=== tft_spi_tx_flat ===
tft_spi_tx_flat/logic_types.png
(6 px per um)
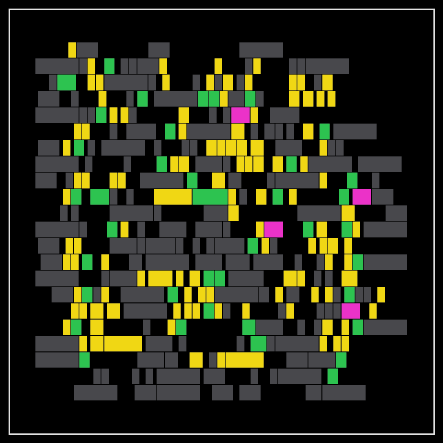

## src/rtl/tft_spi_tx_if.sv

```systemverilog
// tft_spi_tx_if: byte request handshake between the drawing stage and the SPI transmitter
interface tft_spi_tx_if;
    logic       tft_transmit;
    logic       tft_dc;
    logic [7:0] tft_data;
    logic       tft_busy;
    modport master (output tft_transmit, tft_dc, tft_data, input tft_busy);
    modport slave (input tft_transmit, tft_dc, tft_data, output tft_busy);
endinterface

```

## src/rtl/tft_spi_tx.sv

```systemverilog
// tft_spi_tx: mode-0 SPI byte transmitter for a TFT panel with D/C line and chip-select hold
module tft_spi_tx #(
    parameter int CLK_DIV = 2,
    parameter int CS_HOLD = 8
) (
    input  logic          clk,
    input  logic          rst,
    tft_spi_tx_if.slave   tft,
    output logic          spi_sck,
    output logic          spi_mosi,
    output logic          spi_cs_n,
    output logic          spi_dc
);
    typedef enum logic [1:0] {IDLE, LOW, HIGH, HOLD} state_t;
    localparam logic [7:0] DIV_LAST  = 8'(CLK_DIV - 1);
    localparam logic [7:0] HOLD_LAST = 8'(CS_HOLD - 1);
    state_t     state, state_n;
    logic [7:0] div, div_n, idle_cnt, idle_n, shift, shift_n;
    logic [2:0] bits, bits_n;
    logic       dc_n, accept;
    assign accept   = tft.tft_transmit && !tft.tft_busy && (state == IDLE || state == HOLD);
    assign spi_mosi = shift[7];
    // next-state: a new byte always wins over the hold countdown
    always_comb begin
        state_n = state;
        div_n   = div;
        bits_n  = bits;
        idle_n  = idle_cnt;
        shift_n = shift;
        dc_n    = spi_dc;
        case (state)
            IDLE, HOLD: begin
                if (accept) begin
                    state_n = LOW;
                    div_n   = 8'd0;
                    bits_n  = 3'd0;
                    idle_n  = 8'd0;
                    shift_n = tft.tft_data;
                    dc_n    = tft.tft_dc;
                end else if (state == HOLD) begin
                    state_n = (idle_cnt == HOLD_LAST) ? IDLE : HOLD;
                    idle_n  = idle_cnt + 8'd1;
                end
            end
            LOW: begin
                state_n = (div == DIV_LAST) ? HIGH : LOW;
                div_n   = (div == DIV_LAST) ? 8'd0 : div + 8'd1;
            end
            HIGH: begin
                div_n = (div == DIV_LAST) ? 8'd0 : div + 8'd1;
                if (div == DIV_LAST) begin
                    if (bits == 3'd7) begin
                        state_n = (CS_HOLD == 0) ? IDLE : HOLD;
                        idle_n  = 8'd0;
                    end else begin
                        state_n = LOW;
                        bits_n  = bits + 3'd1;
                        shift_n = {shift[6:0], 1'b0};
                    end
                end
            end
            default: state_n = IDLE;
        endcase
    end
    // state, counters and registered pin drive derived from the next state
    always_ff @(posedge clk) begin
        if (rst) begin
            state        <= IDLE;
            div          <= 8'd0;
            bits         <= 3'd0;
            idle_cnt     <= 8'd0;
            shift        <= 8'd0;
            spi_dc       <= 1'b0;
            tft.tft_busy <= 1'b0;
            spi_sck      <= 1'b0;
            spi_cs_n     <= 1'b1;
        end else begin
            state        <= state_n;
            div          <= div_n;
            bits         <= bits_n;
            idle_cnt     <= idle_n;
            shift        <= shift_n;
            spi_dc       <= dc_n;
            tft.tft_busy <= (state_n == LOW) || (state_n == HIGH);
            spi_sck      <= (state_n == HIGH);
            spi_cs_n     <= (state_n == IDLE);
        end
    end
endmodule

```

## src/flat_wrapper.sv

```systemverilog
// flat-port wrapper written by rule: the top's interface ports become plain ports
module tft_spi_tx_flat 
#(
    parameter int CLK_DIV = 2,
    parameter int CS_HOLD = 8
)
  (clk, rst, spi_sck, spi_mosi, spi_cs_n, spi_dc, tft_tft_transmit, tft_tft_dc, tft_tft_data, tft_tft_busy);
  tft_spi_tx_if tft_i ();
  input  logic clk;
  input  logic rst;
  output logic spi_sck;
  output logic spi_mosi;
  output logic spi_cs_n;
  output logic spi_dc;
  input wire logic [$bits(tft_i.tft_transmit)-1:0] tft_tft_transmit;
  input wire logic [$bits(tft_i.tft_dc)-1:0] tft_tft_dc;
  input wire logic [$bits(tft_i.tft_data)-1:0] tft_tft_data;
  output wire logic [$bits(tft_i.tft_busy)-1:0] tft_tft_busy;
  assign tft_i.tft_transmit = tft_tft_transmit;
  assign tft_i.tft_dc = tft_tft_dc;
  assign tft_i.tft_data = tft_tft_data;
  assign tft_tft_busy = tft_i.tft_busy;
  tft_spi_tx #(.CLK_DIV(CLK_DIV), .CS_HOLD(CS_HOLD)) u_core (.clk(clk), .rst(rst), .tft(tft_i), .spi_sck(spi_sck), .spi_mosi(spi_mosi), .spi_cs_n(spi_cs_n), .spi_dc(spi_dc));
endmodule
```

## config.mk

```make
export PLATFORM = sky130hd
export DESIGN_NAME = tft_spi_tx_flat
export DESIGN_NICKNAME = d
export VERILOG_FILES = /design/src/rtl/tft_spi_tx_if.sv /design/src/rtl/tft_spi_tx.sv /design/src/flat_wrapper.sv
export SDC_FILE = /design/constraint.sdc
export NUM_CORES = 1
export LEC_CHECK = 0
export ABC_AREA = 1
export CORE_MARGIN = 4
export CORE_UTILIZATION = 51
export CTS_CLUSTER_SIZE = 16
export DETAILED_ROUTE_END_ITERATION = 6
export GPL_ROUTABILITY_DRIVEN = 0
export HOLD_SLACK_MARGIN = 0.12
export PLACE_DENSITY = 0.7
export SLEW_MARGIN = 20
export SYNTH_ARGS = -nofsm -noshare
export SYNTH_HDL_FRONTEND = slang
export SYNTH_SLANG_ARGS = --single-unit
```

## constraint.sdc

```tcl
create_clock -name clk -period 2.96 [get_ports clk]
set_input_delay 0.592 -clock clk [delete_from_list [all_inputs] [get_ports clk]]
set_output_delay 0.592 -clock clk [all_outputs]
set_load 0.05 [all_outputs]
```

=== seg_scan_ctrl ===
`config.mk`:
```
export PLATFORM = sky130hd
export DESIGN_NAME = seg_scan_ctrl
export DESIGN_NICKNAME = d
export VERILOG_FILES = /design/src/rtl/seg_scan_pkg.sv /design/src/rtl/seg_scan_ctrl_tick.sv /design/src/rtl/seg_scan_ctrl.sv
export SDC_FILE = /design/constraint.sdc
export NUM_CORES = 1
export LEC_CHECK = 0
export CORE_MARGIN = 8
export CORE_UTILIZATION = 60
export DETAILED_ROUTE_END_ITERATION = 16
export PLACE_DENSITY = 0.94
export RECOVER_POWER = 50
export SETUP_SLACK_MARGIN = 0.1
export SLEW_MARGIN = 10
export SYNTH_ARGS = -nofsm -noshare
export SYNTH_HDL_FRONTEND = slang
export SYNTH_SLANG_ARGS = --single-unit
```
`constraint.sdc`:
```
create_clock -name clkin -period 5.88 [get_ports clkin]
set_clock_uncertainty 0.05 [all_clocks]
set_input_delay 1.176 -clock clkin [delete_from_list [all_inputs] [get_ports clkin]]
set_output_delay 1.176 -clock clkin [all_outputs]
set_load 0.1 [all_outputs]
```
`src/rtl/seg_scan_pkg.sv`:
```
// Shared types, anode patterns and the hex-to-segment decode for the display scanner.
package seg_scan_pkg;

    typedef enum logic {
        ST_BLANK = 1'b0,
        ST_SCAN  = 1'b1
    } state_e;

    localparam logic [3:0] ANODE_OFF = 4'b1111;
    localparam logic [3:0] ANODE_D0  = 4'b1110;
    localparam logic [3:0] ANODE_D1  = 4'b1101;
    localparam logic [3:0] ANODE_D2  = 4'b1011;
    localparam logic [3:0] ANODE_D3  = 4'b0111;
    localparam logic [6:0] SEG_OFF   = 7'h7F;

    function automatic logic [3:0] digit_anode(input logic [1:0] sel);
        case (sel)
            2'd0:    return ANODE_D0;
            2'd1:    return ANODE_D1;
            2'd2:    return ANODE_D2;
            default: return ANODE_D3;
        endcase
    endfunction

    // Active-low, bit order {g,f,e,d,c,b,a}
    function automatic logic [6:0] hex_to_seg(input logic [3:0] nib);
        case (nib)
            4'h0:    return 7'h40;
            4'h1:    return 7'h79;
            4'h2:    return 7'h24;
            4'h3:    return 7'h30;
            4'h4:    return 7'h19;
            4'h5:    return 7'h12;
            4'h6:    return 7'h02;
            4'h7:    return 7'h78;
            4'h8:    return 7'h00;
            4'h9:    return 7'h10;
            4'hA:    return 7'h08;
            4'hB:    return 7'h03;
            4'hC:    return 7'h46;
            4'hD:    return 7'h21;
            4'hE:    return 7'h06;
            default: return 7'h0E;
        endcase
    endfunction

endpackage

```
`src/rtl/seg_scan_ctrl_tick.sv`:
```
// Refresh prescaler: counts 0..REFRESH_DIV-1, tick high on the terminal count,
// synchronous clear restarts a digit slot.
module seg_ref_tick #(
    parameter int unsigned REFRESH_DIV = 100000
) (
    input  logic clkin,
    input  logic reset,
    input  logic clr,
    output logic tick
);
    localparam int unsigned   CW      = $clog2(REFRESH_DIV);
    localparam logic [CW-1:0] CNT_MAX = CW'(REFRESH_DIV - 1);

    logic [CW-1:0] cnt_q, cnt_d;

    assign tick = (cnt_q == CNT_MAX);

    always_comb begin
        cnt_d = cnt_q + CW'(1);
        if (clr || tick) cnt_d = '0;
    end

    always_ff @(posedge clkin or posedge reset) begin
        if (reset) cnt_q <= '0;
        else       cnt_q <= cnt_d;
    end
endmodule

```
`src/rtl/seg_scan_ctrl.sv`:
```
// Four-digit multiplexed 7-segment scanner with double-buffered value.
// Define SEG_SCAN_BLANK_EN to blank leading-zero digits.
//
// state    | meaning
// ST_BLANK | display dark, waiting for the first value after reset
// ST_SCAN  | cycling digits, new values committed only at frame wrap
module seg_scan_ctrl
    import seg_scan_pkg::*;
#(
    parameter int unsigned REFRESH_DIV = 100000
) (
    input  logic        clkin,
    input  logic        reset,
    input  logic [15:0] data_in,
    input  logic        load,
    output logic        load_ready,
    output logic [3:0]  anode,
    output logic [6:0]  seg,
    output logic [1:0]  digit_sel,
    output logic        frame_done
);
    state_e      state_q, state_d;
    logic [1:0]  sel_q, sel_d;
    logic [15:0] pend_q, pend_d;
    logic [15:0] act_q, act_d;
    logic        pvld_q, pvld_d;
    logic [3:0]  anode_q, anode_d;
    logic [6:0]  seg_q, seg_d;
    logic        tick, commit_blank, wrap, blank_dig;
    logic [3:0]  nibble;

    seg_ref_tick #(.REFRESH_DIV(REFRESH_DIV)) u_tick (
        .clkin (clkin),
        .reset (reset),
        .clr   (commit_blank),
        .tick  (tick)
    );

`ifdef SEG_SCAN_BLANK_EN
    logic [3:0] lead_zero;
    assign lead_zero[3] = (act_q[15:12] == 4'h0);
    assign lead_zero[2] = lead_zero[3] && (act_q[11:8] == 4'h0);
    assign lead_zero[1] = lead_zero[2] && (act_q[7:4] == 4'h0);
    assign lead_zero[0] = 1'b0;
    assign blank_dig    = lead_zero[sel_q];
`else
    assign blank_dig    = 1'b0;
`endif

    always_ff @(posedge clkin or posedge reset) begin
        if (reset) begin
            state_q <= ST_BLANK;
            sel_q   <= 2'd0;
            pend_q  <= 16'h0000;
            act_q   <= 16'h0000;
            pvld_q  <= 1'b0;
            anode_q <= ANODE_OFF;
            seg_q   <= SEG_OFF;
        end else begin
            state_q <= state_d;
            sel_q   <= sel_d;
            pend_q  <= pend_d;
            act_q   <= act_d;
            pvld_q  <= pvld_d;
            anode_q <= anode_d;
            seg_q   <= seg_d;
        end
    end

    always_comb begin
        state_d = state_q;
        case (state_q)
            ST_BLANK: if (pvld_q) state_d = ST_SCAN;
            ST_SCAN:  state_d = ST_SCAN;
            default:  state_d = ST_BLANK;
        endcase
    end

    always_comb begin
        commit_blank = (state_q == ST_BLANK) && pvld_q;
        wrap         = (state_q == ST_SCAN) && tick && (sel_q == 2'd3);
        load_ready   = ~pvld_q;
        frame_done   = wrap;

        sel_d  = sel_q;
        act_d  = act_q;
        pend_d = pend_q;
        pvld_d = pvld_q;
        if (commit_blank) begin
            act_d  = pend_q;
            pvld_d = 1'b0;
            sel_d  = 2'd0;
        end else if ((state_q == ST_SCAN) && tick) begin
            sel_d = sel_q + 2'd1;
            if (wrap && pvld_q) begin
                act_d  = pend_q;
                pvld_d = 1'b0;
            end
        end
        // A commit needs a full buffer, so it can never collide with a capture
        if (load && !pvld_q) begin
            pend_d = data_in;
            pvld_d = 1'b1;
        end

        nibble  = act_q[{sel_q, 2'b00} +: 4];
        anode_d = ANODE_OFF;
        seg_d   = SEG_OFF;
        if (state_q == ST_SCAN) begin
            anode_d = blank_dig ? ANODE_OFF : digit_anode(sel_q);
            seg_d   = hex_to_seg(nibble);
        end
    end

    assign anode     = anode_q;
    assign seg       = seg_q;
    assign digit_sel = sel_q;
endmodule

```
tft_spi_tx_flat/congestion.png
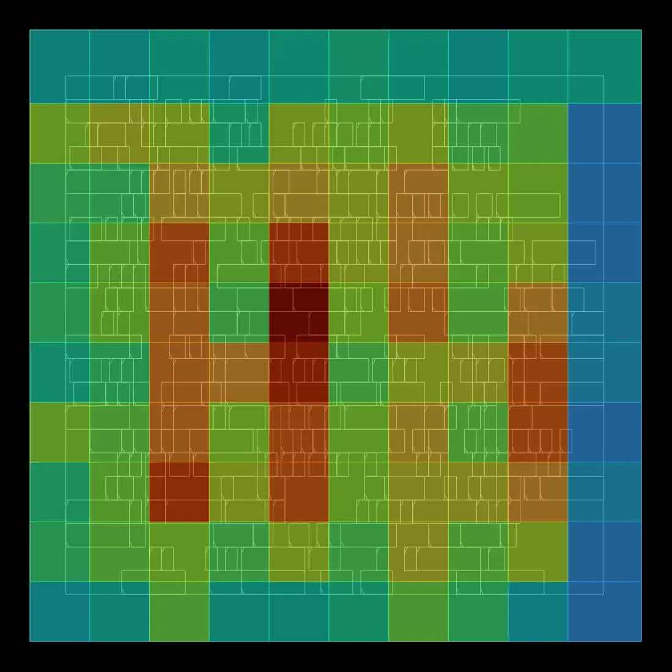
all-layer global routing usage: 16.7%
met3 Usage GRT: 4.40%
global routing met1 resource utilization: 21.1%

tft_spi_tx_flat/layer_met1.png
(6 px per um) Supply wires on this layer in grey.
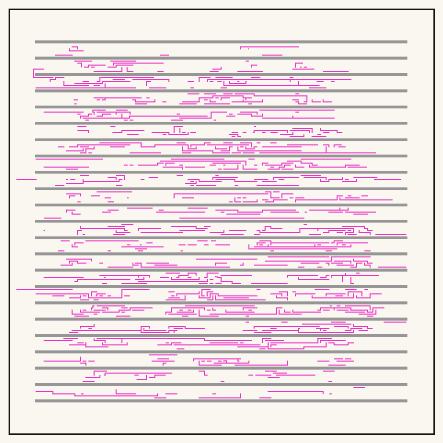
- main direction: horizontal
- nets with wire on the layer: 302
- longest straight run: 23.9 um
- wire length on this layer: 1940 um
routed vias: 1780
final wirelength: 3.99 mm

Notes on tft_spi_tx_flat/logic_types.png above:
- inverting AOI/OAI gates: green (cells 39; most used a21oi_1)
- XOR/XNOR gates: magenta (cells 4; most used xor2_1)
- NAND gates: yellow (cells 113; most used nand2_1)

==> flow_metrics.env, tft_spi_tx_flat <==
# source this file to load flow results
export IMPL_run_status="complete, no violations"
export IMPL_fa_ha_area_share_pct=6.89
export IMPL_post_synth_mux_area_share_pct=0
export IMPL_maxClockFrequency_mhz=442
export IMPL_die_size_x_um=70.6
export IMPL_rr_startpoint="u_core.state[0]$_SDFF_PP0_"
export IMPL_final_seq_area_sq_um=661
export IMPL_maxCapViolCount=0
export IMPL_m1WireLength_mm=1.94
export IMPL_edf_count=0
export IMPL_setup_worst_path_end="u_core.spi_cs_n$_SDFF_PP1_"
export IMPL_initCoreUtil_pct=53.7
export IMPL_timing_critical_path_depth=10
export IMPL_crit_path_frequent_cell="inv_1"
export IMPL_syn_cell_area_sq_um=2000
export IMPL_post_place_cells=349
export IMPL_stage_log_warnings=31
export IMPL_cts_sink_count=33
export IMPL_min_hold_slack_ns=0.453
export IMPL_placement_setup_worst_slack_ns=0.654
export IMPL_timing_critical_path_arrival_ns=2.44
export IMPL_grt_pass1_vias=1574
export IMPL_syn_avg_cell_area_sq_um=6.82
export IMPL_clock_area_share_pct=3.68
==> tft_spi_tx_flat: flip-flops by register name, indices dropped and copies added, names as in the netlist <==
| signal | count |
|---|---|
| u_core.idle_cnt | 8 |
| u_core.spi_dc | 1 |
| u_core.spi_cs_n | 1 |
| u_core.state | 2 |
| u_core.tft.tft_busy | 1 |
| u_core.div | 8 |
| u_core.spi_sck | 1 |
| u_core.bits | 3 |
| u_core.shift | 8 |
==> tft_spi_tx_flat: power breakdown <==
group | internal (mW) | total (mW) | switching, mW
logic | 0.239 | 0.696 | 0.457
registers | 0.535 | 0.591 | 0.0552
clock network | 0.163 | 0.329 | 0.167
seg_scan_ctrl/logic_types.png
(6 px per um)
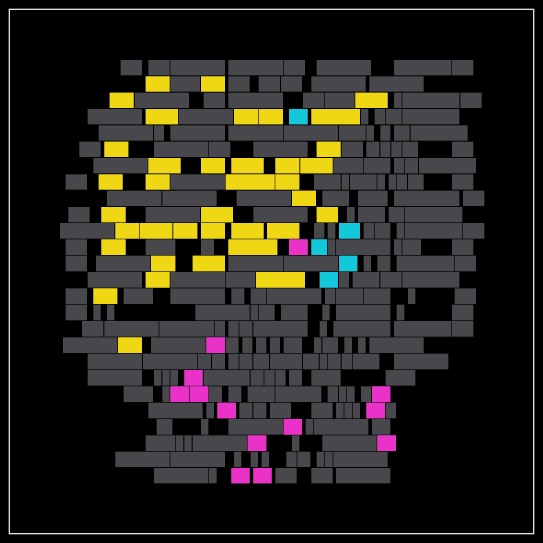
- multiplexers: yellow (cells 37; most used mux2_2)
- XOR/XNOR gates: magenta (cells 13; most used xor2_1; where bottom middle)
- AND-OR and OR-AND gates: cyan (cells 5; where middle)
leading cell type in the layout, fill and taps excluded: dfrtp_1
final cell count without fillers: 351

seg_scan_ctrl/wires.png
(4 px per um) Two of the layers only.
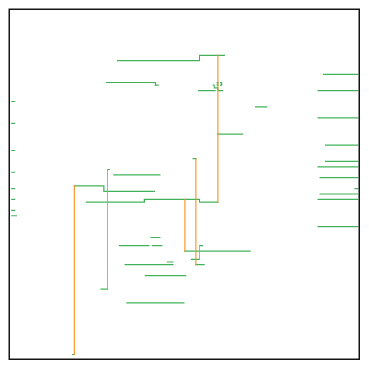
- metal 3: green (wire length 301 um)
- metal 4: orange (wire length 152 um)
final wirelength: 5.70 mm
all-layer global routing usage: 17.1%
routed vias: 1974
average detailed-routed wire length per instance: 16.3 um

==> flow_metrics.env, seg_scan_ctrl <==
# source this file to load flow results
export IMPL_utilization_pct=71.9
export IMPL_largest_cell_class="flip-flops and latches"
export IMPL_power_switching_mw=0.476
export IMPL_dp_hpwl_mm=3.85
export IMPL_violations="capacitance limit, slew limit"
export IMPL_run_status="finished with violations"
export IMPL_dpl_cell_area_sq_um=3400
export IMPL_synth_main_ff_cell="dfrtp_1"
export IMPL_die_h_um=87.1
export IMPL_nFillCells=341
export IMPL_syn_nets=271
export IMPL_cts_buffers=9
export IMPL_timing_critical_path_arrival_ns=3.91
export IMPL_clockRootBuffer="clkbuf_8"
export IMPL_layout_top_cells_excl_fill_tap="dfrtp_1 (53), clkdlybuf4s50_1 (33), mux2_2 (22)"
export IMPL_async_reset_ff_share_pct=100
export IMPL_nNonClkInverters=8
export IMPL_cts_sink_count=64
export IMPL_grt_pass1_wl_mm=9.72
export IMPL_timing_max_transition_violations_final=65
export IMPL_maxCapViolCount=1
export IMPL_synth_seq_share_pct=53.2
export IMPL_synth_yosys_chip_area_sq_um=3040
export IMPL_yosys_register_bits=64
export IMPL_design_die_area_sq_um=7590
export IMPL_worst_hold_path_type="flop to flop"
## seg_scan_ctrl: power groups by stage
stage / clock [mW] / combinational [mW] / sequential [mW]
floorplan: 0 / 0.206 / 0.732
global route: 0.415 / 0.421 / 0.657
global placement: 0 / 0.374 / 0.640
finish: 0.387 / 0.389 / 0.641
CTS: 0.395 / 0.393 / 0.642
detailed placement: 0 / 0.389 / 0.649
## seg_scan_ctrl: metal layers
metal | global-route usage, % | routed length (um)
met4 | 9.69 | 151
met5 | 0 | 0
met2 | 26.6 | 2800
met1 | 20.6 | 2460
met3 | 5.09 | 300

=== vga_fb_scanout ===
vga_fb_scanout/detail.png
Region (26, 43) to (56, 73) um. Cells in grey, sequential cells in the stronger grey; small squares are vias.
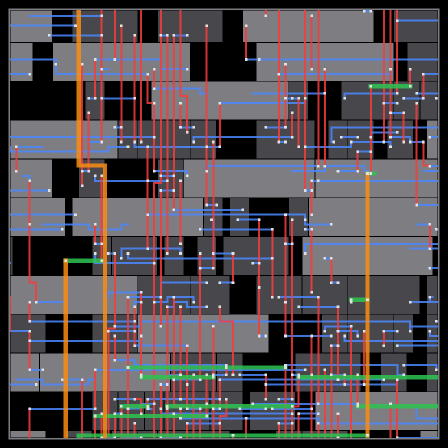

[src/rtl/vga_fb_scanout.sv]
// VGA 640x480 scan-out: pixel-tick divider, raster counters, 2-stage fetch/output pipeline.
// Define VGA_TEST_PATTERN_EN to replace the framebuffer fetch with 8 vertical colour bars.
module vga_fb_scanout #(
  parameter int unsigned CLK_DIV  = 4,
  parameter int unsigned H_ACTIVE = 640,
  parameter int unsigned H_FP     = 16,
  parameter int unsigned H_SYNC   = 96,
  parameter int unsigned H_BP     = 48,
  parameter int unsigned V_ACTIVE = 480,
  parameter int unsigned V_FP     = 10,
  parameter int unsigned V_SYNC   = 2,
  parameter int unsigned V_BP     = 33
) (
  input  logic        clk,
  input  logic        rst,
  output logic [14:0] fb_addr,
  output logic        fb_ren,
  input  logic [11:0] fb_rdata,
  output logic [3:0]  VGA_R,
  output logic [3:0]  VGA_G,
  output logic [3:0]  VGA_B,
  output logic        VGA_HS,
  output logic        VGA_VS,
  output logic        vblank,
  output logic [15:0] frame_cnt
);

  localparam int unsigned H_TOTAL = H_ACTIVE + H_FP + H_SYNC + H_BP;
  localparam int unsigned V_TOTAL = V_ACTIVE + V_FP + V_SYNC + V_BP;
  localparam int unsigned DW      = (CLK_DIV > 1) ? $clog2(CLK_DIV) : 1;
  localparam int unsigned HW      = $clog2(H_TOTAL);
  localparam int unsigned VW      = $clog2(V_TOTAL);

  // Divider and raster counters
  logic [DW-1:0] div_q, div_d;
  logic [HW-1:0] h_q, h_d;
  logic [VW-1:0] v_q, v_d;
  logic [15:0]   frame_q, frame_d;
  logic          tick, h_last, v_last;

  assign tick   = (div_q == DW'(CLK_DIV - 1));
  assign h_last = (h_q == HW'(H_TOTAL - 1));
  assign v_last = (v_q == VW'(V_TOTAL - 1));

  always_comb begin
    div_d   = tick ? '0 : div_q + 1'b1;
    h_d     = h_q;
    v_d     = v_q;
    frame_d = frame_q;
    if (tick) begin
      if (h_last) begin
        h_d = '0;
        if (v_last) begin
          v_d     = '0;
          frame_d = frame_q + 16'd1;
        end else begin
          v_d = v_q + 1'b1;
        end
      end else begin
        h_d = h_q + 1'b1;
      end
    end
  end

  always_ff @(posedge clk or negedge rst) begin
    if (!rst) begin
      div_q   <= '0;
      h_q     <= '0;
      v_q     <= '0;
      frame_q <= '0;
    end else begin
      div_q   <= div_d;
      h_q     <= h_d;
      v_q     <= v_d;
      frame_q <= frame_d;
    end
  end

  // Raster decode for the pixel the counters currently hold
  logic        active, hs_n, vs_n, vb;
  logic [14:0] row, col, addr_d;

  always_comb begin
    active = (h_q < HW'(H_ACTIVE)) && (v_q < VW'(V_ACTIVE));
    hs_n   = !((h_q >= HW'(H_ACTIVE + H_FP)) && (h_q < HW'(H_ACTIVE + H_FP + H_SYNC)));
    vs_n   = !((v_q >= VW'(V_ACTIVE + V_FP)) && (v_q < VW'(V_ACTIVE + V_FP + V_SYNC)));
    vb     = (v_q >= VW'(V_ACTIVE));
    row    = 15'(v_q >> 2);
    col    = 15'(h_q >> 2);
    // row*160 as two shifts
    addr_d = (row << 7) + (row << 5) + col;
  end

  // Stage 1: capture on the tick edge; stb/upd mark the two clks that follow it
  logic        stb_q, upd_q, ren_q, act_q, hs1_q, vs1_q, vb1_q;
  logic [14:0] addr_q;
  logic        ren_d;

`ifdef VGA_TEST_PATTERN_EN
  localparam int unsigned BAR_W = H_ACTIVE / 8;
  logic [2:0] bar_q;

  assign ren_d = 1'b0;

  always_ff @(posedge clk or negedge rst) begin
    if (!rst) begin
      bar_q <= '0;
    end else if (tick) begin
      bar_q <= 3'(h_q / HW'(BAR_W));
    end
  end
`else
  assign ren_d = active;
`endif

  always_ff @(posedge clk or negedge rst) begin
    if (!rst) begin
      stb_q  <= 1'b0;
      upd_q  <= 1'b0;
      ren_q  <= 1'b0;
      act_q  <= 1'b0;
      hs1_q  <= 1'b1;
      vs1_q  <= 1'b1;
      vb1_q  <= 1'b0;
      addr_q <= '0;
    end else begin
      stb_q <= tick;
      upd_q <= stb_q;
      ren_q <= tick & ren_d;
      if (tick) begin
        act_q <= active;
        hs1_q <= hs_n;
        vs1_q <= vs_n;
        vb1_q <= vb;
        if (active) begin
          addr_q <= addr_d;
        end
      end
    end
  end

  // Stage 2: RAM data is valid in the clk after the read strobe
  logic [11:0] pix_d, pix_q;
  logic        hs2_q, vs2_q, vb2_q;

  always_comb begin
    pix_d = '0;
    if (act_q) begin
`ifdef VGA_TEST_PATTERN_EN
      // White bar first, black bar last
      logic [2:0] c;
      c     = 3'd7 - bar_q;
      pix_d = {{4{c[2]}}, {4{c[1]}}, {4{c[0]}}};
`else
      pix_d = fb_rdata;
`endif
    end
  end

  always_ff @(posedge clk or negedge rst) begin
    if (!rst) begin
      pix_q <= '0;
      hs2_q <= 1'b1;
      vs2_q <= 1'b1;
      vb2_q <= 1'b0;
    end else if (upd_q) begin
      pix_q <= pix_d;
      hs2_q <= hs1_q;
      vs2_q <= vs1_q;
      vb2_q <= vb1_q;
    end
  end

  assign fb_addr   = addr_q;
  assign fb_ren    = ren_q;
  assign VGA_R     = pix_q[11:8];
  assign VGA_G     = pix_q[7:4];
  assign VGA_B     = pix_q[3:0];
  assign VGA_HS    = hs2_q;
  assign VGA_VS    = vs2_q;
  assign vblank    = vb2_q;
  assign frame_cnt = frame_q;

endmodule

[config.mk]
export PLATFORM = sky130hd
export DESIGN_NAME = vga_fb_scanout
export DESIGN_NICKNAME = d
export VERILOG_FILES = /design/src/rtl/vga_fb_scanout.sv
export SDC_FILE = /design/constraint.sdc
export NUM_CORES = 1
export LEC_CHECK = 0
export CAP_MARGIN = 10
export CORE_UTILIZATION = 57
export CTS_CLUSTER_DIAMETER = 60
export DETAILED_ROUTE_END_ITERATION = 12
export PLACE_DENSITY_LB_ADDON = 0.2
export SYNTH_ARGS = -nofsm -noshare
export SYNTH_HDL_FRONTEND = slang
export SYNTH_SLANG_ARGS = --single-unit
[constraint.sdc]
create_clock -name clk -period 5.28 [get_ports clk]
set_input_delay 1.32 -clock clk [delete_from_list [all_inputs] [get_ports clk]]
set_output_delay 1.32 -clock clk [all_outputs]
set_load 0.02 [all_outputs]
=== and_unit_arbiter ===
--- config.mk ---
export PLATFORM = sky130hd
export DESIGN_NAME = and_unit_arbiter
export DESIGN_NICKNAME = d
export VERILOG_FILES = /design/src/rtl/and_arb_pkg.sv /design/src/rtl/and_unit.sv /design/src/rtl/and_unit_arbiter.sv
export SDC_FILE = /design/constraint.sdc
export NUM_CORES = 1
export LEC_CHECK = 0
export CAP_MARGIN = 10
export CORE_MARGIN = 5
export CORE_UTILIZATION = 44
export DETAILED_ROUTE_END_ITERATION = 12
export GPL_TIMING_DRIVEN = 0
export PLACE_DENSITY = 0.9
export SLEW_MARGIN = 40
export SYNTH_ARGS = -nofsm -noshare
export SYNTH_HDL_FRONTEND = slang
export SYNTH_HIERARCHICAL = 1
export SYNTH_SLANG_ARGS = --single-unit
--- constraint.sdc ---
create_clock -name clk -period 1.5 [get_ports clk]
set_input_delay 0.15 -clock clk [delete_from_list [all_inputs] [get_ports clk]]
set_output_delay 0.15 -clock clk [all_outputs]
set_load 0.005 [all_outputs]
--- src/rtl/and_arb_pkg.sv ---
// Shared types and helpers for the round-robin arbiter in front of the shared AND unit.
// Holds the FSM state encoding, default sizes and the next-winner search.
package and_arb_pkg;

  localparam int DEF_WIDTH = 4;
  localparam int DEF_N_REQ = 2;
  localparam int MAX_REQ   = 8;

  typedef enum logic [1:0] {
    IDLE = 2'd0,
    EXEC = 2'd1,
    RESP = 2'd2
  } state_e;

  typedef struct packed {
    logic       found;
    logic [2:0] idx;
  } pick_t;

  // First requester with valid set, searching ptr, ptr+1, ... modulo n.
  // Iterating from the far end down lets the closest candidate win the last write.
  function automatic pick_t rr_pick(input logic [MAX_REQ-1:0] valid,
                                    input logic [2:0]         ptr,
                                    input int                 n);
    pick_t p;
    int    cand;
    p = '0;
    for (int i = MAX_REQ - 1; i >= 0; i--) begin
      cand = int'(ptr) + i;
      if (cand >= n) cand = cand - n;
      if (i < n && cand < MAX_REQ && valid[cand]) begin
        p.found = 1'b1;
        p.idx   = 3'(cand);
      end
    end
    return p;
  endfunction

endpackage

--- src/rtl/and_unit.sv ---
// Shared combinational datapath: bitwise AND of two WIDTH-bit operands.
module and_unit #(
  parameter int WIDTH = 4
) (
  input  logic [WIDTH-1:0] a,
  input  logic [WIDTH-1:0] b,
  output logic [WIDTH-1:0] y
);

  assign y = a & b;

endmodule

--- src/rtl/and_unit_arbiter.sv ---
// Round-robin arbiter sharing one AND unit between N_REQ requesters, with a
// registered result held per requester until that requester's next completion.
module and_unit_arbiter
  import and_arb_pkg::*;
#(
  parameter int WIDTH = DEF_WIDTH,
  parameter int N_REQ = DEF_N_REQ,
  parameter int PTR_W = $clog2(N_REQ)
) (
  input  logic                   clk,
  input  logic                   rst_n,
  input  logic [N_REQ-1:0]       req_valid,
  input  logic [N_REQ*WIDTH-1:0] req_a,
  input  logic [N_REQ*WIDTH-1:0] req_b,
  output logic [N_REQ-1:0]       req_ready,
  output logic [N_REQ-1:0]       rsp_valid,
  output logic [N_REQ*WIDTH-1:0] rsp_data,
  input  logic [N_REQ-1:0]       rsp_ready,
  output logic                   busy
);

  // Handshakes: a request transfers on the rising edge where req_valid[i] and
  // req_ready[i] are both high; a response transfers on the edge where
  // rsp_valid[i] and rsp_ready[i] are both high. Requesters hold operands
  // stable while valid and not yet ready.

  state_e           state;
  logic [PTR_W-1:0] ptr;
  logic [PTR_W-1:0] grant;
  logic [WIDTH-1:0] op_a;
  logic [WIDTH-1:0] op_b;
  logic [WIDTH-1:0] result;

  pick_t            pick;
  logic [PTR_W-1:0] winner;
  logic             take;
  logic             last_grant;

  always_comb begin
    pick   = rr_pick(MAX_REQ'(req_valid), 3'(ptr), N_REQ);
    winner = PTR_W'(pick.idx);
    take   = (state == IDLE) && pick.found;
  end

  always_comb begin
    req_ready = '0;
    if (take) req_ready[winner] = 1'b1;
  end

  assign busy       = (state != IDLE);
  assign last_grant = (grant == PTR_W'(N_REQ - 1));

  and_unit #(
    .WIDTH(WIDTH)
  ) u_and_unit (
    .a(op_a),
    .b(op_b),
    .y(result)
  );

  always_ff @(posedge clk or negedge rst_n) begin
    if (!rst_n) begin
      state     <= IDLE;
      ptr       <= '0;
      grant     <= '0;
      op_a      <= '0;
      op_b      <= '0;
      rsp_valid <= '0;
      rsp_data  <= '0;
    end else begin
      case (state)
        IDLE: begin
          if (take) begin
            op_a  <= req_a[winner*WIDTH +: WIDTH];
            op_b  <= req_b[winner*WIDTH +: WIDTH];
            grant <= winner;
            state <= EXEC;
          end
        end
        EXEC: begin
          rsp_data[grant*WIDTH +: WIDTH] <= result;
          rsp_valid[grant]               <= 1'b1;
          state                          <= RESP;
        end
        RESP: begin
          // Only the granted requester's ack matters; others are ignored.
          if (rsp_ready[grant]) begin
            rsp_valid[grant] <= 1'b0;
            ptr              <= last_grant ? '0 : grant + 1'b1;
            state            <= IDLE;
          end
        end
        default: state <= IDLE;
      endcase
    end
  end

  a_req_ready_onehot0: assert property (@(posedge clk) disable iff (!rst_n)
    $onehot0(req_ready));

  a_rsp_valid_onehot0: assert property (@(posedge clk) disable iff (!rst_n)
    $onehot0(rsp_valid));

  // Operands stay captured through RESP, so the held result must match them.
  a_rsp_data_matches: assert property (@(posedge clk) disable iff (!rst_n)
    (state == RESP) |-> (rsp_data[grant*WIDTH +: WIDTH] == (op_a & op_b)));

endmodule
=== hilo_muldiv_ctrl ===
==> src/rtl/hilo_muldiv_ctrl.sv <==
// hilo_muldiv_ctrl: iterative multiply/divide sequencer owning the HI/LO pair.
// MULT/MULTU run a WIDTH-step shift-add loop, DIV/DIVU a WIDTH-step restoring
// divide. Both loops work on unsigned magnitudes, and a final FIX cycle applies
// the sign. MTHI/MTLO and divide-by-zero finish at the accept edge.
//
// Handshake: start is sampled on a rising edge only while busy=0. A legal op
// is accepted at that edge. A start seen while busy=1, or a start with a
// reserved op, is dropped with no effect, and the requester must re-issue it.
// done pulses for exactly one cycle after hi/lo change. busy drops in that
// same cycle, so a new start may be presented while done=1.
module hilo_muldiv_ctrl #(
   parameter int WIDTH = 32
) (
   input  logic             clk,
   input  logic             reset,
   input  logic             start,
   input  logic [2:0]       op,
   input  logic [WIDTH-1:0] a,
   input  logic [WIDTH-1:0] b,
   output logic             busy,
   output logic             done,
   output logic [WIDTH-1:0] hi,
   output logic [WIDTH-1:0] lo,
   output logic             div_by_zero
);

   localparam int CW = $clog2(WIDTH);
   localparam logic [CW-1:0] LAST_STEP = CW'(WIDTH - 1);

   localparam logic [2:0] OP_MULT  = 3'b000;
   localparam logic [2:0] OP_MULTU = 3'b001;
   localparam logic [2:0] OP_DIV   = 3'b010;
   localparam logic [2:0] OP_DIVU  = 3'b011;
   localparam logic [2:0] OP_MTHI  = 3'b100;
   localparam logic [2:0] OP_MTLO  = 3'b101;

   typedef enum logic [1:0] {
      IDLE = 2'd0,
      MUL  = 2'd1,
      DIV  = 2'd2,
      FIX  = 2'd3
   } state_t;

   state_t           state;
   logic [CW-1:0]    cnt;
   // work_hi/work_lo hold the running product, or the remainder and quotient.
   logic [WIDTH-1:0] work_hi;
   logic [WIDTH-1:0] work_lo;
   logic [WIDTH-1:0] opnd;        // multiplicand or divisor magnitude
   logic             is_div;
   logic             neg_q;       // negate product or quotient in FIX
   logic             neg_r;       // negate remainder in FIX

   logic             signed_op;
   logic             sign_a;
   logic             sign_b;
   logic [WIDTH-1:0] abs_a;
   logic [WIDTH-1:0] abs_b;
   logic [WIDTH:0]   mul_sum;
   logic [WIDTH:0]   div_trial;
   logic [2*WIDTH-1:0] prod;
   logic [2*WIDTH-1:0] prod_fix;
   logic [WIDTH-1:0] quo_fix;
   logic [WIDTH-1:0] rem_fix;

   // Operand magnitudes for the accept edge, plus the datapath for one loop step and for FIX.
   always_comb begin
      signed_op = (op == OP_MULT) || (op == OP_DIV);
      sign_a    = signed_op & a[WIDTH-1];
      sign_b    = signed_op & b[WIDTH-1];
      abs_a     = sign_a ? (~a + 1'b1) : a;
      abs_b     = sign_b ? (~b + 1'b1) : b;
      mul_sum   = {1'b0, work_hi} + (work_lo[0] ? {1'b0, opnd} : {(WIDTH+1){1'b0}});
      div_trial = {work_hi, work_lo[WIDTH-1]} - {1'b0, opnd};
      prod      = {work_hi, work_lo};
      prod_fix  = neg_q ? (~prod + 1'b1) : prod;
      quo_fix   = neg_q ? (~work_lo + 1'b1) : work_lo;
      rem_fix   = neg_r ? (~work_hi + 1'b1) : work_hi;
   end

   // Sequencer FSM and the architectural HI/LO registers.
   always_ff @(posedge clk) begin
      if (reset) begin
         state       <= IDLE;
         cnt         <= '0;
         work_hi     <= '0;
         work_lo     <= '0;
         opnd        <= '0;
         is_div      <= 1'b0;
         neg_q       <= 1'b0;
         neg_r       <= 1'b0;
         busy        <= 1'b0;
         done        <= 1'b0;
         hi          <= '0;
         lo          <= '0;
         div_by_zero <= 1'b0;
      end else begin
         done <= 1'b0;
         case (state)
            IDLE: begin
               if (start) begin
                  case (op)
                     OP_MTHI: begin
                        hi          <= a;
                        done        <= 1'b1;
                        div_by_zero <= 1'b0;
                     end
                     OP_MTLO: begin
                        lo          <= a;
                        done        <= 1'b1;
                        div_by_zero <= 1'b0;
                     end
                     OP_MULT, OP_MULTU: begin
                        work_hi     <= '0;
                        work_lo     <= abs_b;
                        opnd        <= abs_a;
                        is_div      <= 1'b0;
                        neg_q       <= sign_a ^ sign_b;
                        neg_r       <= 1'b0;
                        cnt         <= '0;
                        busy        <= 1'b1;
                        div_by_zero <= 1'b0;
                        state       <= MUL;
                     end
                     OP_DIV, OP_DIVU: begin
                        if (b == '0) begin
                           hi          <= a;
                           lo          <= '1;
                           div_by_zero <= 1'b1;
                           done        <= 1'b1;
                        end else begin
                           work_hi     <= '0;
                           work_lo     <= abs_a;
                           opnd        <= abs_b;
                           is_div      <= 1'b1;
                           neg_q       <= sign_a ^ sign_b;
                           neg_r       <= sign_a;
                           cnt         <= '0;
                           busy        <= 1'b1;
                           div_by_zero <= 1'b0;
                           state       <= DIV;
                        end
                     end
                     default: begin
                        // Reserved encodings are dropped silently.
                     end
                  endcase
               end
            end
            MUL: begin
               work_hi <= mul_sum[WIDTH:1];
               work_lo <= {mul_sum[0], work_lo[WIDTH-1:1]};
               cnt     <= cnt + 1'b1;
               if (cnt == LAST_STEP) begin
                  cnt   <= '0;
                  state <= FIX;
               end
            end
            DIV: begin
               if (!div_trial[WIDTH]) begin
                  work_hi <= div_trial[WIDTH-1:0];
                  work_lo <= {work_lo[WIDTH-2:0], 1'b1};
               end else begin
                  work_hi <= {work_hi[WIDTH-2:0], work_lo[WIDTH-1]};
                  work_lo <= {work_lo[WIDTH-2:0], 1'b0};
               end
               cnt <= cnt + 1'b1;
               if (cnt == LAST_STEP) begin
                  cnt   <= '0;
                  state <= FIX;
               end
            end
            FIX: begin
               if (is_div) begin
                  hi <= rem_fix;
                  lo <= quo_fix;
               end else begin
                  hi <= prod_fix[2*WIDTH-1:WIDTH];
                  lo <= prod_fix[WIDTH-1:0];
               end
               done  <= 1'b1;
               busy  <= 1'b0;
               state <= IDLE;
            end
            default: state <= IDLE;
         endcase
      end
   end

endmodule

==> config.mk <==
export PLATFORM = sky130hd
export DESIGN_NAME = hilo_muldiv_ctrl
export DESIGN_NICKNAME = d
export VERILOG_FILES = /design/src/rtl/hilo_muldiv_ctrl.sv
export SDC_FILE = /design/constraint.sdc
export NUM_CORES = 1
export LEC_CHECK = 0
export CAP_MARGIN = 20
export CORE_ASPECT_RATIO = 2
export CORE_UTILIZATION = 40
export DETAILED_ROUTE_END_ITERATION = 7
export DONT_BUFFER_PORTS = 1
export HOLD_SLACK_MARGIN = 0.1
export PLACE_DENSITY_LB_ADDON = 0.15
export SKIP_CTS_REPAIR_TIMING = 1
export SKIP_LAST_GASP = 1
export SLEW_MARGIN = 5
export SYNTH_ARGS = -nofsm -noshare
export SYNTH_HDL_FRONTEND = slang
export SYNTH_SLANG_ARGS = --single-unit
==> constraint.sdc <==
create_clock -name clk -period 3.6 [get_ports clk]
set_clock_uncertainty 0.05 [all_clocks]
set_input_delay 0.72 -clock clk [delete_from_list [all_inputs] [get_ports clk]]
set_output_delay 0.72 -clock clk [all_outputs]
set_load 0.01 [all_outputs]

==> screenshots <==
Track usage over the die.
(a)
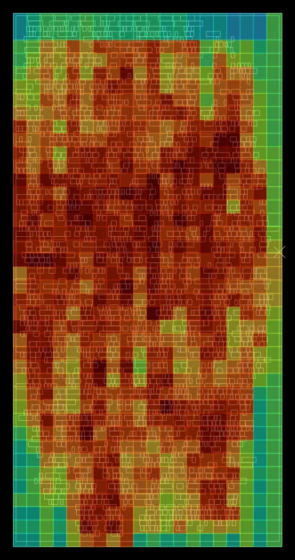
(b)
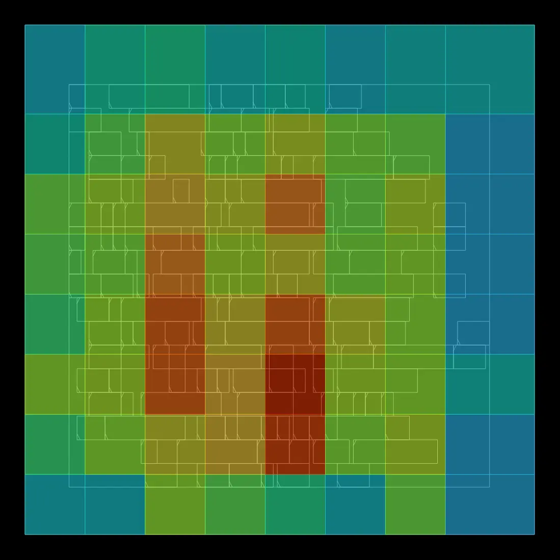
(c)
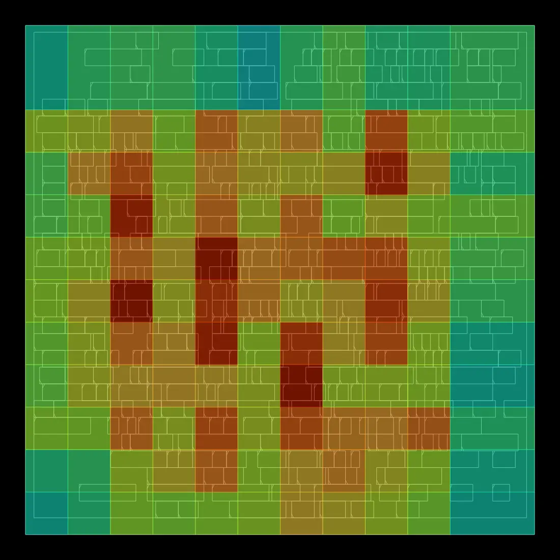
vga_fb_scanout is (c).
hilo_muldiv_ctrl is (a).
and_unit_arbiter is (b).

and_unit_arbiter/logic_types.png
(8 px per um)
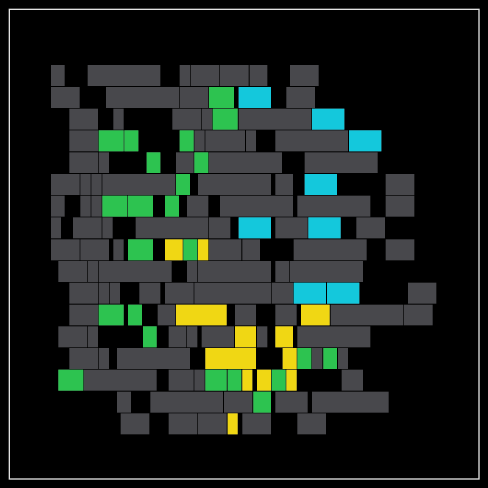
- multiplexers: cyan (cells 8; most used mux2_2)
- NAND gates: yellow (cells 12; most used nand2_1)
- inverting AOI/OAI gates: green (cells 23; most used o221ai_1)
final cell count without fillers: 172
leading cell type in the layout, fill and taps excluded: clkdlybuf4s50_1
fraction of standard cell area in multi-input logic: 27.0%

==> flow_metrics.env, and_unit_arbiter <==
# source this file to load flow results
export IMPL_timing_setup_critical_path_class="flop to output port"
export IMPL_tritoncts="built"
export IMPL_r2r_slack_ns=0.07
export IMPL_regToRegEndpoint="rsp_data[2]$_DFFE_PN0P_"
export IMPL_buffer_depth_of_the_longest_clock_path=2
export IMPL_row_count=17
export IMPL_cts_sink_count=22
export IMPL_synth_yosys_chip_area_sq_um=1040
export IMPL_clock_area_share_pct=2.41
export IMPL_post_cts_resized=10
export IMPL_async_reset_ff_share_pct=100
export IMPL_stage_log_warnings=27
export IMPL_pin_count_of_the_biggest_net_entering_global_routing=23
export IMPL_topCellsByArea="dfrtp_1 (53%), mux2_2 (8.7%), inv_1 (7.2%)"
export IMPL_power_switching_mw=0.906
export IMPL_setup_worst_path_end="req_ready[0]"
export IMPL_run_status="complete, no violations"
export IMPL_timing_worst_slew_pin_value_ns=0.583
export IMPL_grt_busiest_layer="met2"
[and_unit_arbiter: stage by stage]
step | hold WS [ns] | worst slack [ns] | util [%]
finish | 0.324 | 0.0678 | 67.4
global route | 0.380 | 0.00132 | 67.4
CTS | 0.333 | -0.00188 | 67.3
detailed placement | 0.137 | -0.191 | 63.0
global placement | 0.474 | -0.155 | 63.2
floorplan | -0.146 | 0.237 | -
[and_unit_arbiter: routing by layer]
| metal | wire, um | up-vias |
|---|---|---|
| li1 | - | 428 |
| met1 | 1060 | 431 |
| met2 | 1150 | 35 |
| met3 | 153 | 4 |
| met4 | 27 | 0 |
| met5 | 0 | - |
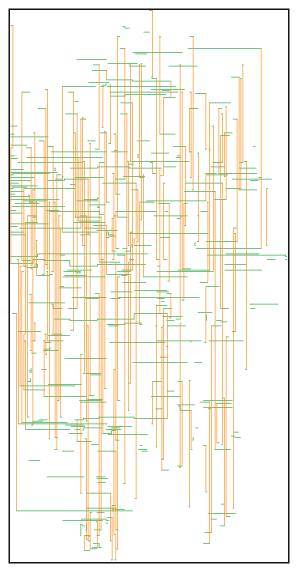
hilo_muldiv_ctrl/wires.png
(2 px per um) Two of the layers only.
- metal 4: orange (wire length 8590 um)
- metal 3: green (wire length 3330 um)

==> flow_metrics.env, hilo_muldiv_ctrl <==
# source this file to load flow results
export IMPL_run_status="finished with violations"
export IMPL_violations="DRC"
export IMPL_pwr_share_seq_pct=25.8
export IMPL_synthTopLogicFamily="AND-OR/OR-AND gates"
export IMPL_core_area_sq_um=37000
export IMPL_edf_count=0
export IMPL_clk_insertion_delay_late_ns=0.47
export IMPL_grt_pass1_wl_mm=103
export IMPL_maxClockFrequency_mhz=288
export IMPL_critical_path_startpoint="opnd[16]$_SDFFE_PP0P_"
export IMPL_row_count=100
export IMPL_post_synth_top_area_cell="dfxtp_1"
export IMPL_maxCapViolCount=0
export IMPL_buffers_excl_clock=190
export IMPL_internal_power_mw=5.06
export IMPL_final_layout_top_logic_cell="a21oi_1"
export IMPL_crit_path_cell_trace="inv_1 -> ha_1 -> a41oi_1 -> a21oi_1 -> o311ai_0 -> a31oi_1 -> o21bai_1 -> a2111oi_0 -> buf_4 -> o21ba_2 -> a221oi_1 -> a2111oi_0"
export IMPL_drc=1
-- hilo_muldiv_ctrl: registers in the layout (all words and copies together) (netlist names), 2 cells and up --
name	flops
cnt	5
hi	32
lo	32
opnd	32
state	2
work_hi	32
work_lo	32
-- hilo_muldiv_ctrl: layer usage --
metal | GRT usage [%] | vias up | share of wire (%) | routed length (um)
met5 | 0 | - | 0 | 0
met1 | 32.6 | 7952 | 32 | 22500
met3 | 5.55 | 305 | 4.7 | 3330
li1 | - | 7693 | - | -
met2 | 68.6 | 690 | 52 | 36600
met4 | 38.6 | 0 | 12 | 8590
vga_fb_scanout/logic_types.png
(6 px per um)
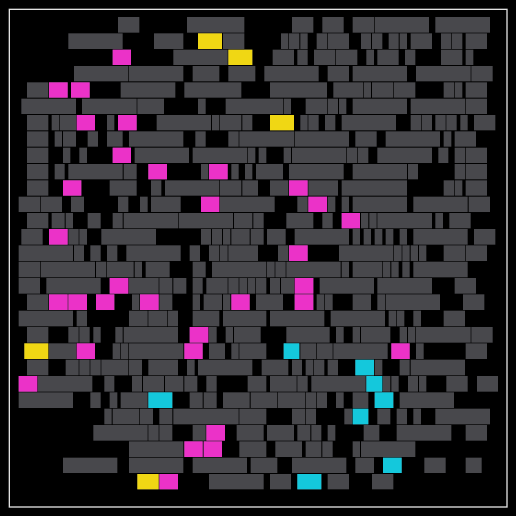
- AND-OR and OR-AND gates: cyan (cells 8; most used a211o_1)
- XOR/XNOR gates: magenta (cells 32; most used xnor2_1)
- multiplexers: yellow (cells 5; most used mux2_2)
fraction of standard cell area in multi-input logic: 36.6%
final cell count without fillers: 503

## Picture notes: vga_fb_scanout/detail.png
- metal 4: orange
- metal 3: green
- metal 1: blue
- metal 2: red
- sequential cells in the window: 14
- most frequent: dfrtp_1 (11), nor2_1 (7), o21ai_0 (6)
- netlist names of flops here include: h_q (6), pix_q (3)
- cells with their middle in the window: 59

==> flow_metrics.env, vga_fb_scanout <==
# source this file to load flow results
export IMPL_timing_worst_slew_pin_value_ns=0.922
export IMPL_row_count=29
export IMPL_area_growth_pct=23.2
export IMPL_core_area_sq_um=6310
export IMPL_vdd_drop_max_v=0.000151
export IMPL_maxCapViolCount=0
export IMPL_htree_levels=3
export IMPL_clk_transition_reported_paths_ns=0.08
export IMPL_comb_power_mw=0.0414
export IMPL_first_pass_iters=4
export IMPL_maxSlewHeadroom_pct=38.5
export IMPL_num_nets_final=459
export IMPL_maxClockFrequency_mhz=357
export IMPL_run_status="complete, no violations"
export IMPL_syn_avg_cell_area_sq_um=10.2
export IMPL_synth_yosys_chip_area_sq_um=3710
export IMPL_pwr_share_seq_pct=52.5
export IMPL_initCoreUtil_pct=58.8
export IMPL_numPortBuffers=60
export IMPL_use_met3_pct=3.74
export IMPL_post_route_cells_drive_above_1_share_pct=7.98
export IMPL_synth_main_ff_cell="dfrtp_1"
export IMPL_setup_viol_count_final=0
export IMPL_crit_path_cell_trace="clkdlybuf4s50_1"
export IMPL_met3WireLength_um=410
export IMPL_setup_tns_final_ns=0
export IMPL_path_buffers=1
export IMPL_hold_path_endpoint="upd_q$_DFF_PN0_"
[vga_fb_scanout: cell type report]
cell class	instances	area share (%)
Sequential cell	75	41.1
Clock inverter	6	1.97
Multi-Input combinational cell	248	36.6
Timing Repair Buffer	61	13.2
Inverter	26	2.13
Tap cell	77	2.11
Clock buffer	10	2.79
[vga_fb_scanout: logic make-up (layout without fill, tap and decap cells)]
kind of cell,after synthesis,after routing
XOR/XNOR,32,32
adder cells (fa/ha/maj),24,24
multiplexers,5,5
AND-OR/OR-AND,50,50
AND/OR/NAND/NOR,137,137
buffers and inverters,40,103
flip-flops,75,75

=== conf_int_add_pipe ===
conf_int_add_pipe/by_instance.png
(4 px per um) Other cells in grey.
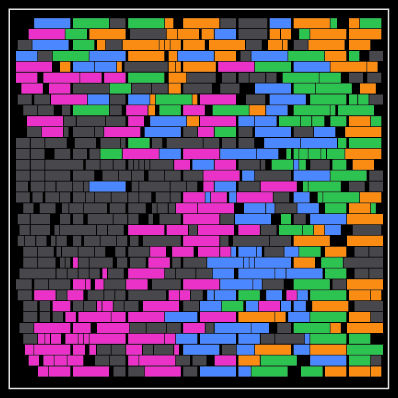

File: config.mk
export PLATFORM = sky130hd
export DESIGN_NAME = conf_int_add_pipe
export DESIGN_NICKNAME = d
export VERILOG_FILES = /design/src/rtl/conf_int_add_pkg.sv /design/src/rtl/conf_int_add_seg_stage.sv /design/src/rtl/conf_int_add_pipe.sv
export SDC_FILE = /design/constraint.sdc
export NUM_CORES = 1
export LEC_CHECK = 0
export CORE_UTILIZATION = 60
export DETAILED_ROUTE_END_ITERATION = 8
export PLACE_DENSITY = 0.78
export SLEW_MARGIN = 20
export SYNTH_ARGS = -nofsm -noshare
export SYNTH_HDL_FRONTEND = slang
export SYNTH_HIERARCHICAL = 1
export SYNTH_SLANG_ARGS = --single-unit
File: constraint.sdc
create_clock -name clk -period 1.4 [get_ports clk]
set_input_delay 0.35 -clock clk [delete_from_list [all_inputs] [get_ports clk]]
set_output_delay 0.35 -clock clk [all_outputs]
set_load 0.005 [all_outputs]
File: src/rtl/conf_int_add_pkg.sv
// Shared types and helpers for the segmented, precision-configurable pipelined adder.
// Stage records are sized for the widest supported datapath (MAX_W); narrower builds leave the upper bits zero.
package conf_int_add_pkg;

   localparam int SEG_WIDTH_DEF = 4;
   localparam int MAX_W         = 64;

   typedef struct packed {
      logic             valid;
      logic [MAX_W-1:0] psum;
      logic             carry;
      logic [MAX_W-1:0] a_rem;
      logic [MAX_W-1:0] b_rem;
   } stage_t;

   // Top min(prec, width) bits of a width-bit word; a shift by MAX_W or more yields zero.
   function automatic logic [MAX_W-1:0] prec_mask(input int unsigned prec, input int unsigned width);
      logic [MAX_W-1:0] ones;
      logic [MAX_W-1:0] keep;
      logic [MAX_W-1:0] drop;
      int unsigned      p;
      ones = '1;
      p    = (prec > width) ? width : prec;
      keep = ones >> (MAX_W - width);
      drop = ones >> (MAX_W - (width - p));
      return keep & ~drop;
   endfunction

endpackage

File: src/rtl/conf_int_add_seg_stage.sv
// One pipeline stage: adds operand segment IDX plus the incoming carry and registers the updated record.
module conf_int_add_seg_stage
   import conf_int_add_pkg::*;
#(
   parameter int SEG_WIDTH = SEG_WIDTH_DEF,
   parameter int IDX       = 0
) (
   input  logic   clk,
   input  logic   rst,
   input  logic   en,
   input  stage_t prev,
   output stage_t cur
);

   logic [SEG_WIDTH:0] seg_sum;
   stage_t             nxt;

   // Consumed operand segments are cleared so each record only carries the segments still to be added.
   always_comb begin
      nxt     = prev;
      seg_sum = {1'b0, prev.a_rem[IDX*SEG_WIDTH +: SEG_WIDTH]}
              + {1'b0, prev.b_rem[IDX*SEG_WIDTH +: SEG_WIDTH]}
              + {{SEG_WIDTH{1'b0}}, prev.carry};
      nxt.psum[IDX*SEG_WIDTH +: SEG_WIDTH]  = seg_sum[SEG_WIDTH-1:0];
      nxt.carry                             = seg_sum[SEG_WIDTH];
      nxt.a_rem[IDX*SEG_WIDTH +: SEG_WIDTH] = '0;
      nxt.b_rem[IDX*SEG_WIDTH +: SEG_WIDTH] = '0;
   end

   always_ff @(posedge clk or negedge rst) begin
      if (!rst) begin
         cur <= '0;
      end else if (en) begin
         cur <= nxt;
      end
   end

endmodule

File: src/rtl/conf_int_add_pipe.sv
// Pipelined segmented adder keeping only the top prec bits, behind a valid/ready stream with global stall.
// Define CONF_INT_ADD_SAT_EN to saturate the sum to all ones when the final carry is set.
module conf_int_add_pipe
   import conf_int_add_pkg::*;
#(
   parameter int DATA_PATH_BITWIDTH = 16,
   parameter int SEG_WIDTH          = SEG_WIDTH_DEF,
   parameter int PREC_W             = $clog2(DATA_PATH_BITWIDTH) + 1
) (
   input  logic                          clk,
   input  logic                          rst,
   input  logic                          in_valid,
   output logic                          in_ready,
   input  logic [DATA_PATH_BITWIDTH-1:0] a,
   input  logic [DATA_PATH_BITWIDTH-1:0] b,
   input  logic [PREC_W-1:0]             prec,
   output logic                          out_valid,
   input  logic                          out_ready,
   output logic [DATA_PATH_BITWIDTH-1:0] sum,
   output logic                          cout
);

   localparam int NUM_SEG = DATA_PATH_BITWIDTH / SEG_WIDTH;

   if ((DATA_PATH_BITWIDTH % SEG_WIDTH) != 0 || DATA_PATH_BITWIDTH > MAX_W) begin : g_bad_cfg
      $error("conf_int_add_pipe: DATA_PATH_BITWIDTH must be a multiple of SEG_WIDTH and at most MAX_W");
   end

   logic [MAX_W-1:0]      mask;
   logic                  adv;
   stage_t                stage_in;
   stage_t                last;
   stage_t [NUM_SEG:0]    chain;
   logic                  unused_last;

   assign mask = prec_mask(32'(prec), 32'(DATA_PATH_BITWIDTH));
   assign adv  = !out_valid || out_ready;

   // Masked operands are captured with the transaction, so prec may differ on every accept.
   always_comb begin
      stage_in       = '0;
      stage_in.valid = in_valid;
      stage_in.a_rem = MAX_W'(a) & mask;
      stage_in.b_rem = MAX_W'(b) & mask;
   end

   assign chain[0] = stage_in;

   for (genvar k = 0; k < NUM_SEG; k++) begin : g_stage
      conf_int_add_seg_stage #(
         .SEG_WIDTH (SEG_WIDTH),
         .IDX       (k)
      ) u_stage (
         .clk  (clk),
         .rst  (rst),
         .en   (adv),
         .prev (chain[k]),
         .cur  (chain[k+1])
      );
   end

   assign last      = chain[NUM_SEG];
   assign in_ready  = adv;
   assign out_valid = last.valid;
   assign cout      = last.carry;

`ifdef CONF_INT_ADD_SAT_EN
   assign sum = last.carry ? '1 : last.psum[DATA_PATH_BITWIDTH-1:0];
`else
   assign sum = last.psum[DATA_PATH_BITWIDTH-1:0];
`endif

   // Operand fields of the final record and psum bits above the datapath are never needed downstream.
   assign unused_last = ^{last.a_rem, last.b_rem, last.psum};

endmodule

=== fetch_stage ===
--- config.mk ---
export PLATFORM = sky130hd
export DESIGN_NAME = fetch_stage
export DESIGN_NICKNAME = d
export VERILOG_FILES = /design/src/rtl/fetch_stage.sv
export SDC_FILE = /design/constraint.sdc
export NUM_CORES = 1
export LEC_CHECK = 0
export CAP_MARGIN = 5
export CORE_ASPECT_RATIO = 0.9
export CORE_UTILIZATION = 30
export DETAILED_ROUTE_END_ITERATION = 10
export HOLD_SLACK_MARGIN = 0.06
export PLACE_DENSITY = 0.58
export SYNTH_ARGS = -nofsm -noshare
export SYNTH_HDL_FRONTEND = slang
export SYNTH_SLANG_ARGS = --single-unit
--- constraint.sdc ---
create_clock -name CLK -period 3.5 [get_ports CLK]
set_input_delay 0.35 -clock CLK [delete_from_list [all_inputs] [get_ports CLK]]
set_output_delay 0.35 -clock CLK [all_outputs]
set_load 0.005 [all_outputs]
--- src/rtl/fetch_stage.sv ---
// Instruction-fetch stage plus IF/ID pipeline register.
// Holds PC_F and runs a req/ack handshake with a variable-latency instruction memory.
// A decode-stage redirect (branch or jump) either retargets PC_F directly or, if a request is
// still in flight, is remembered in pending_q until the stale word arrives and is dropped.
// Ports:
//   CLK, RST           clock, asynchronous active-low reset
//   Stall_F, Stall_D   hazard-unit stalls (no new request / hold IF/ID)
//   PCSrc_D, Jump_D    decode redirect; jump wins over branch
//   PCBranch_D, PCJump_D  redirect targets
//   IMem_Req/Addr      fetch request and address (stable until ack)
//   IMem_Ack/RData     memory acknowledge and same-cycle instruction word
//   Instr_D, PCPlus4_D, Valid_D  IF/ID register contents (bubble = all zero)
//   Fetch_Busy         a memory wait is in progress
module fetch_stage #(
  parameter int unsigned            datasize = 32,
  parameter logic [datasize-1:0]    RESET_PC = '0
) (
  input  logic                CLK,
  input  logic                RST,
  input  logic                Stall_F,
  input  logic                Stall_D,
  input  logic                PCSrc_D,
  input  logic                Jump_D,
  input  logic [datasize-1:0] PCBranch_D,
  input  logic [datasize-1:0] PCJump_D,
  output logic                IMem_Req,
  output logic [datasize-1:0] IMem_Addr,
  input  logic                IMem_Ack,
  input  logic [datasize-1:0] IMem_RData,
  output logic [datasize-1:0] Instr_D,
  output logic [datasize-1:0] PCPlus4_D,
  output logic                Valid_D,
  output logic                Fetch_Busy
);

  typedef enum logic [1:0] {StIdle, StWait, StDrop, StHold} state_e;

  state_e              state_q, state_d;
  logic [datasize-1:0] pc_q, pc_d;
  logic [datasize-1:0] pending_q, pending_d;
  logic [datasize-1:0] skid_q, skid_d;
  logic [datasize-1:0] instr_q, instr_d;
  logic [datasize-1:0] pcplus4_q, pcplus4_d;
  logic                valid_q, valid_d;

  logic                redirect;
  logic [datasize-1:0] target;
  logic [datasize-1:0] pc_plus4;
  logic                req;
  logic                deliver;
  logic [datasize-1:0] deliver_word;

  always_comb begin
    redirect = PCSrc_D | Jump_D;
    target   = Jump_D ? PCJump_D : PCBranch_D;
    // Wraps modulo 2^datasize.
    pc_plus4 = pc_q + datasize'(4);
  end

  // Next-state, PC and request logic.
  always_comb begin
    state_d      = state_q;
    pc_d         = pc_q;
    pending_d    = pending_q;
    skid_d       = skid_q;
    req          = 1'b0;
    deliver      = 1'b0;
    deliver_word = IMem_RData;

    unique case (state_q)
      StIdle: begin
        req = ~Stall_F & ~redirect;
        if (redirect) begin
          pc_d = target;
        end else if (req && IMem_Ack) begin
          if (Stall_D) begin
            skid_d  = IMem_RData;
            state_d = StHold;
          end else begin
            deliver = 1'b1;
          end
        end else if (req) begin
          state_d = StWait;
        end
      end
      StWait: begin
        req = 1'b1;
        if (IMem_Ack) begin
          if (redirect) begin
            pc_d    = target;
            state_d = StIdle;
          end else if (!Stall_D) begin
            deliver = 1'b1;
            state_d = StIdle;
          end else begin
            skid_d  = IMem_RData;
            state_d = StHold;
          end
        end else if (redirect) begin
          pending_d = target;
          state_d   = StDrop;
        end
      end
      StDrop: begin
        // Keep the stale request on the bus until the memory completes it.
        req = 1'b1;
        if (IMem_Ack) begin
          pc_d    = redirect ? target : pending_q;
          state_d = StIdle;
        end else if (redirect) begin
          pending_d = target;
        end
      end
      StHold: begin
        if (redirect) begin
          pc_d    = target;
          state_d = StIdle;
        end else if (!Stall_D) begin
          deliver      = 1'b1;
          deliver_word = skid_q;
          state_d      = StIdle;
        end
      end
      default: state_d = StIdle;
    endcase

    if (deliver) pc_d = pc_plus4;
  end

  // IF/ID register: redirect flush beats stall, stall beats load, otherwise a bubble.
  always_comb begin
    instr_d   = instr_q;
    pcplus4_d = pcplus4_q;
    valid_d   = valid_q;
    if (redirect) begin
      instr_d   = '0;
      pcplus4_d = '0;
      valid_d   = 1'b0;
    end else if (!Stall_D) begin
      if (deliver) begin
        instr_d   = deliver_word;
        pcplus4_d = pc_plus4;
        valid_d   = 1'b1;
      end else begin
        instr_d   = '0;
        pcplus4_d = '0;
        valid_d   = 1'b0;
      end
    end
  end

  always_ff @(posedge CLK or negedge RST) begin
    if (!RST) begin
      state_q   <= StIdle;
      pc_q      <= RESET_PC;
      pending_q <= '0;
      skid_q    <= '0;
      instr_q   <= '0;
      pcplus4_q <= '0;
      valid_q   <= 1'b0;
    end else begin
      state_q   <= state_d;
      pc_q      <= pc_d;
      pending_q <= pending_d;
      skid_q    <= skid_d;
      instr_q   <= instr_d;
      pcplus4_q <= pcplus4_d;
      valid_q   <= valid_d;
    end
  end

  assign IMem_Req   = req;
  assign IMem_Addr  = pc_q;
  assign Instr_D    = instr_q;
  assign PCPlus4_D  = pcplus4_q;
  assign Valid_D    = valid_q;
  assign Fetch_Busy = (state_q == StWait) || (state_q == StDrop);

endmodule

=== kernel_launcher ===
===== src/rtl/kernel_launcher_pkg.sv =====
// Shared types for the kernel launcher: command modes, FSM states and mode decode.
package kernel_launcher_pkg;

  typedef enum logic [1:0] {
    MODE_SINGLE = 2'd0,
    MODE_COUNT  = 2'd1,
    MODE_FREE   = 2'd2
  } mode_e;

  typedef enum logic [1:0] {
    ST_IDLE  = 2'd0,
    ST_START = 2'd1,
    ST_WAIT  = 2'd2,
    ST_STALL = 2'd3
  } state_e;

  // Raw encoding 3 is reserved and runs as a single launch.
  function automatic mode_e decode_mode(input logic [1:0] raw);
    case (raw)
      2'd1:    return MODE_COUNT;
      2'd2:    return MODE_FREE;
      default: return MODE_SINGLE;
    endcase
  endfunction

endpackage


===== src/rtl/launcher_result_fifo.sv =====
// First-word-fall-through result FIFO; a push into a full FIFO succeeds when it is popped in the same cycle.
module launcher_result_fifo
  import kernel_launcher_pkg::*;
#(
  parameter int unsigned RET_W      = 32,
  parameter int unsigned FIFO_DEPTH = 4
) (
  input  logic             clock,
  input  logic             reset,
  input  logic             push,
  input  logic [RET_W-1:0] push_data,
  input  logic             res_ready,
  output logic             res_valid,
  output logic [RET_W-1:0] res_data,
  output logic             full,
  output logic             pop_c
);

  localparam int unsigned ADDR_W = $clog2(FIFO_DEPTH);
  localparam int unsigned OCC_W  = ADDR_W + 1;

  logic [RET_W-1:0]  mem_q [FIFO_DEPTH];
  logic [ADDR_W-1:0] wr_ptr_q, wr_ptr_d;
  logic [ADDR_W-1:0] rd_ptr_q, rd_ptr_d;
  logic [OCC_W-1:0]  count_q, count_d;
  logic              valid_q, full_q;
  logic              push_ok;

  assign pop_c     = valid_q && res_ready;
  assign push_ok   = push && (!full_q || pop_c);
  assign res_valid = valid_q;
  assign full      = full_q;
  assign res_data  = mem_q[rd_ptr_q];

  // Pointers wrap naturally because the depth is a power of two.
  always_comb begin
    wr_ptr_d = wr_ptr_q;
    rd_ptr_d = rd_ptr_q;
    count_d  = count_q;
    if (push_ok) wr_ptr_d = wr_ptr_q + ADDR_W'(1);
    if (pop_c)   rd_ptr_d = rd_ptr_q + ADDR_W'(1);
    count_d = count_q + OCC_W'(push_ok) - OCC_W'(pop_c);
  end

  always_ff @(posedge clock) begin
    if (reset) begin
      wr_ptr_q <= '0;
      rd_ptr_q <= '0;
      count_q  <= '0;
      valid_q  <= 1'b0;
      full_q   <= 1'b0;
    end else begin
      wr_ptr_q <= wr_ptr_d;
      rd_ptr_q <= rd_ptr_d;
      count_q  <= count_d;
      valid_q  <= (count_d != '0);
      full_q   <= (count_d == OCC_W'(FIFO_DEPTH));
    end
  end

  always_ff @(posedge clock) begin
    if (push_ok) mem_q[wr_ptr_q] <= push_data;
  end

endmodule


===== src/rtl/kernel_launcher.sv =====
// Launches a kernel once, N times or until aborted, and queues each return value in a result FIFO.
// Optional kernel watchdog: define KERNEL_LAUNCHER_TIMEOUT_EN.
module kernel_launcher
  import kernel_launcher_pkg::*;
#(
  parameter int unsigned RET_W       = 32,
  parameter int unsigned FIFO_DEPTH  = 4,
  parameter int unsigned CNT_W       = 16,
  parameter int unsigned TIMEOUT_CYC = 1024
) (
  input  logic             clock,
  input  logic             reset,
  input  logic             cmd_valid,
  output logic             cmd_ready,
  input  logic [1:0]       cmd_mode,
  input  logic [CNT_W-1:0] cmd_count,
  input  logic             abort,
  output logic             start_port,
  input  logic             done_port,
  input  logic [RET_W-1:0] return_port,
  output logic             res_valid,
  input  logic             res_ready,
  output logic [RET_W-1:0] res_data,
  output logic             busy,
  output logic             batch_done,
  output logic             err_timeout
);

  state_e           state_q, state_d;
  mode_e            mode_q, mode_d;
  logic [CNT_W-1:0] remaining_q, remaining_d;
  logic [RET_W-1:0] skid_q, skid_d;
  logic             abort_pend_q, abort_pend_d;
  logic             batch_done_q, batch_done_d;
  logic             start_port_q, busy_q, cmd_ready_q;

  logic             fifo_push_c, fifo_full, fifo_pop_c, fifo_space_c;
  logic [RET_W-1:0] fifo_data_c;
  logic             run_end_c, abort_any_c, last_run_c;

`ifdef KERNEL_LAUNCHER_TIMEOUT_EN
  localparam int unsigned TMR_W = $clog2(TIMEOUT_CYC + 1);
  logic [TMR_W-1:0] timer_q, timer_d;
  logic             err_q, err_d;
  assign err_timeout = err_q;
`else
  assign err_timeout = 1'b0;
`endif

  assign cmd_ready    = cmd_ready_q;
  assign start_port   = start_port_q;
  assign busy         = busy_q;
  assign batch_done   = batch_done_q;
  assign fifo_space_c = !fifo_full || fifo_pop_c;
  assign abort_any_c  = abort_pend_q || abort;
  assign last_run_c   = (mode_q == MODE_SINGLE) ||
                        ((mode_q == MODE_COUNT) && (remaining_q <= CNT_W'(1)));

  always_comb begin
    state_d      = state_q;
    mode_d       = mode_q;
    remaining_d  = remaining_q;
    skid_d       = skid_q;
    abort_pend_d = abort_pend_q;
    batch_done_d = 1'b0;
    fifo_push_c  = 1'b0;
    fifo_data_c  = return_port;
    run_end_c    = 1'b0;
`ifdef KERNEL_LAUNCHER_TIMEOUT_EN
    timer_d      = '0;
    err_d        = err_q;
`endif

    case (state_q)
      ST_IDLE: begin
        if (cmd_valid) begin
          abort_pend_d = 1'b0;
          mode_d       = decode_mode(cmd_mode);
`ifdef KERNEL_LAUNCHER_TIMEOUT_EN
          err_d        = 1'b0;
`endif
          case (decode_mode(cmd_mode))
            MODE_COUNT: begin
              remaining_d = cmd_count;
              if (cmd_count == '0) batch_done_d = 1'b1;
              else                 state_d      = ST_START;
            end
            MODE_FREE: state_d = ST_START;
            default: begin
              remaining_d = CNT_W'(1);
              state_d     = ST_START;
            end
          endcase
        end
      end
      ST_START: begin
        abort_pend_d = abort_any_c;
        state_d      = ST_WAIT;
      end
      ST_WAIT: begin
        abort_pend_d = abort_any_c;
`ifdef KERNEL_LAUNCHER_TIMEOUT_EN
        timer_d      = timer_q + TMR_W'(1);
`endif
        if (done_port) begin
          if (fifo_space_c) begin
            fifo_push_c = 1'b1;
            run_end_c   = 1'b1;
          end else begin
            skid_d  = return_port;
            state_d = ST_STALL;
          end
        end
`ifdef KERNEL_LAUNCHER_TIMEOUT_EN
        else if (timer_q == TMR_W'(TIMEOUT_CYC - 1)) begin
          err_d        = 1'b1;
          batch_done_d = 1'b1;
          abort_pend_d = 1'b0;
          state_d      = ST_IDLE;
        end
`endif
      end
      ST_STALL: begin
        abort_pend_d = abort_any_c;
        fifo_data_c  = skid_q;
        if (fifo_space_c) begin
          fifo_push_c = 1'b1;
          run_end_c   = 1'b1;
        end
      end
      default: state_d = ST_IDLE;
    endcase

    // Shared tail after a result has been queued.
    if (run_end_c) begin
      if (mode_q == MODE_COUNT) remaining_d = remaining_q - CNT_W'(1);
      if (last_run_c || abort_any_c) begin
        state_d      = ST_IDLE;
        batch_done_d = 1'b1;
        abort_pend_d = 1'b0;
      end else begin
        state_d = ST_START;
      end
    end
  end

  always_ff @(posedge clock) begin
    if (reset) begin
      state_q      <= ST_IDLE;
      mode_q       <= MODE_SINGLE;
      remaining_q  <= '0;
      skid_q       <= '0;
      abort_pend_q <= 1'b0;
      batch_done_q <= 1'b0;
      start_port_q <= 1'b0;
      busy_q       <= 1'b0;
      cmd_ready_q  <= 1'b1;
`ifdef KERNEL_LAUNCHER_TIMEOUT_EN
      timer_q      <= '0;
      err_q        <= 1'b0;
`endif
    end else begin
      state_q      <= state_d;
      mode_q       <= mode_d;
      remaining_q  <= remaining_d;
      skid_q       <= skid_d;
      abort_pend_q <= abort_pend_d;
      batch_done_q <= batch_done_d;
      start_port_q <= (state_d == ST_START);
      busy_q       <= (state_d != ST_IDLE);
      cmd_ready_q  <= (state_d == ST_IDLE);
`ifdef KERNEL_LAUNCHER_TIMEOUT_EN
      timer_q      <= timer_d;
      err_q        <= err_d;
`endif
    end
  end

  launcher_result_fifo #(
    .RET_W      (RET_W),
    .FIFO_DEPTH (FIFO_DEPTH)
  ) u_result_fifo (
    .clock     (clock),
    .reset     (reset),
    .push      (fifo_push_c),
    .push_data (fifo_data_c),
    .res_ready (res_ready),
    .res_valid (res_valid),
    .res_data  (res_data),
    .full      (fifo_full),
    .pop_c     (fifo_pop_c)
  );

endmodule


===== config.mk =====
export PLATFORM = sky130hd
export DESIGN_NAME = kernel_launcher
export DESIGN_NICKNAME = d
export VERILOG_FILES = /design/src/rtl/kernel_launcher_pkg.sv /design/src/rtl/launcher_result_fifo.sv /design/src/rtl/kernel_launcher.sv
export SDC_FILE = /design/constraint.sdc
export NUM_CORES = 1
export LEC_CHECK = 0
export ABC_CLOCK_PERIOD_IN_PS = 4500
export CAP_MARGIN = 20
export CELL_PAD_IN_SITES_DETAIL_PLACEMENT = 0
export CELL_PAD_IN_SITES_GLOBAL_PLACEMENT = 1
export CORE_UTILIZATION = 45
export CTS_CLUSTER_DIAMETER = 200
export DETAILED_ROUTE_END_ITERATION = 6
export PLACE_DENSITY_LB_ADDON = 0.12
export SLEW_MARGIN = 40
export SYNTH_ARGS = -nofsm -noshare
export SYNTH_HDL_FRONTEND = slang
export SYNTH_SLANG_ARGS = --single-unit

===== constraint.sdc =====
create_clock -name clock -period 4.5 [get_ports clock]
set_clock_uncertainty 0.15 [all_clocks]
set_input_delay 0.45 -clock clock [delete_from_list [all_inputs] [get_ports clock]]
set_output_delay 0.45 -clock clock [all_outputs]
set_load 0.01 [all_outputs]

=== synapse_current_integrator ===
===== src/rtl/synapse_current_integrator.sv =====
// synapse_current_integrator: weighted, exponentially decaying synaptic current for the spike-initiation neuron.
// Optional build macro SYN_SATURATE_EN clamps the current at all-ones instead of wrapping modulo 2^DATA_LENGTH.
module synapse_current_integrator #(
    parameter int DATA_LENGTH = 16,
    parameter int N_INPUTS    = 8,
    parameter int ADDR_W      = 4,
    parameter int TAU_SHIFT   = 2
) (
    input  logic                   i_clk,
    input  logic                   i_rst,
    input  logic [N_INPUTS-1:0]    i_pre_spike,
    input  logic                   i_wr_en,
    input  logic [ADDR_W-1:0]      i_wr_addr,
    input  logic [DATA_LENGTH-1:0] i_wr_data,
    output logic                   o_wr_ack,
    output logic [DATA_LENGTH-1:0] o_current,
    output logic                   o_active
);

    // One spare bit above the full weight sum so adding the old current cannot overflow either.
    localparam int WIDE_W = DATA_LENGTH + $clog2(N_INPUTS) + 1;

    logic [DATA_LENGTH-1:0] w_q [N_INPUTS];
    logic [DATA_LENGTH-1:0] w_d [N_INPUTS];
    logic [DATA_LENGTH-1:0] cur_q, cur_d, dec;
    logic                   act_q, act_d, ack_q, ack_d, wr_ok;
    logic [WIDE_W-1:0]      sum, nxt;

    // Weight table write decode; out-of-range addresses are ignored and not acknowledged.
    always_comb begin
        wr_ok = i_wr_en && (32'(i_wr_addr) < N_INPUTS);
        ack_d = wr_ok;
        w_d   = w_q;
        for (int k = 0; k < N_INPUTS; k++)
            if (wr_ok && 32'(i_wr_addr) == k) w_d[k] = i_wr_data;
    end

    // Sum the pre-write weights of every spiking input and apply decay with a floor of one step.
    always_comb begin
        sum = '0;
        for (int k = 0; k < N_INPUTS; k++)
            if (i_pre_spike[k]) sum = sum + WIDE_W'(w_q[k]);
        dec   = ((cur_q >> TAU_SHIFT) == '0 && cur_q != '0) ? DATA_LENGTH'(1) : (cur_q >> TAU_SHIFT);
        nxt   = WIDE_W'(cur_q) - WIDE_W'(dec) + sum;
        act_d = |i_pre_spike;
    end

`ifdef SYN_SATURATE_EN
    // Clamp to all-ones whenever the wide result exceeds the output range.
    always_comb begin
        cur_d = (|nxt[WIDE_W-1:DATA_LENGTH]) ? '1 : nxt[DATA_LENGTH-1:0];
    end
`else
    logic unused_hi;
    // Keep only the low bits, wrapping modulo 2^DATA_LENGTH.
    always_comb begin
        cur_d     = nxt[DATA_LENGTH-1:0];
        unused_hi = ^nxt[WIDE_W-1:DATA_LENGTH];
    end
`endif

    // State registers; reset clears the weights and the accumulated current.
    always_ff @(posedge i_clk) begin
        if (i_rst) begin
            w_q   <= '{default: '0};
            cur_q <= '0;
            act_q <= 1'b0;
            ack_q <= 1'b0;
        end else begin
            w_q   <= w_d;
            cur_q <= cur_d;
            act_q <= act_d;
            ack_q <= ack_d;
        end
    end

    assign o_current = cur_q;
    assign o_active  = act_q;
    assign o_wr_ack  = ack_q;

endmodule


===== config.mk =====
export PLATFORM = sky130hd
export DESIGN_NAME = synapse_current_integrator
export DESIGN_NICKNAME = d
export VERILOG_FILES = /design/src/rtl/synapse_current_integrator.sv
export SDC_FILE = /design/constraint.sdc
export NUM_CORES = 1
export LEC_CHECK = 0
export ABC_CLOCK_PERIOD_IN_PS = 14200
export CORE_MARGIN = 3
export CORE_UTILIZATION = 64
export CTS_BUF_LIST = sky130_fd_sc_hd__clkbuf_8
export CTS_CLUSTER_DIAMETER = 150
export DETAILED_ROUTE_END_ITERATION = 6
export GPL_ROUTABILITY_DRIVEN = 0
export PLACE_DENSITY = 0.81
export SETUP_SLACK_MARGIN = 0.4
export SYNTH_ARGS = -nofsm -noshare
export SYNTH_HDL_FRONTEND = slang
export SYNTH_SLANG_ARGS = --single-unit

===== constraint.sdc =====
create_clock -name i_clk -period 14.2 [get_ports i_clk]
set_input_delay 1.42 -clock i_clk [delete_from_list [all_inputs] [get_ports i_clk]]
set_output_delay 1.42 -clock i_clk [all_outputs]
set_load 0.1 [all_outputs]

=== xor8_descrambler ===
File: config.mk
export PLATFORM = sky130hd
export DESIGN_NAME = xor8_descrambler
export DESIGN_NICKNAME = d
export VERILOG_FILES = /design/src/rtl/xor8_descrambler.sv
export SDC_FILE = /design/constraint.sdc
export NUM_CORES = 1
export LEC_CHECK = 0
export CAP_MARGIN = 20
export CORE_UTILIZATION = 49
export CTS_BUF_LIST = sky130_fd_sc_hd__clkbuf_8
export DETAILED_ROUTE_END_ITERATION = 8
export MAX_ROUTING_LAYER = met4
export PLACE_DENSITY = 0.82
export SYNTH_ARGS = -nofsm -noshare
export SYNTH_HDL_FRONTEND = slang
export SYNTH_SLANG_ARGS = --single-unit
File: constraint.sdc
create_clock -name i_clk -period 2.6 [get_ports i_clk]
set_clock_uncertainty 0.15 [all_clocks]
set_input_delay 0.52 -clock i_clk [delete_from_list [all_inputs] [get_ports i_clk]]
set_output_delay 0.52 -clock i_clk [all_outputs]
set_load 0.005 [all_outputs]
File: src/rtl/xor8_descrambler.sv
// Byte-wide XOR descrambler: strips an 8-bit Galois LFSR keystream from a scrambled
// byte stream, with valid/ready on both sides and a one-entry output register.
module xor8_descrambler #(
    parameter int unsigned     WIDTH        = 8,
    parameter logic [WIDTH-1:0] POLY         = 8'hB8,
    parameter logic [WIDTH-1:0] SEED_DEFAULT = 8'h01
) (
    input  logic             i_clk,
    input  logic             i_rst,
    input  logic             i_seed_load,
    input  logic [WIDTH-1:0] i_seed,
    input  logic             i_in_valid,
    output logic             o_in_ready,
    input  logic [WIDTH-1:0] i_in1,
    output logic             o_out_valid,
    input  logic             i_out_ready,
    output logic [WIDTH-1:0] o_out,
    output logic             o_seed_err,
    output logic [15:0]      o_byte_cnt
);

    // state | meaning
    // IDLE  | after reset, no keystream alignment yet; input blocked
    // RUN   | streaming; left only through reset
    typedef enum logic {
        S_IDLE = 1'b0,
        S_RUN  = 1'b1
    } state_t;

    state_t           r_state;
    state_t           w_state_nxt;
    logic [WIDTH-1:0] r_ks;
    logic [WIDTH-1:0] r_out;
    logic             r_out_valid;
    logic             r_seed_err;
    logic [15:0]      r_byte_cnt;

    logic             w_accept;
    logic             w_seed_zero;
    logic [WIDTH-1:0] w_ks_step;

    assign w_seed_zero = (i_seed == '0);
    assign w_ks_step   = (r_ks >> 1) ^ (r_ks[0] ? POLY : '0);

    // seed_load blocks acceptance so the keystream is never stepped and reloaded together
    assign o_in_ready = (r_state == S_RUN) && !i_seed_load && (!r_out_valid || i_out_ready);
    assign w_accept   = i_in_valid && o_in_ready;

    always_comb begin
        w_state_nxt = r_state;
        if (i_seed_load) begin
            w_state_nxt = S_RUN;
        end
    end

    always_ff @(posedge i_clk or posedge i_rst) begin
        if (i_rst) begin
            r_state <= S_IDLE;
        end else begin
            r_state <= w_state_nxt;
        end
    end

    always_ff @(posedge i_clk or posedge i_rst) begin
        if (i_rst) begin
            r_ks       <= SEED_DEFAULT;
            r_seed_err <= 1'b0;
            r_byte_cnt <= 16'h0000;
        end else begin
            r_seed_err <= i_seed_load && w_seed_zero;
            if (i_seed_load) begin
                r_ks       <= w_seed_zero ? SEED_DEFAULT : i_seed;
                r_byte_cnt <= 16'h0000;
            end else if (w_accept) begin
                r_ks       <= w_ks_step;
                r_byte_cnt <= r_byte_cnt + 16'h0001;
            end
        end
    end

    always_ff @(posedge i_clk or posedge i_rst) begin
        if (i_rst) begin
            r_out       <= '0;
            r_out_valid <= 1'b0;
        end else if (w_accept) begin
            r_out       <= i_in1 ^ r_ks;
            r_out_valid <= 1'b1;
        end else if (i_out_ready) begin
            r_out_valid <= 1'b0;
        end
    end

    assign o_out_valid = r_out_valid;
    assign o_out       = r_out;
    assign o_seed_err  = r_seed_err;
    assign o_byte_cnt  = r_byte_cnt;

endmodule


==> screenshots <==
Layout detail.
picture 1
Region (75, 98) to (105, 128) um. Cells in grey, sequential cells in the stronger grey; small squares are vias.
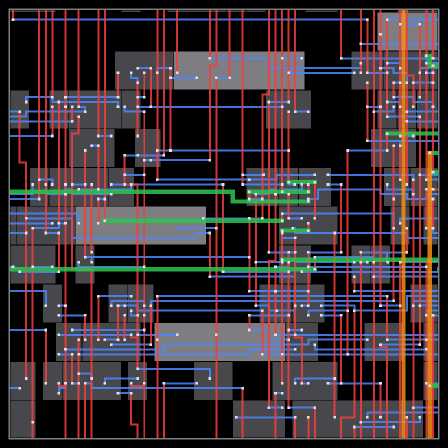
picture 2
Region (32, 51) to (62, 81) um. Cells in grey, sequential cells in the stronger grey; small squares are vias.
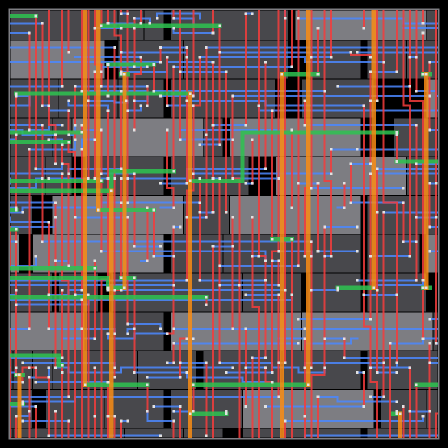
picture 3
Region (54, 81) to (84, 111) um. Cells in grey, sequential cells in the stronger grey; small squares are vias.
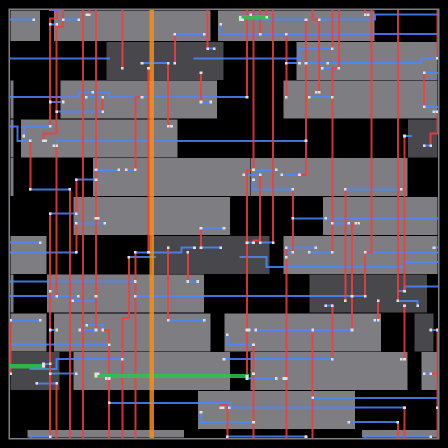
picture 4
Region (57, 86) to (87, 116) um. Cells in grey, sequential cells in the stronger grey; small squares are vias.
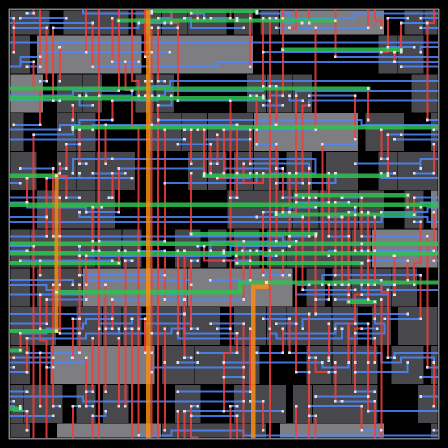
picture 5
Region (15, 27) to (45, 57) um. Cells in grey, sequential cells in the stronger grey; small squares are vias.
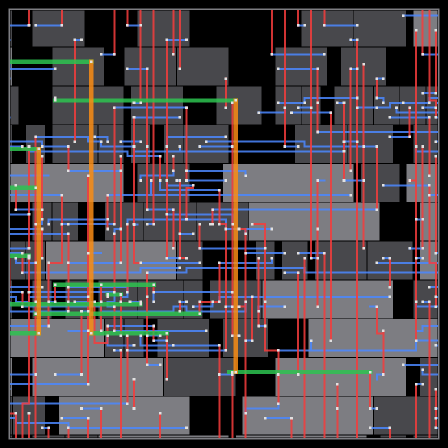
- synapse_current_integrator = picture 4
- conf_int_add_pipe = picture 2
- kernel_launcher = picture 3
- fetch_stage = picture 1
- xor8_descrambler = picture 5

Key to picture 3:
- metal 1: blue
- metal 3: green
- metal 2: red
- metal 4: orange
- most frequent: edfxtp_1 (17), mux4_2 (3), clkbuf_1 (1)
- sequential cells in the window: 17
- cells with their middle in the window: 21
- netlist names of flops here include: u_result_fifo.mem_q (17)

kernel_launcher/layer_met1.png
(3 px per um) Supply wires on this layer in grey.
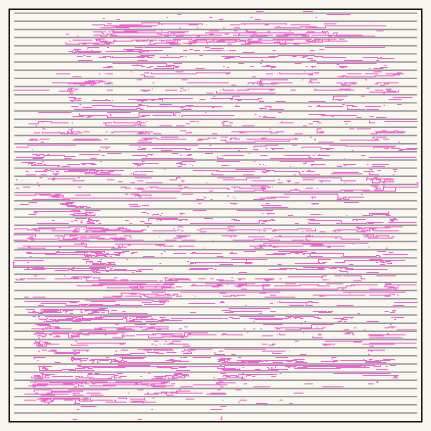
- share of all routed wire: 44%
- longest straight run: 50.1 um
- nets with wire on the layer: 682
- main direction: horizontal
- wire length on this layer: 7360 um
final wirelength: 16.7 mm
routed vias: 5050
global routing met1 resource utilization: 23.7%

==> flow_metrics.env, kernel_launcher <==
# source this file to load flow results
export IMPL_yosys_area_share_simple_pct=8.66
export IMPL_share_comb_of_total_power_pct=24.7
export IMPL_run_status="complete, no violations"
export IMPL_worst_ep_required_time_ns=3.90
export IMPL_clkbuf_count=23
export IMPL_p_per_area_nw_per_um2=486
export IMPL_clock_area_share_pct=5.60
export IMPL_core_area_sq_um=17900
export IMPL_maxSlewHeadroom_pct=46.1
export IMPL_use_met3_pct=3.89
export IMPL_xor_area_share_pct=0.961
export IMPL_edf_count=128
export IMPL_clk_transition_reported_paths_ns=0.06
export IMPL_synth_compound_area_share_pct=8.14
export IMPL_post_place_cells=885
export IMPL_drt_antenna_violating_nets=0
-- kernel_launcher: path summary, 6_finish.rpt --
| path | to | slack [ns] | cells after the start |
|---|---|---|---|
| worst max-delay path | res_data[0] | 1.22 | 3 |
| worst min-delay path | skid_q[15]$_SDFFE_PP0P_ | 0.30 | 2 |
| worst min register to register | skid_q[15]$_SDFFE_PP0P_ | 0.30 | 2 |
| worst max register to register | remaining_q[13]$_SDFF_PP0_ | 1.76 | 8 |
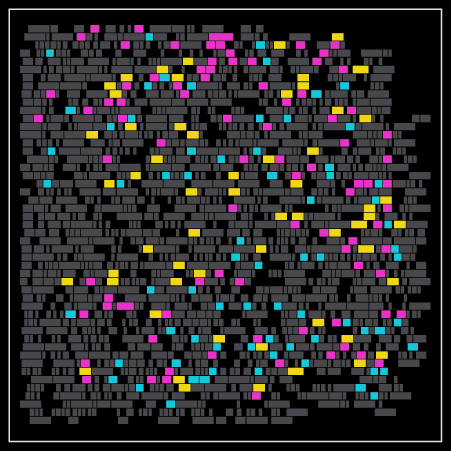
synapse_current_integrator/logic_types.png
(3 px per um)
- multiplexers: yellow (cells 58; most used mux2_2)
- XOR/XNOR gates: magenta (cells 87; most used xnor2_1; where widely spread)
- AND-OR and OR-AND gates: cyan (cells 71; most used a21o_1; where widely spread)

==> flow_metrics.env, synapse_current_integrator <==
# source this file to load flow results
export IMPL_drc=0
export IMPL_clockRootBuffer="clkbuf_8"
export IMPL_fa_ha_area_share_pct=16.3
export IMPL_timing_critical_path_slowest_stage_cell="fa_1"
export IMPL_gr_total_overflow=0
export IMPL_synth_main_ff_cell="dfxtp_1"
export IMPL_all_layer_global_routing_usage_pct=32.6
export IMPL_post_route_cells_drive_above_1_share_pct=8.08
export IMPL_synthTopLogicFamily="AND-OR/OR-AND gates"
export IMPL_die_size_x_um=144
export IMPL_run_status="complete, no violations"
export IMPL_setup_tns_final_ns=0
export IMPL_die_h_um=144
export IMPL_stdcell_count=1851
export IMPL_design_die_area_sq_um=20600
export IMPL_critPathCaptureType="flop"
export IMPL_regToRegEndpoint="o_current[15]$_SDFF_PP0_"
export IMPL_design_portCount=49
[synapse_current_integrator: worst max-delay path: cells and delay by family]
kind	cells	cell delay, ns
AND/OR/NAND/NOR	20	2.55
adder cells (fa/ha/maj)	10	3.53
AND-OR/OR-AND	17	2.81
buffers and inverters	4	0.66
XOR/XNOR	11	1.77
multiplexers	2	0.58
[synapse_current_integrator: power by group through the flow]
stage                     sequential, mW  combinational, mW  clock, mW
after floorplan                    0.608              0.482          0
after global placement             0.480              0.756          0
after detailed placement           0.481              0.772          0
after CTS                          0.471              0.780      0.336
after global routing               0.475              0.867      0.352
final                              0.472              0.787      0.334
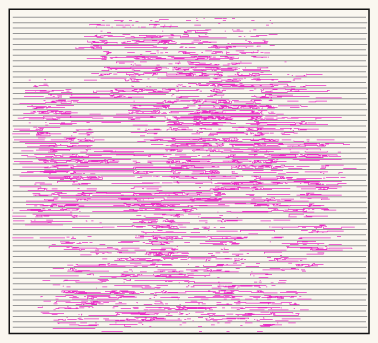
fetch_stage/layer_met1.png
(2 px per um) Supply wires on this layer in grey.
- wire length on this layer: 11900 um
- share of all routed wire: 47%
- main direction: horizontal

==> flow_metrics.env, fetch_stage <==
# source this file to load flow results
export IMPL_grt_pass1_vias=6687
export IMPL_post_cts_repair_setup_buffers=0
export IMPL_vias=6852
export IMPL_timing_worst_slew_pin_value_ns=0.999
export IMPL_initCoreUtil_pct=30.9
export IMPL_mi_logic_area_sq_um=4150
export IMPL_timing_critical_path_depth=7
export IMPL_netlist_cell_type_count=60
export IMPL_yosys_warnings=0
export IMPL_grt_util_met2_pct=26.7
export IMPL_utilization_pct=41.7
export IMPL_tritoncts="built"
export IMPL_cts_buffers=17
export IMPL_maxSlewHeadroom_pct=33.4
export IMPL_drt_first_iter_violations=421
export IMPL_use_met3_pct=3.93
export IMPL_violations="DRC"
export IMPL_run_status="finished with violations"
export IMPL_maxClockFrequency_mhz=378
export IMPL_cts_sink_count=163
export IMPL_hold_path_endpoint="IMem_Addr[3]$_DFFE_PN0P_"
export IMPL_fa_ha_area_share_pct=0.887
export IMPL_min_hold_slack_ns=0.408
export IMPL_post_cts_resized=0
export IMPL_drc=14
export IMPL_place_gp_congestion=0.821
export IMPL_worst_ep_required_time_ns=3.77
export IMPL_hold_depth=4
export IMPL_timing_critical_path_from_type="flop"
export IMPL_yosys_area_share_simple_pct=12.3
export IMPL_final_setup_skew_ns=0.0115
export IMPL_timing_setup_critical_path_class="flop to flop"
export IMPL_clockRootBuffer="clkbuf_16"
export IMPL_netlist_area_leader_share_pct=48.2
export IMPL_path_buffers=1
export IMPL_setup_tns_final_ns=0
[fetch_stage: registers in the layout, summed over array words and instances (netlist names)]
name and cells:
IMem_Addr 32, Instr_D 32, PCPlus4_D 32, Valid_D 1, pending_q 32, skid_q 32, state_q 2
[fetch_stage: power by group]
group | total [mW] | leakage, nW | internal (mW) | switching (mW)
logic | 2.58 | 2.31 | 1.36 | 1.22
clock network | 1.88 | 0.281 | 1.07 | 0.803
registers | 3.11 | 2.03 | 2.50 | 0.617
total | 7.57 | 4.63 | 4.93 | 2.64
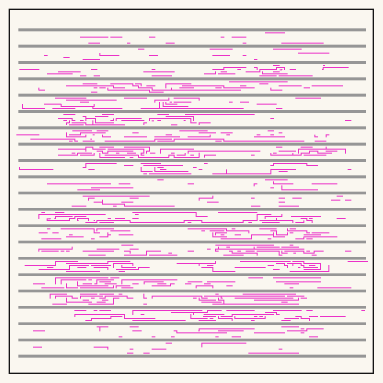
xor8_descrambler/layer_met1.png
(6 px per um) Supply wires on this layer in grey.
- longest straight run: 17.0 um
- nets with wire on the layer: 211
- wire length on this layer: 1580 um

==> flow_metrics.env, xor8_descrambler <==
# source this file to load flow results
export IMPL_run_status="complete, no violations"
export IMPL_worstHoldStart="o_out[4]$_DFFE_PP0P_"
export IMPL_met2_length_mm=1.93
export IMPL_clk_insertion_delay_late_ns=0.29
export IMPL_grt_pass1_wl_mm=6.31
export IMPL_nNonClkInverters=4
export IMPL_drc=0
export IMPL_met3WireLength_um=206
export IMPL_die_size_x_um=60.4
export IMPL_layout_top_cells_excl_fill_tap="clkdlybuf4s50_1 (47), dfrtp_1 (34), nand2_1 (23)"
export IMPL_grt_busiest_layer="met2"
export IMPL_share_comb_of_total_power_pct=16.9
export IMPL_critical_path_startpoint="i_seed_load"
export IMPL_path_buffers=2
export IMPL_top_layer="met4"
export IMPL_num_nets_final=248
export IMPL_rr_startpoint="o_byte_cnt[0]$_DFFE_PP0P_"
export IMPL_area_growth_pct=39.3
export IMPL_edf_count=0
export IMPL_crit_path_cell_trace="clkdlybuf4s50_1 -> nand2b_1 -> nor2_1 -> clkdlybuf4s50_1"
export IMPL_netlist_area_leader_share_pct=50.9
export IMPL_largest_cell_class="flip-flops and latches"
export IMPL_r2r_cells=5
export IMPL_core_area_sq_um=3150
export IMPL_buffers_excl_clock=54
export IMPL_timing_setup_critical_path_class="primary input to output port"
export IMPL_syn_cell_area_sq_um=1670
## xor8_descrambler: how the worst max path moves through the flow
stage	end	slack, ns	cells after the start
final	o_in_ready	0.14	4
after global routing	o_in_ready	0.05	4
after CTS	o_in_ready	0.12	4
after detailed placement	o_byte_cnt[12]$_DFFE_PP0P_	-0.06	5
after global placement	o_byte_cnt[12]$_DFFE_PP0P_	0.06	5
after floorplan	o_byte_cnt[10]$_DFFE_PP0P_	0.59	5
## xor8_descrambler: flip-flops by register name (all words and copies together), names as in the netlist
name / cells
o_out: 8
r_ks: 8
r_state: 1
o_byte_cnt: 16
o_seed_err: 1
o_out_valid: 1
conf_int_add_pipe/logic_types.png
(4 px per um)
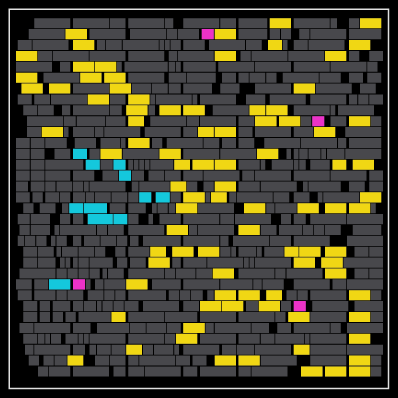
- multiplexers: yellow (cells 89; most used mux2_4; where widely spread)
- XOR/XNOR gates: magenta (cells 4; most used xnor2_1)
- AND-OR and OR-AND gates: cyan (cells 11; most used o31a_1; where left middle)
final cell count without fillers: 657
leading cell type in the layout, fill and taps excluded: dfrtp_1
fraction of standard cell area in multi-input logic: 39.1%

Notes on conf_int_add_pipe/by_instance.png above:
- g_stage[3].u_stage: orange (cells 69)
- g_stage[2].u_stage: green (cells 72)
- g_stage[0].u_stage: magenta (cells 95)
- g_stage[1].u_stage: blue (cells 78)

==> flow_metrics.env, conf_int_add_pipe <==
# source this file to load flow results
export IMPL_buffer_depth_of_the_longest_clock_path=2
export IMPL_stage_log_warnings=31
export IMPL_vias=4189
export IMPL_syn_cell_area_sq_um=5130
export IMPL_nFillCells=269
export IMPL_final_cell_area_sq_um=7610
export IMPL_crit_path_frequent_cell="buf_6"
export IMPL_final_min_clock_period_ns=2.28
export IMPL_min_hold_slack_ns=-0.0369
export IMPL_utilization_pct=92.1
export IMPL_drt_antenna_violating_nets=0
export IMPL_r2r_cells=5
export IMPL_dp_hpwl_mm=7.39
export IMPL_final_hold_viol_count=12
export IMPL_gr_total_overflow=0
export IMPL_violations="hold timing, setup timing"
export IMPL_p_per_area_nw_per_um2=1800
export IMPL_maxCapViolCount=0
export IMPL_design_die_area_sq_um=8920
export IMPL_area_share_nonclk_buffers_pct=23.4
export IMPL_crit_path_cell_trace="buf_6 -> nand2b_4 -> buf_4 -> buf_6 -> ha_4 -> o311a_1 -> nand2_1 -> a21boi_1 -> inv_1 -> fa_2 -> xnor2_1 -> mux2_2"
export IMPL_run_status="finished with violations"
export IMPL_post_place_cells=586
export IMPL_antenna_violations_before_repair=0
export IMPL_htree_levels=3
export IMPL_die_h_um=94.4
export IMPL_rsz0062_at_grt="true"
export IMPL_row_count=33
export IMPL_drt_first_iter_violations=282
export IMPL_grt_pass1_vias=3999
export IMPL_clock_area_share_pct=2.66
export IMPL_final_setup_skew_ns=0.0144
export IMPL_pin_count_of_the_biggest_net_entering_global_routing=97
export IMPL_timing_max_transition_violations_final=0
export IMPL_vdd_drop_max_v=0.000906
export IMPL_cts_hold_buffers=0
export IMPL_numPortBuffers=59
export IMPL_setup_viol_count_final=90
export IMPL_area_growth_pct=48.4
export IMPL_timing_setup_critical_path_class="primary input to flop"
export IMPL_timing_critical_path_depth=12
export IMPL_yosys_warnings=6
export IMPL_post_route_worst_setup_slack_ns=-0.883
export IMPL_grt_busiest_layer="met2"
export IMPL_clk_insertion_delay_late_ns=0.39
==> conf_int_add_pipe: power by group <==
| part | internal [mW] | total, mW | switching [mW] | leakage (nW) |
|---|---|---|---|---|
| sequential | 3.85 | 4.72 | 0.864 | 1.21 |
| combinational | 4.24 | 7.01 | 2.77 | 2.30 |
| clock | 0.857 | 1.97 | 1.11 | 0.0994 |
==> conf_int_add_pipe: repair_timing <==
action                                  in CTS  in global routing
gates cloned                                 6                  5
pin swaps                                   46                 27
endpoints found under the setup margin      84                114
gates resized                              162                 94
buffers inserted                            32                 28

=== systolic_seq_ctrl_flat ===
systolic_seq_ctrl_flat/congestion.png
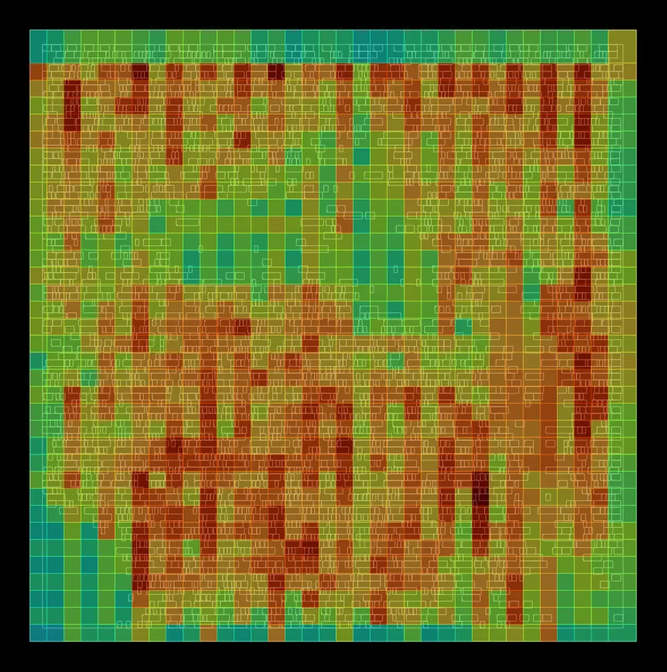

**src/rtl/systolic_seq_ctrl_pkg.sv**
```systemverilog
// Shared constants and FSM state type for the 4x4 systolic array sequencer.
package systolic_pkg;

    localparam int N         = 4;
    localparam int DW        = 8;
    localparam int RW        = 16;
    localparam int FEED_CYC  = 2 * N - 1;
    localparam int DRAIN_CYC = N;
    localparam int CNT_W     = $clog2(FEED_CYC + 1);

    typedef enum logic [2:0] {
        IDLE,
        CLEAR,
        FEED,
        DRAIN,
        DONE
    } state_t;

endpackage

```
**src/rtl/systolic_seq_ctrl_if.sv**
```systemverilog
// Host-side bundle: matrix row loads, start/busy/done, captured product.
interface systolic_seq_ctrl_if #(
    parameter int N  = systolic_pkg::N,
    parameter int DW = systolic_pkg::DW,
    parameter int RW = systolic_pkg::RW
);
    logic                   ld_valid;
    logic                   ld_ready;
    logic                   ld_sel;
    logic [$clog2(N)-1:0]   ld_row;
    logic [N*DW-1:0]        ld_data;
    logic                   start;
    logic                   busy;
    logic                   done;
    logic [N*N*RW-1:0]      res;
    logic                   res_valid;

    modport master (
        output ld_valid, ld_sel, ld_row, ld_data, start,
        input  ld_ready, busy, done, res, res_valid
    );

    modport slave (
        input  ld_valid, ld_sel, ld_row, ld_data, start,
        output ld_ready, busy, done, res, res_valid
    );
endinterface

```
**src/rtl/systolic_seq_ctrl_skew_feeder.sv**
```systemverilog
// Diagonal skew select: row i of A and column j of B enter the array
// delayed by i (resp. j) cycles, with zeros outside each operand window.
module skew_feeder
    import systolic_pkg::*;
#(
    parameter int N  = systolic_pkg::N,
    parameter int DW = systolic_pkg::DW
) (
    input  logic [N-1:0][N-1:0][DW-1:0] a_buf,
    input  logic [N-1:0][N-1:0][DW-1:0] b_buf,
    input  logic [CNT_W-1:0]            t,
    output logic [N*DW-1:0]             a_sel,
    output logic [N*DW-1:0]             b_sel
);
    localparam int IW = $clog2(N);

    // Element k = t - lane feeds lane; lanes outside 0..N-1 get zero.
    always_comb begin
        int k;
        k     = 0;
        a_sel = '0;
        b_sel = '0;
        for (int i = 0; i < N; i++) begin
            k = int'(t) - i;
            if (k >= 0 && k < N) begin
                a_sel[i*DW +: DW] = a_buf[i][k[IW-1:0]];
                b_sel[i*DW +: DW] = b_buf[k[IW-1:0]][i];
            end
        end
    end
endmodule

```
**src/rtl/systolic_seq_ctrl.sv**
```systemverilog
// Sequencer for the 4x4 output-stationary MAC array: buffers A/B, clears
// the array, streams skewed feeds, waits for drain and captures C = A*B.
module systolic_seq_ctrl
    import systolic_pkg::*;
#(
    parameter int N  = systolic_pkg::N,
    parameter int DW = systolic_pkg::DW,
    parameter int RW = systolic_pkg::RW
) (
    input  logic                 clk,
    input  logic                 rst,
    systolic_seq_ctrl_if.slave   host,
    output logic                 arr_clr,
    output logic [N*DW-1:0]      a_feed,
    output logic [N*DW-1:0]      b_feed,
    input  logic [N*N*RW-1:0]    arr_res
);
    state_t                      state;
    logic [CNT_W-1:0]            cnt;
    logic [CNT_W-1:0]            t_next;
    logic [N-1:0][N-1:0][DW-1:0] a_buf;
    logic [N-1:0][N-1:0][DW-1:0] b_buf;
    logic [N*DW-1:0]             a_skew;
    logic [N*DW-1:0]             b_skew;
    logic                        done_r;
    logic [N*N*RW-1:0]           res_r;
    logic                        res_valid_r;
    logic                        load_en;

    assign load_en        = host.ld_valid && (state == IDLE);
    assign host.ld_ready  = (state == IDLE);
    assign host.busy      = (state != IDLE);
    assign host.done      = done_r;
    assign host.res       = res_r;
    assign host.res_valid = res_valid_r;

    // Feeds are registered, so select the element for the FEED step about to begin.
    assign t_next = (state == FEED) ? cnt + CNT_W'(1) : '0;

    skew_feeder #(
        .N  (N),
        .DW (DW)
    ) u_skew (
        .a_buf (a_buf),
        .b_buf (b_buf),
        .t     (t_next),
        .a_sel (a_skew),
        .b_sel (b_skew)
    );

    // Host row writes into the operand buffers, accepted only while idle.
    always_ff @(posedge clk) begin
        if (rst) begin
            a_buf <= '0;
            b_buf <= '0;
        end else if (load_en) begin
            if (host.ld_sel) begin
                b_buf[host.ld_row] <= host.ld_data;
            end else begin
                a_buf[host.ld_row] <= host.ld_data;
            end
        end
    end

    // Run FSM with registered array controls, feeds and result capture.
    always_ff @(posedge clk) begin
        if (rst) begin
            state       <= IDLE;
            cnt         <= '0;
            done_r      <= 1'b0;
            arr_clr     <= 1'b1;
            a_feed      <= '0;
            b_feed      <= '0;
            res_r       <= '0;
            res_valid_r <= 1'b0;
        end else begin
            done_r  <= 1'b0;
            arr_clr <= 1'b0;
            unique case (state)
                IDLE: begin
                    if (host.start) begin
                        state       <= CLEAR;
                        cnt         <= '0;
                        arr_clr     <= 1'b1;
                        res_valid_r <= 1'b0;
                    end
                end
                CLEAR: begin
                    state  <= FEED;
                    cnt    <= '0;
                    a_feed <= a_skew;
                    b_feed <= b_skew;
                end
                FEED: begin
                    if (cnt == CNT_W'(FEED_CYC - 1)) begin
                        state  <= DRAIN;
                        cnt    <= '0;
                        a_feed <= '0;
                        b_feed <= '0;
                    end else begin
                        cnt    <= cnt + CNT_W'(1);
                        a_feed <= a_skew;
                        b_feed <= b_skew;
                    end
                end
                DRAIN: begin
                    if (cnt == CNT_W'(DRAIN_CYC - 1)) begin
                        state  <= DONE;
                        cnt    <= '0;
                        done_r <= 1'b1;
                    end else begin
                        cnt <= cnt + CNT_W'(1);
                    end
                end
                DONE: begin
                    res_r       <= arr_res;
                    res_valid_r <= 1'b1;
                    state       <= IDLE;
                end
                default: state <= IDLE;
            endcase
        end
    end
endmodule
```
**src/flat_wrapper.sv**
```systemverilog
// flat-port wrapper written by rule: the top's interface ports become plain ports
module systolic_seq_ctrl_flat import systolic_pkg::*;
#(
    parameter int N  = systolic_pkg::N,
    parameter int DW = systolic_pkg::DW,
    parameter int RW = systolic_pkg::RW
)
  (clk, rst, arr_clr, a_feed, b_feed, arr_res, host_ld_valid, host_ld_sel, host_ld_row, host_ld_data, host_start, host_ld_ready, host_busy, host_done, host_res, host_res_valid);
  systolic_seq_ctrl_if #(.N(N), .DW(DW), .RW(RW)) host_i ();
  input  logic clk;
  input  logic rst;
  output logic arr_clr;
  output logic [N*DW-1:0] a_feed;
  output logic [N*DW-1:0] b_feed;
  input  logic [N*N*RW-1:0] arr_res;
  input wire logic [$bits(host_i.ld_valid)-1:0] host_ld_valid;
  input wire logic [$bits(host_i.ld_sel)-1:0] host_ld_sel;
  input wire logic [$bits(host_i.ld_row)-1:0] host_ld_row;
  input wire logic [$bits(host_i.ld_data)-1:0] host_ld_data;
  input wire logic [$bits(host_i.start)-1:0] host_start;
  output wire logic [$bits(host_i.ld_ready)-1:0] host_ld_ready;
  output wire logic [$bits(host_i.busy)-1:0] host_busy;
  output wire logic [$bits(host_i.done)-1:0] host_done;
  output wire logic [$bits(host_i.res)-1:0] host_res;
  output wire logic [$bits(host_i.res_valid)-1:0] host_res_valid;
  assign host_i.ld_valid = host_ld_valid;
  assign host_i.ld_sel = host_ld_sel;
  assign host_i.ld_row = host_ld_row;
  assign host_i.ld_data = host_ld_data;
  assign host_i.start = host_start;
  assign host_ld_ready = host_i.ld_ready;
  assign host_busy = host_i.busy;
  assign host_done = host_i.done;
  assign host_res = host_i.res;
  assign host_res_valid = host_i.res_valid;
  systolic_seq_ctrl #(.N(N), .DW(DW), .RW(RW)) u_core (.clk(clk), .rst(rst), .host(host_i), .arr_clr(arr_clr), .a_feed(a_feed), .b_feed(b_feed), .arr_res(arr_res));
endmodule
```
**config.mk**
```make
export PLATFORM = sky130hd
export DESIGN_NAME = systolic_seq_ctrl_flat
export DESIGN_NICKNAME = d
export VERILOG_FILES = /design/src/rtl/systolic_seq_ctrl_pkg.sv /design/src/rtl/systolic_seq_ctrl_if.sv /design/src/rtl/systolic_seq_ctrl_skew_feeder.sv /design/src/rtl/systolic_seq_ctrl.sv /design/src/flat_wrapper.sv
export SDC_FILE = /design/constraint.sdc
export NUM_CORES = 1
export LEC_CHECK = 0
export ABC_CLOCK_PERIOD_IN_PS = 3600
export CAP_MARGIN = 20
export CORE_AREA = 5 5 241 243
export CTS_BUF_LIST = sky130_fd_sc_hd__clkbuf_16
export DETAILED_ROUTE_END_ITERATION = 6
export DIE_AREA = 0 0 246 248
export GPL_ROUTABILITY_DRIVEN = 0
export GPL_TIMING_DRIVEN = 0
export PLACE_DENSITY = 0.69
export SLEW_MARGIN = 15
export SYNTH_ARGS = -nofsm -noshare
export SYNTH_HDL_FRONTEND = slang
export SYNTH_SLANG_ARGS = --single-unit
```
**constraint.sdc**
```tcl
create_clock -name clk -period 3.6 [get_ports clk]
set_clock_uncertainty 0.1 [all_clocks]
set_input_delay 0.54 -clock clk [delete_from_list [all_inputs] [get_ports clk]]
set_output_delay 0.54 -clock clk [all_outputs]
set_load 0.1 [all_outputs]
```
=== macro_phase_sched ===
### config.mk
export PLATFORM = sky130hd
export DESIGN_NAME = macro_phase_sched
export DESIGN_NICKNAME = d
export VERILOG_FILES = /design/src/rtl/macro_phase_sched.sv
export SDC_FILE = /design/constraint.sdc
export NUM_CORES = 1
export LEC_CHECK = 0
export CAP_MARGIN = 15
export CORE_MARGIN = 2
export CORE_UTILIZATION = 49
export CTS_CLUSTER_DIAMETER = 80
export CTS_CLUSTER_SIZE = 30
export DETAILED_ROUTE_END_ITERATION = 8
export HOLD_SLACK_MARGIN = 0.12
export MAX_ROUTING_LAYER = met4
export PLACE_DENSITY = 0.74
export SKIP_LAST_GASP = 1
export SLEW_MARGIN = 20
export SYNTH_ARGS = -nofsm -noshare
export SYNTH_HDL_FRONTEND = slang
export SYNTH_SLANG_ARGS = --single-unit
### constraint.sdc
create_clock -name clk -period 1.95 [get_ports clk]
set_input_delay 0.39 -clock clk [delete_from_list [all_inputs] [get_ports clk]]
set_output_delay 0.39 -clock clk [all_outputs]
set_load 0.01 [all_outputs]
### src/rtl/macro_phase_sched.sv
// CIM macro phase sequencer: each accepted data_e runs LATCH -> CONV -> READ,
// driving latch/adc/macro_e, then advances the channel-group select.
module macro_phase_sched #(
  parameter int NUM_GROUPS = 4,
  parameter int LATCH_CYC  = 4,
  parameter int CONV_CYC   = 1,
  parameter int READ_CYC   = 3,
  parameter int ARM_CNT    = 31
) (
  input  logic                          clk,
  input  logic                          rst,
  input  logic                          mode,
  input  logic                          vs,
  input  logic                          data_e,
  output logic                          latch,
  output logic                          adc,
  output logic                          macro_e,
  output logic [$clog2(NUM_GROUPS)-1:0] chs_macro,
  output logic                          busy,
  output logic                          done,
  output logic                          overrun
);

  // state | meaning
  // IDLE  | waiting for an accepted data_e
  // LATCH | latch high, adc low
  // CONV  | adc low while the macro converts
  // READ  | adc released, results read out; done on final cycle
  typedef enum logic [1:0] {ST_IDLE, ST_LATCH, ST_CONV, ST_READ} state_t;

  localparam int GW    = $clog2(NUM_GROUPS);
  localparam int MAX_A = (LATCH_CYC > CONV_CYC) ? LATCH_CYC : CONV_CYC;
  localparam int MAX_C = (MAX_A > READ_CYC) ? MAX_A : READ_CYC;
  localparam int CW    = $clog2(MAX_C) + 1;
  localparam int AW    = $clog2(ARM_CNT + 2);

  state_t        state_q, state_d;
  logic [CW-1:0] cnt_q, cnt_d;
  logic [GW-1:0] chs_q, chs_d;
  logic [AW-1:0] arm_q, arm_d;
  logic          seq_armed_q, seq_armed_d;
  logic          ovr_q, ovr_d;
  logic          latch_q, latch_d;
  logic          adc_q, adc_d;
  logic          macro_e_q, macro_e_d;
  logic          busy_q, busy_d;
  logic          done_q, done_d;
  logic          last_read;
  logic          start;

  always_comb begin
    state_d     = state_q;
    cnt_d       = cnt_q;
    chs_d       = chs_q;
    arm_d       = arm_q;
    seq_armed_d = seq_armed_q;
    ovr_d       = ovr_q;
    last_read   = (state_q == ST_READ) && (cnt_q == '0);
    start       = mode && data_e && !vs && ((state_q == ST_IDLE) || last_read);

    if (vs) begin
      state_d = ST_IDLE;
      cnt_d   = '0;
      chs_d   = '0;
      ovr_d   = 1'b0;
    end else if (!mode) begin
      state_d = ST_IDLE;
      cnt_d   = '0;
    end else begin
      if (data_e && !start) ovr_d = 1'b1;
      case (state_q)
        ST_LATCH: begin
          if (cnt_q == '0) begin
            state_d = ST_CONV;
            cnt_d   = CW'(CONV_CYC - 1);
          end else begin
            cnt_d = cnt_q - CW'(1);
          end
        end
        ST_CONV: begin
          if (cnt_q == '0) begin
            state_d = ST_READ;
            cnt_d   = CW'(READ_CYC - 1);
          end else begin
            cnt_d = cnt_q - CW'(1);
          end
        end
        ST_READ: begin
          if (cnt_q == '0) begin
            state_d = ST_IDLE;
            chs_d   = chs_q + GW'(1);
          end else begin
            cnt_d = cnt_q - CW'(1);
          end
        end
        default: ;
      endcase
      // Arm status is frozen per sequence so a start never arms itself mid-flight.
      if (start) begin
        state_d     = ST_LATCH;
        cnt_d       = CW'(LATCH_CYC - 1);
        seq_armed_d = (arm_q == AW'(ARM_CNT));
        if (arm_q != AW'(ARM_CNT)) arm_d = arm_q + AW'(1);
      end
    end

    latch_d   = (state_d == ST_LATCH);
    adc_d     = !((state_d == ST_LATCH) || (state_d == ST_CONV));
    busy_d    = (state_d != ST_IDLE);
    macro_e_d = busy_d && seq_armed_d;
    done_d    = (state_d == ST_READ) && (cnt_d == '0);
  end

  always_ff @(posedge clk or posedge rst) begin
    if (rst) begin
      state_q     <= ST_IDLE;
      cnt_q       <= '0;
      chs_q       <= '0;
      arm_q       <= '0;
      seq_armed_q <= 1'b0;
      ovr_q       <= 1'b0;
      latch_q     <= 1'b0;
      adc_q       <= 1'b1;
      macro_e_q   <= 1'b0;
      busy_q      <= 1'b0;
      done_q      <= 1'b0;
    end else begin
      state_q     <= state_d;
      cnt_q       <= cnt_d;
      chs_q       <= chs_d;
      arm_q       <= arm_d;
      seq_armed_q <= seq_armed_d;
      ovr_q       <= ovr_d;
      latch_q     <= latch_d;
      adc_q       <= adc_d;
      macro_e_q   <= macro_e_d;
      busy_q      <= busy_d;
      done_q      <= done_d;
    end
  end

  assign latch     = latch_q;
  assign adc       = adc_q;
  assign macro_e   = macro_e_q;
  assign chs_macro = chs_q;
  assign busy      = busy_q;
  assign done      = done_q;
  assign overrun   = ovr_q;

endmodule

=== misere_board_ctrl ===
### config.mk
export PLATFORM = sky130hd
export DESIGN_NAME = misere_board_ctrl
export DESIGN_NICKNAME = d
export VERILOG_FILES = /design/src/rtl/misere_board_ctrl.sv
export SDC_FILE = /design/constraint.sdc
export NUM_CORES = 1
export LEC_CHECK = 0
export ABC_CLOCK_PERIOD_IN_PS = 8680
export CORE_UTILIZATION = 58
export DETAILED_ROUTE_END_ITERATION = 10
export GPL_ROUTABILITY_DRIVEN = 0
export PLACE_DENSITY = 0.79
export REMOVE_ABC_BUFFERS = 1
export SLEW_MARGIN = 30
export SYNTH_ARGS = -nofsm -noshare
export SYNTH_HDL_FRONTEND = slang
export SYNTH_SLANG_ARGS = --single-unit
### constraint.sdc
create_clock -name clock -period 8.68 [get_ports clock]
set_clock_uncertainty 0.2 [all_clocks]
set_input_delay 0.868 -clock clock [delete_from_list [all_inputs] [get_ports clock]]
set_output_delay 0.868 -clock clock [all_outputs]
set_load 0.02 [all_outputs]
### src/rtl/misere_board_ctrl.sv
// -----------------------------------------------------------------------------
// misere_board_ctrl
//
// Move controller for a misere N-in-a-row game on an N x N board. Completing a
// run of K identical symbols through the placed cell makes the mover lose.
// Either player may place either symbol.
//
// Each accepted command walks IDLE -> CHECK -> WRITE -> SCAN -> IDLE.
// CHECK rejects illegal moves. SCAN walks the four line directions one cell
// per cycle, so a legal move always takes the same number of cycles.
//
// Ports
//   clock       single clock, rising edge
//   reset       synchronous, active-high
//   cmd_valid   move command valid
//   cmd_ready   high only in IDLE
//   cmd_row     target row (zero-based)
//   cmd_col     target column (zero-based)
//   cmd_sym     symbol to place: 01 = X, 10 = O
//   rd_row      display read row address
//   rd_col      display read column address
//   rd_sym      cell contents at the read address, combinational;
//               00 when the address is off-board
//   turn        player to move: 01 = P1, 10 = P2
//   winner      00 none, 01 P1, 10 P2, 11 tie
//   game_over   sticky until reset
//   move_done   one-cycle pulse when a legal move completes
//   reject_err  one-cycle pulse when a command is rejected
//   move_count  number of legal moves played
// -----------------------------------------------------------------------------
module misere_board_ctrl #(
  parameter int N = 3,
  parameter int K = 3,
  localparam int RW = ($clog2(N) < 1) ? 1 : $clog2(N),
  localparam int CW = $clog2(N*N+1)
) (
  input  logic          clock,
  input  logic          reset,
  input  logic          cmd_valid,
  output logic          cmd_ready,
  input  logic [RW-1:0] cmd_row,
  input  logic [RW-1:0] cmd_col,
  input  logic [1:0]    cmd_sym,
  input  logic [RW-1:0] rd_row,
  input  logic [RW-1:0] rd_col,
  output logic [1:0]    rd_sym,
  output logic [1:0]    turn,
  output logic [1:0]    winner,
  output logic          game_over,
  output logic          move_done,
  output logic          reject_err,
  output logic [CW-1:0] move_count
);

  // Offset counter holds 1..K-1; the run counter holds up to 2*(K-1).
  localparam int OW = $clog2(K);
  localparam int NW = $clog2(2*K);
  localparam int IW = $clog2(2*N*N);

  typedef enum logic [1:0] {IDLE, CHECK, WRITE, SCAN} state_t;

  state_t state_reg, state_next;

  // The board is a flat vector of 2-bit cells in row-major order.
  logic [2*N*N-1:0] board_reg;

  logic [RW-1:0] row_reg, col_reg;
  logic [1:0]    sym_reg;

  // Scan position: direction, half (0 = plus side, 1 = minus side), offset.
  logic [1:0]    dir_reg;
  logic          half_reg;
  logic [OW-1:0] off_reg;
  logic [NW-1:0] run_cnt_reg;   // matches counted so far in this direction
  logic          alive_reg;     // current half-direction run still unbroken
  logic          loss_reg;      // an earlier direction already reached K

  logic [1:0]    turn_reg, winner_reg;
  logic          game_over_reg, move_done_reg, reject_err_reg;
  logic [CW-1:0] move_count_reg;

  function automatic logic [IW-1:0] cell_bit(input int r, input int c);
    return IW'(2 * (r * N + c));
  endfunction

  // ---------------------------------------------------------------------------
  // Display read port
  // ---------------------------------------------------------------------------
  logic          rd_in_range;
  logic [IW-1:0] rd_bit;

  assign rd_in_range = (int'(rd_row) < N) && (int'(rd_col) < N);
  assign rd_bit      = cell_bit(int'(rd_row), int'(rd_col));
  assign rd_sym      = rd_in_range ? board_reg[rd_bit +: 2] : 2'b00;

  // ---------------------------------------------------------------------------
  // Legality check on the registered command
  // ---------------------------------------------------------------------------
  logic          tgt_in_range, tgt_occupied, sym_ok, check_bad;
  logic [IW-1:0] tgt_bit;

  assign tgt_in_range = (int'(row_reg) < N) && (int'(col_reg) < N);
  assign tgt_bit      = cell_bit(int'(row_reg), int'(col_reg));
  // The cell is looked at only when it is on the board.
  assign tgt_occupied = tgt_in_range && (board_reg[tgt_bit +: 2] != 2'b00);
  assign sym_ok       = (sym_reg == 2'b01) || (sym_reg == 2'b10);
  assign check_bad    = game_over_reg || !tgt_in_range || tgt_occupied || !sym_ok;

  // ---------------------------------------------------------------------------
  // Scan probe: the cell at the current offset along the current direction
  // ---------------------------------------------------------------------------
  int            step_r, step_c, offset, probe_r, probe_c;
  logic          probe_in, probe_hit, off_last, dir_end, scan_last, dir_loss, lose_now;
  logic [1:0]    probe_cell;
  logic [NW-1:0] run_cnt_next;

  always_comb begin
    step_r = 0;
    step_c = 1;
    case (dir_reg)
      2'd0:    begin step_r = 0; step_c = 1;  end  // horizontal
      2'd1:    begin step_r = 1; step_c = 0;  end  // vertical
      2'd2:    begin step_r = 1; step_c = 1;  end  // main diagonal
      default: begin step_r = 1; step_c = -1; end  // anti-diagonal
    endcase
    offset     = half_reg ? -int'(off_reg) : int'(off_reg);
    probe_r    = int'(row_reg) + offset * step_r;
    probe_c    = int'(col_reg) + offset * step_c;
    probe_in   = (probe_r >= 0) && (probe_r < N) && (probe_c >= 0) && (probe_c < N);
    probe_cell = probe_in ? board_reg[cell_bit(probe_r, probe_c) +: 2] : 2'b00;
  end

  // Once a half-direction run breaks, the remaining cells of that half are
  // still visited (for fixed latency) but no longer counted.
  assign probe_hit    = alive_reg && probe_in && (probe_cell == sym_reg);
  assign run_cnt_next = run_cnt_reg + NW'(probe_hit);
  assign off_last     = (int'(off_reg) == K - 1);
  assign dir_end      = off_last && half_reg;
  assign scan_last    = dir_end && (dir_reg == 2'd3);
  assign dir_loss     = dir_end && (int'(run_cnt_next) + 1 >= K);
  assign lose_now     = loss_reg || dir_loss;

  // ---------------------------------------------------------------------------
  // FSM
  // ---------------------------------------------------------------------------
  always_ff @(posedge clock) begin
    if (reset) begin
      state_reg <= IDLE;
    end else begin
      state_reg <= state_next;
    end
  end

  always_comb begin
    state_next = state_reg;
    cmd_ready  = 1'b0;
    case (state_reg)
      IDLE: begin
        cmd_ready = 1'b1;
        if (cmd_valid) state_next = CHECK;
      end
      CHECK:   state_next = check_bad ? IDLE : WRITE;
      WRITE:   state_next = SCAN;
      SCAN:    if (scan_last) state_next = IDLE;
      default: state_next = IDLE;
    endcase
  end

  // ---------------------------------------------------------------------------
  // Datapath
  // ---------------------------------------------------------------------------
  always_ff @(posedge clock) begin
    if (reset) begin
      board_reg      <= '0;
      row_reg        <= '0;
      col_reg        <= '0;
      sym_reg        <= 2'b00;
      dir_reg        <= 2'd0;
      half_reg       <= 1'b0;
      off_reg        <= '0;
      run_cnt_reg    <= '0;
      alive_reg      <= 1'b0;
      loss_reg       <= 1'b0;
      turn_reg       <= 2'b01;
      winner_reg     <= 2'b00;
      game_over_reg  <= 1'b0;
      move_count_reg <= '0;
      move_done_reg  <= 1'b0;
      reject_err_reg <= 1'b0;
    end else begin
      move_done_reg  <= 1'b0;
      reject_err_reg <= 1'b0;
      case (state_reg)
        IDLE: begin
          if (cmd_valid) begin
            row_reg <= cmd_row;
            col_reg <= cmd_col;
            sym_reg <= cmd_sym;
          end
        end
        CHECK: begin
          if (check_bad) reject_err_reg <= 1'b1;
        end
        WRITE: begin
          board_reg[tgt_bit +: 2] <= sym_reg;
          dir_reg     <= 2'd0;
          half_reg    <= 1'b0;
          off_reg     <= OW'(1);
          run_cnt_reg <= '0;
          alive_reg   <= 1'b1;
          loss_reg    <= 1'b0;
        end
        SCAN: begin
          loss_reg <= lose_now;
          if (off_last) begin
            off_reg   <= OW'(1);
            alive_reg <= 1'b1;
            if (half_reg) begin
              half_reg    <= 1'b0;
              dir_reg     <= dir_reg + 2'd1;
              run_cnt_reg <= '0;
            end else begin
              half_reg    <= 1'b1;
              run_cnt_reg <= run_cnt_next;
            end
          end else begin
            off_reg     <= off_reg + OW'(1);
            alive_reg   <= probe_hit;
            run_cnt_reg <= run_cnt_next;
          end

          if (scan_last) begin
            move_done_reg  <= 1'b1;
            move_count_reg <= move_count_reg + CW'(1);
            if (lose_now) begin
              // The mover loses; turn stays on the mover.
              winner_reg    <= (turn_reg == 2'b01) ? 2'b10 : 2'b01;
              game_over_reg <= 1'b1;
            end else if (int'(move_count_reg) + 1 == N * N) begin
              winner_reg    <= 2'b11;
              game_over_reg <= 1'b1;
            end else begin
              turn_reg <= ~turn_reg;
            end
          end
        end
        default: ;
      endcase
    end
  end

  assign turn       = turn_reg;
  assign winner     = winner_reg;
  assign game_over  = game_over_reg;
  assign move_done  = move_done_reg;
  assign reject_err = reject_err_reg;
  assign move_count = move_count_reg;

endmodule

=== alu_sequencer ===
==> src/rtl/alu_sequencer.sv <==
// alu_sequencer: issues one request at a time to a combinational alu and queues the results.
//   clk, reset               : single clock; synchronous active-high reset
//   req_valid/ready/command/a/b                : request handshake and operands
//   alu_enable/command/a/b, alu_result/overflow: alu drive (registered) and alu return
//   rsp_valid/ready/result/overflow/error      : result FIFO head handshake
//   op_count/ovf_count/err_count               : saturating statistics
module alu_sequencer #(
  parameter int SIZE  = 2,
  parameter int DEPTH = 2,
  parameter int CNT_W = 16
) (
  input  logic              clk,
  input  logic              reset,
  input  logic              req_valid,
  output logic              req_ready,
  input  logic [3:0]        req_command,
  input  logic [SIZE-1:0]   req_a,
  input  logic [SIZE-1:0]   req_b,
  output logic              alu_enable,
  output logic [3:0]        alu_command,
  output logic [SIZE-1:0]   alu_a,
  output logic [SIZE-1:0]   alu_b,
  input  logic              alu_overflow,
  input  logic [2*SIZE-1:0] alu_result,
  output logic              rsp_valid,
  input  logic              rsp_ready,
  output logic [2*SIZE-1:0] rsp_result,
  output logic              rsp_overflow,
  output logic              rsp_error,
  output logic [CNT_W-1:0]  op_count,
  output logic [CNT_W-1:0]  ovf_count,
  output logic [CNT_W-1:0]  err_count
);
  localparam int PW = $clog2(DEPTH);
  localparam logic [PW:0] FULL = (PW+1)'(DEPTH);
  typedef enum logic {IDLE, EXEC} state_t;
  state_t state_q, state_d;
  logic [3:0] cmd_q, cmd_d;
  logic [SIZE-1:0] a_q, a_d, b_q, b_d;
  logic [2*SIZE+1:0] mem_q [DEPTH];
  logic [2*SIZE+1:0] push_data, head;
  logic [PW-1:0] wr_q, rd_q;
  logic [PW:0] cnt_q, cnt_d;
  logic [CNT_W-1:0] op_q, ovf_q, err_q;
  logic accept, bad, push, pop;
  function automatic logic [CNT_W-1:0] sat_inc(input logic [CNT_W-1:0] v, input logic inc);
    return (inc && !(&v)) ? v + CNT_W'(1) : v;
  endfunction
  assign req_ready = (state_q == IDLE) && (cnt_q < FULL);
  assign accept = req_valid && req_ready;
  assign bad = req_command > 4'd9;
  always_comb begin
    state_d = state_q;
    cmd_d = cmd_q;
    a_d = a_q;
    b_d = b_q;
    push = 1'b0;
    if (state_q == EXEC) begin
      state_d = IDLE;
      push = 1'b1;
    end else if (accept && !bad) begin
      state_d = EXEC;
      cmd_d = req_command;
      a_d = req_a;
      b_d = req_b;
    end else if (accept) begin
      push = 1'b1;
    end
  end
  // invalid commands never reach the alu; they enqueue a zero result flagged as error
  assign push_data = (state_q == EXEC) ? {alu_result, alu_overflow, 1'b0} : {(2*SIZE+1)'(0), 1'b1};
  assign pop = rsp_valid && rsp_ready;
  assign cnt_d = cnt_q + (PW+1)'(push) - (PW+1)'(pop);
  assign head = mem_q[rd_q];
  assign rsp_valid = cnt_q != '0;
  assign {rsp_result, rsp_overflow, rsp_error} = rsp_valid ? head : '0;
  assign alu_enable = state_q == EXEC;
  assign alu_command = cmd_q;
  assign alu_a = a_q;
  assign alu_b = b_q;
  assign op_count = op_q;
  assign ovf_count = ovf_q;
  assign err_count = err_q;
  always_ff @(posedge clk) begin
    if (reset) begin
      state_q <= IDLE;
      cmd_q <= '0;
      a_q <= '0;
      b_q <= '0;
      wr_q <= '0;
      rd_q <= '0;
      cnt_q <= '0;
      op_q <= '0;
      ovf_q <= '0;
      err_q <= '0;
    end else begin
      state_q <= state_d;
      cmd_q <= cmd_d;
      a_q <= a_d;
      b_q <= b_d;
      wr_q <= push ? wr_q + PW'(1) : wr_q;
      rd_q <= pop ? rd_q + PW'(1) : rd_q;
      cnt_q <= cnt_d;
      op_q <= sat_inc(op_q, state_q == EXEC);
      ovf_q <= sat_inc(ovf_q, state_q == EXEC && alu_overflow);
      err_q <= sat_inc(err_q, accept && bad);
    end
  end
  always_ff @(posedge clk) begin
    if (push) mem_q[wr_q] <= push_data;
  end
endmodule

==> config.mk <==
export PLATFORM = sky130hd
export DESIGN_NAME = alu_sequencer
export DESIGN_NICKNAME = d
export VERILOG_FILES = /design/src/rtl/alu_sequencer.sv
export SDC_FILE = /design/constraint.sdc
export NUM_CORES = 1
export LEC_CHECK = 0
export ABC_AREA = 1
export CORE_ASPECT_RATIO = 1.4
export CORE_MARGIN = 2
export CORE_UTILIZATION = 46
export DETAILED_ROUTE_END_ITERATION = 8
export GPL_TIMING_DRIVEN = 0
export HOLD_SLACK_MARGIN = 0.05
export PLACE_DENSITY_LB_ADDON = 0.12
export SYNTH_ARGS = -nofsm -noshare
export SYNTH_HDL_FRONTEND = slang
export SYNTH_SLANG_ARGS = --single-unit
==> constraint.sdc <==
create_clock -name clk -period 1.7 [get_ports clk]
set_input_delay 0.34 -clock clk [delete_from_list [all_inputs] [get_ports clk]]
set_output_delay 0.34 -clock clk [all_outputs]
set_load 0.02 [all_outputs]
macro_phase_sched/layer_met1.png
(8 px per um) Supply wires on this layer in grey.
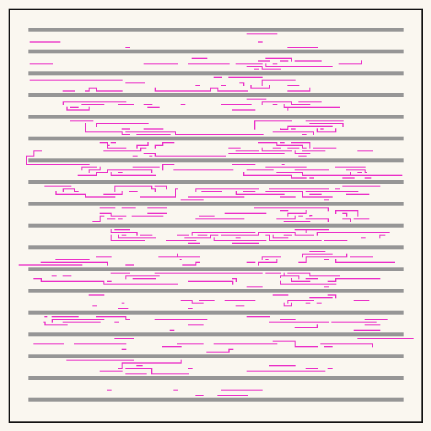
- main direction: horizontal
- wire length on this layer: 968 um
- nets with wire on the layer: 138
- longest straight run: 13.3 um
- share of all routed wire: 42%

==> flow_metrics.env, macro_phase_sched <==
# source this file to load flow results
export IMPL_synthTopLogicFamily="simple AND/OR/NAND/NOR gates"
export IMPL_dp_hpwl_mm=1.79
export IMPL_tritoncts="built"
export IMPL_rsz0062_at_grt="true"
export IMPL_placement_setup_worst_slack_ns=-0.0995
export IMPL_initCoreUtil_pct=50.8
export IMPL_synth_yosys_chip_area_sq_um=1100
export IMPL_yosys_register_bits=20
export IMPL_buffers_excl_clock=34
export IMPL_antenna_violations_before_repair=0
export IMPL_run_status="complete, no violations"
export IMPL_vias=858
export IMPL_post_cts_resized=3
export IMPL_first_pass_iters=4
export IMPL_post_synth_top_area_cell="dfrtp_1"
export IMPL_yosys_area_share_simple_pct=19.1
export IMPL_clkbuf_count=3
export IMPL_all_layer_global_routing_usage_pct=21.4
export IMPL_grt_pass1_wl_mm=4.06
export IMPL_internal_power_mw=0.830
export IMPL_num_nets_final=153
export IMPL_timing_critical_path_slowest_stage_cell="dfrtp_1"
export IMPL_synth_main_ff_cell="dfrtp_1"
export IMPL_grt_pass1_vias=979
export IMPL_m1WireLength_um=967
export IMPL_timing_max_transition_violations_final=0
[macro_phase_sched: worst min path at each step]
stage | from | endpoint | slack, ns | cells past startpoint
CTS | rst | latch$_DFF_PP0_ | 0.43 | 2
global placement | seq_armed_q$_DFF_PP0_ | seq_armed_q$_DFF_PP0_ | 0.49 | 2
finish | rst | arm_q[4]$_DFFE_PP0P_ | 0.41 | 2
floorplan | rst | arm_q[0]$_DFFE_PP0P_ | 0.35 | 1
detailed placement | arm_q[3]$_DFFE_PP0P_ | arm_q[3]$_DFFE_PP0P_ | 0.51 | 1
global route | rst | latch$_DFF_PP0_ | 0.47 | 2
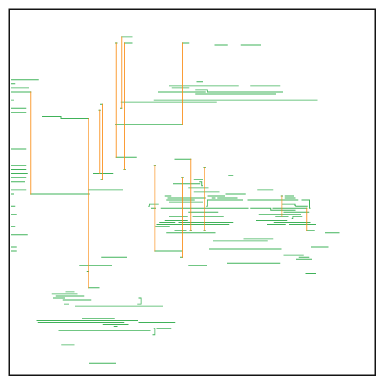
misere_board_ctrl/wires.png
(3 px per um) Two of the layers only.
- metal 3: green (wire length 1110 um)
- metal 4: orange (wire length 382 um)

==> flow_metrics.env, misere_board_ctrl <==
# source this file to load flow results
export IMPL_netlist_cell_type_count=66
export IMPL_num_nets_final=1228
export IMPL_yosys_area_share_simple_pct=14.6
export IMPL_tap_cell_count=180
export IMPL_crit_path_max_incr_delay_ns=0.57
export IMPL_netlist_instances=964
export IMPL_grt_pass1_wl_mm=31.8
export IMPL_utilization_pct=65.1
export IMPL_timing_max_transition_violations_final=0
export IMPL_htree_levels=2
export IMPL_drt_antenna_violating_nets=0
export IMPL_edf_count=0
export IMPL_run_status="complete, no violations"
export IMPL_post_route_worst_setup_slack_ns=0.394
export IMPL_comb_power_mw=0.0986
export IMPL_critPathCaptureType="flop"
export IMPL_post_synth_top_area_cell="ha_1"
export IMPL_groute_layer_met1_usage_pct=36.9
export IMPL_leakage_nw=4.40
export IMPL_p_per_area_nw_per_um2=63.1
export IMPL_ys_top_cells_by_count="ha_1 (152), inv_1 (150), nor2_1 (79)"
export IMPL_layout_top_cells_excl_fill_tap="ha_1 (150), inv_1 (148), nor2_1 (77)"
export IMPL_total_inserted_antenna_cells=0
export IMPL_power_switching_mw=0.143
export IMPL_drt_first_iter_violations=540
export IMPL_clock_area_share_pct=2.09
export IMPL_vias=6753
export IMPL_xor_area_share_pct=6.63
export IMPL_post_cts_repair_setup_buffers=0
export IMPL_area_growth_pct=9.16
export IMPL_gr_total_overflow=0
export IMPL_mi_logic_area_sq_um=6690
export IMPL_all_layer_global_routing_usage_pct=27.0
export IMPL_grt_util_met2_pct=44.0
export IMPL_post_cts_resized=0
## misere_board_ctrl: worst paths after layout
check	start	to	slack [ns]	depth (start not counted)
worst max-delay path	off_reg[0]$_SDFFE_PP0P_	turn[0]$_SDFFE_PP1P_	0.39	35
worst min-delay path	run_cnt_reg[0]$_SDFFE_PP0P_	run_cnt_reg[0]$_SDFFE_PP0P_	0.28	2
worst max register to register	off_reg[0]$_SDFFE_PP0P_	turn[0]$_SDFFE_PP1P_	0.39	35
worst min register to register	run_cnt_reg[0]$_SDFFE_PP0P_	run_cnt_reg[0]$_SDFFE_PP0P_	0.28	2
systolic_seq_ctrl_flat/detail.png
Region (108, 159) to (138, 189) um. Cells in grey, sequential cells in the stronger grey; small squares are vias.
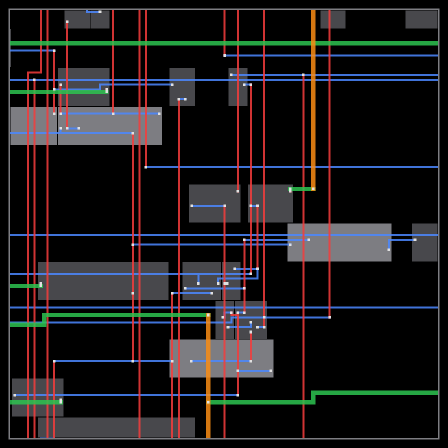
- metal 1: blue
- metal 2: red
- metal 3: green
- metal 4: orange
- sequential cells in the window: 3
- most frequent: clkdlybuf4s50_1 (3), dfxtp_1 (3), inv_1 (2)
- cells with their middle in the window: 15

systolic_seq_ctrl_flat/layer_met1.png
(1.5 px per um) Supply wires on this layer in grey.
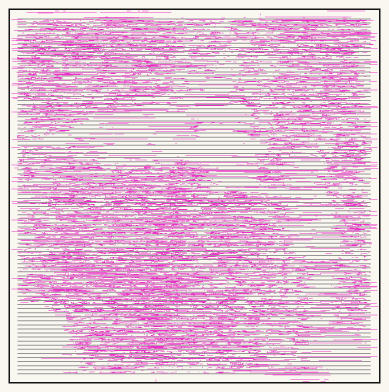
- nets with wire on the layer: 3497
- wire length on this layer: 37.3 mm
global routing met1 resource utilization: 37.0%
routed vias: 22.2k

## Picture notes: systolic_seq_ctrl_flat/congestion.png
all-layer global routing usage: 30.7%
final design utilization: 56.1%
most used routing layer in global routing: met2
met2 routing resource usage after global routing: 51.2%

==> flow_metrics.env, systolic_seq_ctrl_flat <==
# source this file to load flow results
export IMPL_final_hold_viol_count=0
export IMPL_syn_cell_area_sq_um=22100
export IMPL_design_die_area_sq_um=61000
export IMPL_worstPathMaxFanout=10
export IMPL_yosys_area_share_simple_pct=20.0
export IMPL_maxClockFrequency_mhz=288
export IMPL_cts_sink_count=585
export IMPL_worst_ep_required_time_ns=4.07
export IMPL_topCellsByArea="dfxtp_1 (53%), nand2_1 (18%), a21oi_1 (12%)"
export IMPL_netlist_top_cell_by_instances="nand2_1"
export IMPL_timing_critical_path_from_type="flop"
export IMPL_fa_ha_area_share_pct=0.453
export IMPL_combAreaFraction_pct=29.7
export IMPL_initCoreUtil_pct=39.7
export IMPL_netlist_cell_type_count=48
export IMPL_vdd_drop_max_v=0.000400
export IMPL_power_switching_mw=3.60
export IMPL_post_synth_top_area_cell="dfxtp_1"
export IMPL_r2r_slack_ns=0.12
export IMPL_rr_startpoint="u_core.cnt[0]$_SDFFE_PP0P_"
export IMPL_rsz0062_at_grt="false"
export IMPL_setup_viol_count_final=0
export IMPL_power_switching_fraction_pct=25.2
export IMPL_run_status="complete, no violations"
export IMPL_stage_log_warnings=31
export IMPL_core_area_sq_um=55700
export IMPL_netlist_instances=2743
export IMPL_totalWireLength_mm=100
export IMPL_grt_pass1_vias=20700
export IMPL_drt_antenna_violating_nets=0
export IMPL_mi_logic_area_sq_um=9300
export IMPL_comb_power_mw=1.31
export IMPL_timing_critical_path_arrival_ns=3.94
export IMPL_area_growth_pct=41.5
export IMPL_post_cts_resized=7
export IMPL_xor_area_share_pct=0.0396
export IMPL_viasPerCell=5.27
## systolic_seq_ctrl_flat: metrics by stage
step / hold slack (ns) / util [%] / std cells
final: 0.165 / 56.1 / 4223
after global routing: 0.148 / 56.1 / 4221
after CTS: 0.147 / 56.1 / 4210
after detailed placement: 0.343 / 52.5 / 4103
after global placement: 0.334 / 51.9 / 4084
after floorplan: 0.333 / - / 2743
## systolic_seq_ctrl_flat: layer usage
layer	vias to the layer above	track usage [%]	share of wire [%]
met4	0	10.4	3.2
met5	-	0	0
met3	185	10.7	12
met2	1098	51.2	48
met1	10500	37.0	37
li1	10400	-	-
alu_sequencer/detail.png
Region (26, 64) to (56, 94) um. Cells in grey, sequential cells in the stronger grey; small squares are vias.
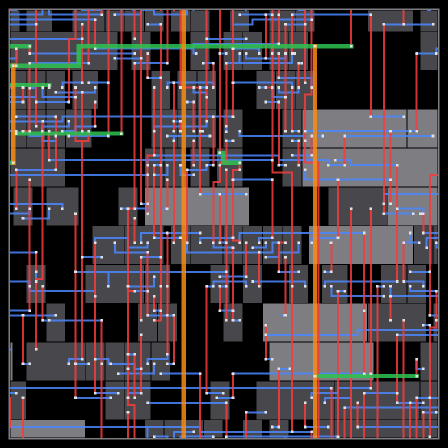
- metal 4: orange
- metal 3: green
- metal 1: blue
- metal 2: red
- cells with their middle in the window: 89
- most frequent: nand2_1 (25), nor2_1 (21), inv_1 (9)
- netlist names of flops here include: ovf_count (3)
- sequential cells in the window: 6

==> flow_metrics.env, alu_sequencer <==
# source this file to load flow results
export IMPL_run_status="complete, no violations"
export IMPL_totalWireLength_mm=9.98
export IMPL_netlist_top_cell_by_instances="nand2_1"
export IMPL_layout_top_cells_excl_fill_tap="nand2_1 (148), nor2_1 (130), dfxtp_1 (57)"
export IMPL_post_route_worst_setup_slack_ns=0.0348
export IMPL_yosys_register_bits=74
export IMPL_combAreaFraction_pct=40.6
export IMPL_top_layer="met4"
export IMPL_async_reset_ff_share_pct=0
export IMPL_grt_busiest_layer="met2"
export IMPL_stdcell_count=773
export IMPL_netlist_area_leader_share_pct=31.8
export IMPL_post_synth_top_area_cell="dfxtp_1"
export IMPL_worst_ep_required_time_ns=1.36
export IMPL_hold_path_endpoint="err_count[10]$_SDFFE_PP0P_"
export IMPL_timing_critical_path_from_type="flop"
export IMPL_final_cell_area_sq_um=5160
export IMPL_tap_cell_count=102
export IMPL_met3WireLength_um=391
export IMPL_worst_hold_path_type="primary input to flop"
export IMPL_timing_critical_path_slowest_stage_cell="clkdlybuf4s50_1"
export IMPL_buffer_depth_of_the_longest_clock_path=2
export IMPL_final_setup_skew_ns=0.00447
export IMPL_post_place_cells=751
export IMPL_synth_cells_yosys=569
export IMPL_die_size_x_um=81.9
export IMPL_worstHoldStart="reset"
export IMPL_total_inserted_antenna_cells=0
## alu_sequencer: power by group
part,switching [mW],internal (mW)
logic,0.701,0.453
registers,0.113,1.92
clock network,0.724,0.976
## alu_sequencer: logic make-up after synthesis
family	share of synthesized area, %
compound gates	7.30
xor+xnor	0.449
fa+ha+maj	1.60
buf+inv	7.21
flops	41.0
simple gates	42.4
## alu_sequencer: repair_timing
item                                    in CTS  in global routing
pin swaps                                    5                  4
resized                                     77                 23
endpoints found under the setup margin      66                 44
setup buffers                                5                  1

=== dvi_rx_tmds_decoder ===
dvi_rx_tmds_decoder/wires.png
(4 px per um) Two of the layers only.
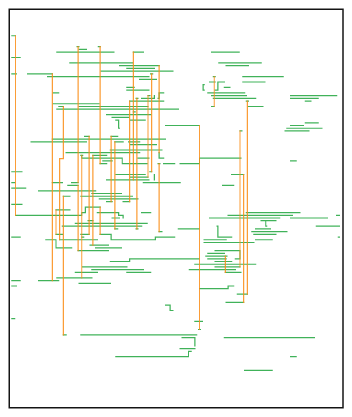

<file path="src/rtl/dvi_rx_tmds_decoder.sv">
// TMDS receive channel: bit-slip symbol alignment keyed on control tokens, lock tracking, symbol decode.
// Optional lock/slip statistics outputs are built when DVI_RX_LOCK_STATS_EN is defined.
`timescale 1ns/1ps

// state     | meaning
// ST_SEARCH | hunting for TOKEN_RUN consecutive tokens, slipping one bit every SEARCH_DWELL cycles
// ST_LOCKED | offset frozen, dropping lock after LOSS_TIMEOUT cycles with no token
module dvi_rx_tmds_decoder #(
   parameter int TOKEN_RUN    = 8,
   parameter int SEARCH_DWELL = 4096,
   parameter int LOSS_TIMEOUT = 8192
) (
   input  logic       pixel_clock,
   input  logic       reset_n,
   input  logic [9:0] tmds_raw,
   output logic [7:0] data_out,
   output logic [1:0] ctrl_out,
   output logic       de_out,
   output logic       locked,
   output logic [3:0] slip_offset
`ifdef DVI_RX_LOCK_STATS_EN
   ,
   output logic [15:0] lock_loss_cnt,
   output logic [15:0] slip_cnt
`endif
);

   typedef enum logic {ST_SEARCH, ST_LOCKED} state_t;

   localparam logic [7:0]  RUN_LAST   = 8'(TOKEN_RUN - 1);
   localparam logic [15:0] DWELL_LOAD = 16'(SEARCH_DWELL - 1);
   localparam logic [15:0] GAP_LOAD   = 16'(LOSS_TIMEOUT - 1);

   logic [9:0]  prev_raw;
   logic [9:0]  sym_d;
   logic [9:0]  sym_q;
   logic [18:0] cat;
   logic        is_token;
   logic [1:0]  tok_ctrl;
   logic [7:0]  d_word;
   logic [7:0]  dec_data;

   state_t      state_q;
   state_t      state_d;
   logic [7:0]  run_q;
   logic [7:0]  run_d;
   logic [15:0] dwell_q;
   logic [15:0] dwell_d;
   logic [15:0] gap_q;
   logic [15:0] gap_d;
   logic [3:0]  offset_d;

   // Offset 9 reaches bit 18 at most, so the top bit of the new word only feeds prev_raw.
   assign cat = {tmds_raw[8:0], prev_raw};

   always_comb begin
      sym_d = prev_raw;
      for (int k = 1; k < 10; k++) begin
         if (slip_offset == 4'(k)) sym_d = cat[k +: 10];
      end
   end

   always_comb begin
      is_token = 1'b1;
      tok_ctrl = 2'b00;
      case (sym_q)
         10'b1101010100: tok_ctrl = 2'b00;
         10'b0010101011: tok_ctrl = 2'b01;
         10'b0101010100: tok_ctrl = 2'b10;
         10'b1010101011: tok_ctrl = 2'b11;
         default:        is_token = 1'b0;
      endcase
   end

   always_comb begin
      d_word      = sym_q[9] ? ~sym_q[7:0] : sym_q[7:0];
      dec_data    = '0;
      dec_data[0] = d_word[0];
      for (int i = 1; i < 8; i++) begin
         dec_data[i] = sym_q[8] ? (d_word[i] ^ d_word[i-1]) : ~(d_word[i] ^ d_word[i-1]);
      end
   end

   always_ff @(posedge pixel_clock) begin
      if (!reset_n) begin
         prev_raw <= '0;
         sym_q    <= '0;
         data_out <= '0;
         ctrl_out <= '0;
         de_out   <= 1'b0;
      end else begin
         prev_raw <= tmds_raw;
         sym_q    <= sym_d;
         if (is_token) begin
            de_out   <= 1'b0;
            ctrl_out <= tok_ctrl;
         end else begin
            de_out   <= 1'b1;
            data_out <= dec_data;
         end
      end
   end

   // Dwell and gap timers count down; a freshly loaded timer corresponds to zero elapsed cycles.
   always_ff @(posedge pixel_clock) begin
      if (!reset_n) begin
         state_q     <= ST_SEARCH;
         run_q       <= '0;
         dwell_q     <= DWELL_LOAD;
         gap_q       <= GAP_LOAD;
         slip_offset <= '0;
      end else begin
         state_q     <= state_d;
         run_q       <= run_d;
         dwell_q     <= dwell_d;
         gap_q       <= gap_d;
         slip_offset <= offset_d;
      end
   end

   always_comb begin
      state_d  = state_q;
      run_d    = run_q;
      dwell_d  = dwell_q;
      gap_d    = gap_q;
      offset_d = slip_offset;
      case (state_q)
         ST_SEARCH: begin
            if (is_token) run_d = (run_q == 8'hFF) ? run_q : run_q + 8'd1;
            else          run_d = '0;
            if (is_token && (run_q == RUN_LAST)) begin
               state_d = ST_LOCKED;
               dwell_d = DWELL_LOAD;
               gap_d   = GAP_LOAD;
            end else if (dwell_q == '0) begin
               offset_d = (slip_offset == 4'd9) ? 4'd0 : slip_offset + 4'd1;
               run_d    = '0;
               dwell_d  = DWELL_LOAD;
            end else begin
               dwell_d = dwell_q - 16'd1;
            end
         end
         ST_LOCKED: begin
            if (is_token) begin
               gap_d = GAP_LOAD;
            end else if (gap_q == '0) begin
               state_d = ST_SEARCH;
               run_d   = '0;
               dwell_d = DWELL_LOAD;
            end else begin
               gap_d = gap_q - 16'd1;
            end
         end
         default: state_d = ST_SEARCH;
      endcase
   end

   assign locked = (state_q == ST_LOCKED);

`ifdef DVI_RX_LOCK_STATS_EN
   logic slip_evt;
   logic loss_evt;

   assign slip_evt = (state_q == ST_SEARCH) && (offset_d != slip_offset);
   assign loss_evt = (state_q == ST_LOCKED) && (state_d == ST_SEARCH);

   always_ff @(posedge pixel_clock) begin
      if (!reset_n) begin
         lock_loss_cnt <= '0;
         slip_cnt      <= '0;
      end else begin
         if (loss_evt && (lock_loss_cnt != 16'hFFFF)) lock_loss_cnt <= lock_loss_cnt + 16'd1;
         if (slip_evt && (slip_cnt != 16'hFFFF))      slip_cnt      <= slip_cnt + 16'd1;
      end
   end
`endif

endmodule
</file>
<file path="config.mk">
export PLATFORM = sky130hd
export DESIGN_NAME = dvi_rx_tmds_decoder
export DESIGN_NICKNAME = d
export VERILOG_FILES = /design/src/rtl/dvi_rx_tmds_decoder.sv
export SDC_FILE = /design/constraint.sdc
export NUM_CORES = 1
export LEC_CHECK = 0
export CAP_MARGIN = 40
export CORE_ASPECT_RATIO = 1.2
export CORE_UTILIZATION = 60
export DETAILED_ROUTE_END_ITERATION = 7
export GPL_TIMING_DRIVEN = 0
export HOLD_SLACK_MARGIN = 0.06
export PLACE_DENSITY_LB_ADDON = 0.05
export SLEW_MARGIN = 5
export SYNTH_ARGS = -nofsm -noshare
export SYNTH_HDL_FRONTEND = slang
export SYNTH_SLANG_ARGS = --single-unit
</file>
<file path="constraint.sdc">
create_clock -name pixel_clock -period 2.9 [get_ports pixel_clock]
set_clock_uncertainty 0.1 [all_clocks]
set_input_delay 0.29 -clock pixel_clock [delete_from_list [all_inputs] [get_ports pixel_clock]]
set_output_delay 0.29 -clock pixel_clock [all_outputs]
set_load 0.01 [all_outputs]
</file>
=== prog_dumper ===
[config.mk]
export PLATFORM = sky130hd
export DESIGN_NAME = prog_dumper
export DESIGN_NICKNAME = d
export VERILOG_FILES = /design/src/rtl/uart_pkg.sv /design/src/rtl/uart_tx_frame.sv /design/src/rtl/prog_dumper.sv
export SDC_FILE = /design/constraint.sdc
export NUM_CORES = 1
export LEC_CHECK = 0
export ABC_AREA = 1
export CAP_MARGIN = 10
export CORE_MARGIN = 10
export CORE_UTILIZATION = 59
export DETAILED_ROUTE_END_ITERATION = 16
export GPL_TIMING_DRIVEN = 0
export HOLD_SLACK_MARGIN = 0.05
export PLACE_DENSITY = 0.87
export SYNTH_ARGS = -nofsm -noshare
export SYNTH_HDL_FRONTEND = slang
export SYNTH_SLANG_ARGS = --single-unit
[constraint.sdc]
create_clock -name clk -period 4.9 [get_ports clk]
set_input_delay 0.49 -clock clk [delete_from_list [all_inputs] [get_ports clk]]
set_output_delay 0.49 -clock clk [all_outputs]
set_load 0.005 [all_outputs]
[src/rtl/uart_pkg.sv]
`default_nettype none
// ============================================================================
//  Module   : uart_pkg
//  Purpose  : Shared UART framing constants and state encodings used by the
//             program dumper, the loader RX and the debugger UART.
//  Contents : DATA_BITS, START_LEVEL, STOP_LEVEL, DEFAULT_CLKS_PER_BIT,
//             ADR_W, dumper_state_t (IDLE/WAIT/READ/SEND),
//             frame_state_t (IDLE/START/DATA/STOP)
//  Revision : 1.0 - initial release
// ============================================================================
package uart_pkg;

    localparam int unsigned DATA_BITS            = 8;
    localparam logic        START_LEVEL          = 1'b0;
    localparam logic        STOP_LEVEL           = 1'b1;
    localparam int unsigned DEFAULT_CLKS_PER_BIT = 104;
    localparam int unsigned ADR_W                = 21;

    // Dumper control: SEND covers the START/DATA/STOP sub-states that the
    // frame transmitter owns.
    typedef enum logic [1:0] {
        DMP_IDLE = 2'd0,
        DMP_WAIT = 2'd1,
        DMP_READ = 2'd2,
        DMP_SEND = 2'd3
    } dumper_state_t;

    typedef enum logic [1:0] {
        FRM_IDLE  = 2'd0,
        FRM_START = 2'd1,
        FRM_DATA  = 2'd2,
        FRM_STOP  = 2'd3
    } frame_state_t;

endpackage
`default_nettype wire

[src/rtl/uart_tx_frame.sv]
`default_nettype none
// ============================================================================
//  Module   : uart_tx_frame
//  Purpose  : Serialises one byte as an 8N1 frame, LSB first, CLKS_PER_BIT
//             clocks per bit. Owns the START/DATA/STOP sub-states and the
//             baud counter.
//  Ports    : clk     - system clock
//             n_reset - synchronous active-low reset
//             load    - accept data; honoured only while idle=1
//             data    - byte to transmit
//             tx      - serial line, idle high (registered)
//             idle    - a load presented this cycle is accepted; also high
//                       during the final STOP cycle so frames can abut
//  Revision : 1.0 - initial release
// ============================================================================
module uart_tx_frame
    import uart_pkg::*;
#(
    parameter int unsigned CLKS_PER_BIT = DEFAULT_CLKS_PER_BIT
) (
    input  logic                 clk,
    input  logic                 n_reset,
    input  logic                 load,
    input  logic [DATA_BITS-1:0] data,
    output logic                 tx,
    output logic                 idle
);

    localparam int unsigned      BAUD_W   = (CLKS_PER_BIT > 1) ? $clog2(CLKS_PER_BIT) : 1;
    localparam logic [BAUD_W-1:0] BAUD_MAX = BAUD_W'(CLKS_PER_BIT - 1);
    localparam int unsigned      BIT_W    = $clog2(DATA_BITS);
    localparam logic [BIT_W-1:0] BIT_LAST = BIT_W'(DATA_BITS - 1);

    frame_state_t           r_state;
    frame_state_t           w_state_nxt;
    logic [BAUD_W-1:0]      r_baud;
    logic [BIT_W-1:0]       r_bit;
    logic [DATA_BITS-1:0]   r_sh;
    logic                   r_tx;
    logic                   w_baud_zero;
    logic                   w_idle;

    assign w_baud_zero = (r_baud == '0);
    assign w_idle      = (r_state == FRM_IDLE) || ((r_state == FRM_STOP) && w_baud_zero);
    assign idle        = w_idle;
    assign tx          = r_tx;

    always_ff @(posedge clk) begin
        if (!n_reset) r_state <= FRM_IDLE;
        else          r_state <= w_state_nxt;
    end

    always_comb begin
        w_state_nxt = r_state;
        case (r_state)
            FRM_IDLE:  if (load) w_state_nxt = FRM_START;
            FRM_START: if (w_baud_zero) w_state_nxt = FRM_DATA;
            FRM_DATA:  if (w_baud_zero && (r_bit == BIT_LAST)) w_state_nxt = FRM_STOP;
            FRM_STOP:  if (w_baud_zero) w_state_nxt = load ? FRM_START : FRM_IDLE;
            default:   w_state_nxt = FRM_IDLE;
        endcase
    end

    // tx is registered and set one edge ahead of each bit so the line never
    // glitches on state decode.
    always_ff @(posedge clk) begin
        if (!n_reset) begin
            r_baud <= '0;
            r_bit  <= '0;
            r_sh   <= '0;
            r_tx   <= STOP_LEVEL;
        end else if (w_idle && load) begin
            r_baud <= BAUD_MAX;
            r_bit  <= '0;
            r_sh   <= data;
            r_tx   <= START_LEVEL;
        end else begin
            case (r_state)
                FRM_START: begin
                    if (w_baud_zero) begin
                        r_baud <= BAUD_MAX;
                        r_tx   <= r_sh[0];
                    end else begin
                        r_baud <= r_baud - 1'b1;
                    end
                end
                FRM_DATA: begin
                    if (w_baud_zero) begin
                        r_baud <= BAUD_MAX;
                        if (r_bit == BIT_LAST) begin
                            r_tx <= STOP_LEVEL;
                        end else begin
                            r_bit <= r_bit + 1'b1;
                            r_sh  <= {1'b0, r_sh[DATA_BITS-1:1]};
                            r_tx  <= r_sh[1];
                        end
                    end else begin
                        r_baud <= r_baud - 1'b1;
                    end
                end
                FRM_STOP: begin
                    if (!w_baud_zero) r_baud <= r_baud - 1'b1;
                end
                default: ;
            endcase
        end
    end

endmodule
`default_nettype wire

[src/rtl/prog_dumper.sv]
`default_nettype none
// ============================================================================
//  Module   : prog_dumper
//  Purpose  : Reads a contiguous range of the 21-bit external bus and streams
//             each byte out over UART TX (8N1, LSB first) so the host can
//             verify a loaded image.
//  Ports    : clk       - system clock (UART domain)
//             n_reset   - synchronous active-low reset
//             start     - one-cycle request, dropped while busy
//             start_adr - first byte address, sampled on accepted start
//             length    - byte count, sampled on accepted start (0 = none)
//             hold      - host flow control, sampled only between bytes
//             adr       - external bus address
//             read      - active-high read strobe
//             din       - external bus data
//             tx        - UART TX line, idle high
//             busy      - transfer in progress
//             done      - one-cycle pulse at end of transfer
//  Revision : 1.0 - initial release
// ============================================================================
module prog_dumper
    import uart_pkg::*;
#(
    parameter int unsigned CLKS_PER_BIT = DEFAULT_CLKS_PER_BIT,
    parameter int unsigned READ_CYCLES  = 2
) (
    input  logic             clk,
    input  logic             n_reset,
    input  logic             start,
    input  logic [ADR_W-1:0] start_adr,
    input  logic [ADR_W-1:0] length,
    input  logic             hold,
    output logic [ADR_W-1:0] adr,
    output logic             read,
    input  logic [7:0]       din,
    output logic             tx,
    output logic             busy,
    output logic             done
);

    localparam int unsigned     RD_W    = $clog2(READ_CYCLES + 1);
    localparam logic [RD_W-1:0] RD_LAST = RD_W'(READ_CYCLES - 1);

    dumper_state_t      r_state;
    dumper_state_t      w_state_nxt;
    logic [ADR_W-1:0]   r_adr;
    logic [ADR_W-1:0]   r_remaining;
    logic [RD_W-1:0]    r_rd_cnt;
    logic               r_done;
    logic               w_rd_last;
    logic               w_load;
    logic               w_frame_idle;
    logic               w_last_byte;

    assign w_rd_last   = (r_rd_cnt == RD_LAST);
    assign w_load      = (r_state == DMP_READ) && w_rd_last;
    assign w_last_byte = (r_remaining == ADR_W'(1));

    assign adr  = r_adr;
    assign read = (r_state == DMP_READ);
    assign busy = (r_state != DMP_IDLE);
    assign done = r_done;

    // din is captured by the frame on the last read cycle via load.
    uart_tx_frame #(
        .CLKS_PER_BIT (CLKS_PER_BIT)
    ) u_frame (
        .clk     (clk),
        .n_reset (n_reset),
        .load    (w_load),
        .data    (din),
        .tx      (tx),
        .idle    (w_frame_idle)
    );

    always_ff @(posedge clk) begin
        if (!n_reset) r_state <= DMP_IDLE;
        else          r_state <= w_state_nxt;
    end

    // In SEND the frame reports idle only during its final STOP cycle,
    // which is when the byte is retired.
    always_comb begin
        w_state_nxt = r_state;
        case (r_state)
            DMP_IDLE: if (start && (length != '0)) w_state_nxt = DMP_WAIT;
            DMP_WAIT: if (!hold) w_state_nxt = DMP_READ;
            DMP_READ: if (w_rd_last) w_state_nxt = DMP_SEND;
            DMP_SEND: if (w_frame_idle) w_state_nxt = w_last_byte ? DMP_IDLE : DMP_WAIT;
            default:  w_state_nxt = DMP_IDLE;
        endcase
    end

    always_ff @(posedge clk) begin
        if (!n_reset) begin
            r_adr       <= '0;
            r_remaining <= '0;
            r_rd_cnt    <= '0;
            r_done      <= 1'b0;
        end else begin
            r_done <= 1'b0;
            case (r_state)
                DMP_IDLE: begin
                    if (start) begin
                        if (length != '0) begin
                            r_adr       <= start_adr;
                            r_remaining <= length;
                        end else begin
                            r_done <= 1'b1;
                        end
                    end
                end
                DMP_WAIT: r_rd_cnt <= '0;
                DMP_READ: if (!w_rd_last) r_rd_cnt <= r_rd_cnt + 1'b1;
                DMP_SEND: begin
                    if (w_frame_idle) begin
                        r_adr       <= r_adr + 1'b1;  // wraps at 2^21
                        r_remaining <= r_remaining - 1'b1;
                        if (w_last_byte) r_done <= 1'b1;
                    end
                end
                default: ;
            endcase
        end
    end

endmodule
`default_nettype wire

prog_dumper/layer_met1.png
(3 px per um) Supply wires on this layer in grey.
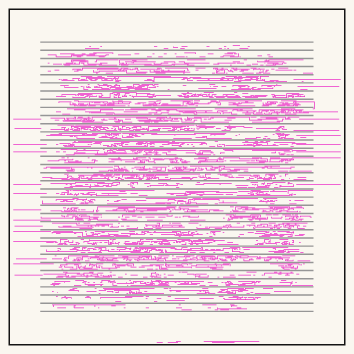
- main direction: horizontal
- wire length on this layer: 6030 um
- nets with wire on the layer: 869
- share of all routed wire: 41%
routed vias: 5432
global routing met1 resource utilization: 27.1%
final wirelength: 14.9 mm

==> flow_metrics.env, prog_dumper <==
# source this file to load flow results
export IMPL_run_status="complete, no violations"
export IMPL_final_hold_viol_count=0
export IMPL_initCoreUtil_pct=60.2
export IMPL_maxCapViolCount=0
export IMPL_p_per_area_nw_per_um2=616
export IMPL_grt_util_met2_pct=41.7
export IMPL_setup_tns_final_ns=0
export IMPL_wire_per_inst_um=15.3
export IMPL_edf_count=0
export IMPL_maxSlewHeadroom_pct=42.2
export IMPL_sequential_cell_total=68
export IMPL_post_cts_resized=0
export IMPL_timing_setup_critical_path_class="flop to output port"
export IMPL_clk_insertion_delay_late_ns=0.35
export IMPL_numPortBuffers=78
export IMPL_final_setup_skew_ns=0.0140
export IMPL_netlist_top_cell_by_instances="nand2_1"
export IMPL_placement_setup_worst_slack_ns=2.49
export IMPL_antenna_violations_before_repair=0
export IMPL_crit_path_frequent_cell="inv_1"
export IMPL_dp_hpwl_mm=11.1
export IMPL_layout_top_cells_excl_fill_tap="nand2_1 (238), nor2_1 (92), clkdlybuf4s50_1 (78)"
export IMPL_share_comb_of_total_power_pct=57.1
export IMPL_power_mw=3.76
export IMPL_clkbuf_count=9
export IMPL_async_reset_ff_share_pct=0
export IMPL_clk_transition_reported_paths_ns=0.09
export IMPL_power_switching_fraction_pct=47.4
export IMPL_all_layer_global_routing_usage_pct=23.2
export IMPL_htree_levels=3
export IMPL_syn_avg_cell_area_sq_um=6.35
export IMPL_final_seq_area_sq_um=1360
export IMPL_buffer_depth_of_the_longest_clock_path=2
export IMPL_netlist_instances=775
export IMPL_leakage_nw=2.67
export IMPL_drt_antenna_violating_nets=0
export IMPL_dpl_cell_area_sq_um=5830
export IMPL_met3WireLength_um=980
==> prog_dumper: flip-flops by register name, indices dropped and copies added (netlist names) <==
register	cells
u_frame.r_state	2
r_state	2
adr	21
r_remaining	21
u_frame.r_bit	3
r_rd_cnt	2
u_frame.r_sh	8
u_frame.tx	1
done	1
u_frame.r_baud	7
==> prog_dumper: power groups by stage <==
stage	sequential [mW]	clock [mW]	combinational [mW]
global route	1.00	0.661	2.36
CTS	0.964	0.637	2.12
finish	0.973	0.640	2.14
global placement	0.962	0	2.01
floorplan	0.926	0	1.53
detailed placement	0.974	0	2.09
dvi_rx_tmds_decoder/detail.png
Region (27, 54) to (57, 84) um. Cells in grey, sequential cells in the stronger grey; small squares are vias.
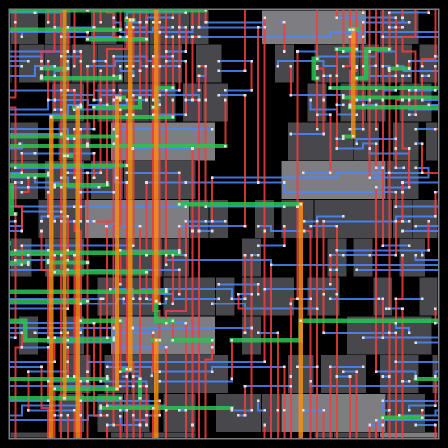
- metal 1: blue
- metal 3: green
- metal 2: red
- metal 4: orange
- netlist names of flops here include: dwell_q (2), prev_raw (2)
- cells with their middle in the window: 87
- sequential cells in the window: 6
- most frequent: o21ai_0 (9), nor2_1 (8)

## Picture notes: dvi_rx_tmds_decoder/wires.png
- metal 3: green (wire length 1110 um)
- metal 4: orange (wire length 724 um)
all-layer global routing usage: 34.0%
routed vias: 4948
final wirelength: 14.2 mm

==> flow_metrics.env, dvi_rx_tmds_decoder <==
# source this file to load flow results
export IMPL_post_route_period_util_pct=90.1
export IMPL_initCoreUtil_pct=61.7
export IMPL_synth_yosys_chip_area_sq_um=4730
export IMPL_area_share_nonclk_buffers_pct=8.21
export IMPL_r2r_cells=7
export IMPL_post_place_cells=712
export IMPL_regToRegEndpoint="dwell_q[14]$_SDFFE_PN0P_"
export IMPL_design_portCount=28
export IMPL_row_count=35
export IMPL_timing_critical_path_slowest_stage_cell="nor3_1"
export IMPL_syn_avg_cell_area_sq_um=7.95
export IMPL_maxClockFrequency_mhz=383
export IMPL_run_status="complete, no violations"
export IMPL_power_switching_fraction_pct=27.5
export IMPL_critPathCaptureType="flop"
export IMPL_cts_hold_buffers=0
==> dvi_rx_tmds_decoder: registers in the layout, summed over array words and instances (netlist names) <==
register,count
gap_q,16
dwell_q,16
ctrl_out,2
prev_raw,10
data_out,8
slip_offset,4
de_out,1
locked,1
run_q,8
sym_q,10
==> dvi_rx_tmds_decoder: worst reg2reg max path, cell delays in order (launching register included) <==
cell,delay [ns]
dfxtp_1,0.35
nor3_1,0.53
and3_1,0.29
a41o_1,0.31
clkbuf_1,0.47
o31ai_1,0.18
a32oi_1,0.20
nor2_1,0.06

==> notes/layouts.md <==
Pictures saved along the way, in no particular order.

Track usage over the die.
Plate I
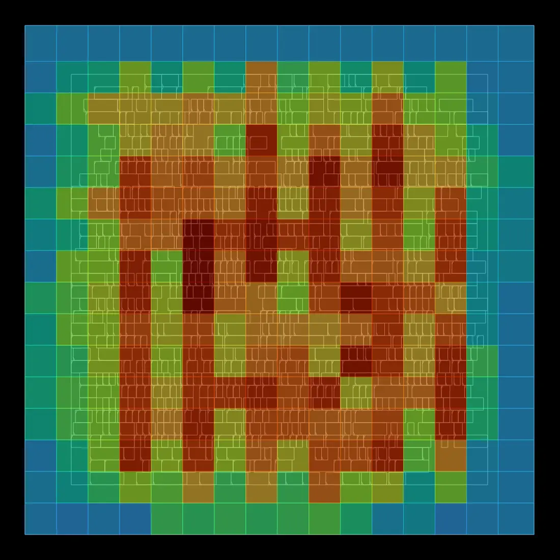
Plate II
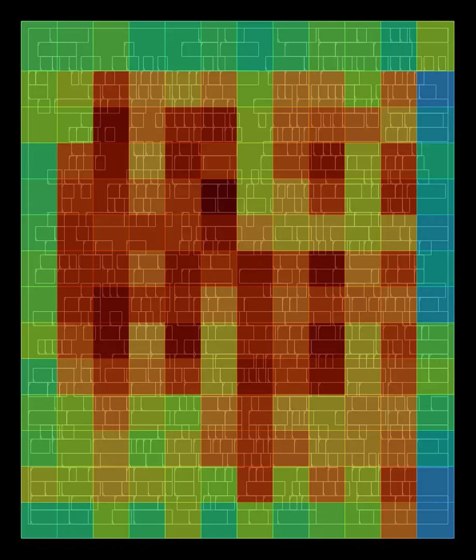
Plate I comes from prog_dumper.
Plate II comes from dvi_rx_tmds_decoder.


=== seq_multiplier ===
seq_multiplier/logic_types.png
(2 px per um)
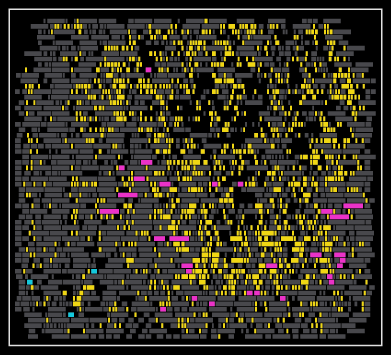

## src/rtl/seq_multiplier.sv

```systemverilog
// Sequential shift-and-add unsigned multiplier feeding the HiLo stage.
// One multiplier bit is retired per clock, LSB first. The product and the
// opcode are published together with a one-cycle done pulse. The opcode is
// only carried through; MULTU and MADDU behave identically here.
module seq_multiplier #(
  parameter logic [5:0] MULTU = 6'd1,
  parameter logic [5:0] MADDU = 6'd28,
  parameter int         WIDTH = 32
) (
  input  logic                 clk,
  input  logic                 rst,
  input  logic                 start,
  input  logic [5:0]           op,
  input  logic [WIDTH-1:0]     a,
  input  logic [WIDTH-1:0]     b,
  output logic [2*WIDTH-1:0]   MulAns,
  output logic [5:0]           opOut,
  output logic                 busy,
  output logic                 done
);

  typedef enum logic [1:0] {
    IDLE,
    CALC,
    DONE
  } state_t;

  state_t state, next_state;

  // Multiplicand widened to the product width so it can be shifted left
  // WIDTH-1 times without losing bits.
  logic [2*WIDTH-1:0] mcand;
  logic [2*WIDTH-1:0] acc;
  logic [2*WIDTH-1:0] addend;
  logic [2*WIDTH-1:0] acc_next;
  logic [WIDTH-1:0]   mplier;
  logic [5:0]         op_latched;
  logic [5:0]         count;
  logic               accept;
  logic               last_bit;

  // A start is honoured only while idle and only for a multiply opcode.
  assign accept   = (state == IDLE) && start && ((op == MULTU) || (op == MADDU));
  // The count tracks how many bits have been retired before this edge, so
  // the WIDTH-th CALC edge is the one that sees WIDTH-1.
  assign last_bit = (count == 6'(WIDTH - 1));
  assign addend   = mplier[0] ? mcand : '0;
  assign acc_next = acc + addend;

  // State register with asynchronous active-low reset.
  always_ff @(posedge clk or negedge rst) begin
    if (!rst) begin
      state <= IDLE;
    end else begin
      state <= next_state;
    end
  end

  // Next-state selection: accept, run for WIDTH edges, one DONE cycle.
  always_comb begin
    next_state = state;
    unique case (state)
      IDLE:    if (accept) next_state = CALC;
      CALC:    if (last_bit) next_state = DONE;
      DONE:    next_state = IDLE;
      default: next_state = IDLE;
    endcase
  end

  // Status outputs decoded purely from the current state.
  always_comb begin
    busy = 1'b0;
    done = 1'b0;
    unique case (state)
      IDLE:    busy = 1'b0;
      CALC:    busy = 1'b1;
      DONE: begin
        busy = 1'b1;
        done = 1'b1;
      end
      default: busy = 1'b0;
    endcase
  end

  // Datapath: latch operands on accept, shift-and-add in CALC, and publish
  // the final sum and the latched opcode on the last CALC edge.
  always_ff @(posedge clk or negedge rst) begin
    if (!rst) begin
      mcand      <= '0;
      mplier     <= '0;
      acc        <= '0;
      count      <= '0;
      op_latched <= '0;
      MulAns     <= '0;
      opOut      <= '0;
    end else if (accept) begin
      mcand      <= {{WIDTH{1'b0}}, a};
      mplier     <= b;
      op_latched <= op;
      acc        <= '0;
      count      <= '0;
    end else if (state == CALC) begin
      acc    <= acc_next;
      mcand  <= mcand << 1;
      mplier <= mplier >> 1;
      count  <= count + 6'd1;
      if (last_bit) begin
        MulAns <= acc_next;
        opOut  <= op_latched;
      end
    end
  end

endmodule

```

## config.mk

```make
export PLATFORM = sky130hd
export DESIGN_NAME = seq_multiplier
export DESIGN_NICKNAME = d
export VERILOG_FILES = /design/src/rtl/seq_multiplier.sv
export SDC_FILE = /design/constraint.sdc
export NUM_CORES = 1
export LEC_CHECK = 0
export ABC_AREA = 1
export CORE_ASPECT_RATIO = 0.9
export CORE_MARGIN = 2
export CORE_UTILIZATION = 53
export DETAILED_ROUTE_END_ITERATION = 8
export PLACE_DENSITY_LB_ADDON = 0.25
export SLEW_MARGIN = 20
export SYNTH_ARGS = -nofsm -noshare
export SYNTH_HDL_FRONTEND = slang
export SYNTH_SLANG_ARGS = --single-unit
```

## constraint.sdc

```tcl
create_clock -name clk -period 2.6 [get_ports clk]
set_clock_uncertainty 0.2 [all_clocks]
set_input_delay 0.78 -clock clk [delete_from_list [all_inputs] [get_ports clk]]
set_output_delay 0.78 -clock clk [all_outputs]
set_load 0.05 [all_outputs]
```

=== quad_decoder ===
## src/rtl/quad_pkg.sv

```systemverilog
// Shared types for the quadrature decoder: FSM states, the 2-bit {A,B} phase
// and the four phase encodings in forward order.
package quad_pkg;

  typedef enum logic {
    INIT  = 1'b0,
    TRACK = 1'b1
  } state_t;

  typedef logic [1:0] phase_t;

  localparam phase_t PH_00 = 2'b00;
  localparam phase_t PH_10 = 2'b10;
  localparam phase_t PH_11 = 2'b11;
  localparam phase_t PH_01 = 2'b01;

  // Successor of a phase when the shaft turns forward.
  function automatic phase_t fwd_next(input phase_t p);
    case (p)
      PH_00:   fwd_next = PH_10;
      PH_10:   fwd_next = PH_11;
      PH_11:   fwd_next = PH_01;
      default: fwd_next = PH_00;
    endcase
  endfunction

endpackage

```

## src/rtl/quad_filter.sv

```systemverilog
// Two-flop synchronizer followed by a glitch filter: the output level follows
// the synchronized input only after FILTER_LEN consecutive differing cycles.
module quad_filter #(
  parameter int unsigned FILTER_LEN = 4
) (
  input  logic clk,
  input  logic rst,
  input  logic din,
  output logic level,
  output logic stable
);

  localparam logic [3:0] CNT_MAX = 4'(FILTER_LEN - 1);

  logic       s1;
  logic       s2;
  logic [3:0] cnt;

  always_ff @(posedge clk) begin
    if (rst) begin
      s1    <= 1'b0;
      s2    <= 1'b0;
      level <= 1'b0;
      cnt   <= 4'd0;
    end else begin
      s1 <= din;
      s2 <= s1;
      // Any return to the accepted level discards a partial count.
      if (s2 == level) begin
        cnt <= 4'd0;
      end else if (cnt == CNT_MAX) begin
        level <= s2;
        cnt   <= 4'd0;
      end else begin
        cnt <= cnt + 4'd1;
      end
    end
  end

  // Nothing in flight through the synchronizer or the filter.
  assign stable = (s1 == level) && (s2 == level);

endmodule

```

## src/rtl/quad_decoder.sv

```systemverilog
// Quadrature decoder: filtered A/B phases drive registered step/up/err pulses.
// Optional saturating error counter enabled by QUAD_ERR_CNT_EN.
module quad_decoder
  import quad_pkg::*;
#(
  parameter int unsigned FILTER_LEN = 4
) (
  input  logic       clk,
  input  logic       rst,
  input  logic       a_in,
  input  logic       b_in,
  output logic       step,
  output logic       up,
  output logic       err,
`ifdef QUAD_ERR_CNT_EN
  input  logic       err_clr,
  output logic [7:0] err_cnt,
`endif
  output state_t     fsm_state
);

  localparam logic [3:0] INIT_MAX = 4'(FILTER_LEN - 1);

  phase_t     filt;
  logic       stab_a;
  logic       stab_b;
  state_t     state;
  state_t     state_n;
  phase_t     ph;
  phase_t     ph_n;
  logic [3:0] init_cnt;
  logic [3:0] init_cnt_n;
  logic       step_n;
  logic       up_n;
  logic       err_n;

  quad_filter #(.FILTER_LEN(FILTER_LEN)) u_filt_a (
    .clk(clk), .rst(rst), .din(a_in), .level(filt[1]), .stable(stab_a)
  );

  quad_filter #(.FILTER_LEN(FILTER_LEN)) u_filt_b (
    .clk(clk), .rst(rst), .din(b_in), .level(filt[0]), .stable(stab_b)
  );

  always_comb begin
    state_n    = state;
    ph_n       = ph;
    init_cnt_n = init_cnt;
    step_n     = 1'b0;
    err_n      = 1'b0;
    up_n       = up;
    case (state)
      INIT: begin
        // Adopt the phase silently once both channels have settled.
        if (stab_a && stab_b) begin
          if (init_cnt == INIT_MAX) begin
            state_n    = TRACK;
            ph_n       = filt;
            init_cnt_n = 4'd0;
          end else begin
            init_cnt_n = init_cnt + 4'd1;
          end
        end else begin
          init_cnt_n = 4'd0;
        end
      end
      TRACK: begin
        if (filt != ph) begin
          ph_n = filt;
          if (filt == ~ph) begin
            err_n = 1'b1;
          end else begin
            step_n = 1'b1;
            up_n   = (filt == fwd_next(ph));
          end
        end
      end
      default: state_n = INIT;
    endcase
  end

  always_ff @(posedge clk) begin
    if (rst) begin
      state    <= INIT;
      ph       <= PH_00;
      init_cnt <= 4'd0;
      step     <= 1'b0;
      up       <= 1'b0;
      err      <= 1'b0;
    end else begin
      state    <= state_n;
      ph       <= ph_n;
      init_cnt <= init_cnt_n;
      step     <= step_n;
      up       <= up_n;
      err      <= err_n;
    end
  end

  assign fsm_state = state;

`ifdef QUAD_ERR_CNT_EN
  // A clear in the same cycle as an err pulse still records that pulse.
  always_ff @(posedge clk) begin
    if (rst) begin
      err_cnt <= 8'd0;
    end else if (err_clr) begin
      err_cnt <= {7'd0, err};
    end else if (err && (err_cnt != 8'hFF)) begin
      err_cnt <= err_cnt + 8'd1;
    end
  end
`endif

endmodule

```

## config.mk

```make
export PLATFORM = sky130hd
export DESIGN_NAME = quad_decoder
export DESIGN_NICKNAME = d
export VERILOG_FILES = /design/src/rtl/quad_pkg.sv /design/src/rtl/quad_filter.sv /design/src/rtl/quad_decoder.sv
export SDC_FILE = /design/constraint.sdc
export NUM_CORES = 1
export LEC_CHECK = 0
export ABC_CLOCK_PERIOD_IN_PS = 1600
export CAP_MARGIN = 10
export CORE_MARGIN = 2
export CORE_UTILIZATION = 49
export DETAILED_ROUTE_END_ITERATION = 12
export HOLD_SLACK_MARGIN = 0.05
export MAX_ROUTING_LAYER = met4
export PLACE_DENSITY = 0.72
export SLEW_MARGIN = 10
export SYNTH_ARGS = -nofsm -noshare
export SYNTH_HDL_FRONTEND = slang
export SYNTH_HIERARCHICAL = 1
export SYNTH_SLANG_ARGS = --single-unit
export TNS_END_PERCENT = 20
```

## constraint.sdc

```tcl
create_clock -name clk -period 1.6 [get_ports clk]
set_input_delay 0.32 -clock clk [delete_from_list [all_inputs] [get_ports clk]]
set_output_delay 0.32 -clock clk [all_outputs]
set_load 0.01 [all_outputs]
```

seq_multiplier/layer_met1.png
(2 px per um) Supply wires on this layer in grey.
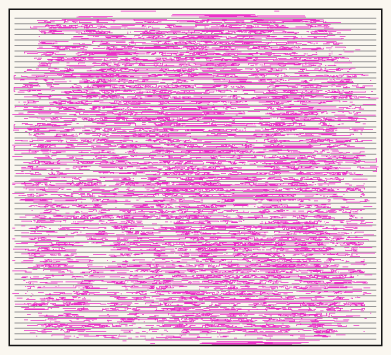
- share of all routed wire: 45%
- longest straight run: 85.6 um

About seq_multiplier/logic_types.png:
- XOR/XNOR gates: magenta (cells 29; most used xnor2_1)
- AND-OR and OR-AND gates: cyan (cells 3; most used a22o_1)
- NAND gates: yellow (cells 1133; most used nand2_1; where widely spread)
leading cell type in the layout, fill and taps excluded: nand2_1
final cell count without fillers: 3105
fraction of standard cell area in multi-input logic: 42.6%

==> flow_metrics.env, seq_multiplier <==
# source this file to load flow results
export IMPL_run_status="finished with violations"
export IMPL_violations="setup timing"
export IMPL_rsz0062_at_grt="true"
export IMPL_stage_log_warnings=30
export IMPL_post_route_worst_setup_slack_ns=-0.193
export IMPL_edf_count=0
export IMPL_critical_path_startpoint="mplier[0]$_DFFE_PN0P_"
export IMPL_setup_viol_count_final=72
export IMPL_clockRootBuffer="clkbuf_16"
export IMPL_worstHoldStart="MulAns[37]$_DFFE_PN0P_"
export IMPL_final_min_clock_period_ns=2.79
export IMPL_final_cell_area_sq_um=22100
export IMPL_netlist_area_leader_share_pct=38.9
export IMPL_fa_ha_area_share_pct=5.46
export IMPL_synth_seq_share_pct=38.9
export IMPL_hold_path_endpoint="MulAns[37]$_DFFE_PN0P_"
seq_multiplier: timing repair:
item | in CTS | in global routing
gates resized | 295 | 163
setup buffers | 6 | 2
pin swaps | 23 | 22
setup endpoints to repair | 151 | 110
hold buffers | 1 | 0
endpoints found under the hold margin | 51 | 0
seq_multiplier: worst max-delay path: cells and delay by family, from the launching register on:
kind	cells	cell delay, ns
AND/OR/NAND/NOR	11	0.92
adder cells (fa/ha/maj)	1	0.22
buffers and inverters	7	0.84
flip-flops	1	0.49
quad_decoder/layer_met1.png
(8 px per um) Supply wires on this layer in grey.
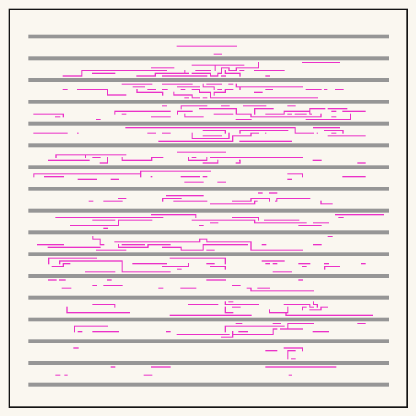
- wire length on this layer: 749 um
- longest straight run: 21.2 um
routed vias: 732
global routing met1 resource utilization: 16.6%

==> flow_metrics.env, quad_decoder <==
# source this file to load flow results
export IMPL_numPortBuffers=7
export IMPL_timing_setup_critical_path_class="flop to flop"
export IMPL_area_growth_pct=19.3
export IMPL_clockRootBuffer="clkbuf_4"
export IMPL_run_status="complete, no violations"
export IMPL_num_nets_final=128
export IMPL_power_share_clock_pct=26.1
export IMPL_grt_pass1_wl_mm=2.85
export IMPL_power_switching_fraction_pct=21.9
export IMPL_leakage_nw=0.472
export IMPL_pwr_group_sequential_mw=0.623
export IMPL_hold_depth=1
export IMPL_initCoreUtil_pct=51.8
export IMPL_yosys_warnings=6
export IMPL_setup_worst_path_end="init_cnt[3]$_SDFFE_PP0N_"
export IMPL_netlist_top_cell_by_instances="dfxtp_1"
export IMPL_power_switching_mw=0.210
## quad_decoder: registers in the layout, indices dropped and copies added (netlist names), 2 cells and up
name,cells
init_cnt,4
ph,2
u_filt_a/cnt,4
u_filt_b/cnt,4
## quad_decoder: cell families after synthesis
kind of cell | Yosys count | synth area share, %
adders and majority gates | 3 | 3.69
muxes | 4 | 3.94
xor gates and xnor gates | 11 | 9.47
DFF | 24 | 47.2
and+or+nand+nor | 48 | 27.9
buffers and inverters | 5 | 2.58
AOI/OAI and AO/OA | 9 | 5.17

==> gallery <==
Layout detail.
panel A
Region (10, 20) to (40, 50) um. Cells in grey, sequential cells in the stronger grey; small squares are vias.
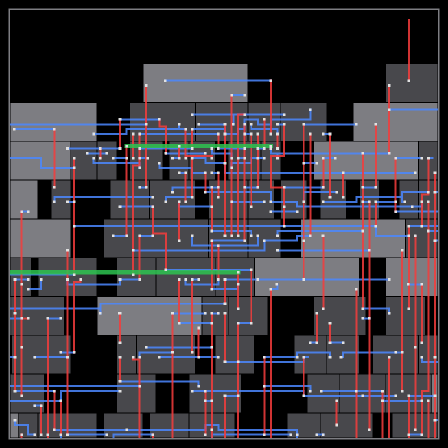
panel B
Region (78, 102) to (108, 132) um. Cells in grey, sequential cells in the stronger grey; small squares are vias.
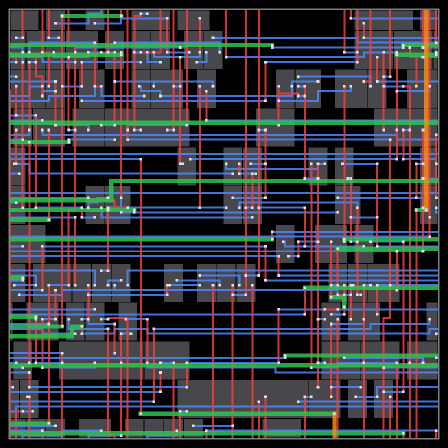
quad_decoder: panel A
seq_multiplier: panel B


=== mux4_rr_arbiter ===
==> src/rtl/mux4_rr_arbiter_pkg.sv <==
// Shared types for the 4-way round-robin arbiter and the datapath mux it steers.
// The mux select and the arbiter's grant index share sel_t.
package mux4_rr_arbiter_pkg;

    localparam int NUM_REQ = 4;

    typedef logic [1:0] sel_t;

    typedef enum logic {
        IDLE = 1'b0,
        BUSY = 1'b1
    } state_t;

    function automatic logic [NUM_REQ-1:0] sel_onehot(input sel_t sel);
        sel_onehot = 4'b0001 << sel;
    endfunction

    function automatic sel_t sel_next(input sel_t sel);
        sel_next = sel + 2'd1;
    endfunction

endpackage

==> src/rtl/mux4_rr_arbiter_pick.sv <==
// rr_pick4: finds the first set bit of a 4-bit request mask, searching
// ptr, ptr+1, ptr+2, ptr+3 (mod 4).
module rr_pick4
    import mux4_rr_arbiter_pkg::*;
(
    input  logic [NUM_REQ-1:0] req,
    input  sel_t               ptr,
    output logic               found,
    output sel_t               idx
);

    sel_t cand_s;
    logic hit_s;

    // Priority search starting at ptr; first hit wins.
    always_comb begin
        found  = 1'b0;
        idx    = ptr;
        cand_s = ptr;
        hit_s  = 1'b0;
        for (int i = 0; i < NUM_REQ; i++) begin
            cand_s = ptr + sel_t'(i);
            hit_s  = !found && req[cand_s];
            idx    = hit_s ? cand_s : idx;
            found  = found | hit_s;
        end
    end

endmodule

==> src/rtl/mux4_rr_arbiter.sv <==
// Round-robin arbiter for a shared 4-input port: registered one-hot grant,
// mux select, and optional hold-limit preemption.
module mux4_rr_arbiter
    import mux4_rr_arbiter_pkg::*;
#(
    parameter int MAX_HOLD = 16
) (
    input  logic               i_Clock,
    input  logic               i_Reset,
    input  logic [NUM_REQ-1:0] i_Request,
    output logic [NUM_REQ-1:0] o_Grant,
    output sel_t               o_Select,
    output logic               o_Valid,
    output logic               o_Preempt
);

    localparam int CW = (MAX_HOLD > 0) ? $clog2(MAX_HOLD + 1) : 1;
    localparam logic [CW-1:0] HOLD_MAX  = CW'(MAX_HOLD);
    localparam logic [CW-1:0] HOLD_LAST = CW'((MAX_HOLD > 0) ? (MAX_HOLD - 1) : 0);
    localparam logic          HOLD_EN   = (MAX_HOLD > 0);

    state_t          state_r, state_s;
    sel_t            ptr_r, ptr_s;
    sel_t            sel_r, sel_s;
    logic [CW-1:0]   hold_r, hold_s;
    logic            preempt_r, preempt_s;

    logic               owner_req_s;
    logic [NUM_REQ-1:0] others_s;
    logic [NUM_REQ-1:0] pick_mask_s;
    logic               pick_found_s;
    sel_t               pick_idx_s;
    logic               limit_hit_s;

    assign owner_req_s = i_Request[sel_r];
    assign others_s    = i_Request & ~sel_onehot(sel_r);
    // While busy the owner is masked out so handover and preemption look past it.
    assign pick_mask_s = (state_r == BUSY) ? others_s : i_Request;
    assign limit_hit_s = HOLD_EN && (hold_r == HOLD_LAST);

    rr_pick4 u_pick (
        .req   (pick_mask_s),
        .ptr   (ptr_r),
        .found (pick_found_s),
        .idx   (pick_idx_s)
    );

    // Next-state: grant, handover, preemption and hold counting.
    always_comb begin
        state_s   = state_r;
        ptr_s     = ptr_r;
        sel_s     = sel_r;
        hold_s    = hold_r;
        preempt_s = 1'b0;
        case (state_r)
            IDLE: begin
                if (pick_found_s) begin
                    state_s = BUSY;
                    sel_s   = pick_idx_s;
                    ptr_s   = sel_next(pick_idx_s);
                    hold_s  = '0;
                end else begin
                    state_s = IDLE;
                end
            end
            BUSY: begin
                if (!owner_req_s) begin
                    if (pick_found_s) begin
                        sel_s  = pick_idx_s;
                        ptr_s  = sel_next(pick_idx_s);
                        hold_s = '0;
                    end else begin
                        state_s = IDLE;
                    end
                end else if (limit_hit_s && pick_found_s) begin
                    sel_s     = pick_idx_s;
                    ptr_s     = sel_next(pick_idx_s);
                    hold_s    = '0;
                    preempt_s = 1'b1;
                end else begin
                    hold_s = (hold_r == HOLD_MAX) ? hold_r : hold_r + 1'b1;
                end
            end
            default: begin
                state_s = IDLE;
            end
        endcase
    end

    // State, pointer, select, hold counter and preempt pulse registers.
    always_ff @(posedge i_Clock or negedge i_Reset) begin
        if (!i_Reset) begin
            state_r   <= IDLE;
            ptr_r     <= 2'd0;
            sel_r     <= 2'd0;
            hold_r    <= '0;
            preempt_r <= 1'b0;
        end else begin
            state_r   <= state_s;
            ptr_r     <= ptr_s;
            sel_r     <= sel_s;
            hold_r    <= hold_s;
            preempt_r <= preempt_s;
        end
    end

    assign o_Grant   = (state_r == BUSY) ? sel_onehot(sel_r) : 4'b0000;
    assign o_Select  = sel_r;
    assign o_Valid   = (state_r == BUSY);
    assign o_Preempt = preempt_r;

endmodule

==> config.mk <==
export PLATFORM = sky130hd
export DESIGN_NAME = mux4_rr_arbiter
export DESIGN_NICKNAME = d
export VERILOG_FILES = /design/src/rtl/mux4_rr_arbiter_pkg.sv /design/src/rtl/mux4_rr_arbiter_pick.sv /design/src/rtl/mux4_rr_arbiter.sv
export SDC_FILE = /design/constraint.sdc
export NUM_CORES = 1
export LEC_CHECK = 0
export CAP_MARGIN = 20
export CORE_MARGIN = 2
export CORE_UTILIZATION = 45
export CTS_BUF_LIST = sky130_fd_sc_hd__clkbuf_8
export DETAILED_ROUTE_END_ITERATION = 10
export PLACE_DENSITY = 0.71
export SETUP_SLACK_MARGIN = 0.15
export SLEW_MARGIN = 20
export SYNTH_ARGS = -nofsm -noshare
export SYNTH_HDL_FRONTEND = slang
export SYNTH_SLANG_ARGS = --single-unit
==> constraint.sdc <==
create_clock -name i_Clock -period 2.6 [get_ports i_Clock]
set_input_delay 0.78 -clock i_Clock [delete_from_list [all_inputs] [get_ports i_Clock]]
set_output_delay 0.78 -clock i_Clock [all_outputs]
set_load 0.05 [all_outputs]
=== pcileech_cfgspace_host_arbiter ===
<file path="src/rtl/pcileech_cfgspace_host_arbiter.sv">
// pcileech_cfgspace_host_arbiter
// Owns the host port (Port B) of the 4 KB config-space shadow BRAM.
// After reset a loader streams the donor config image into the shadow as
// sequential dword writes. The design then moves to RUN and shares the port
// between a management requester (REQ0, read/write) and a monitor requester
// (REQ1, read-only) using round-robin arbitration. Read data returns on one
// tagged response channel.
//
// Ports
//   clk, rst                    clock, synchronous active-high reset
//   init_valid/data/ready       donor image dword stream
//   init_done                   loader finished, arbiter in RUN
//   req0_*                      management request channel (read/write)
//   req1_*                      monitor request channel (read only)
//   req1_wr_err                 pulse when a dropped REQ1 write is accepted
//   rsp_valid/id/rdata          read response channel, no backpressure
//   host_*                      shadow BRAM Port B (1-cycle read latency)
module pcileech_cfgspace_host_arbiter #(
    parameter int unsigned INIT_DWORDS = 1024,
    parameter bit          INIT_ENABLE = 1'b1
) (
    input  logic        clk,
    input  logic        rst,
    input  logic        init_valid,
    input  logic [31:0] init_data,
    output logic        init_ready,
    output logic        init_done,
    input  logic        req0_valid,
    input  logic        req0_write,
    input  logic [11:0] req0_addr,
    input  logic [31:0] req0_wdata,
    output logic        req0_ready,
    input  logic        req1_valid,
    input  logic        req1_write,
    input  logic [11:0] req1_addr,
    output logic        req1_ready,
    output logic        req1_wr_err,
    output logic        rsp_valid,
    output logic        rsp_id,
    output logic [31:0] rsp_rdata,
    output logic        host_access_en,
    output logic        host_write_en,
    output logic [11:0] host_addr,
    output logic [31:0] host_write_data,
    input  logic [31:0] host_read_data
);

    localparam int unsigned IDX_W  = 10;
    localparam int unsigned ADDR_W = 12;
    localparam int unsigned DATA_W = 32;

    typedef enum logic [0:0] {
        ST_INIT = 1'b0,
        ST_RUN  = 1'b1
    } state_t;

    state_t             state;
    logic [IDX_W-1:0]   idx;
    logic               last_grant;
    logic               rd_pend;
    logic               rd_id;

    logic               in_init;
    logic               in_run;
    logic               init_acc;
    logic               last_init;
    logic               grant0;
    logic               grant1;
    logic               rd_acc;
    logic               unused_addr_lsbs;

    // Dword alignment discards the byte-lane bits of both request addresses.
    assign unused_addr_lsbs = ^{req0_addr[1:0], req1_addr[1:0]};

    // Handshakes and round-robin grant; rst forces every output low.
    always_comb begin
        in_init   = (state == ST_INIT) && !rst;
        in_run    = (state == ST_RUN) && !rst;
        init_acc  = in_init && init_valid;
        last_init = init_acc && (idx == IDX_W'(INIT_DWORDS - 1));
        // On contention the requester that did not win last time goes next.
        grant0    = in_run && req0_valid && (!req1_valid || last_grant);
        grant1    = in_run && req1_valid && (!req0_valid || !last_grant);
        rd_acc    = (grant0 && !req0_write) || (grant1 && !req1_write);
    end

    // Port B drive: loader writes, REQ0 accesses, REQ1 reads (REQ1 writes dropped).
    always_comb begin
        init_ready      = in_init;
        req0_ready      = grant0;
        req1_ready      = grant1;
        host_access_en  = 1'b0;
        host_write_en   = 1'b0;
        host_addr       = '0;
        host_write_data = '0;
        if (init_acc) begin
            host_access_en  = 1'b1;
            host_write_en   = 1'b1;
            host_addr       = {idx, 2'b00};
            host_write_data = init_data;
        end else if (grant0) begin
            host_access_en  = 1'b1;
            host_write_en   = req0_write;
            host_addr       = {req0_addr[ADDR_W-1:2], 2'b00};
            host_write_data = req0_write ? req0_wdata : DATA_W'(0);
        end else if (grant1 && !req1_write) begin
            host_access_en  = 1'b1;
            host_addr       = {req1_addr[ADDR_W-1:2], 2'b00};
        end
    end

    // State, loader index, arbitration history and the 2-stage read pipeline.
    always_ff @(posedge clk) begin
        if (rst) begin
            state       <= INIT_ENABLE ? ST_INIT : ST_RUN;
            idx         <= '0;
            last_grant  <= 1'b1;
            rd_pend     <= 1'b0;
            rd_id       <= 1'b0;
            rsp_valid   <= 1'b0;
            rsp_id      <= 1'b0;
            rsp_rdata   <= '0;
            req1_wr_err <= 1'b0;
            init_done   <= 1'b0;
        end else begin
            if (last_init) begin
                state <= ST_RUN;
            end
            if (init_acc) begin
                idx <= idx + IDX_W'(1);
            end
            if (grant0) begin
                last_grant <= 1'b0;
            end else if (grant1) begin
                last_grant <= 1'b1;
            end
            // Stage 1: BRAM sees the address; stage 2: capture its read data.
            rd_pend   <= rd_acc;
            rd_id     <= grant1;
            rsp_valid <= rd_pend;
            rsp_id    <= rd_id;
            if (rd_pend) begin
                rsp_rdata <= host_read_data;
            end
            req1_wr_err <= grant1 && req1_write;
            init_done   <= (state == ST_RUN) || last_init;
        end
    end

endmodule

</file>
<file path="config.mk">
export PLATFORM = sky130hd
export DESIGN_NAME = pcileech_cfgspace_host_arbiter
export DESIGN_NICKNAME = d
export VERILOG_FILES = /design/src/rtl/pcileech_cfgspace_host_arbiter.sv
export SDC_FILE = /design/constraint.sdc
export NUM_CORES = 1
export LEC_CHECK = 0
export ABC_CLOCK_PERIOD_IN_PS = 4700
export CAP_MARGIN = 10
export CELL_PAD_IN_SITES_DETAIL_PLACEMENT = 1
export CELL_PAD_IN_SITES_GLOBAL_PLACEMENT = 2
export CORE_MARGIN = 4
export CORE_UTILIZATION = 17
export DETAILED_ROUTE_END_ITERATION = 16
export MAX_ROUTING_LAYER = met4
export PLACE_DENSITY_LB_ADDON = 0.1
export SYNTH_ARGS = -nofsm -noshare
export SYNTH_HDL_FRONTEND = slang
export SYNTH_SLANG_ARGS = --single-unit
</file>
<file path="constraint.sdc">
create_clock -name clk -period 4.7 [get_ports clk]
set_input_delay 0.94 -clock clk [delete_from_list [all_inputs] [get_ports clk]]
set_output_delay 0.94 -clock clk [all_outputs]
set_load 0.03 [all_outputs]
</file>
=== my_axis_dwidth_downsize ===
$ cat src/rtl/axis_dw_pkg.sv
// Shared AXI-Stream width-converter definitions: FSM state encoding and lane-index sizing.
// Imported by both the upsizer and the downsizer so lane ordering stays consistent.
package axis_dw_pkg;

    typedef enum logic {
        IDLE = 1'b0,
        SEND = 1'b1
    } dw_state_t;

    // Width of a lane index; never narrower than one bit.
    function automatic int lane_w(input int num_reg);
        return (num_reg > 2) ? $clog2(num_reg) : 1;
    endfunction

endpackage

$ cat src/rtl/my_axis_dwidth_downsize.sv
// AXI-Stream downsizer: one WIDTH*NUM_REG-bit beat in, NUM_REG WIDTH-bit beats out, MSB lane first.
// Define AXIS_DOWNSIZE_TKEEP_EN to add s_axis_tkeep and skip trailing unkept lanes.
module my_axis_dwidth_downsize
    import axis_dw_pkg::*;
#(
    parameter int WIDTH   = 32,
    parameter int NUM_REG = 2
) (
    input  logic                     aclk,
    input  logic                     areset,
    input  logic                     s_axis_tvalid,
    output logic                     s_axis_tready,
    input  logic [WIDTH*NUM_REG-1:0] s_axis_tdata,
    input  logic                     s_axis_tlast,
`ifdef AXIS_DOWNSIZE_TKEEP_EN
    input  logic [NUM_REG-1:0]       s_axis_tkeep,
`endif
    output logic                     m_axis_tvalid,
    input  logic                     m_axis_tready,
    output logic [WIDTH-1:0]         m_axis_tdata,
    output logic                     m_axis_tlast
);

    localparam int DW = WIDTH * NUM_REG;
    localparam int LW = lane_w(NUM_REG);
    localparam logic [LW-1:0] TOP_LANE = LW'(NUM_REG - 1);

    dw_state_t     state;
    logic [LW-1:0] lane;
    logic [LW-1:0] last_lane;
    logic [LW-1:0] next_lane;
    logic [LW-1:0] in_last_lane;
    logic          in_empty;
    logic [DW-1:0] hold;
    logic          saved_tlast;
    logic          s_fire;
    logic          m_fire;

    // Lowest lane to emit for the incoming beat; kept lanes are contiguous from the MSB.
    always_comb begin
`ifdef AXIS_DOWNSIZE_TKEEP_EN
        in_last_lane = TOP_LANE;
        in_empty     = ~|s_axis_tkeep;
        for (int k = NUM_REG - 1; k >= 0; k--) begin
            if (s_axis_tkeep[k]) in_last_lane = LW'(k);
        end
`else
        in_last_lane = '0;
        in_empty     = 1'b0;
`endif
    end

    assign next_lane     = lane - 1'b1;
    assign s_axis_tready = (state == IDLE) |
                           ((state == SEND) & (lane == last_lane) & m_axis_tready);
    assign s_fire        = s_axis_tvalid & s_axis_tready;
    assign m_fire        = m_axis_tvalid & m_axis_tready;

    // NOTE: state is updated with non-blocking assignments so every register samples pre-edge values.
    always_ff @(posedge aclk or posedge areset) begin
        if (areset) begin
            state         <= IDLE;
            lane          <= '0;
            last_lane     <= '0;
            // NOTE: the holding register is reset too, so no stale wide word survives a reset.
            hold          <= '0;
            saved_tlast   <= 1'b0;
            m_axis_tvalid <= 1'b0;
            m_axis_tlast  <= 1'b0;
            m_axis_tdata  <= '0;
        end else if (s_fire) begin
            hold        <= s_axis_tdata;
            saved_tlast <= s_axis_tlast;
            lane        <= TOP_LANE;
            last_lane   <= in_last_lane;
            if (in_empty) begin
                state         <= IDLE;
                m_axis_tvalid <= 1'b0;
                m_axis_tlast  <= 1'b0;
            end else begin
                state         <= SEND;
                m_axis_tvalid <= 1'b1;
                m_axis_tdata  <= s_axis_tdata[DW-1 -: WIDTH];
                m_axis_tlast  <= s_axis_tlast && (in_last_lane == TOP_LANE);
            end
        end else if (m_fire) begin
            if (lane != last_lane) begin
                lane         <= next_lane;
                m_axis_tdata <= hold[int'(next_lane) * WIDTH +: WIDTH];
                m_axis_tlast <= saved_tlast && (next_lane == last_lane);
            end else begin
                state         <= IDLE;
                m_axis_tvalid <= 1'b0;
                m_axis_tlast  <= 1'b0;
            end
        end
    end

`ifndef SYNTHESIS
    a_stall_stable: assert property (@(posedge aclk) disable iff (areset)
        m_axis_tvalid && !m_axis_tready |=> m_axis_tvalid && $stable(m_axis_tdata) && $stable(m_axis_tlast));

    a_valid_in_send: assert property (@(posedge aclk) disable iff (areset)
        (state == SEND) == m_axis_tvalid);

    a_lane_no_wrap: assert property (@(posedge aclk) disable iff (areset)
        (state == SEND) |-> (lane >= last_lane));

`ifdef AXIS_DOWNSIZE_TKEEP_EN
    a_empty_keep_no_last: assert property (@(posedge aclk) disable iff (areset)
        s_fire |-> !((~|s_axis_tkeep) && s_axis_tlast));
`endif
`endif

endmodule
$ cat config.mk
export PLATFORM = sky130hd
export DESIGN_NAME = my_axis_dwidth_downsize
export DESIGN_NICKNAME = d
export VERILOG_FILES = /design/src/rtl/axis_dw_pkg.sv /design/src/rtl/my_axis_dwidth_downsize.sv
export SDC_FILE = /design/constraint.sdc
export NUM_CORES = 1
export LEC_CHECK = 0
export CORE_MARGIN = 4
export CORE_UTILIZATION = 50
export DETAILED_ROUTE_END_ITERATION = 10
export MAX_ROUTING_LAYER = met4
export PLACE_DENSITY = 0.8
export SETUP_SLACK_MARGIN = 0.02
export SYNTH_ARGS = -nofsm -noshare
export SYNTH_HDL_FRONTEND = slang
export SYNTH_SLANG_ARGS = --single-unit
$ cat constraint.sdc
create_clock -name aclk -period 4.16 [get_ports aclk]
set_clock_uncertainty 0.05 [all_clocks]
set_input_delay 0.832 -clock aclk [delete_from_list [all_inputs] [get_ports aclk]]
set_output_delay 0.832 -clock aclk [all_outputs]
set_load 0.005 [all_outputs]

## Gallery

Selected gate families.
shot_01.png
(4 px per um)
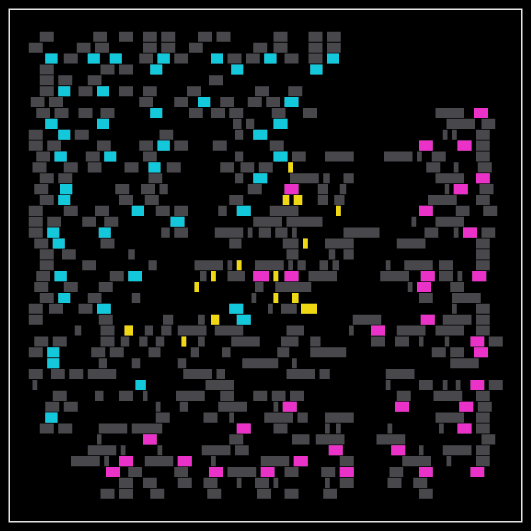
shot_02.png
(4 px per um)
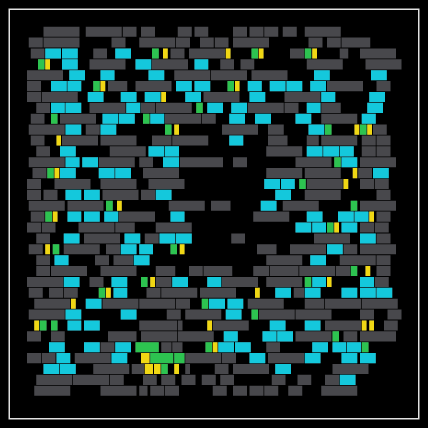
shot_03.png
(10 px per um)
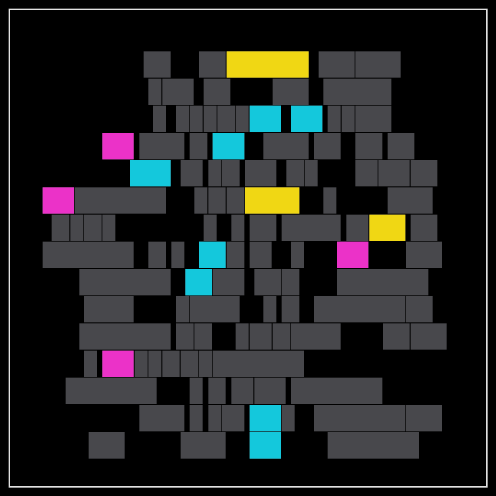
my_axis_dwidth_downsize: shot_02.png
mux4_rr_arbiter: shot_03.png
pcileech_cfgspace_host_arbiter: shot_01.png
- largest die: shot_01.png

pcileech_cfgspace_host_arbiter/congestion.png
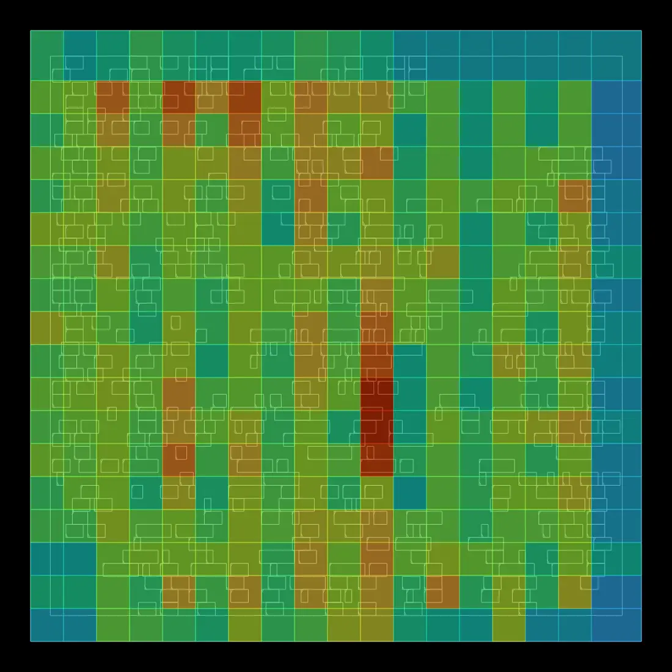
most used routing layer in global routing: met2
final design utilization: 34.2%
average detailed-routed wire length per instance: 16.7 um

==> flow_metrics.env, pcileech_cfgspace_host_arbiter <==
# source this file to load flow results
export IMPL_total_inserted_antenna_cells=0
export IMPL_fa_ha_area_share_pct=0.513
export IMPL_hold_depth=1
export IMPL_gr_total_overflow=0
export IMPL_groute_layer_met1_usage_pct=14.4
export IMPL_timing_critical_path_arrival_ns=3.18
export IMPL_power_switching_fraction_pct=24.5
export IMPL_run_status="complete, no violations"
export IMPL_r2r_slack_ns=3.01
export IMPL_setup_worst_path_end="host_write_data[7]"
export IMPL_path_delay_family="buffers and inverters"
export IMPL_synth_cells_yosys=258
export IMPL_path_buffers=3
export IMPL_layout_top_cells_excl_fill_tap="clkdlybuf4s50_1 (204), dfxtp_1 (49), nor2_1 (38)"
export IMPL_crit_path_frequent_cell="clkdlybuf4s50_1"
export IMPL_antenna_violations_before_repair=0
export IMPL_timing_critical_path_slowest_stage_cell="clkdlybuf4s50_1"
export IMPL_grt_util_met2_pct=21.6
export IMPL_htree_levels=2
export IMPL_die_size_x_um=128
export IMPL_synth_yosys_chip_area_sq_um=2440
export IMPL_pin_count_of_the_biggest_net_entering_global_routing=47
export IMPL_numPortBuffers=205
export IMPL_clk_insertion_delay_late_ns=0.29
export IMPL_regToRegEndpoint="rd_pend$_SDFF_PP0_"
export IMPL_nFillCells=1610
export IMPL_vias=2767
export IMPL_setup_tns_final_ns=0
export IMPL_maxClockFrequency_mhz=243
export IMPL_final_setup_skew_ns=0.0124
export IMPL_topCellsByArea="dfxtp_1 (41%), mux2i_1 (14%), a22o_1 (11%)"
export IMPL_rr_startpoint="state$_SDFFE_PP0P_"
export IMPL_critical_path_startpoint="req1_valid"
export IMPL_post_cts_resized=0
export IMPL_viasPerCell=4.38
export IMPL_stdcell_count=632
export IMPL_grt_pass1_vias=2907
export IMPL_top_regs="rsp_rdata: 32 flops, idx: 10 flops"
export IMPL_drt_antenna_violating_nets=0
export IMPL_synth_main_ff_cell="dfxtp_1"
export IMPL_vdd_drop_max_v=0.000147
export IMPL_rsz0062_at_grt="false"
pcileech_cfgspace_host_arbiter: per-stage QoR:
| step | hold slack [ns] | instance area (sq um) |
|---|---|---|
| floorplan | 0.414 | 2440 |
| global placement | 0.424 | 4630 |
| detailed placement | 0.434 | 4630 |
| CTS | 0.453 | 4780 |
| global route | 0.464 | 4780 |
| finish | 0.450 | 4780 |
pcileech_cfgspace_host_arbiter: cell type report:
type,count,share of cell area (%)
Clock buffer,5,2.62
Clock inverter,3,0.497
Inverter,3,0.236
Multi-Input combinational cell,182,27.5
Sequential cell,50,21.0
Tap cell,180,4.71
Timing Repair Buffer,209,43.4
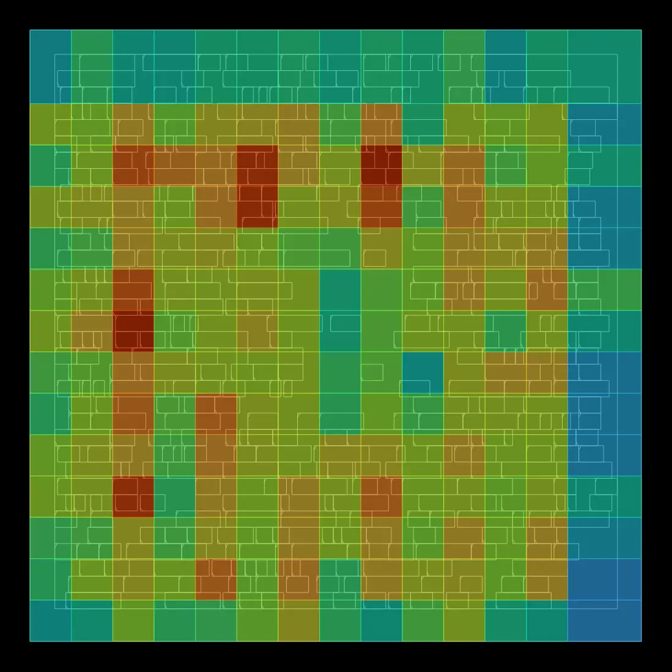
my_axis_dwidth_downsize/congestion.png
final design utilization: 66.6%
average detailed-routed wire length per instance: 15.8 um

==> flow_metrics.env, my_axis_dwidth_downsize <==
# source this file to load flow results
export IMPL_largest_reg_flops=64
export IMPL_timing_setup_critical_path_class="primary input to output port"
export IMPL_power_share_clock_pct=19.4
export IMPL_design_die_area_sq_um=10400
export IMPL_rsz0062_at_grt="false"
export IMPL_viasPerCell=5.22
export IMPL_xor_area_share_pct=0
export IMPL_setup_worst_path_end="s_axis_tready"
export IMPL_run_status="complete, no violations"
export IMPL_timing_critical_path_arrival_ns=2.36
export IMPL_stage_log_warnings=28
export IMPL_place_gp_congestion=0.733
export IMPL_synth_yosys_chip_area_sq_um=4420
export IMPL_worstPathMaxFanout=5
export IMPL_numPortBuffers=103
export IMPL_maxCapViolCount=0
export IMPL_yosys_warnings=0
export IMPL_hold_depth=2
export IMPL_tritoncts="built"
export IMPL_post_place_cells=524
export IMPL_path_buffers=2
export IMPL_synth_cells_yosys=328
export IMPL_crit_path_max_incr_delay_ns=0.59
export IMPL_top_layer="met4"
export IMPL_yosys_area_share_simple_pct=3.54
export IMPL_syn_avg_cell_area_sq_um=13.5
export IMPL_first_pass_iters=4
export IMPL_r2r_slack_ns=1.54
export IMPL_htree_levels=3
export IMPL_logic_gates=205
export IMPL_all_layer_global_routing_usage_pct=18.1
export IMPL_area_share_sequential_pct=43.3
export IMPL_timing_worst_slew_pin_value_ns=0.911
export IMPL_stdcell_count=540
==> my_axis_dwidth_downsize: cell usage after synthesis <==
cell type    n  share of area, %
o21ai_2      1              0.20
o21ai_4      1              0.37
mux2_2      97                25
nor2b_2      1              0.20
buf_2        8              0.91
o32a_1       1              0.23
clkbuf_1     7              0.60
inv_1        2              0.17
mux2i_1     32               7.3
buf_4        1              0.17
nand3_1      1              0.11
dfrtp_1    100                57
a21o_1       1              0.17
o21ai_1     30               3.4
buf_6        4               1.0
inv_2        1             0.085
nor2b_1      1              0.14
nand2b_1     2              0.28
o21ai_0      3              0.34
nand2_1     33               2.8
o31ai_1      1              0.17
mux4_rr_arbiter/detail.png
Region (9, 18) to (39, 48) um. Cells in grey, sequential cells in the stronger grey; small squares are vias.
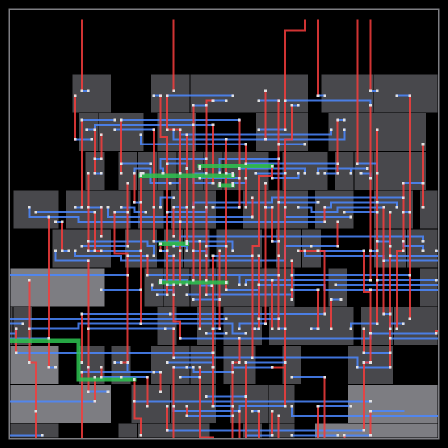
- metal 3: green
- metal 1: blue
- metal 2: red
- most frequent: inv_1 (7), nand2_1 (6)
- netlist names of flops here include: ptr_r (2), o_Select (1)
- cells with their middle in the window: 63
- sequential cells in the window: 3

mux4_rr_arbiter/wires.png
(8 px per um) Two of the layers only.
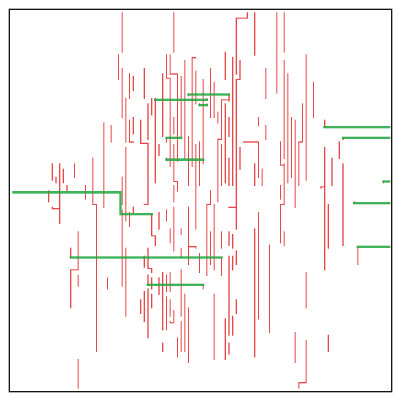
- metal 2: red (wire length 783 um)
- metal 3: green (wire length 87.4 um)
final wirelength: 1.79 mm
routed vias: 753
all-layer global routing usage: 17.9%

==> flow_metrics.env, mux4_rr_arbiter <==
# source this file to load flow results
export IMPL_grt_pass1_wl_mm=2.84
export IMPL_drc=0
export IMPL_final_hold_viol_count=0
export IMPL_setup_viol_count_final=0
export IMPL_r2r_cells=6
export IMPL_synth_yosys_chip_area_sq_um=856
export IMPL_timing_setup_critical_path_class="primary input to flop"
export IMPL_post_synth_mux_area_share_pct=5.56
export IMPL_buffer_depth_of_the_longest_clock_path=2
export IMPL_pin_count_of_the_biggest_net_entering_global_routing=15
export IMPL_die_h_um=47.6
export IMPL_yosys_register_bits=11
export IMPL_dp_hpwl_mm=1.37
export IMPL_num_nets_final=124
export IMPL_worstPathMaxFanout=7
export IMPL_placement_setup_worst_slack_ns=-0.0134
export IMPL_netlist_top_cell_by_instances="dfrtp_1"
export IMPL_run_status="complete, no violations"
export IMPL_synth_cells_yosys=99
export IMPL_xor_area_share_pct=4.09
export IMPL_edf_count=0
export IMPL_core_area_sq_um=1760
## mux4_rr_arbiter: worst reg2reg max path, delay by kind of cell (launching register included)
| kind | cells | cell delay (ns) |
|---|---|---|
| flip-flops | 1 | 0.67 |
| XOR/XNOR | 1 | 0.17 |
| AND-OR/OR-AND | 4 | 0.53 |
| AND/OR/NAND/NOR | 1 | 0.39 |
## mux4_rr_arbiter: final cells by class
class / instances / area share, %
multi-input cells: 74 / 49.7
flip-flops and latches: 11 / 26.0
repair buffers: 16 / 13.5
clock buffers: 3 / 3.91
inverters: 10 / 3.55
well taps: 25 / 2.96
clock inverters: 1 / 0.355

=== mem_port_arbiter ===
mem_port_arbiter/congestion.png
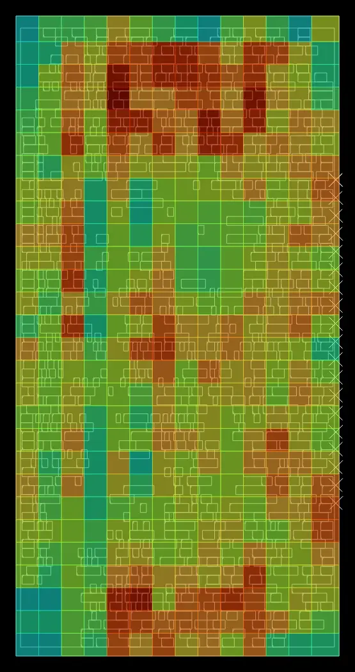

<file path="config.mk">
export PLATFORM = sky130hd
export DESIGN_NAME = mem_port_arbiter
export DESIGN_NICKNAME = d
export VERILOG_FILES = /design/src/rtl/mem_port_arbiter.sv
export SDC_FILE = /design/constraint.sdc
export NUM_CORES = 1
export LEC_CHECK = 0
export CELL_PAD_IN_SITES_DETAIL_PLACEMENT = 1
export CELL_PAD_IN_SITES_GLOBAL_PLACEMENT = 1
export CORE_ASPECT_RATIO = 2
export CORE_MARGIN = 1
export CORE_UTILIZATION = 29
export DETAILED_ROUTE_END_ITERATION = 7
export GPL_TIMING_DRIVEN = 0
export MAX_ROUTING_LAYER = met4
export PLACE_DENSITY = 0.93
export SYNTH_ARGS = -nofsm -noshare
export SYNTH_HDL_FRONTEND = slang
export SYNTH_SLANG_ARGS = --single-unit
</file>
<file path="constraint.sdc">
create_clock -name i_clk -period 2.2 [get_ports i_clk]
set_clock_uncertainty 0.1 [all_clocks]
set_input_delay 0.44 -clock i_clk [delete_from_list [all_inputs] [get_ports i_clk]]
set_output_delay 0.44 -clock i_clk [all_outputs]
set_load 0.01 [all_outputs]
</file>
<file path="src/rtl/mem_port_arbiter.sv">
// mem_port_arbiter: shares one single-ported memory between instruction fetch
// and the MEM-stage load/store path. One transaction in flight at a time;
// load/store normally wins, but a streak counter forces a fetch grant after
// LS_STREAK back-to-back load/store grants while fetch is waiting.
module mem_port_arbiter #(
  parameter int AW        = 32,
  parameter int TIMEOUT   = 15,
  parameter int LS_STREAK = 4
) (
  input  logic          i_clk,
  input  logic          i_rst_n,
  input  logic          i_flush,
  input  logic          i_if_req,
  input  logic [AW-1:0] i_if_addr,
  output logic          o_if_ack,
  output logic [31:0]   o_if_rdata,
  output logic          o_if_stall,
  input  logic          i_ls_req,
  input  logic          i_ls_we,
  input  logic [AW-1:0] i_ls_addr,
  input  logic [31:0]   i_ls_wdata,
  input  logic [3:0]    i_ls_bmask,
  output logic          o_ls_ack,
  output logic [31:0]   o_ls_rdata,
  output logic          o_ls_stall,
  output logic          o_mem_req,
  output logic          o_mem_we,
  output logic [AW-1:0] o_mem_addr,
  output logic [31:0]   o_mem_wdata,
  output logic [3:0]    o_mem_bmask,
  input  logic          i_mem_ack,
  input  logic [31:0]   i_mem_rdata,
  output logic          o_err
);

  typedef enum logic [1:0] {IDLE, IF_BUSY, LS_BUSY, IF_DROP} state_t;

  // Latched memory command, driven straight onto the o_mem_* port.
  typedef struct packed {
    logic          req;
    logic          we;
    logic [AW-1:0] addr;
    logic [31:0]   wdata;
    logic [3:0]    bmask;
  } mem_cmd_t;

  localparam logic [3:0] STREAK_MAX = 4'(LS_STREAK);
  // Abort fires on the TIMEOUT-th busy cycle without an ack.
  localparam logic [7:0] TO_LAST    = 8'(TIMEOUT - 1);

  state_t      state_q, state_d;
  logic [3:0]  streak_q, streak_d;
  logic [7:0]  tcnt_q, tcnt_d;
  mem_cmd_t    cmd_q, cmd_d;
  logic        if_ack_q, if_ack_d;
  logic [31:0] if_rdata_q, if_rdata_d;
  logic        ls_ack_q, ls_ack_d;
  logic [31:0] ls_rdata_q, ls_rdata_d;
  logic        err_q, err_d;

  logic mem_ack_v;
  logic to_hit;
  logic if_go;
  logic starve;

  // Qualified request/ack terms used by the arbiter.
  always_comb begin
    mem_ack_v = i_mem_ack & cmd_q.req;
    to_hit    = (tcnt_q == TO_LAST);
    if_go     = i_if_req & ~i_flush;
    starve    = (streak_q == STREAK_MAX) & if_go;
  end

  // Next-state, command latch, counters and response generation.
  always_comb begin
    state_d    = state_q;
    streak_d   = streak_q;
    tcnt_d     = tcnt_q;
    cmd_d      = cmd_q;
    if_ack_d   = 1'b0;
    if_rdata_d = if_rdata_q;
    ls_ack_d   = 1'b0;
    ls_rdata_d = ls_rdata_q;
    err_d      = err_q;
    case (state_q)
      IDLE: begin
        if (i_ls_req && !starve) begin
          state_d     = LS_BUSY;
          tcnt_d      = '0;
          cmd_d.req   = 1'b1;
          cmd_d.we    = i_ls_we;
          cmd_d.addr  = i_ls_addr;
          cmd_d.wdata = i_ls_wdata;
          cmd_d.bmask = i_ls_bmask;
          // Only a load/store that bypasses a waiting fetch counts toward starvation.
          if (!i_if_req)                    streak_d = '0;
          else if (streak_q != STREAK_MAX)  streak_d = streak_q + 4'd1;
        end else if (if_go) begin
          state_d     = IF_BUSY;
          tcnt_d      = '0;
          streak_d    = '0;
          cmd_d.req   = 1'b1;
          cmd_d.we    = 1'b0;
          cmd_d.addr  = i_if_addr;
          cmd_d.wdata = '0;
          cmd_d.bmask = 4'hF;
        end
      end
      IF_BUSY: begin
        if (mem_ack_v) begin
          state_d   = IDLE;
          cmd_d.req = 1'b0;
          // A flush coinciding with the ack swallows the response.
          if (!i_flush) begin
            if_ack_d   = 1'b1;
            if_rdata_d = i_mem_rdata;
          end
        end else if (to_hit) begin
          state_d   = IDLE;
          cmd_d.req = 1'b0;
          err_d     = 1'b1;
          if (!i_flush) begin
            if_ack_d   = 1'b1;
            if_rdata_d = '0;
          end
        end else begin
          tcnt_d = tcnt_q + 8'd1;
          // Memory cannot be cancelled mid-access; wait it out, then discard.
          if (i_flush) state_d = IF_DROP;
        end
      end
      IF_DROP: begin
        if (mem_ack_v) begin
          state_d   = IDLE;
          cmd_d.req = 1'b0;
        end else if (to_hit) begin
          state_d   = IDLE;
          cmd_d.req = 1'b0;
          err_d     = 1'b1;
        end else begin
          tcnt_d = tcnt_q + 8'd1;
        end
      end
      LS_BUSY: begin
        if (mem_ack_v) begin
          state_d    = IDLE;
          cmd_d.req  = 1'b0;
          ls_ack_d   = 1'b1;
          ls_rdata_d = cmd_q.we ? 32'h0 : i_mem_rdata;
        end else if (to_hit) begin
          state_d    = IDLE;
          cmd_d.req  = 1'b0;
          err_d      = 1'b1;
          ls_ack_d   = 1'b1;
          ls_rdata_d = '0;
        end else begin
          tcnt_d = tcnt_q + 8'd1;
        end
      end
      default: begin
        state_d   = IDLE;
        cmd_d.req = 1'b0;
      end
    endcase
  end

  // State and output registers; synchronous reset drops any in-flight access.
  always_ff @(posedge i_clk) begin
    if (!i_rst_n) begin
      state_q    <= IDLE;
      streak_q   <= '0;
      tcnt_q     <= '0;
      cmd_q      <= '0;
      if_ack_q   <= 1'b0;
      if_rdata_q <= '0;
      ls_ack_q   <= 1'b0;
      ls_rdata_q <= '0;
      err_q      <= 1'b0;
    end else begin
      state_q    <= state_d;
      streak_q   <= streak_d;
      tcnt_q     <= tcnt_d;
      cmd_q      <= cmd_d;
      if_ack_q   <= if_ack_d;
      if_rdata_q <= if_rdata_d;
      ls_ack_q   <= ls_ack_d;
      ls_rdata_q <= ls_rdata_d;
      err_q      <= err_d;
    end
  end

  assign o_mem_req   = cmd_q.req;
  assign o_mem_we    = cmd_q.we;
  assign o_mem_addr  = cmd_q.addr;
  assign o_mem_wdata = cmd_q.wdata;
  assign o_mem_bmask = cmd_q.bmask;
  assign o_if_ack    = if_ack_q;
  assign o_if_rdata  = if_rdata_q;
  assign o_ls_ack    = ls_ack_q;
  assign o_ls_rdata  = ls_rdata_q;
  assign o_err       = err_q;
  assign o_if_stall  = i_if_req & ~if_ack_q;
  assign o_ls_stall  = i_ls_req & ~ls_ack_q;

endmodule
</file>
=== uart_tx_fifo ===
## config.mk

```make
export PLATFORM = sky130hd
export DESIGN_NAME = uart_tx_fifo
export DESIGN_NICKNAME = d
export VERILOG_FILES = /design/src/rtl/uart_tx_fifo.sv
export SDC_FILE = /design/constraint.sdc
export NUM_CORES = 1
export LEC_CHECK = 0
export CORE_MARGIN = 2
export CORE_UTILIZATION = 51
export DETAILED_ROUTE_END_ITERATION = 12
export PLACE_DENSITY = 0.73
export SYNTH_ARGS = -nofsm -noshare
export SYNTH_HDL_FRONTEND = slang
export SYNTH_SLANG_ARGS = --single-unit
```

## constraint.sdc

```tcl
create_clock -name clk -period 4.5 [get_ports clk]
set_clock_uncertainty 0.2 [all_clocks]
set_input_delay 0.9 -clock clk [delete_from_list [all_inputs] [get_ports clk]]
set_output_delay 0.9 -clock clk [all_outputs]
set_load 0.02 [all_outputs]
```

## src/rtl/uart_tx_fifo.sv

```systemverilog
// UART transmitter with configurable data width, parity and stop bits, fed by a small input FIFO.
// The host pushes words while ready is high; frames go out back-to-back while words are queued.
module uart_tx_fifo #(
  parameter int unsigned CLOCK_FREQ = 50_000_000,
  parameter int unsigned BAUD_RATE  = 9600,
  parameter int unsigned DATA_BITS  = 8,
  parameter int unsigned PARITY     = 0,
  parameter int unsigned STOP_BITS  = 1,
  parameter int unsigned FIFO_DEPTH = 4
) (
  input  logic                 clk,
  input  logic                 rst_n,
  input  logic [DATA_BITS-1:0] data_in,
  input  logic                 transmit,
  output logic                 ready,
  output logic                 overflow,
  output logic                 tx,
  output logic                 busy
);

  localparam int unsigned CLKS_PER_BIT = CLOCK_FREQ / BAUD_RATE;
  localparam int unsigned CNT_W        = $clog2(CLKS_PER_BIT);
  localparam int unsigned IDX_W        = $clog2(DATA_BITS);
  localparam int unsigned PTR_W        = $clog2(FIFO_DEPTH);
  localparam int unsigned COUNT_W      = $clog2(FIFO_DEPTH + 1);

  typedef enum logic [2:0] {S_IDLE, S_START, S_DATA, S_PARITY, S_STOP} state_t;

  logic [DATA_BITS-1:0] mem [FIFO_DEPTH];
  logic [PTR_W-1:0]     wr_ptr, rd_ptr;
  logic [COUNT_W-1:0]   count, count_nxt;
  logic [CNT_W-1:0]     baud_cnt;
  logic [IDX_W-1:0]     bit_idx;
  logic [DATA_BITS-1:0] shreg;
  logic                 par_bit;
  state_t               state;

  logic                 push_c, pop_c, baud_last_c, frame_end_c, idle_nxt_c;
  logic [DATA_BITS-1:0] head_c;

  // Pop happens from IDLE or on the final stop clock, so frames chain with no idle gap
  always_comb begin
    push_c      = transmit && ready;
    baud_last_c = (baud_cnt == CNT_W'(CLKS_PER_BIT - 1));
    frame_end_c = (state == S_STOP) && baud_last_c && (bit_idx == IDX_W'(STOP_BITS - 1));
    pop_c       = (count != '0) && ((state == S_IDLE) || frame_end_c);
    idle_nxt_c  = ((state == S_IDLE) || frame_end_c) && !pop_c;
    head_c      = mem[rd_ptr];
    count_nxt   = count;
    if (push_c && !pop_c) begin
      count_nxt = count + COUNT_W'(1);
    end else if (!push_c && pop_c) begin
      count_nxt = count - COUNT_W'(1);
    end
  end

  always_ff @(posedge clk) begin
    if (push_c) begin
      mem[wr_ptr] <= data_in;
    end
  end

  always_ff @(posedge clk or negedge rst_n) begin
    if (!rst_n) begin
      wr_ptr   <= '0;
      rd_ptr   <= '0;
      count    <= '0;
      ready    <= 1'b1;
      busy     <= 1'b0;
      overflow <= 1'b0;
      tx       <= 1'b1;
      state    <= S_IDLE;
      baud_cnt <= '0;
      bit_idx  <= '0;
      shreg    <= '0;
      par_bit  <= 1'b0;
    end else begin
      overflow <= transmit && !ready;
      count    <= count_nxt;
      ready    <= (count_nxt != COUNT_W'(FIFO_DEPTH));
      busy     <= !idle_nxt_c || (count_nxt != '0);
      if (push_c) begin
        wr_ptr <= wr_ptr + PTR_W'(1);
      end
      if (pop_c) begin
        rd_ptr <= rd_ptr + PTR_W'(1);
      end

      unique case (state)
        S_IDLE: begin
          baud_cnt <= '0;
          bit_idx  <= '0;
          if (pop_c) begin
            shreg   <= head_c;
            par_bit <= (^head_c) ^ (PARITY == 1);
            tx      <= 1'b0;
            state   <= S_START;
          end
        end
        S_START: begin
          if (baud_last_c) begin
            baud_cnt <= '0;
            bit_idx  <= '0;
            tx       <= shreg[0];
            shreg    <= {1'b0, shreg[DATA_BITS-1:1]};
            state    <= S_DATA;
          end else begin
            baud_cnt <= baud_cnt + CNT_W'(1);
          end
        end
        S_DATA: begin
          if (baud_last_c) begin
            baud_cnt <= '0;
            if (bit_idx == IDX_W'(DATA_BITS - 1)) begin
              bit_idx <= '0;
              if (PARITY != 0) begin
                tx    <= par_bit;
                state <= S_PARITY;
              end else begin
                tx    <= 1'b1;
                state <= S_STOP;
              end
            end else begin
              bit_idx <= bit_idx + IDX_W'(1);
              tx      <= shreg[0];
              shreg   <= {1'b0, shreg[DATA_BITS-1:1]};
            end
          end else begin
            baud_cnt <= baud_cnt + CNT_W'(1);
          end
        end
        S_PARITY: begin
          if (baud_last_c) begin
            baud_cnt <= '0;
            bit_idx  <= '0;
            tx       <= 1'b1;
            state    <= S_STOP;
          end else begin
            baud_cnt <= baud_cnt + CNT_W'(1);
          end
        end
        S_STOP: begin
          if (baud_last_c) begin
            baud_cnt <= '0;
            if (frame_end_c) begin
              bit_idx <= '0;
              if (pop_c) begin
                shreg   <= head_c;
                par_bit <= (^head_c) ^ (PARITY == 1);
                tx      <= 1'b0;
                state   <= S_START;
              end else begin
                state <= S_IDLE;
              end
            end else begin
              bit_idx <= bit_idx + IDX_W'(1);
            end
          end else begin
            baud_cnt <= baud_cnt + CNT_W'(1);
          end
        end
        default: begin
          tx    <= 1'b1;
          state <= S_IDLE;
        end
      endcase
    end
  end

endmodule

```

=== adc_array_collector ===
**src/rtl/adc_array_pkg.sv**
```systemverilog
// adc_array_pkg: FSM state type, conversion pulse width and parameter defaults
// shared by the ADC array collector and its sclk generator.
package adc_array_pkg;

    typedef enum logic [2:0] {
        IDLE,
        CONVERT,
        WAIT_BUSY,
        SHIFT,
        DRAIN
    } state_t;

    localparam int CNVST_PULSE      = 2;
    localparam int NUM_CH_DEF       = 4;
    localparam int SAMPLE_W_DEF     = 16;
    localparam int SCLK_HALF_DEF    = 2;
    localparam int BUSY_TIMEOUT_DEF = 64;

    function automatic int ch_w(input int n);
        return (n > 1) ? $clog2(n) : 1;
    endfunction

endpackage

```
**src/rtl/adc_sclk_gen.sv**
```systemverilog
// adc_sclk_gen: sclk divider, idle low while disabled, with one-cycle
// strobes on the clk cycle where sclk rises or falls.
module adc_sclk_gen
    import adc_array_pkg::*;
#(
    parameter int SCLK_HALF = SCLK_HALF_DEF
) (
    input  logic clk,
    input  logic reset,
    input  logic en,
    output logic sclk,
    output logic rise,
    output logic fall
);

    localparam int HW = (SCLK_HALF > 1) ? $clog2(SCLK_HALF) : 1;
    localparam logic [HW-1:0] LAST = HW'(SCLK_HALF - 1);

    logic [HW-1:0] cnt;
    logic          tick;

    assign tick = en && (cnt == LAST);
    assign rise = tick && !sclk;
    assign fall = tick && sclk;

    always_ff @(posedge clk) begin
        if (reset || !en) begin
            cnt  <= '0;
            sclk <= 1'b0;
        end else if (tick) begin
            cnt  <= '0;
            sclk <= ~sclk;
        end else begin
            cnt <= cnt + HW'(1);
        end
    end

endmodule

```
**src/rtl/adc_array_collector.sv**
```systemverilog
// adc_array_collector: drives a bank of serial ADCs in lockstep and streams
// their samples out in channel order. Parity output: ADC_STREAM_PARITY_EN.
module adc_array_collector
    import adc_array_pkg::*;
#(
    parameter int NUM_CH       = NUM_CH_DEF,
    parameter int SAMPLE_W     = SAMPLE_W_DEF,
    parameter int SCLK_HALF    = SCLK_HALF_DEF,
    parameter int BUSY_TIMEOUT = BUSY_TIMEOUT_DEF
) (
    input  logic                      clk,
    input  logic                      reset,
    input  logic                      start,
    output logic                      cnvst_n,
    output logic                      cs_n,
    output logic                      sclk,
    input  logic [NUM_CH-1:0]         busy,
    input  logic [NUM_CH-1:0]         sdout,
    output logic                      out_valid,
    input  logic                      out_ready,
    output logic [SAMPLE_W-1:0]       out_data,
    output logic [ch_w(NUM_CH)-1:0]   out_ch,
    output logic                      out_parity,
    output logic                      frame_done,
    output logic                      overrun,
    output logic [NUM_CH-1:0]         adc_error,
    output logic                      any_error,
    input  logic                      clear_error
);

    localparam int CH_W   = ch_w(NUM_CH);
    localparam int CNT_W  = $clog2(BUSY_TIMEOUT + CNVST_PULSE + 1);
    localparam int RISE_W = $clog2(SAMPLE_W + 1);

    localparam logic [CNT_W-1:0]  CNV_LAST = CNT_W'(CNVST_PULSE - 1);
    localparam logic [CNT_W-1:0]  TO_LAST  = CNT_W'(BUSY_TIMEOUT - 1);
    localparam logic [CH_W-1:0]   CH_LAST  = CH_W'(NUM_CH - 1);
    localparam logic [RISE_W-1:0] RISE_N   = RISE_W'(SAMPLE_W);

    state_t              state_q;
    state_t              state_d;
    logic [CNT_W-1:0]    cnt_q;
    logic [RISE_W-1:0]   rise_q;
    logic [NUM_CH-1:0]   to_mask_q;
    logic [SAMPLE_W-1:0] sreg [NUM_CH];

    logic            sclk_rise;
    logic            sclk_fall;
    logic            busy_any;
    logic            timeout;
    logic            accept;
    logic            load_en;
    logic [CH_W-1:0] load_ch;
    logic            last_acc;

    assign busy_any  = |busy;
    assign timeout   = (state_q == WAIT_BUSY) && busy_any && (cnt_q == TO_LAST);
    assign accept    = out_valid && out_ready;
    assign any_error = |adc_error;

    adc_sclk_gen #(
        .SCLK_HALF (SCLK_HALF)
    ) u_sclk (
        .clk   (clk),
        .reset (reset),
        .en    (state_q == SHIFT),
        .sclk  (sclk),
        .rise  (sclk_rise),
        .fall  (sclk_fall)
    );

    always_ff @(posedge clk) begin
        if (reset) begin
            state_q <= IDLE;
        end else begin
            state_q <= state_d;
        end
    end

    always_comb begin
        state_d  = state_q;
        load_en  = 1'b0;
        load_ch  = '0;
        last_acc = 1'b0;
        unique case (state_q)
            IDLE: begin
                if (start) begin
                    state_d = CONVERT;
                end
            end
            CONVERT: begin
                if (cnt_q == CNV_LAST) begin
                    state_d = WAIT_BUSY;
                end
            end
            WAIT_BUSY: begin
                if (!busy_any || cnt_q == TO_LAST) begin
                    state_d = SHIFT;
                end
            end
            SHIFT: begin
                // hold until sclk falls again so it leaves SHIFT low
                if (rise_q == RISE_N && sclk_fall) begin
                    state_d = DRAIN;
                    load_en = 1'b1;
                end
            end
            DRAIN: begin
                if (accept) begin
                    if (out_ch == CH_LAST) begin
                        state_d  = IDLE;
                        last_acc = 1'b1;
                    end else begin
                        load_en = 1'b1;
                        load_ch = out_ch + CH_W'(1);
                    end
                end
            end
            default: state_d = IDLE;
        endcase
    end

    always_ff @(posedge clk) begin
        if (reset) begin
            cnt_q     <= '0;
            rise_q    <= '0;
            to_mask_q <= '0;
            cnvst_n   <= 1'b1;
            cs_n      <= 1'b1;
        end else begin
            cnvst_n <= (state_d != CONVERT);
            cs_n    <= (state_d != SHIFT);
            if (state_d != state_q) begin
                cnt_q <= '0;
            end else if (state_q == CONVERT || state_q == WAIT_BUSY) begin
                cnt_q <= cnt_q + CNT_W'(1);
            end
            if (state_q != SHIFT) begin
                rise_q <= '0;
            end else if (sclk_rise) begin
                rise_q <= rise_q + RISE_W'(1);
            end
            if (state_q == IDLE && start) begin
                to_mask_q <= '0;
            end else if (state_q == WAIT_BUSY && state_d == SHIFT) begin
                to_mask_q <= timeout ? busy : '0;
            end
        end
    end

    // timed-out channels shift in zeros so their word reads back as 0
    always_ff @(posedge clk) begin
        for (int c = 0; c < NUM_CH; c++) begin
            if (reset) begin
                sreg[c] <= '0;
            end else if (sclk_rise) begin
                sreg[c] <= (sreg[c] << 1)
                         | SAMPLE_W'(sdout[c] & ~to_mask_q[c]);
            end
        end
    end

    always_ff @(posedge clk) begin
        if (reset) begin
            overrun   <= 1'b0;
            adc_error <= '0;
        end else begin
            overrun   <= (overrun & ~clear_error)
                       | (start && state_q != IDLE);
            adc_error <= (adc_error & ~{NUM_CH{clear_error}})
                       | (timeout ? busy : '0);
        end
    end

    always_ff @(posedge clk) begin
        if (reset) begin
            out_valid  <= 1'b0;
            out_data   <= '0;
            out_ch     <= '0;
            frame_done <= 1'b0;
        end else begin
            frame_done <= last_acc;
            if (load_en) begin
                out_valid <= 1'b1;
                out_ch    <= load_ch;
                out_data  <= sreg[load_ch];
            end else if (last_acc) begin
                out_valid <= 1'b0;
                out_ch    <= '0;
                out_data  <= '0;
            end
        end
    end

`ifdef ADC_STREAM_PARITY_EN
    logic parity_q;

    always_ff @(posedge clk) begin
        if (reset) begin
            parity_q <= 1'b0;
        end else if (load_en) begin
            parity_q <= ^sreg[load_ch];
        end else if (last_acc) begin
            parity_q <= 1'b0;
        end
    end

    assign out_parity = parity_q;
`else
    assign out_parity = 1'b0;
`endif

endmodule

```
**config.mk**
```make
export PLATFORM = sky130hd
export DESIGN_NAME = adc_array_collector
export DESIGN_NICKNAME = d
export VERILOG_FILES = /design/src/rtl/adc_array_pkg.sv /design/src/rtl/adc_sclk_gen.sv /design/src/rtl/adc_array_collector.sv
export SDC_FILE = /design/constraint.sdc
export NUM_CORES = 1
export LEC_CHECK = 0
export CORE_ASPECT_RATIO = 0.8
export CORE_UTILIZATION = 40
export DETAILED_ROUTE_END_ITERATION = 7
export PLACE_DENSITY_LB_ADDON = 0.08
export SYNTH_ARGS = -nofsm -noshare
export SYNTH_HDL_FRONTEND = slang
export SYNTH_SLANG_ARGS = --single-unit
```
**constraint.sdc**
```tcl
create_clock -name clk -period 5.7 [get_ports clk]
set_input_delay 0.855 -clock clk [delete_from_list [all_inputs] [get_ports clk]]
set_output_delay 0.855 -clock clk [all_outputs]
set_load 0.03 [all_outputs]
```
=== stopwatch_bcd ===
**config.mk**
```make
export PLATFORM = sky130hd
export DESIGN_NAME = stopwatch_bcd
export DESIGN_NICKNAME = d
export VERILOG_FILES = /design/src/rtl/stopwatch_pkg.sv /design/src/rtl/key_debounce.sv /design/src/rtl/stopwatch_bcd.sv
export SDC_FILE = /design/constraint.sdc
export NUM_CORES = 1
export LEC_CHECK = 0
export CORE_MARGIN = 2
export CORE_UTILIZATION = 45
export CTS_CLUSTER_DIAMETER = 50
export DETAILED_ROUTE_END_ITERATION = 8
export HOLD_SLACK_MARGIN = 0.15
export PLACE_DENSITY = 0.76
export SETUP_SLACK_MARGIN = 0.1
export SLEW_MARGIN = 20
export SYNTH_ARGS = -nofsm -noshare
export SYNTH_HDL_FRONTEND = slang
export SYNTH_SLANG_ARGS = --single-unit
export TNS_END_PERCENT = 5
```
**constraint.sdc**
```tcl
create_clock -name CLOCK_50 -period 2.4 [get_ports CLOCK_50]
set_input_delay 0.48 -clock CLOCK_50 [delete_from_list [all_inputs] [get_ports CLOCK_50]]
set_output_delay 0.48 -clock CLOCK_50 [all_outputs]
set_load 0.02 [all_outputs]
```
**src/rtl/stopwatch_pkg.sv**
```systemverilog
// Shared types and constants for the BCD stopwatch.
package stopwatch_pkg;

  // Width of one BCD digit.
  localparam int unsigned BCD_W = 4;

  typedef enum logic [1:0] {
    StIdle,
    StRun,
    StPause,
    StDone
  } sw_state_e;

endpackage

```
**src/rtl/key_debounce.sv**
```systemverilog
// Key debouncer: 2-FF synchroniser, stability counter and a one-cycle
// press pulse on the accepted released-to-pressed transition.
module key_debounce #(
  parameter int unsigned DEBOUNCE_CYCLES = 500000
) (
  input  logic clk,
  input  logic rst_n,
  input  logic key_raw,
  output logic press
);

  localparam int unsigned CW = (DEBOUNCE_CYCLES > 1) ? $clog2(DEBOUNCE_CYCLES) : 1;

  logic          sync1_q, sync2_q;
  logic          level_q, level_dly_q;
  logic          press_q;
  logic [CW-1:0] cnt_q;

  // Synchronise, count consecutive differing samples, accept after a full run.
  always_ff @(posedge clk or negedge rst_n) begin
    if (!rst_n) begin
      sync1_q     <= 1'b1;
      sync2_q     <= 1'b1;
      level_q     <= 1'b1;
      level_dly_q <= 1'b1;
      press_q     <= 1'b0;
      cnt_q       <= '0;
    end else begin
      sync1_q     <= key_raw;
      sync2_q     <= sync1_q;
      level_dly_q <= level_q;
      press_q     <= level_dly_q & ~level_q;
      if (sync2_q == level_q) begin
        cnt_q <= '0;
      end else if (cnt_q == CW'(DEBOUNCE_CYCLES - 1)) begin
        level_q <= sync2_q;
        cnt_q   <= '0;
      end else begin
        cnt_q <= cnt_q + 1'b1;
      end
    end
  end

  assign press = press_q;

endmodule

```
**src/rtl/stopwatch_bcd.sv**
```systemverilog
// BCD stopwatch: up/down counting, lap freeze, wrap pulse and done state.
module stopwatch_bcd
  import stopwatch_pkg::*;
#(
  parameter int unsigned CLK_HZ          = 50000000,
  parameter int unsigned TICK_HZ         = 100,
  parameter int unsigned DIGITS          = 8,
  parameter int unsigned DEBOUNCE_CYCLES = 500000
) (
  input  logic                    CLOCK_50,
  input  logic                    RESET_N,
  input  logic                    KEY_START,
  input  logic                    KEY_CLEAR,
  input  logic                    KEY_LAP,
  input  logic                    MODE_DOWN,
  input  logic [BCD_W*DIGITS-1:0] PRESET_BCD,
  output logic [BCD_W*DIGITS-1:0] BCD_OUT,
  output logic                    RUNNING,
  output logic                    LAP_ACTIVE,
  output logic                    WRAP,
  output logic                    DONE
);

  localparam int unsigned DIV = CLK_HZ / TICK_HZ;
  localparam int unsigned PW  = (DIV > 1) ? $clog2(DIV) : 1;
  localparam int unsigned CW  = BCD_W * DIGITS;

  logic start_press, clear_press, lap_press;

  key_debounce #(.DEBOUNCE_CYCLES(DEBOUNCE_CYCLES)) u_start_db (
    .clk(CLOCK_50), .rst_n(RESET_N), .key_raw(KEY_START), .press(start_press)
  );
  key_debounce #(.DEBOUNCE_CYCLES(DEBOUNCE_CYCLES)) u_clear_db (
    .clk(CLOCK_50), .rst_n(RESET_N), .key_raw(KEY_CLEAR), .press(clear_press)
  );
  key_debounce #(.DEBOUNCE_CYCLES(DEBOUNCE_CYCLES)) u_lap_db (
    .clk(CLOCK_50), .rst_n(RESET_N), .key_raw(KEY_LAP), .press(lap_press)
  );

  sw_state_e         state_q;
  logic [PW-1:0]     presc_q;
  logic [CW-1:0]     count_q, lap_q, bcd_out_q;
  logic              mode_q, lap_active_q, wrap_q, running_q, done_q;

  logic [CW-1:0]     count_inc, count_dec, preset_clean;
  logic [BCD_W-1:0]  digit;
  logic              carry, borrow, all_nines;
  logic              tick, reach_zero;

  // Digit-wise ripple increment/decrement; out-of-range preset digits clamp to 9.
  always_comb begin
    count_inc    = count_q;
    count_dec    = count_q;
    preset_clean = PRESET_BCD;
    carry        = 1'b1;
    borrow       = 1'b1;
    digit        = '0;
    for (int i = 0; i < int'(DIGITS); i++) begin
      digit = count_q[i*BCD_W +: BCD_W];
      if (carry) begin
        if (digit == 4'd9) begin
          count_inc[i*BCD_W +: BCD_W] = '0;
        end else begin
          count_inc[i*BCD_W +: BCD_W] = digit + 4'd1;
          carry = 1'b0;
        end
      end
      if (borrow) begin
        if (digit == 4'd0) begin
          count_dec[i*BCD_W +: BCD_W] = 4'd9;
        end else begin
          count_dec[i*BCD_W +: BCD_W] = digit - 4'd1;
          borrow = 1'b0;
        end
      end
      if (PRESET_BCD[i*BCD_W +: BCD_W] > 4'd9) begin
        preset_clean[i*BCD_W +: BCD_W] = 4'd9;
      end
    end
    all_nines = carry;
  end

  assign tick       = (state_q == StRun) && (presc_q == PW'(DIV - 1));
  assign reach_zero = tick && mode_q && (count_dec == '0);

  // Control FSM with count, lap, prescaler and registered outputs.
  always_ff @(posedge CLOCK_50 or negedge RESET_N) begin
    if (!RESET_N) begin
      state_q      <= StIdle;
      presc_q      <= '0;
      count_q      <= '0;
      lap_q        <= '0;
      bcd_out_q    <= '0;
      mode_q       <= 1'b0;
      lap_active_q <= 1'b0;
      wrap_q       <= 1'b0;
      running_q    <= 1'b0;
      done_q       <= 1'b0;
    end else begin
      wrap_q    <= 1'b0;
      bcd_out_q <= lap_active_q ? lap_q : count_q;

      if (state_q == StRun) presc_q <= tick ? '0 : presc_q + 1'b1;

      if (tick) begin
        if (mode_q) begin
          count_q <= count_dec;
          if (reach_zero) begin
            state_q   <= StDone;
            running_q <= 1'b0;
            done_q    <= 1'b1;
          end
        end else begin
          count_q <= count_inc;
          wrap_q  <= all_nines;
        end
      end

      // Up mode keeps the held count, so a preset loaded in down mode can seed an up count.
      if (state_q == StIdle) begin
        mode_q <= MODE_DOWN;
        if (MODE_DOWN) count_q <= preset_clean;
      end

      if (lap_press && (state_q == StRun || state_q == StPause)) begin
        lap_active_q <= ~lap_active_q;
        if (!lap_active_q) lap_q <= count_q;
      end

      // Clear outranks start; a clear swallowed in RUN lets start through.
      if (clear_press && state_q != StRun) begin
        count_q      <= mode_q ? preset_clean : '0;
        lap_active_q <= 1'b0;
        presc_q      <= '0;
        state_q      <= StIdle;
        running_q    <= 1'b0;
        done_q       <= 1'b0;
      end else if (start_press) begin
        case (state_q)
          StIdle: begin
            if (mode_q && count_q == '0) begin
              state_q <= StDone;
              done_q  <= 1'b1;
            end else begin
              state_q   <= StRun;
              running_q <= 1'b1;
            end
          end
          StRun: begin
            if (!reach_zero) begin
              state_q   <= StPause;
              running_q <= 1'b0;
            end
          end
          StPause: begin
            state_q   <= StRun;
            running_q <= 1'b1;
          end
          default: ;
        endcase
      end
    end
  end

  assign BCD_OUT    = bcd_out_q;
  assign RUNNING    = running_q;
  assign LAP_ACTIVE = lap_active_q;
  assign WRAP       = wrap_q;
  assign DONE       = done_q;

endmodule

```
uart_tx_fifo/congestion.png
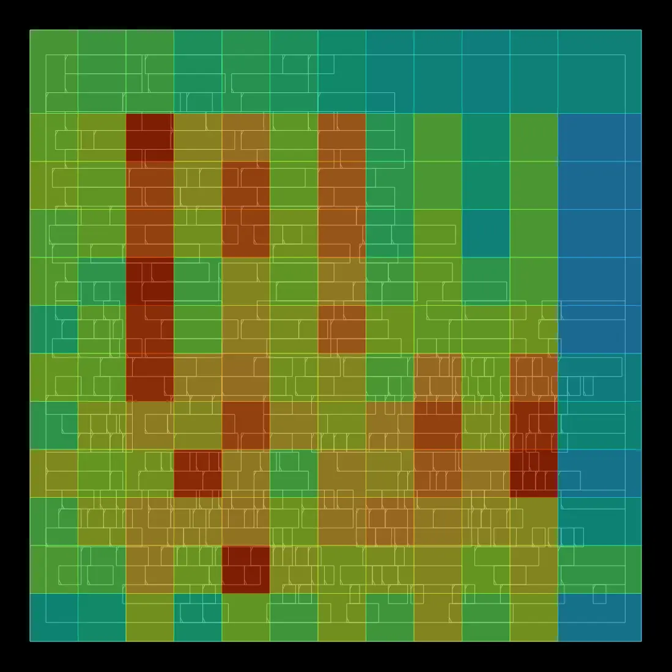
average detailed-routed wire length per instance: 16.5 um
global routing met1 resource utilization: 26.4%
most used routing layer in global routing: met2

uart_tx_fifo/logic_types.png
(6 px per um)
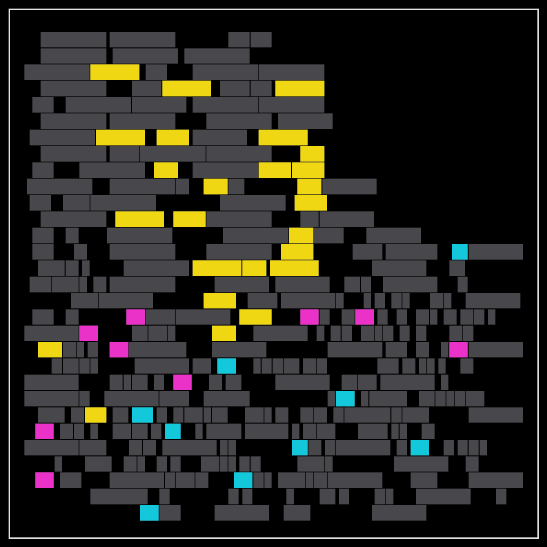
- AND-OR and OR-AND gates: cyan (cells 9)
- XOR/XNOR gates: magenta (cells 9; most used xnor2_1)
- multiplexers: yellow (cells 25)
fraction of standard cell area in multi-input logic: 39.5%
leading cell type in the layout, fill and taps excluded: dfrtp_1
final cell count without fillers: 401

==> flow_metrics.env, uart_tx_fifo <==
# source this file to load flow results
export IMPL_power_share_clock_pct=32.9
export IMPL_cts_hold_buffers=0
export IMPL_syn_nets=308
export IMPL_row_count=30
export IMPL_xor_area_share_pct=2.20
export IMPL_largest_cell_class="flip-flops and latches"
export IMPL_r2r_cells=5
export IMPL_area_share_sequential_pct=47.9
export IMPL_top_layer="met4"
export IMPL_maxSlewHeadroom_pct=41.3
export IMPL_grt_pass1_vias=2335
export IMPL_drt_first_iter_violations=131
export IMPL_worstPathMaxFanout=9
export IMPL_timing_critical_path_from_type="flop"
export IMPL_drc=0
export IMPL_gr_total_overflow=0
export IMPL_netlist_top_cell_by_instances="dfrtp_1"
export IMPL_crit_path_max_incr_delay_ns=0.63
export IMPL_die_size_x_um=87.9
export IMPL_setup_tns_final_ns=0
export IMPL_totalWireLength_mm=6.60
export IMPL_core_area_sq_um=6790
export IMPL_run_status="complete, no violations"
export IMPL_initCoreUtil_pct=52.8
export IMPL_pwr_share_seq_pct=50.8
export IMPL_r2r_slack_ns=1.99
export IMPL_synthTopLogicFamily="simple AND/OR/NAND/NOR gates"
export IMPL_design_die_area_sq_um=7730
export IMPL_logic_gates=193
==> uart_tx_fifo: cell usage in the layout, fill, tap and decap left out, types with 4 or more instances in the layout <==
master and instances:
edfxtp_1 32, nand2_1 22, nor2_1 8, dfrtp_1 36, nor3_1 8, and3_1 8
o21ai_0 23, mux4_2 8, clkbuf_8 9, clkdlybuf4s50_1 13, nand2b_1 5, nor2b_1 4
mux2_2 8, ha_1 11, xnor2_1 8, nand3_1 6, a21oi_1 8, inv_1 12
mux2_4 8, or3_1 4
mem_port_arbiter/wires.png
(2 px per um) Two of the layers only.
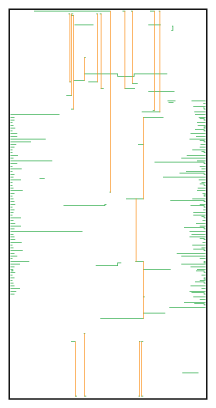
- metal 3: green (wire length 968 um)
- metal 4: orange (wire length 683 um)
all-layer global routing usage: 22.8%
routed vias: 5382
final wirelength: 20.9 mm

mem_port_arbiter/layer_met1.png
(2 px per um) Supply wires on this layer in grey.
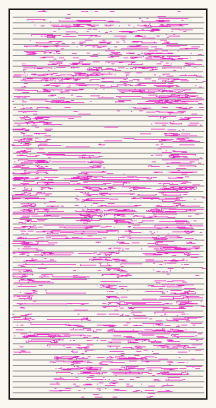
- nets with wire on the layer: 866
- wire length on this layer: 7280 um
- main direction: horizontal
- longest straight run: 49.2 um
- share of all routed wire: 35%
global routing met1 resource utilization: 21.2%

Notes on mem_port_arbiter/congestion.png above:
met3 Usage GRT: 4.40%
met2 routing resource usage after global routing: 43.8%
average detailed-routed wire length per instance: 20.0 um
final design utilization: 50.6%

==> flow_metrics.env, mem_port_arbiter <==
# source this file to load flow results
export IMPL_comb_power_mw=1.19
export IMPL_die_size_x_um=98.0
export IMPL_xor_area_share_pct=0.655
export IMPL_grt_pass1_vias=6033
export IMPL_netlist_area_leader_share_pct=56.5
export IMPL_yosys_warnings=0
export IMPL_setup_tns_final_ns=0
export IMPL_internal_power_mw=5.58
export IMPL_dpl_cell_area_sq_um=8380
export IMPL_stdcell_count=1043
export IMPL_clkbuf_count=23
export IMPL_rr_startpoint="streak_q[0]$_SDFFE_PN0P_"
export IMPL_timing_critical_path_arrival_ns=1.51
export IMPL_clk_insertion_delay_late_ns=0.42
export IMPL_area_share_nonclk_buffers_pct=33.0
export IMPL_core_area_sq_um=17900
export IMPL_power_switching_mw=1.76
export IMPL_rsz0062_at_grt="false"
export IMPL_edf_count=0
export IMPL_syn_avg_cell_area_sq_um=10.2
export IMPL_met2_length_mm=11.9
export IMPL_run_status="finished with violations"
export IMPL_drc=20
export IMPL_worst_ep_required_time_ns=1.66
export IMPL_violations="DRC"
export IMPL_crit_path_cell_trace="clkdlybuf4s50_1"
export IMPL_post_route_cells_drive_above_1_share_pct=8.43
export IMPL_power_share_clock_pct=42.9
## mem_port_arbiter: layout by cell type (no fill, tap or decap), drive strengths merged, types with 3 or more instances in the layout
master,synthesis,routed
and3,4,4
nand2,38,38
buf,23,25
xor2,3,3
nor2,16,16
bufinv,0,5
clkbuf,18,40
or3,3,3
ha,4,4
o21ai,41,41
and2,3,3
a22o,97,97
a21oi,73,73
nand3,4,4
inv,6,6
dfxtp,151,151
nor2b,4,4
nor3,6,6
clkdlybuf4s50,0,274
## mem_port_arbiter: repair_timing
item                       4_1_cts  5_1_grt
resized                          8        6
buffers inserted                 0        2
pin swaps                        0        1
setup endpoints to repair       62       58
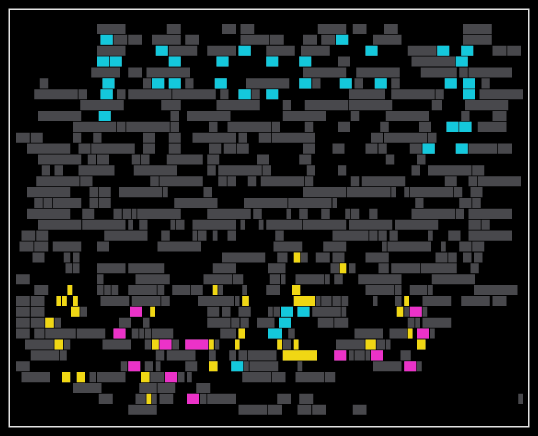
adc_array_collector/logic_types.png
(4 px per um)
- XOR/XNOR gates: magenta (cells 12; most used xnor2_1)
- AND-OR and OR-AND gates: cyan (cells 37; where widely spread)
- NAND gates: yellow (cells 31; most used nand2_1; where a band across the bottom)

==> flow_metrics.env, adc_array_collector <==
# source this file to load flow results
export IMPL_async_reset_ff_share_pct=0
export IMPL_cts_hold_buffers=0
export IMPL_edf_count=64
export IMPL_synth_seq_share_pct=55.4
export IMPL_worst_hold_path_type="flop to flop"
export IMPL_total_inserted_antenna_cells=0
export IMPL_stdcell_count=653
export IMPL_timing_critical_path_slowest_stage_cell="dfxtp_1"
export IMPL_synth_main_ff_cell="edfxtp_1"
export IMPL_clockRootBuffer="clkbuf_16"
export IMPL_setup_worst_path_end="out_ch[0]"
export IMPL_timing_worst_slew_pin_value_ns=1.31
export IMPL_timing_setup_critical_path_class="flop to output port"
export IMPL_run_status="complete, no violations"
export IMPL_min_hold_slack_ns=0.478
export IMPL_largest_reg_flops=64
export IMPL_dp_hpwl_mm=6.83
export IMPL_drt_first_iter_violations=246
-- adc_array_collector: power breakdown --
| group | leakage (nW) | switching [mW] | internal (mW) |
|---|---|---|---|
| sequential | 1.05 | 0.0138 | 0.871 |
| combinational | 0.875 | 0.0460 | 0.0316 |
| clock | 0.140 | 0.301 | 0.314 |
-- adc_array_collector: layout make-up --
cell class	instances	share of cell area, %
Clock buffer	10	3.98
Clock inverter	6	0.855
Inverter	26	1.63
Multi-Input combinational cell	281	34.4
Sequential cell	112	48.0
Tap cell	171	3.56
Timing Repair Buffer	47	7.59
stopwatch_bcd/layer_met1.png
(2 px per um) Supply wires on this layer in grey.
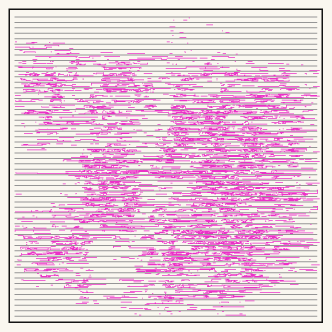
- share of all routed wire: 42%
- longest straight run: 63.4 um
- main direction: horizontal
global routing met1 resource utilization: 28.3%
final wirelength: 26.3 mm
routed vias: 8873

==> flow_metrics.env, stopwatch_bcd <==
# source this file to load flow results
export IMPL_run_status="complete, no violations"
export IMPL_async_reset_ff_share_pct=100
export IMPL_synth_yosys_chip_area_sq_um=10400
export IMPL_syn_nets=1135
export IMPL_synth_main_ff_cell="dfrtp_1"
export IMPL_initCoreUtil_pct=45.8
export IMPL_nFillCells=1948
export IMPL_pin_count_of_the_biggest_net_entering_global_routing=66
export IMPL_synth_cells_yosys=1089
export IMPL_syn_avg_cell_area_sq_um=9.52
export IMPL_r2r_slack_ns=0.1
export IMPL_dp_hpwl_mm=18.4
export IMPL_post_route_worst_setup_slack_ns=0.0986
export IMPL_yosys_area_share_simple_pct=23.4
export IMPL_buffers_excl_clock=173
export IMPL_place_gp_congestion=0.983
export IMPL_leakage_nw=5.21
export IMPL_die_h_um=156
export IMPL_internal_power_mw=5.42
export IMPL_clockRootBuffer="clkbuf_16"
export IMPL_dpl_cell_area_sq_um=11900
export IMPL_fa_ha_area_share_pct=0.965
export IMPL_row_count=55
export IMPL_gr_total_overflow=0
export IMPL_netlist_top_cell_by_instances="dfrtp_1"
export IMPL_core_area_sq_um=22600
export IMPL_min_hold_slack_ns=0.356
export IMPL_post_route_period_util_pct=95.9
stopwatch_bcd: metal layers:
| layer | share of wire, % | up-vias | track usage, % |
|---|---|---|---|
| li1 | - | 4177 | - |
| met1 | 42 | 4292 | 28.3 |
| met2 | 48 | 330 | 36.5 |
| met3 | 6.0 | 74 | 4.75 |
| met4 | 3.5 | 0 | 10.2 |
| met5 | 0 | - | 0 |
stopwatch_bcd: state kept, by name, summed over array words and instances, names as in the netlist, 2 cells and up:
name,cells
BCD_OUT,32
u_lap_db.cnt_q,19
state_q,2
count_q,32
u_clear_db.cnt_q,19
presc_q,19
u_start_db.cnt_q,19
lap_q,32

==> notes/layouts.md <==
Pictures saved along the way, in no particular order.

Layout detail.
image #1
Region (50, 58) to (80, 88) um. Cells in grey, sequential cells in the stronger grey; small squares are vias.
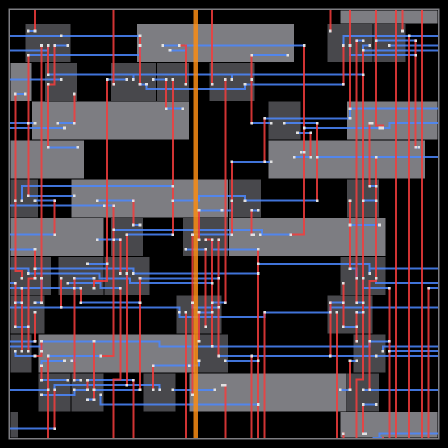
image #2
Region (63, 94) to (93, 124) um. Cells in grey, sequential cells in the stronger grey; small squares are vias.
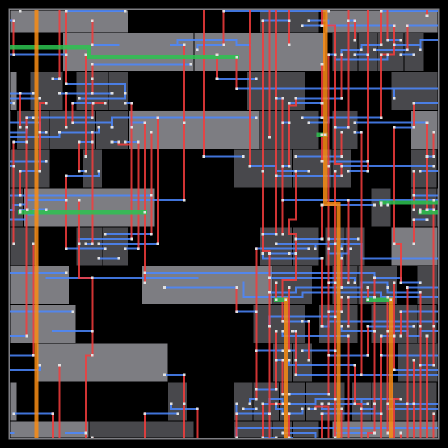
image #3
Region (34, 121) to (64, 151) um. Cells in grey, sequential cells in the stronger grey; small squares are vias.
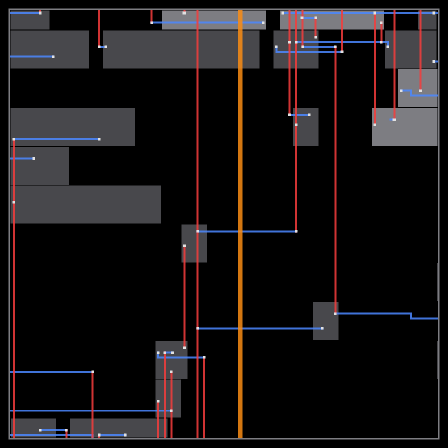
image #4
Region (29, 47) to (59, 77) um. Cells in grey, sequential cells in the stronger grey; small squares are vias.
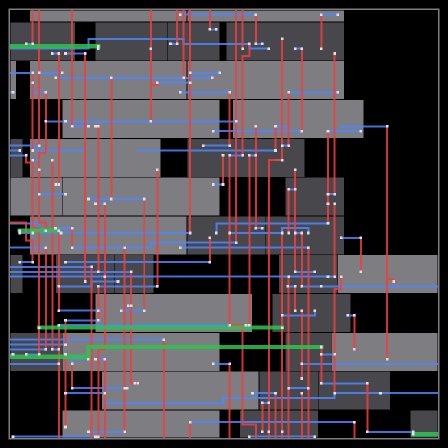
image #1: adc_array_collector
image #4: uart_tx_fifo
image #3: mem_port_arbiter
image #2: stopwatch_bcd



==> notes/layouts.md <==
Pictures saved along the way, in no particular order.

Track usage over the die.
picture 1
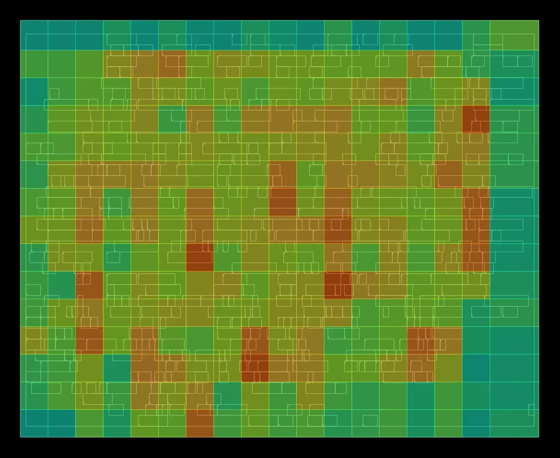
picture 2
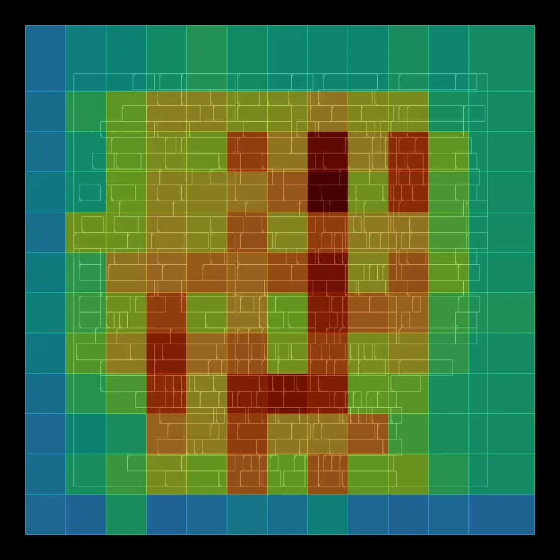
picture 3
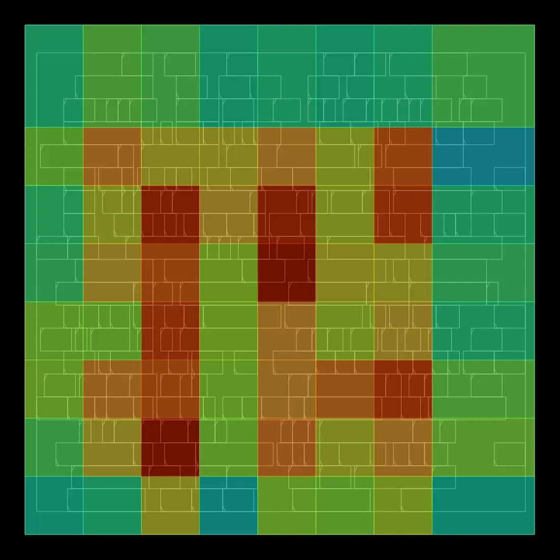
picture 4
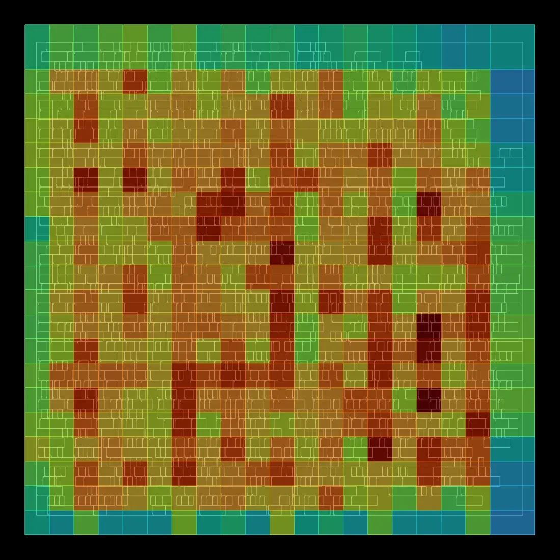
picture 5
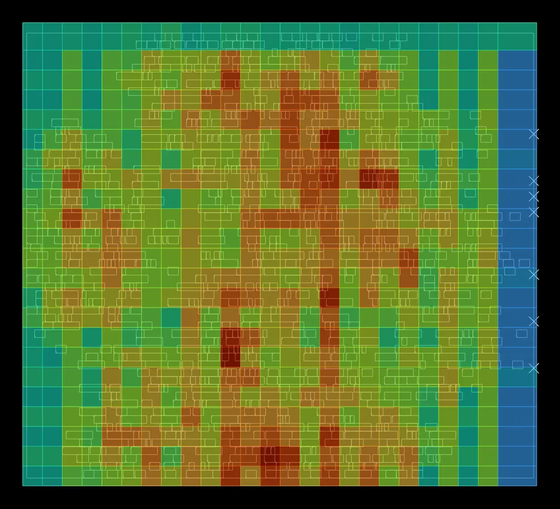
picture 6
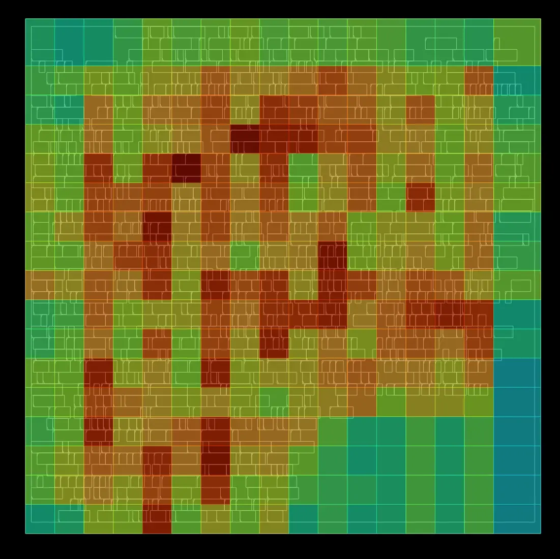
picture 6: misere_board_ctrl
picture 2: seg_scan_ctrl
picture 1: adc_array_collector
picture 4: synapse_current_integrator
picture 3: xor8_descrambler
picture 5: fetch_stage
The one with the lowest utilization is picture 5.
The one with the highest track usage is picture 4.


==> notes/layouts.md <==
Pictures saved along the way, in no particular order.

Selected gate families.
image #1
(10 px per um)
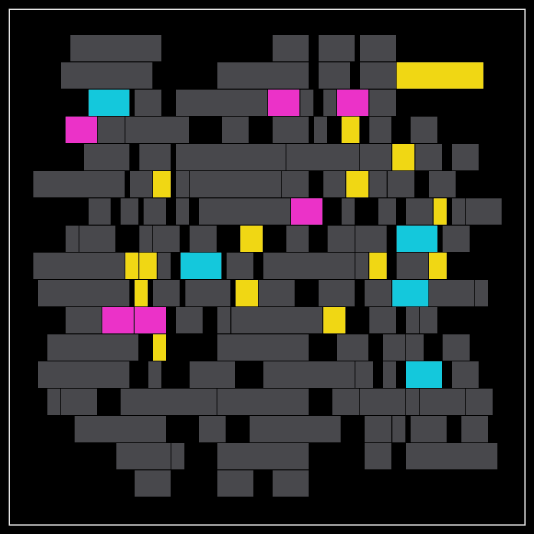
image #2
(8 px per um)
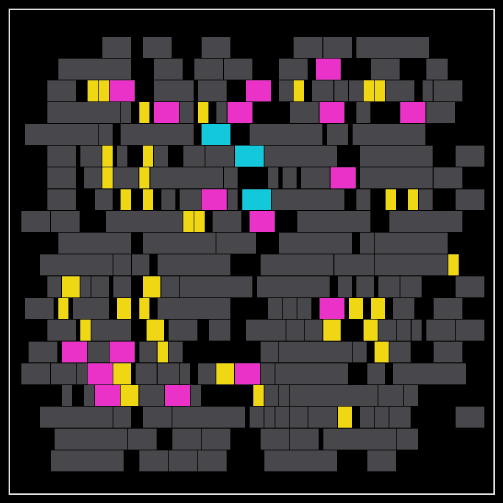
image #3
(4 px per um)
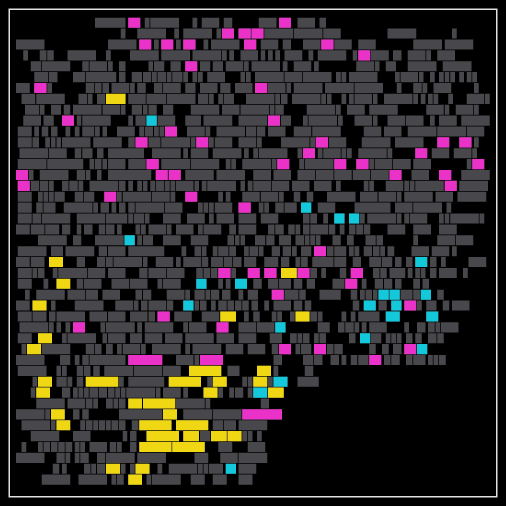
image #4
(3 px per um)
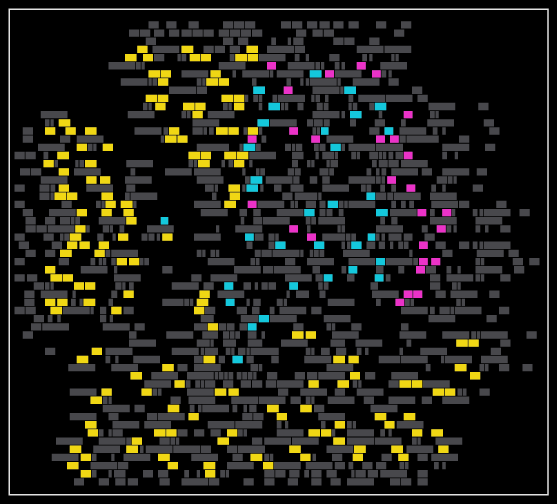
image #5
(2 px per um)
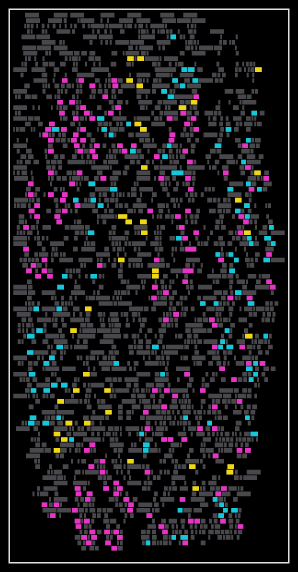
image #6
(4 px per um)
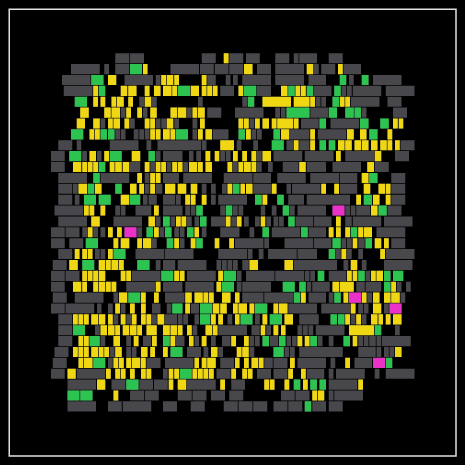
Image #1 is macro_phase_sched.
Image #5 is hilo_muldiv_ctrl.
Image #2 is xor8_descrambler.
Image #4 is fetch_stage.
Image #3 is misere_board_ctrl.
Image #6 is prog_dumper.
Of these, fewest cells: image #1
Of these, most cells: image #5

Power and IR drop assume default switching activity.
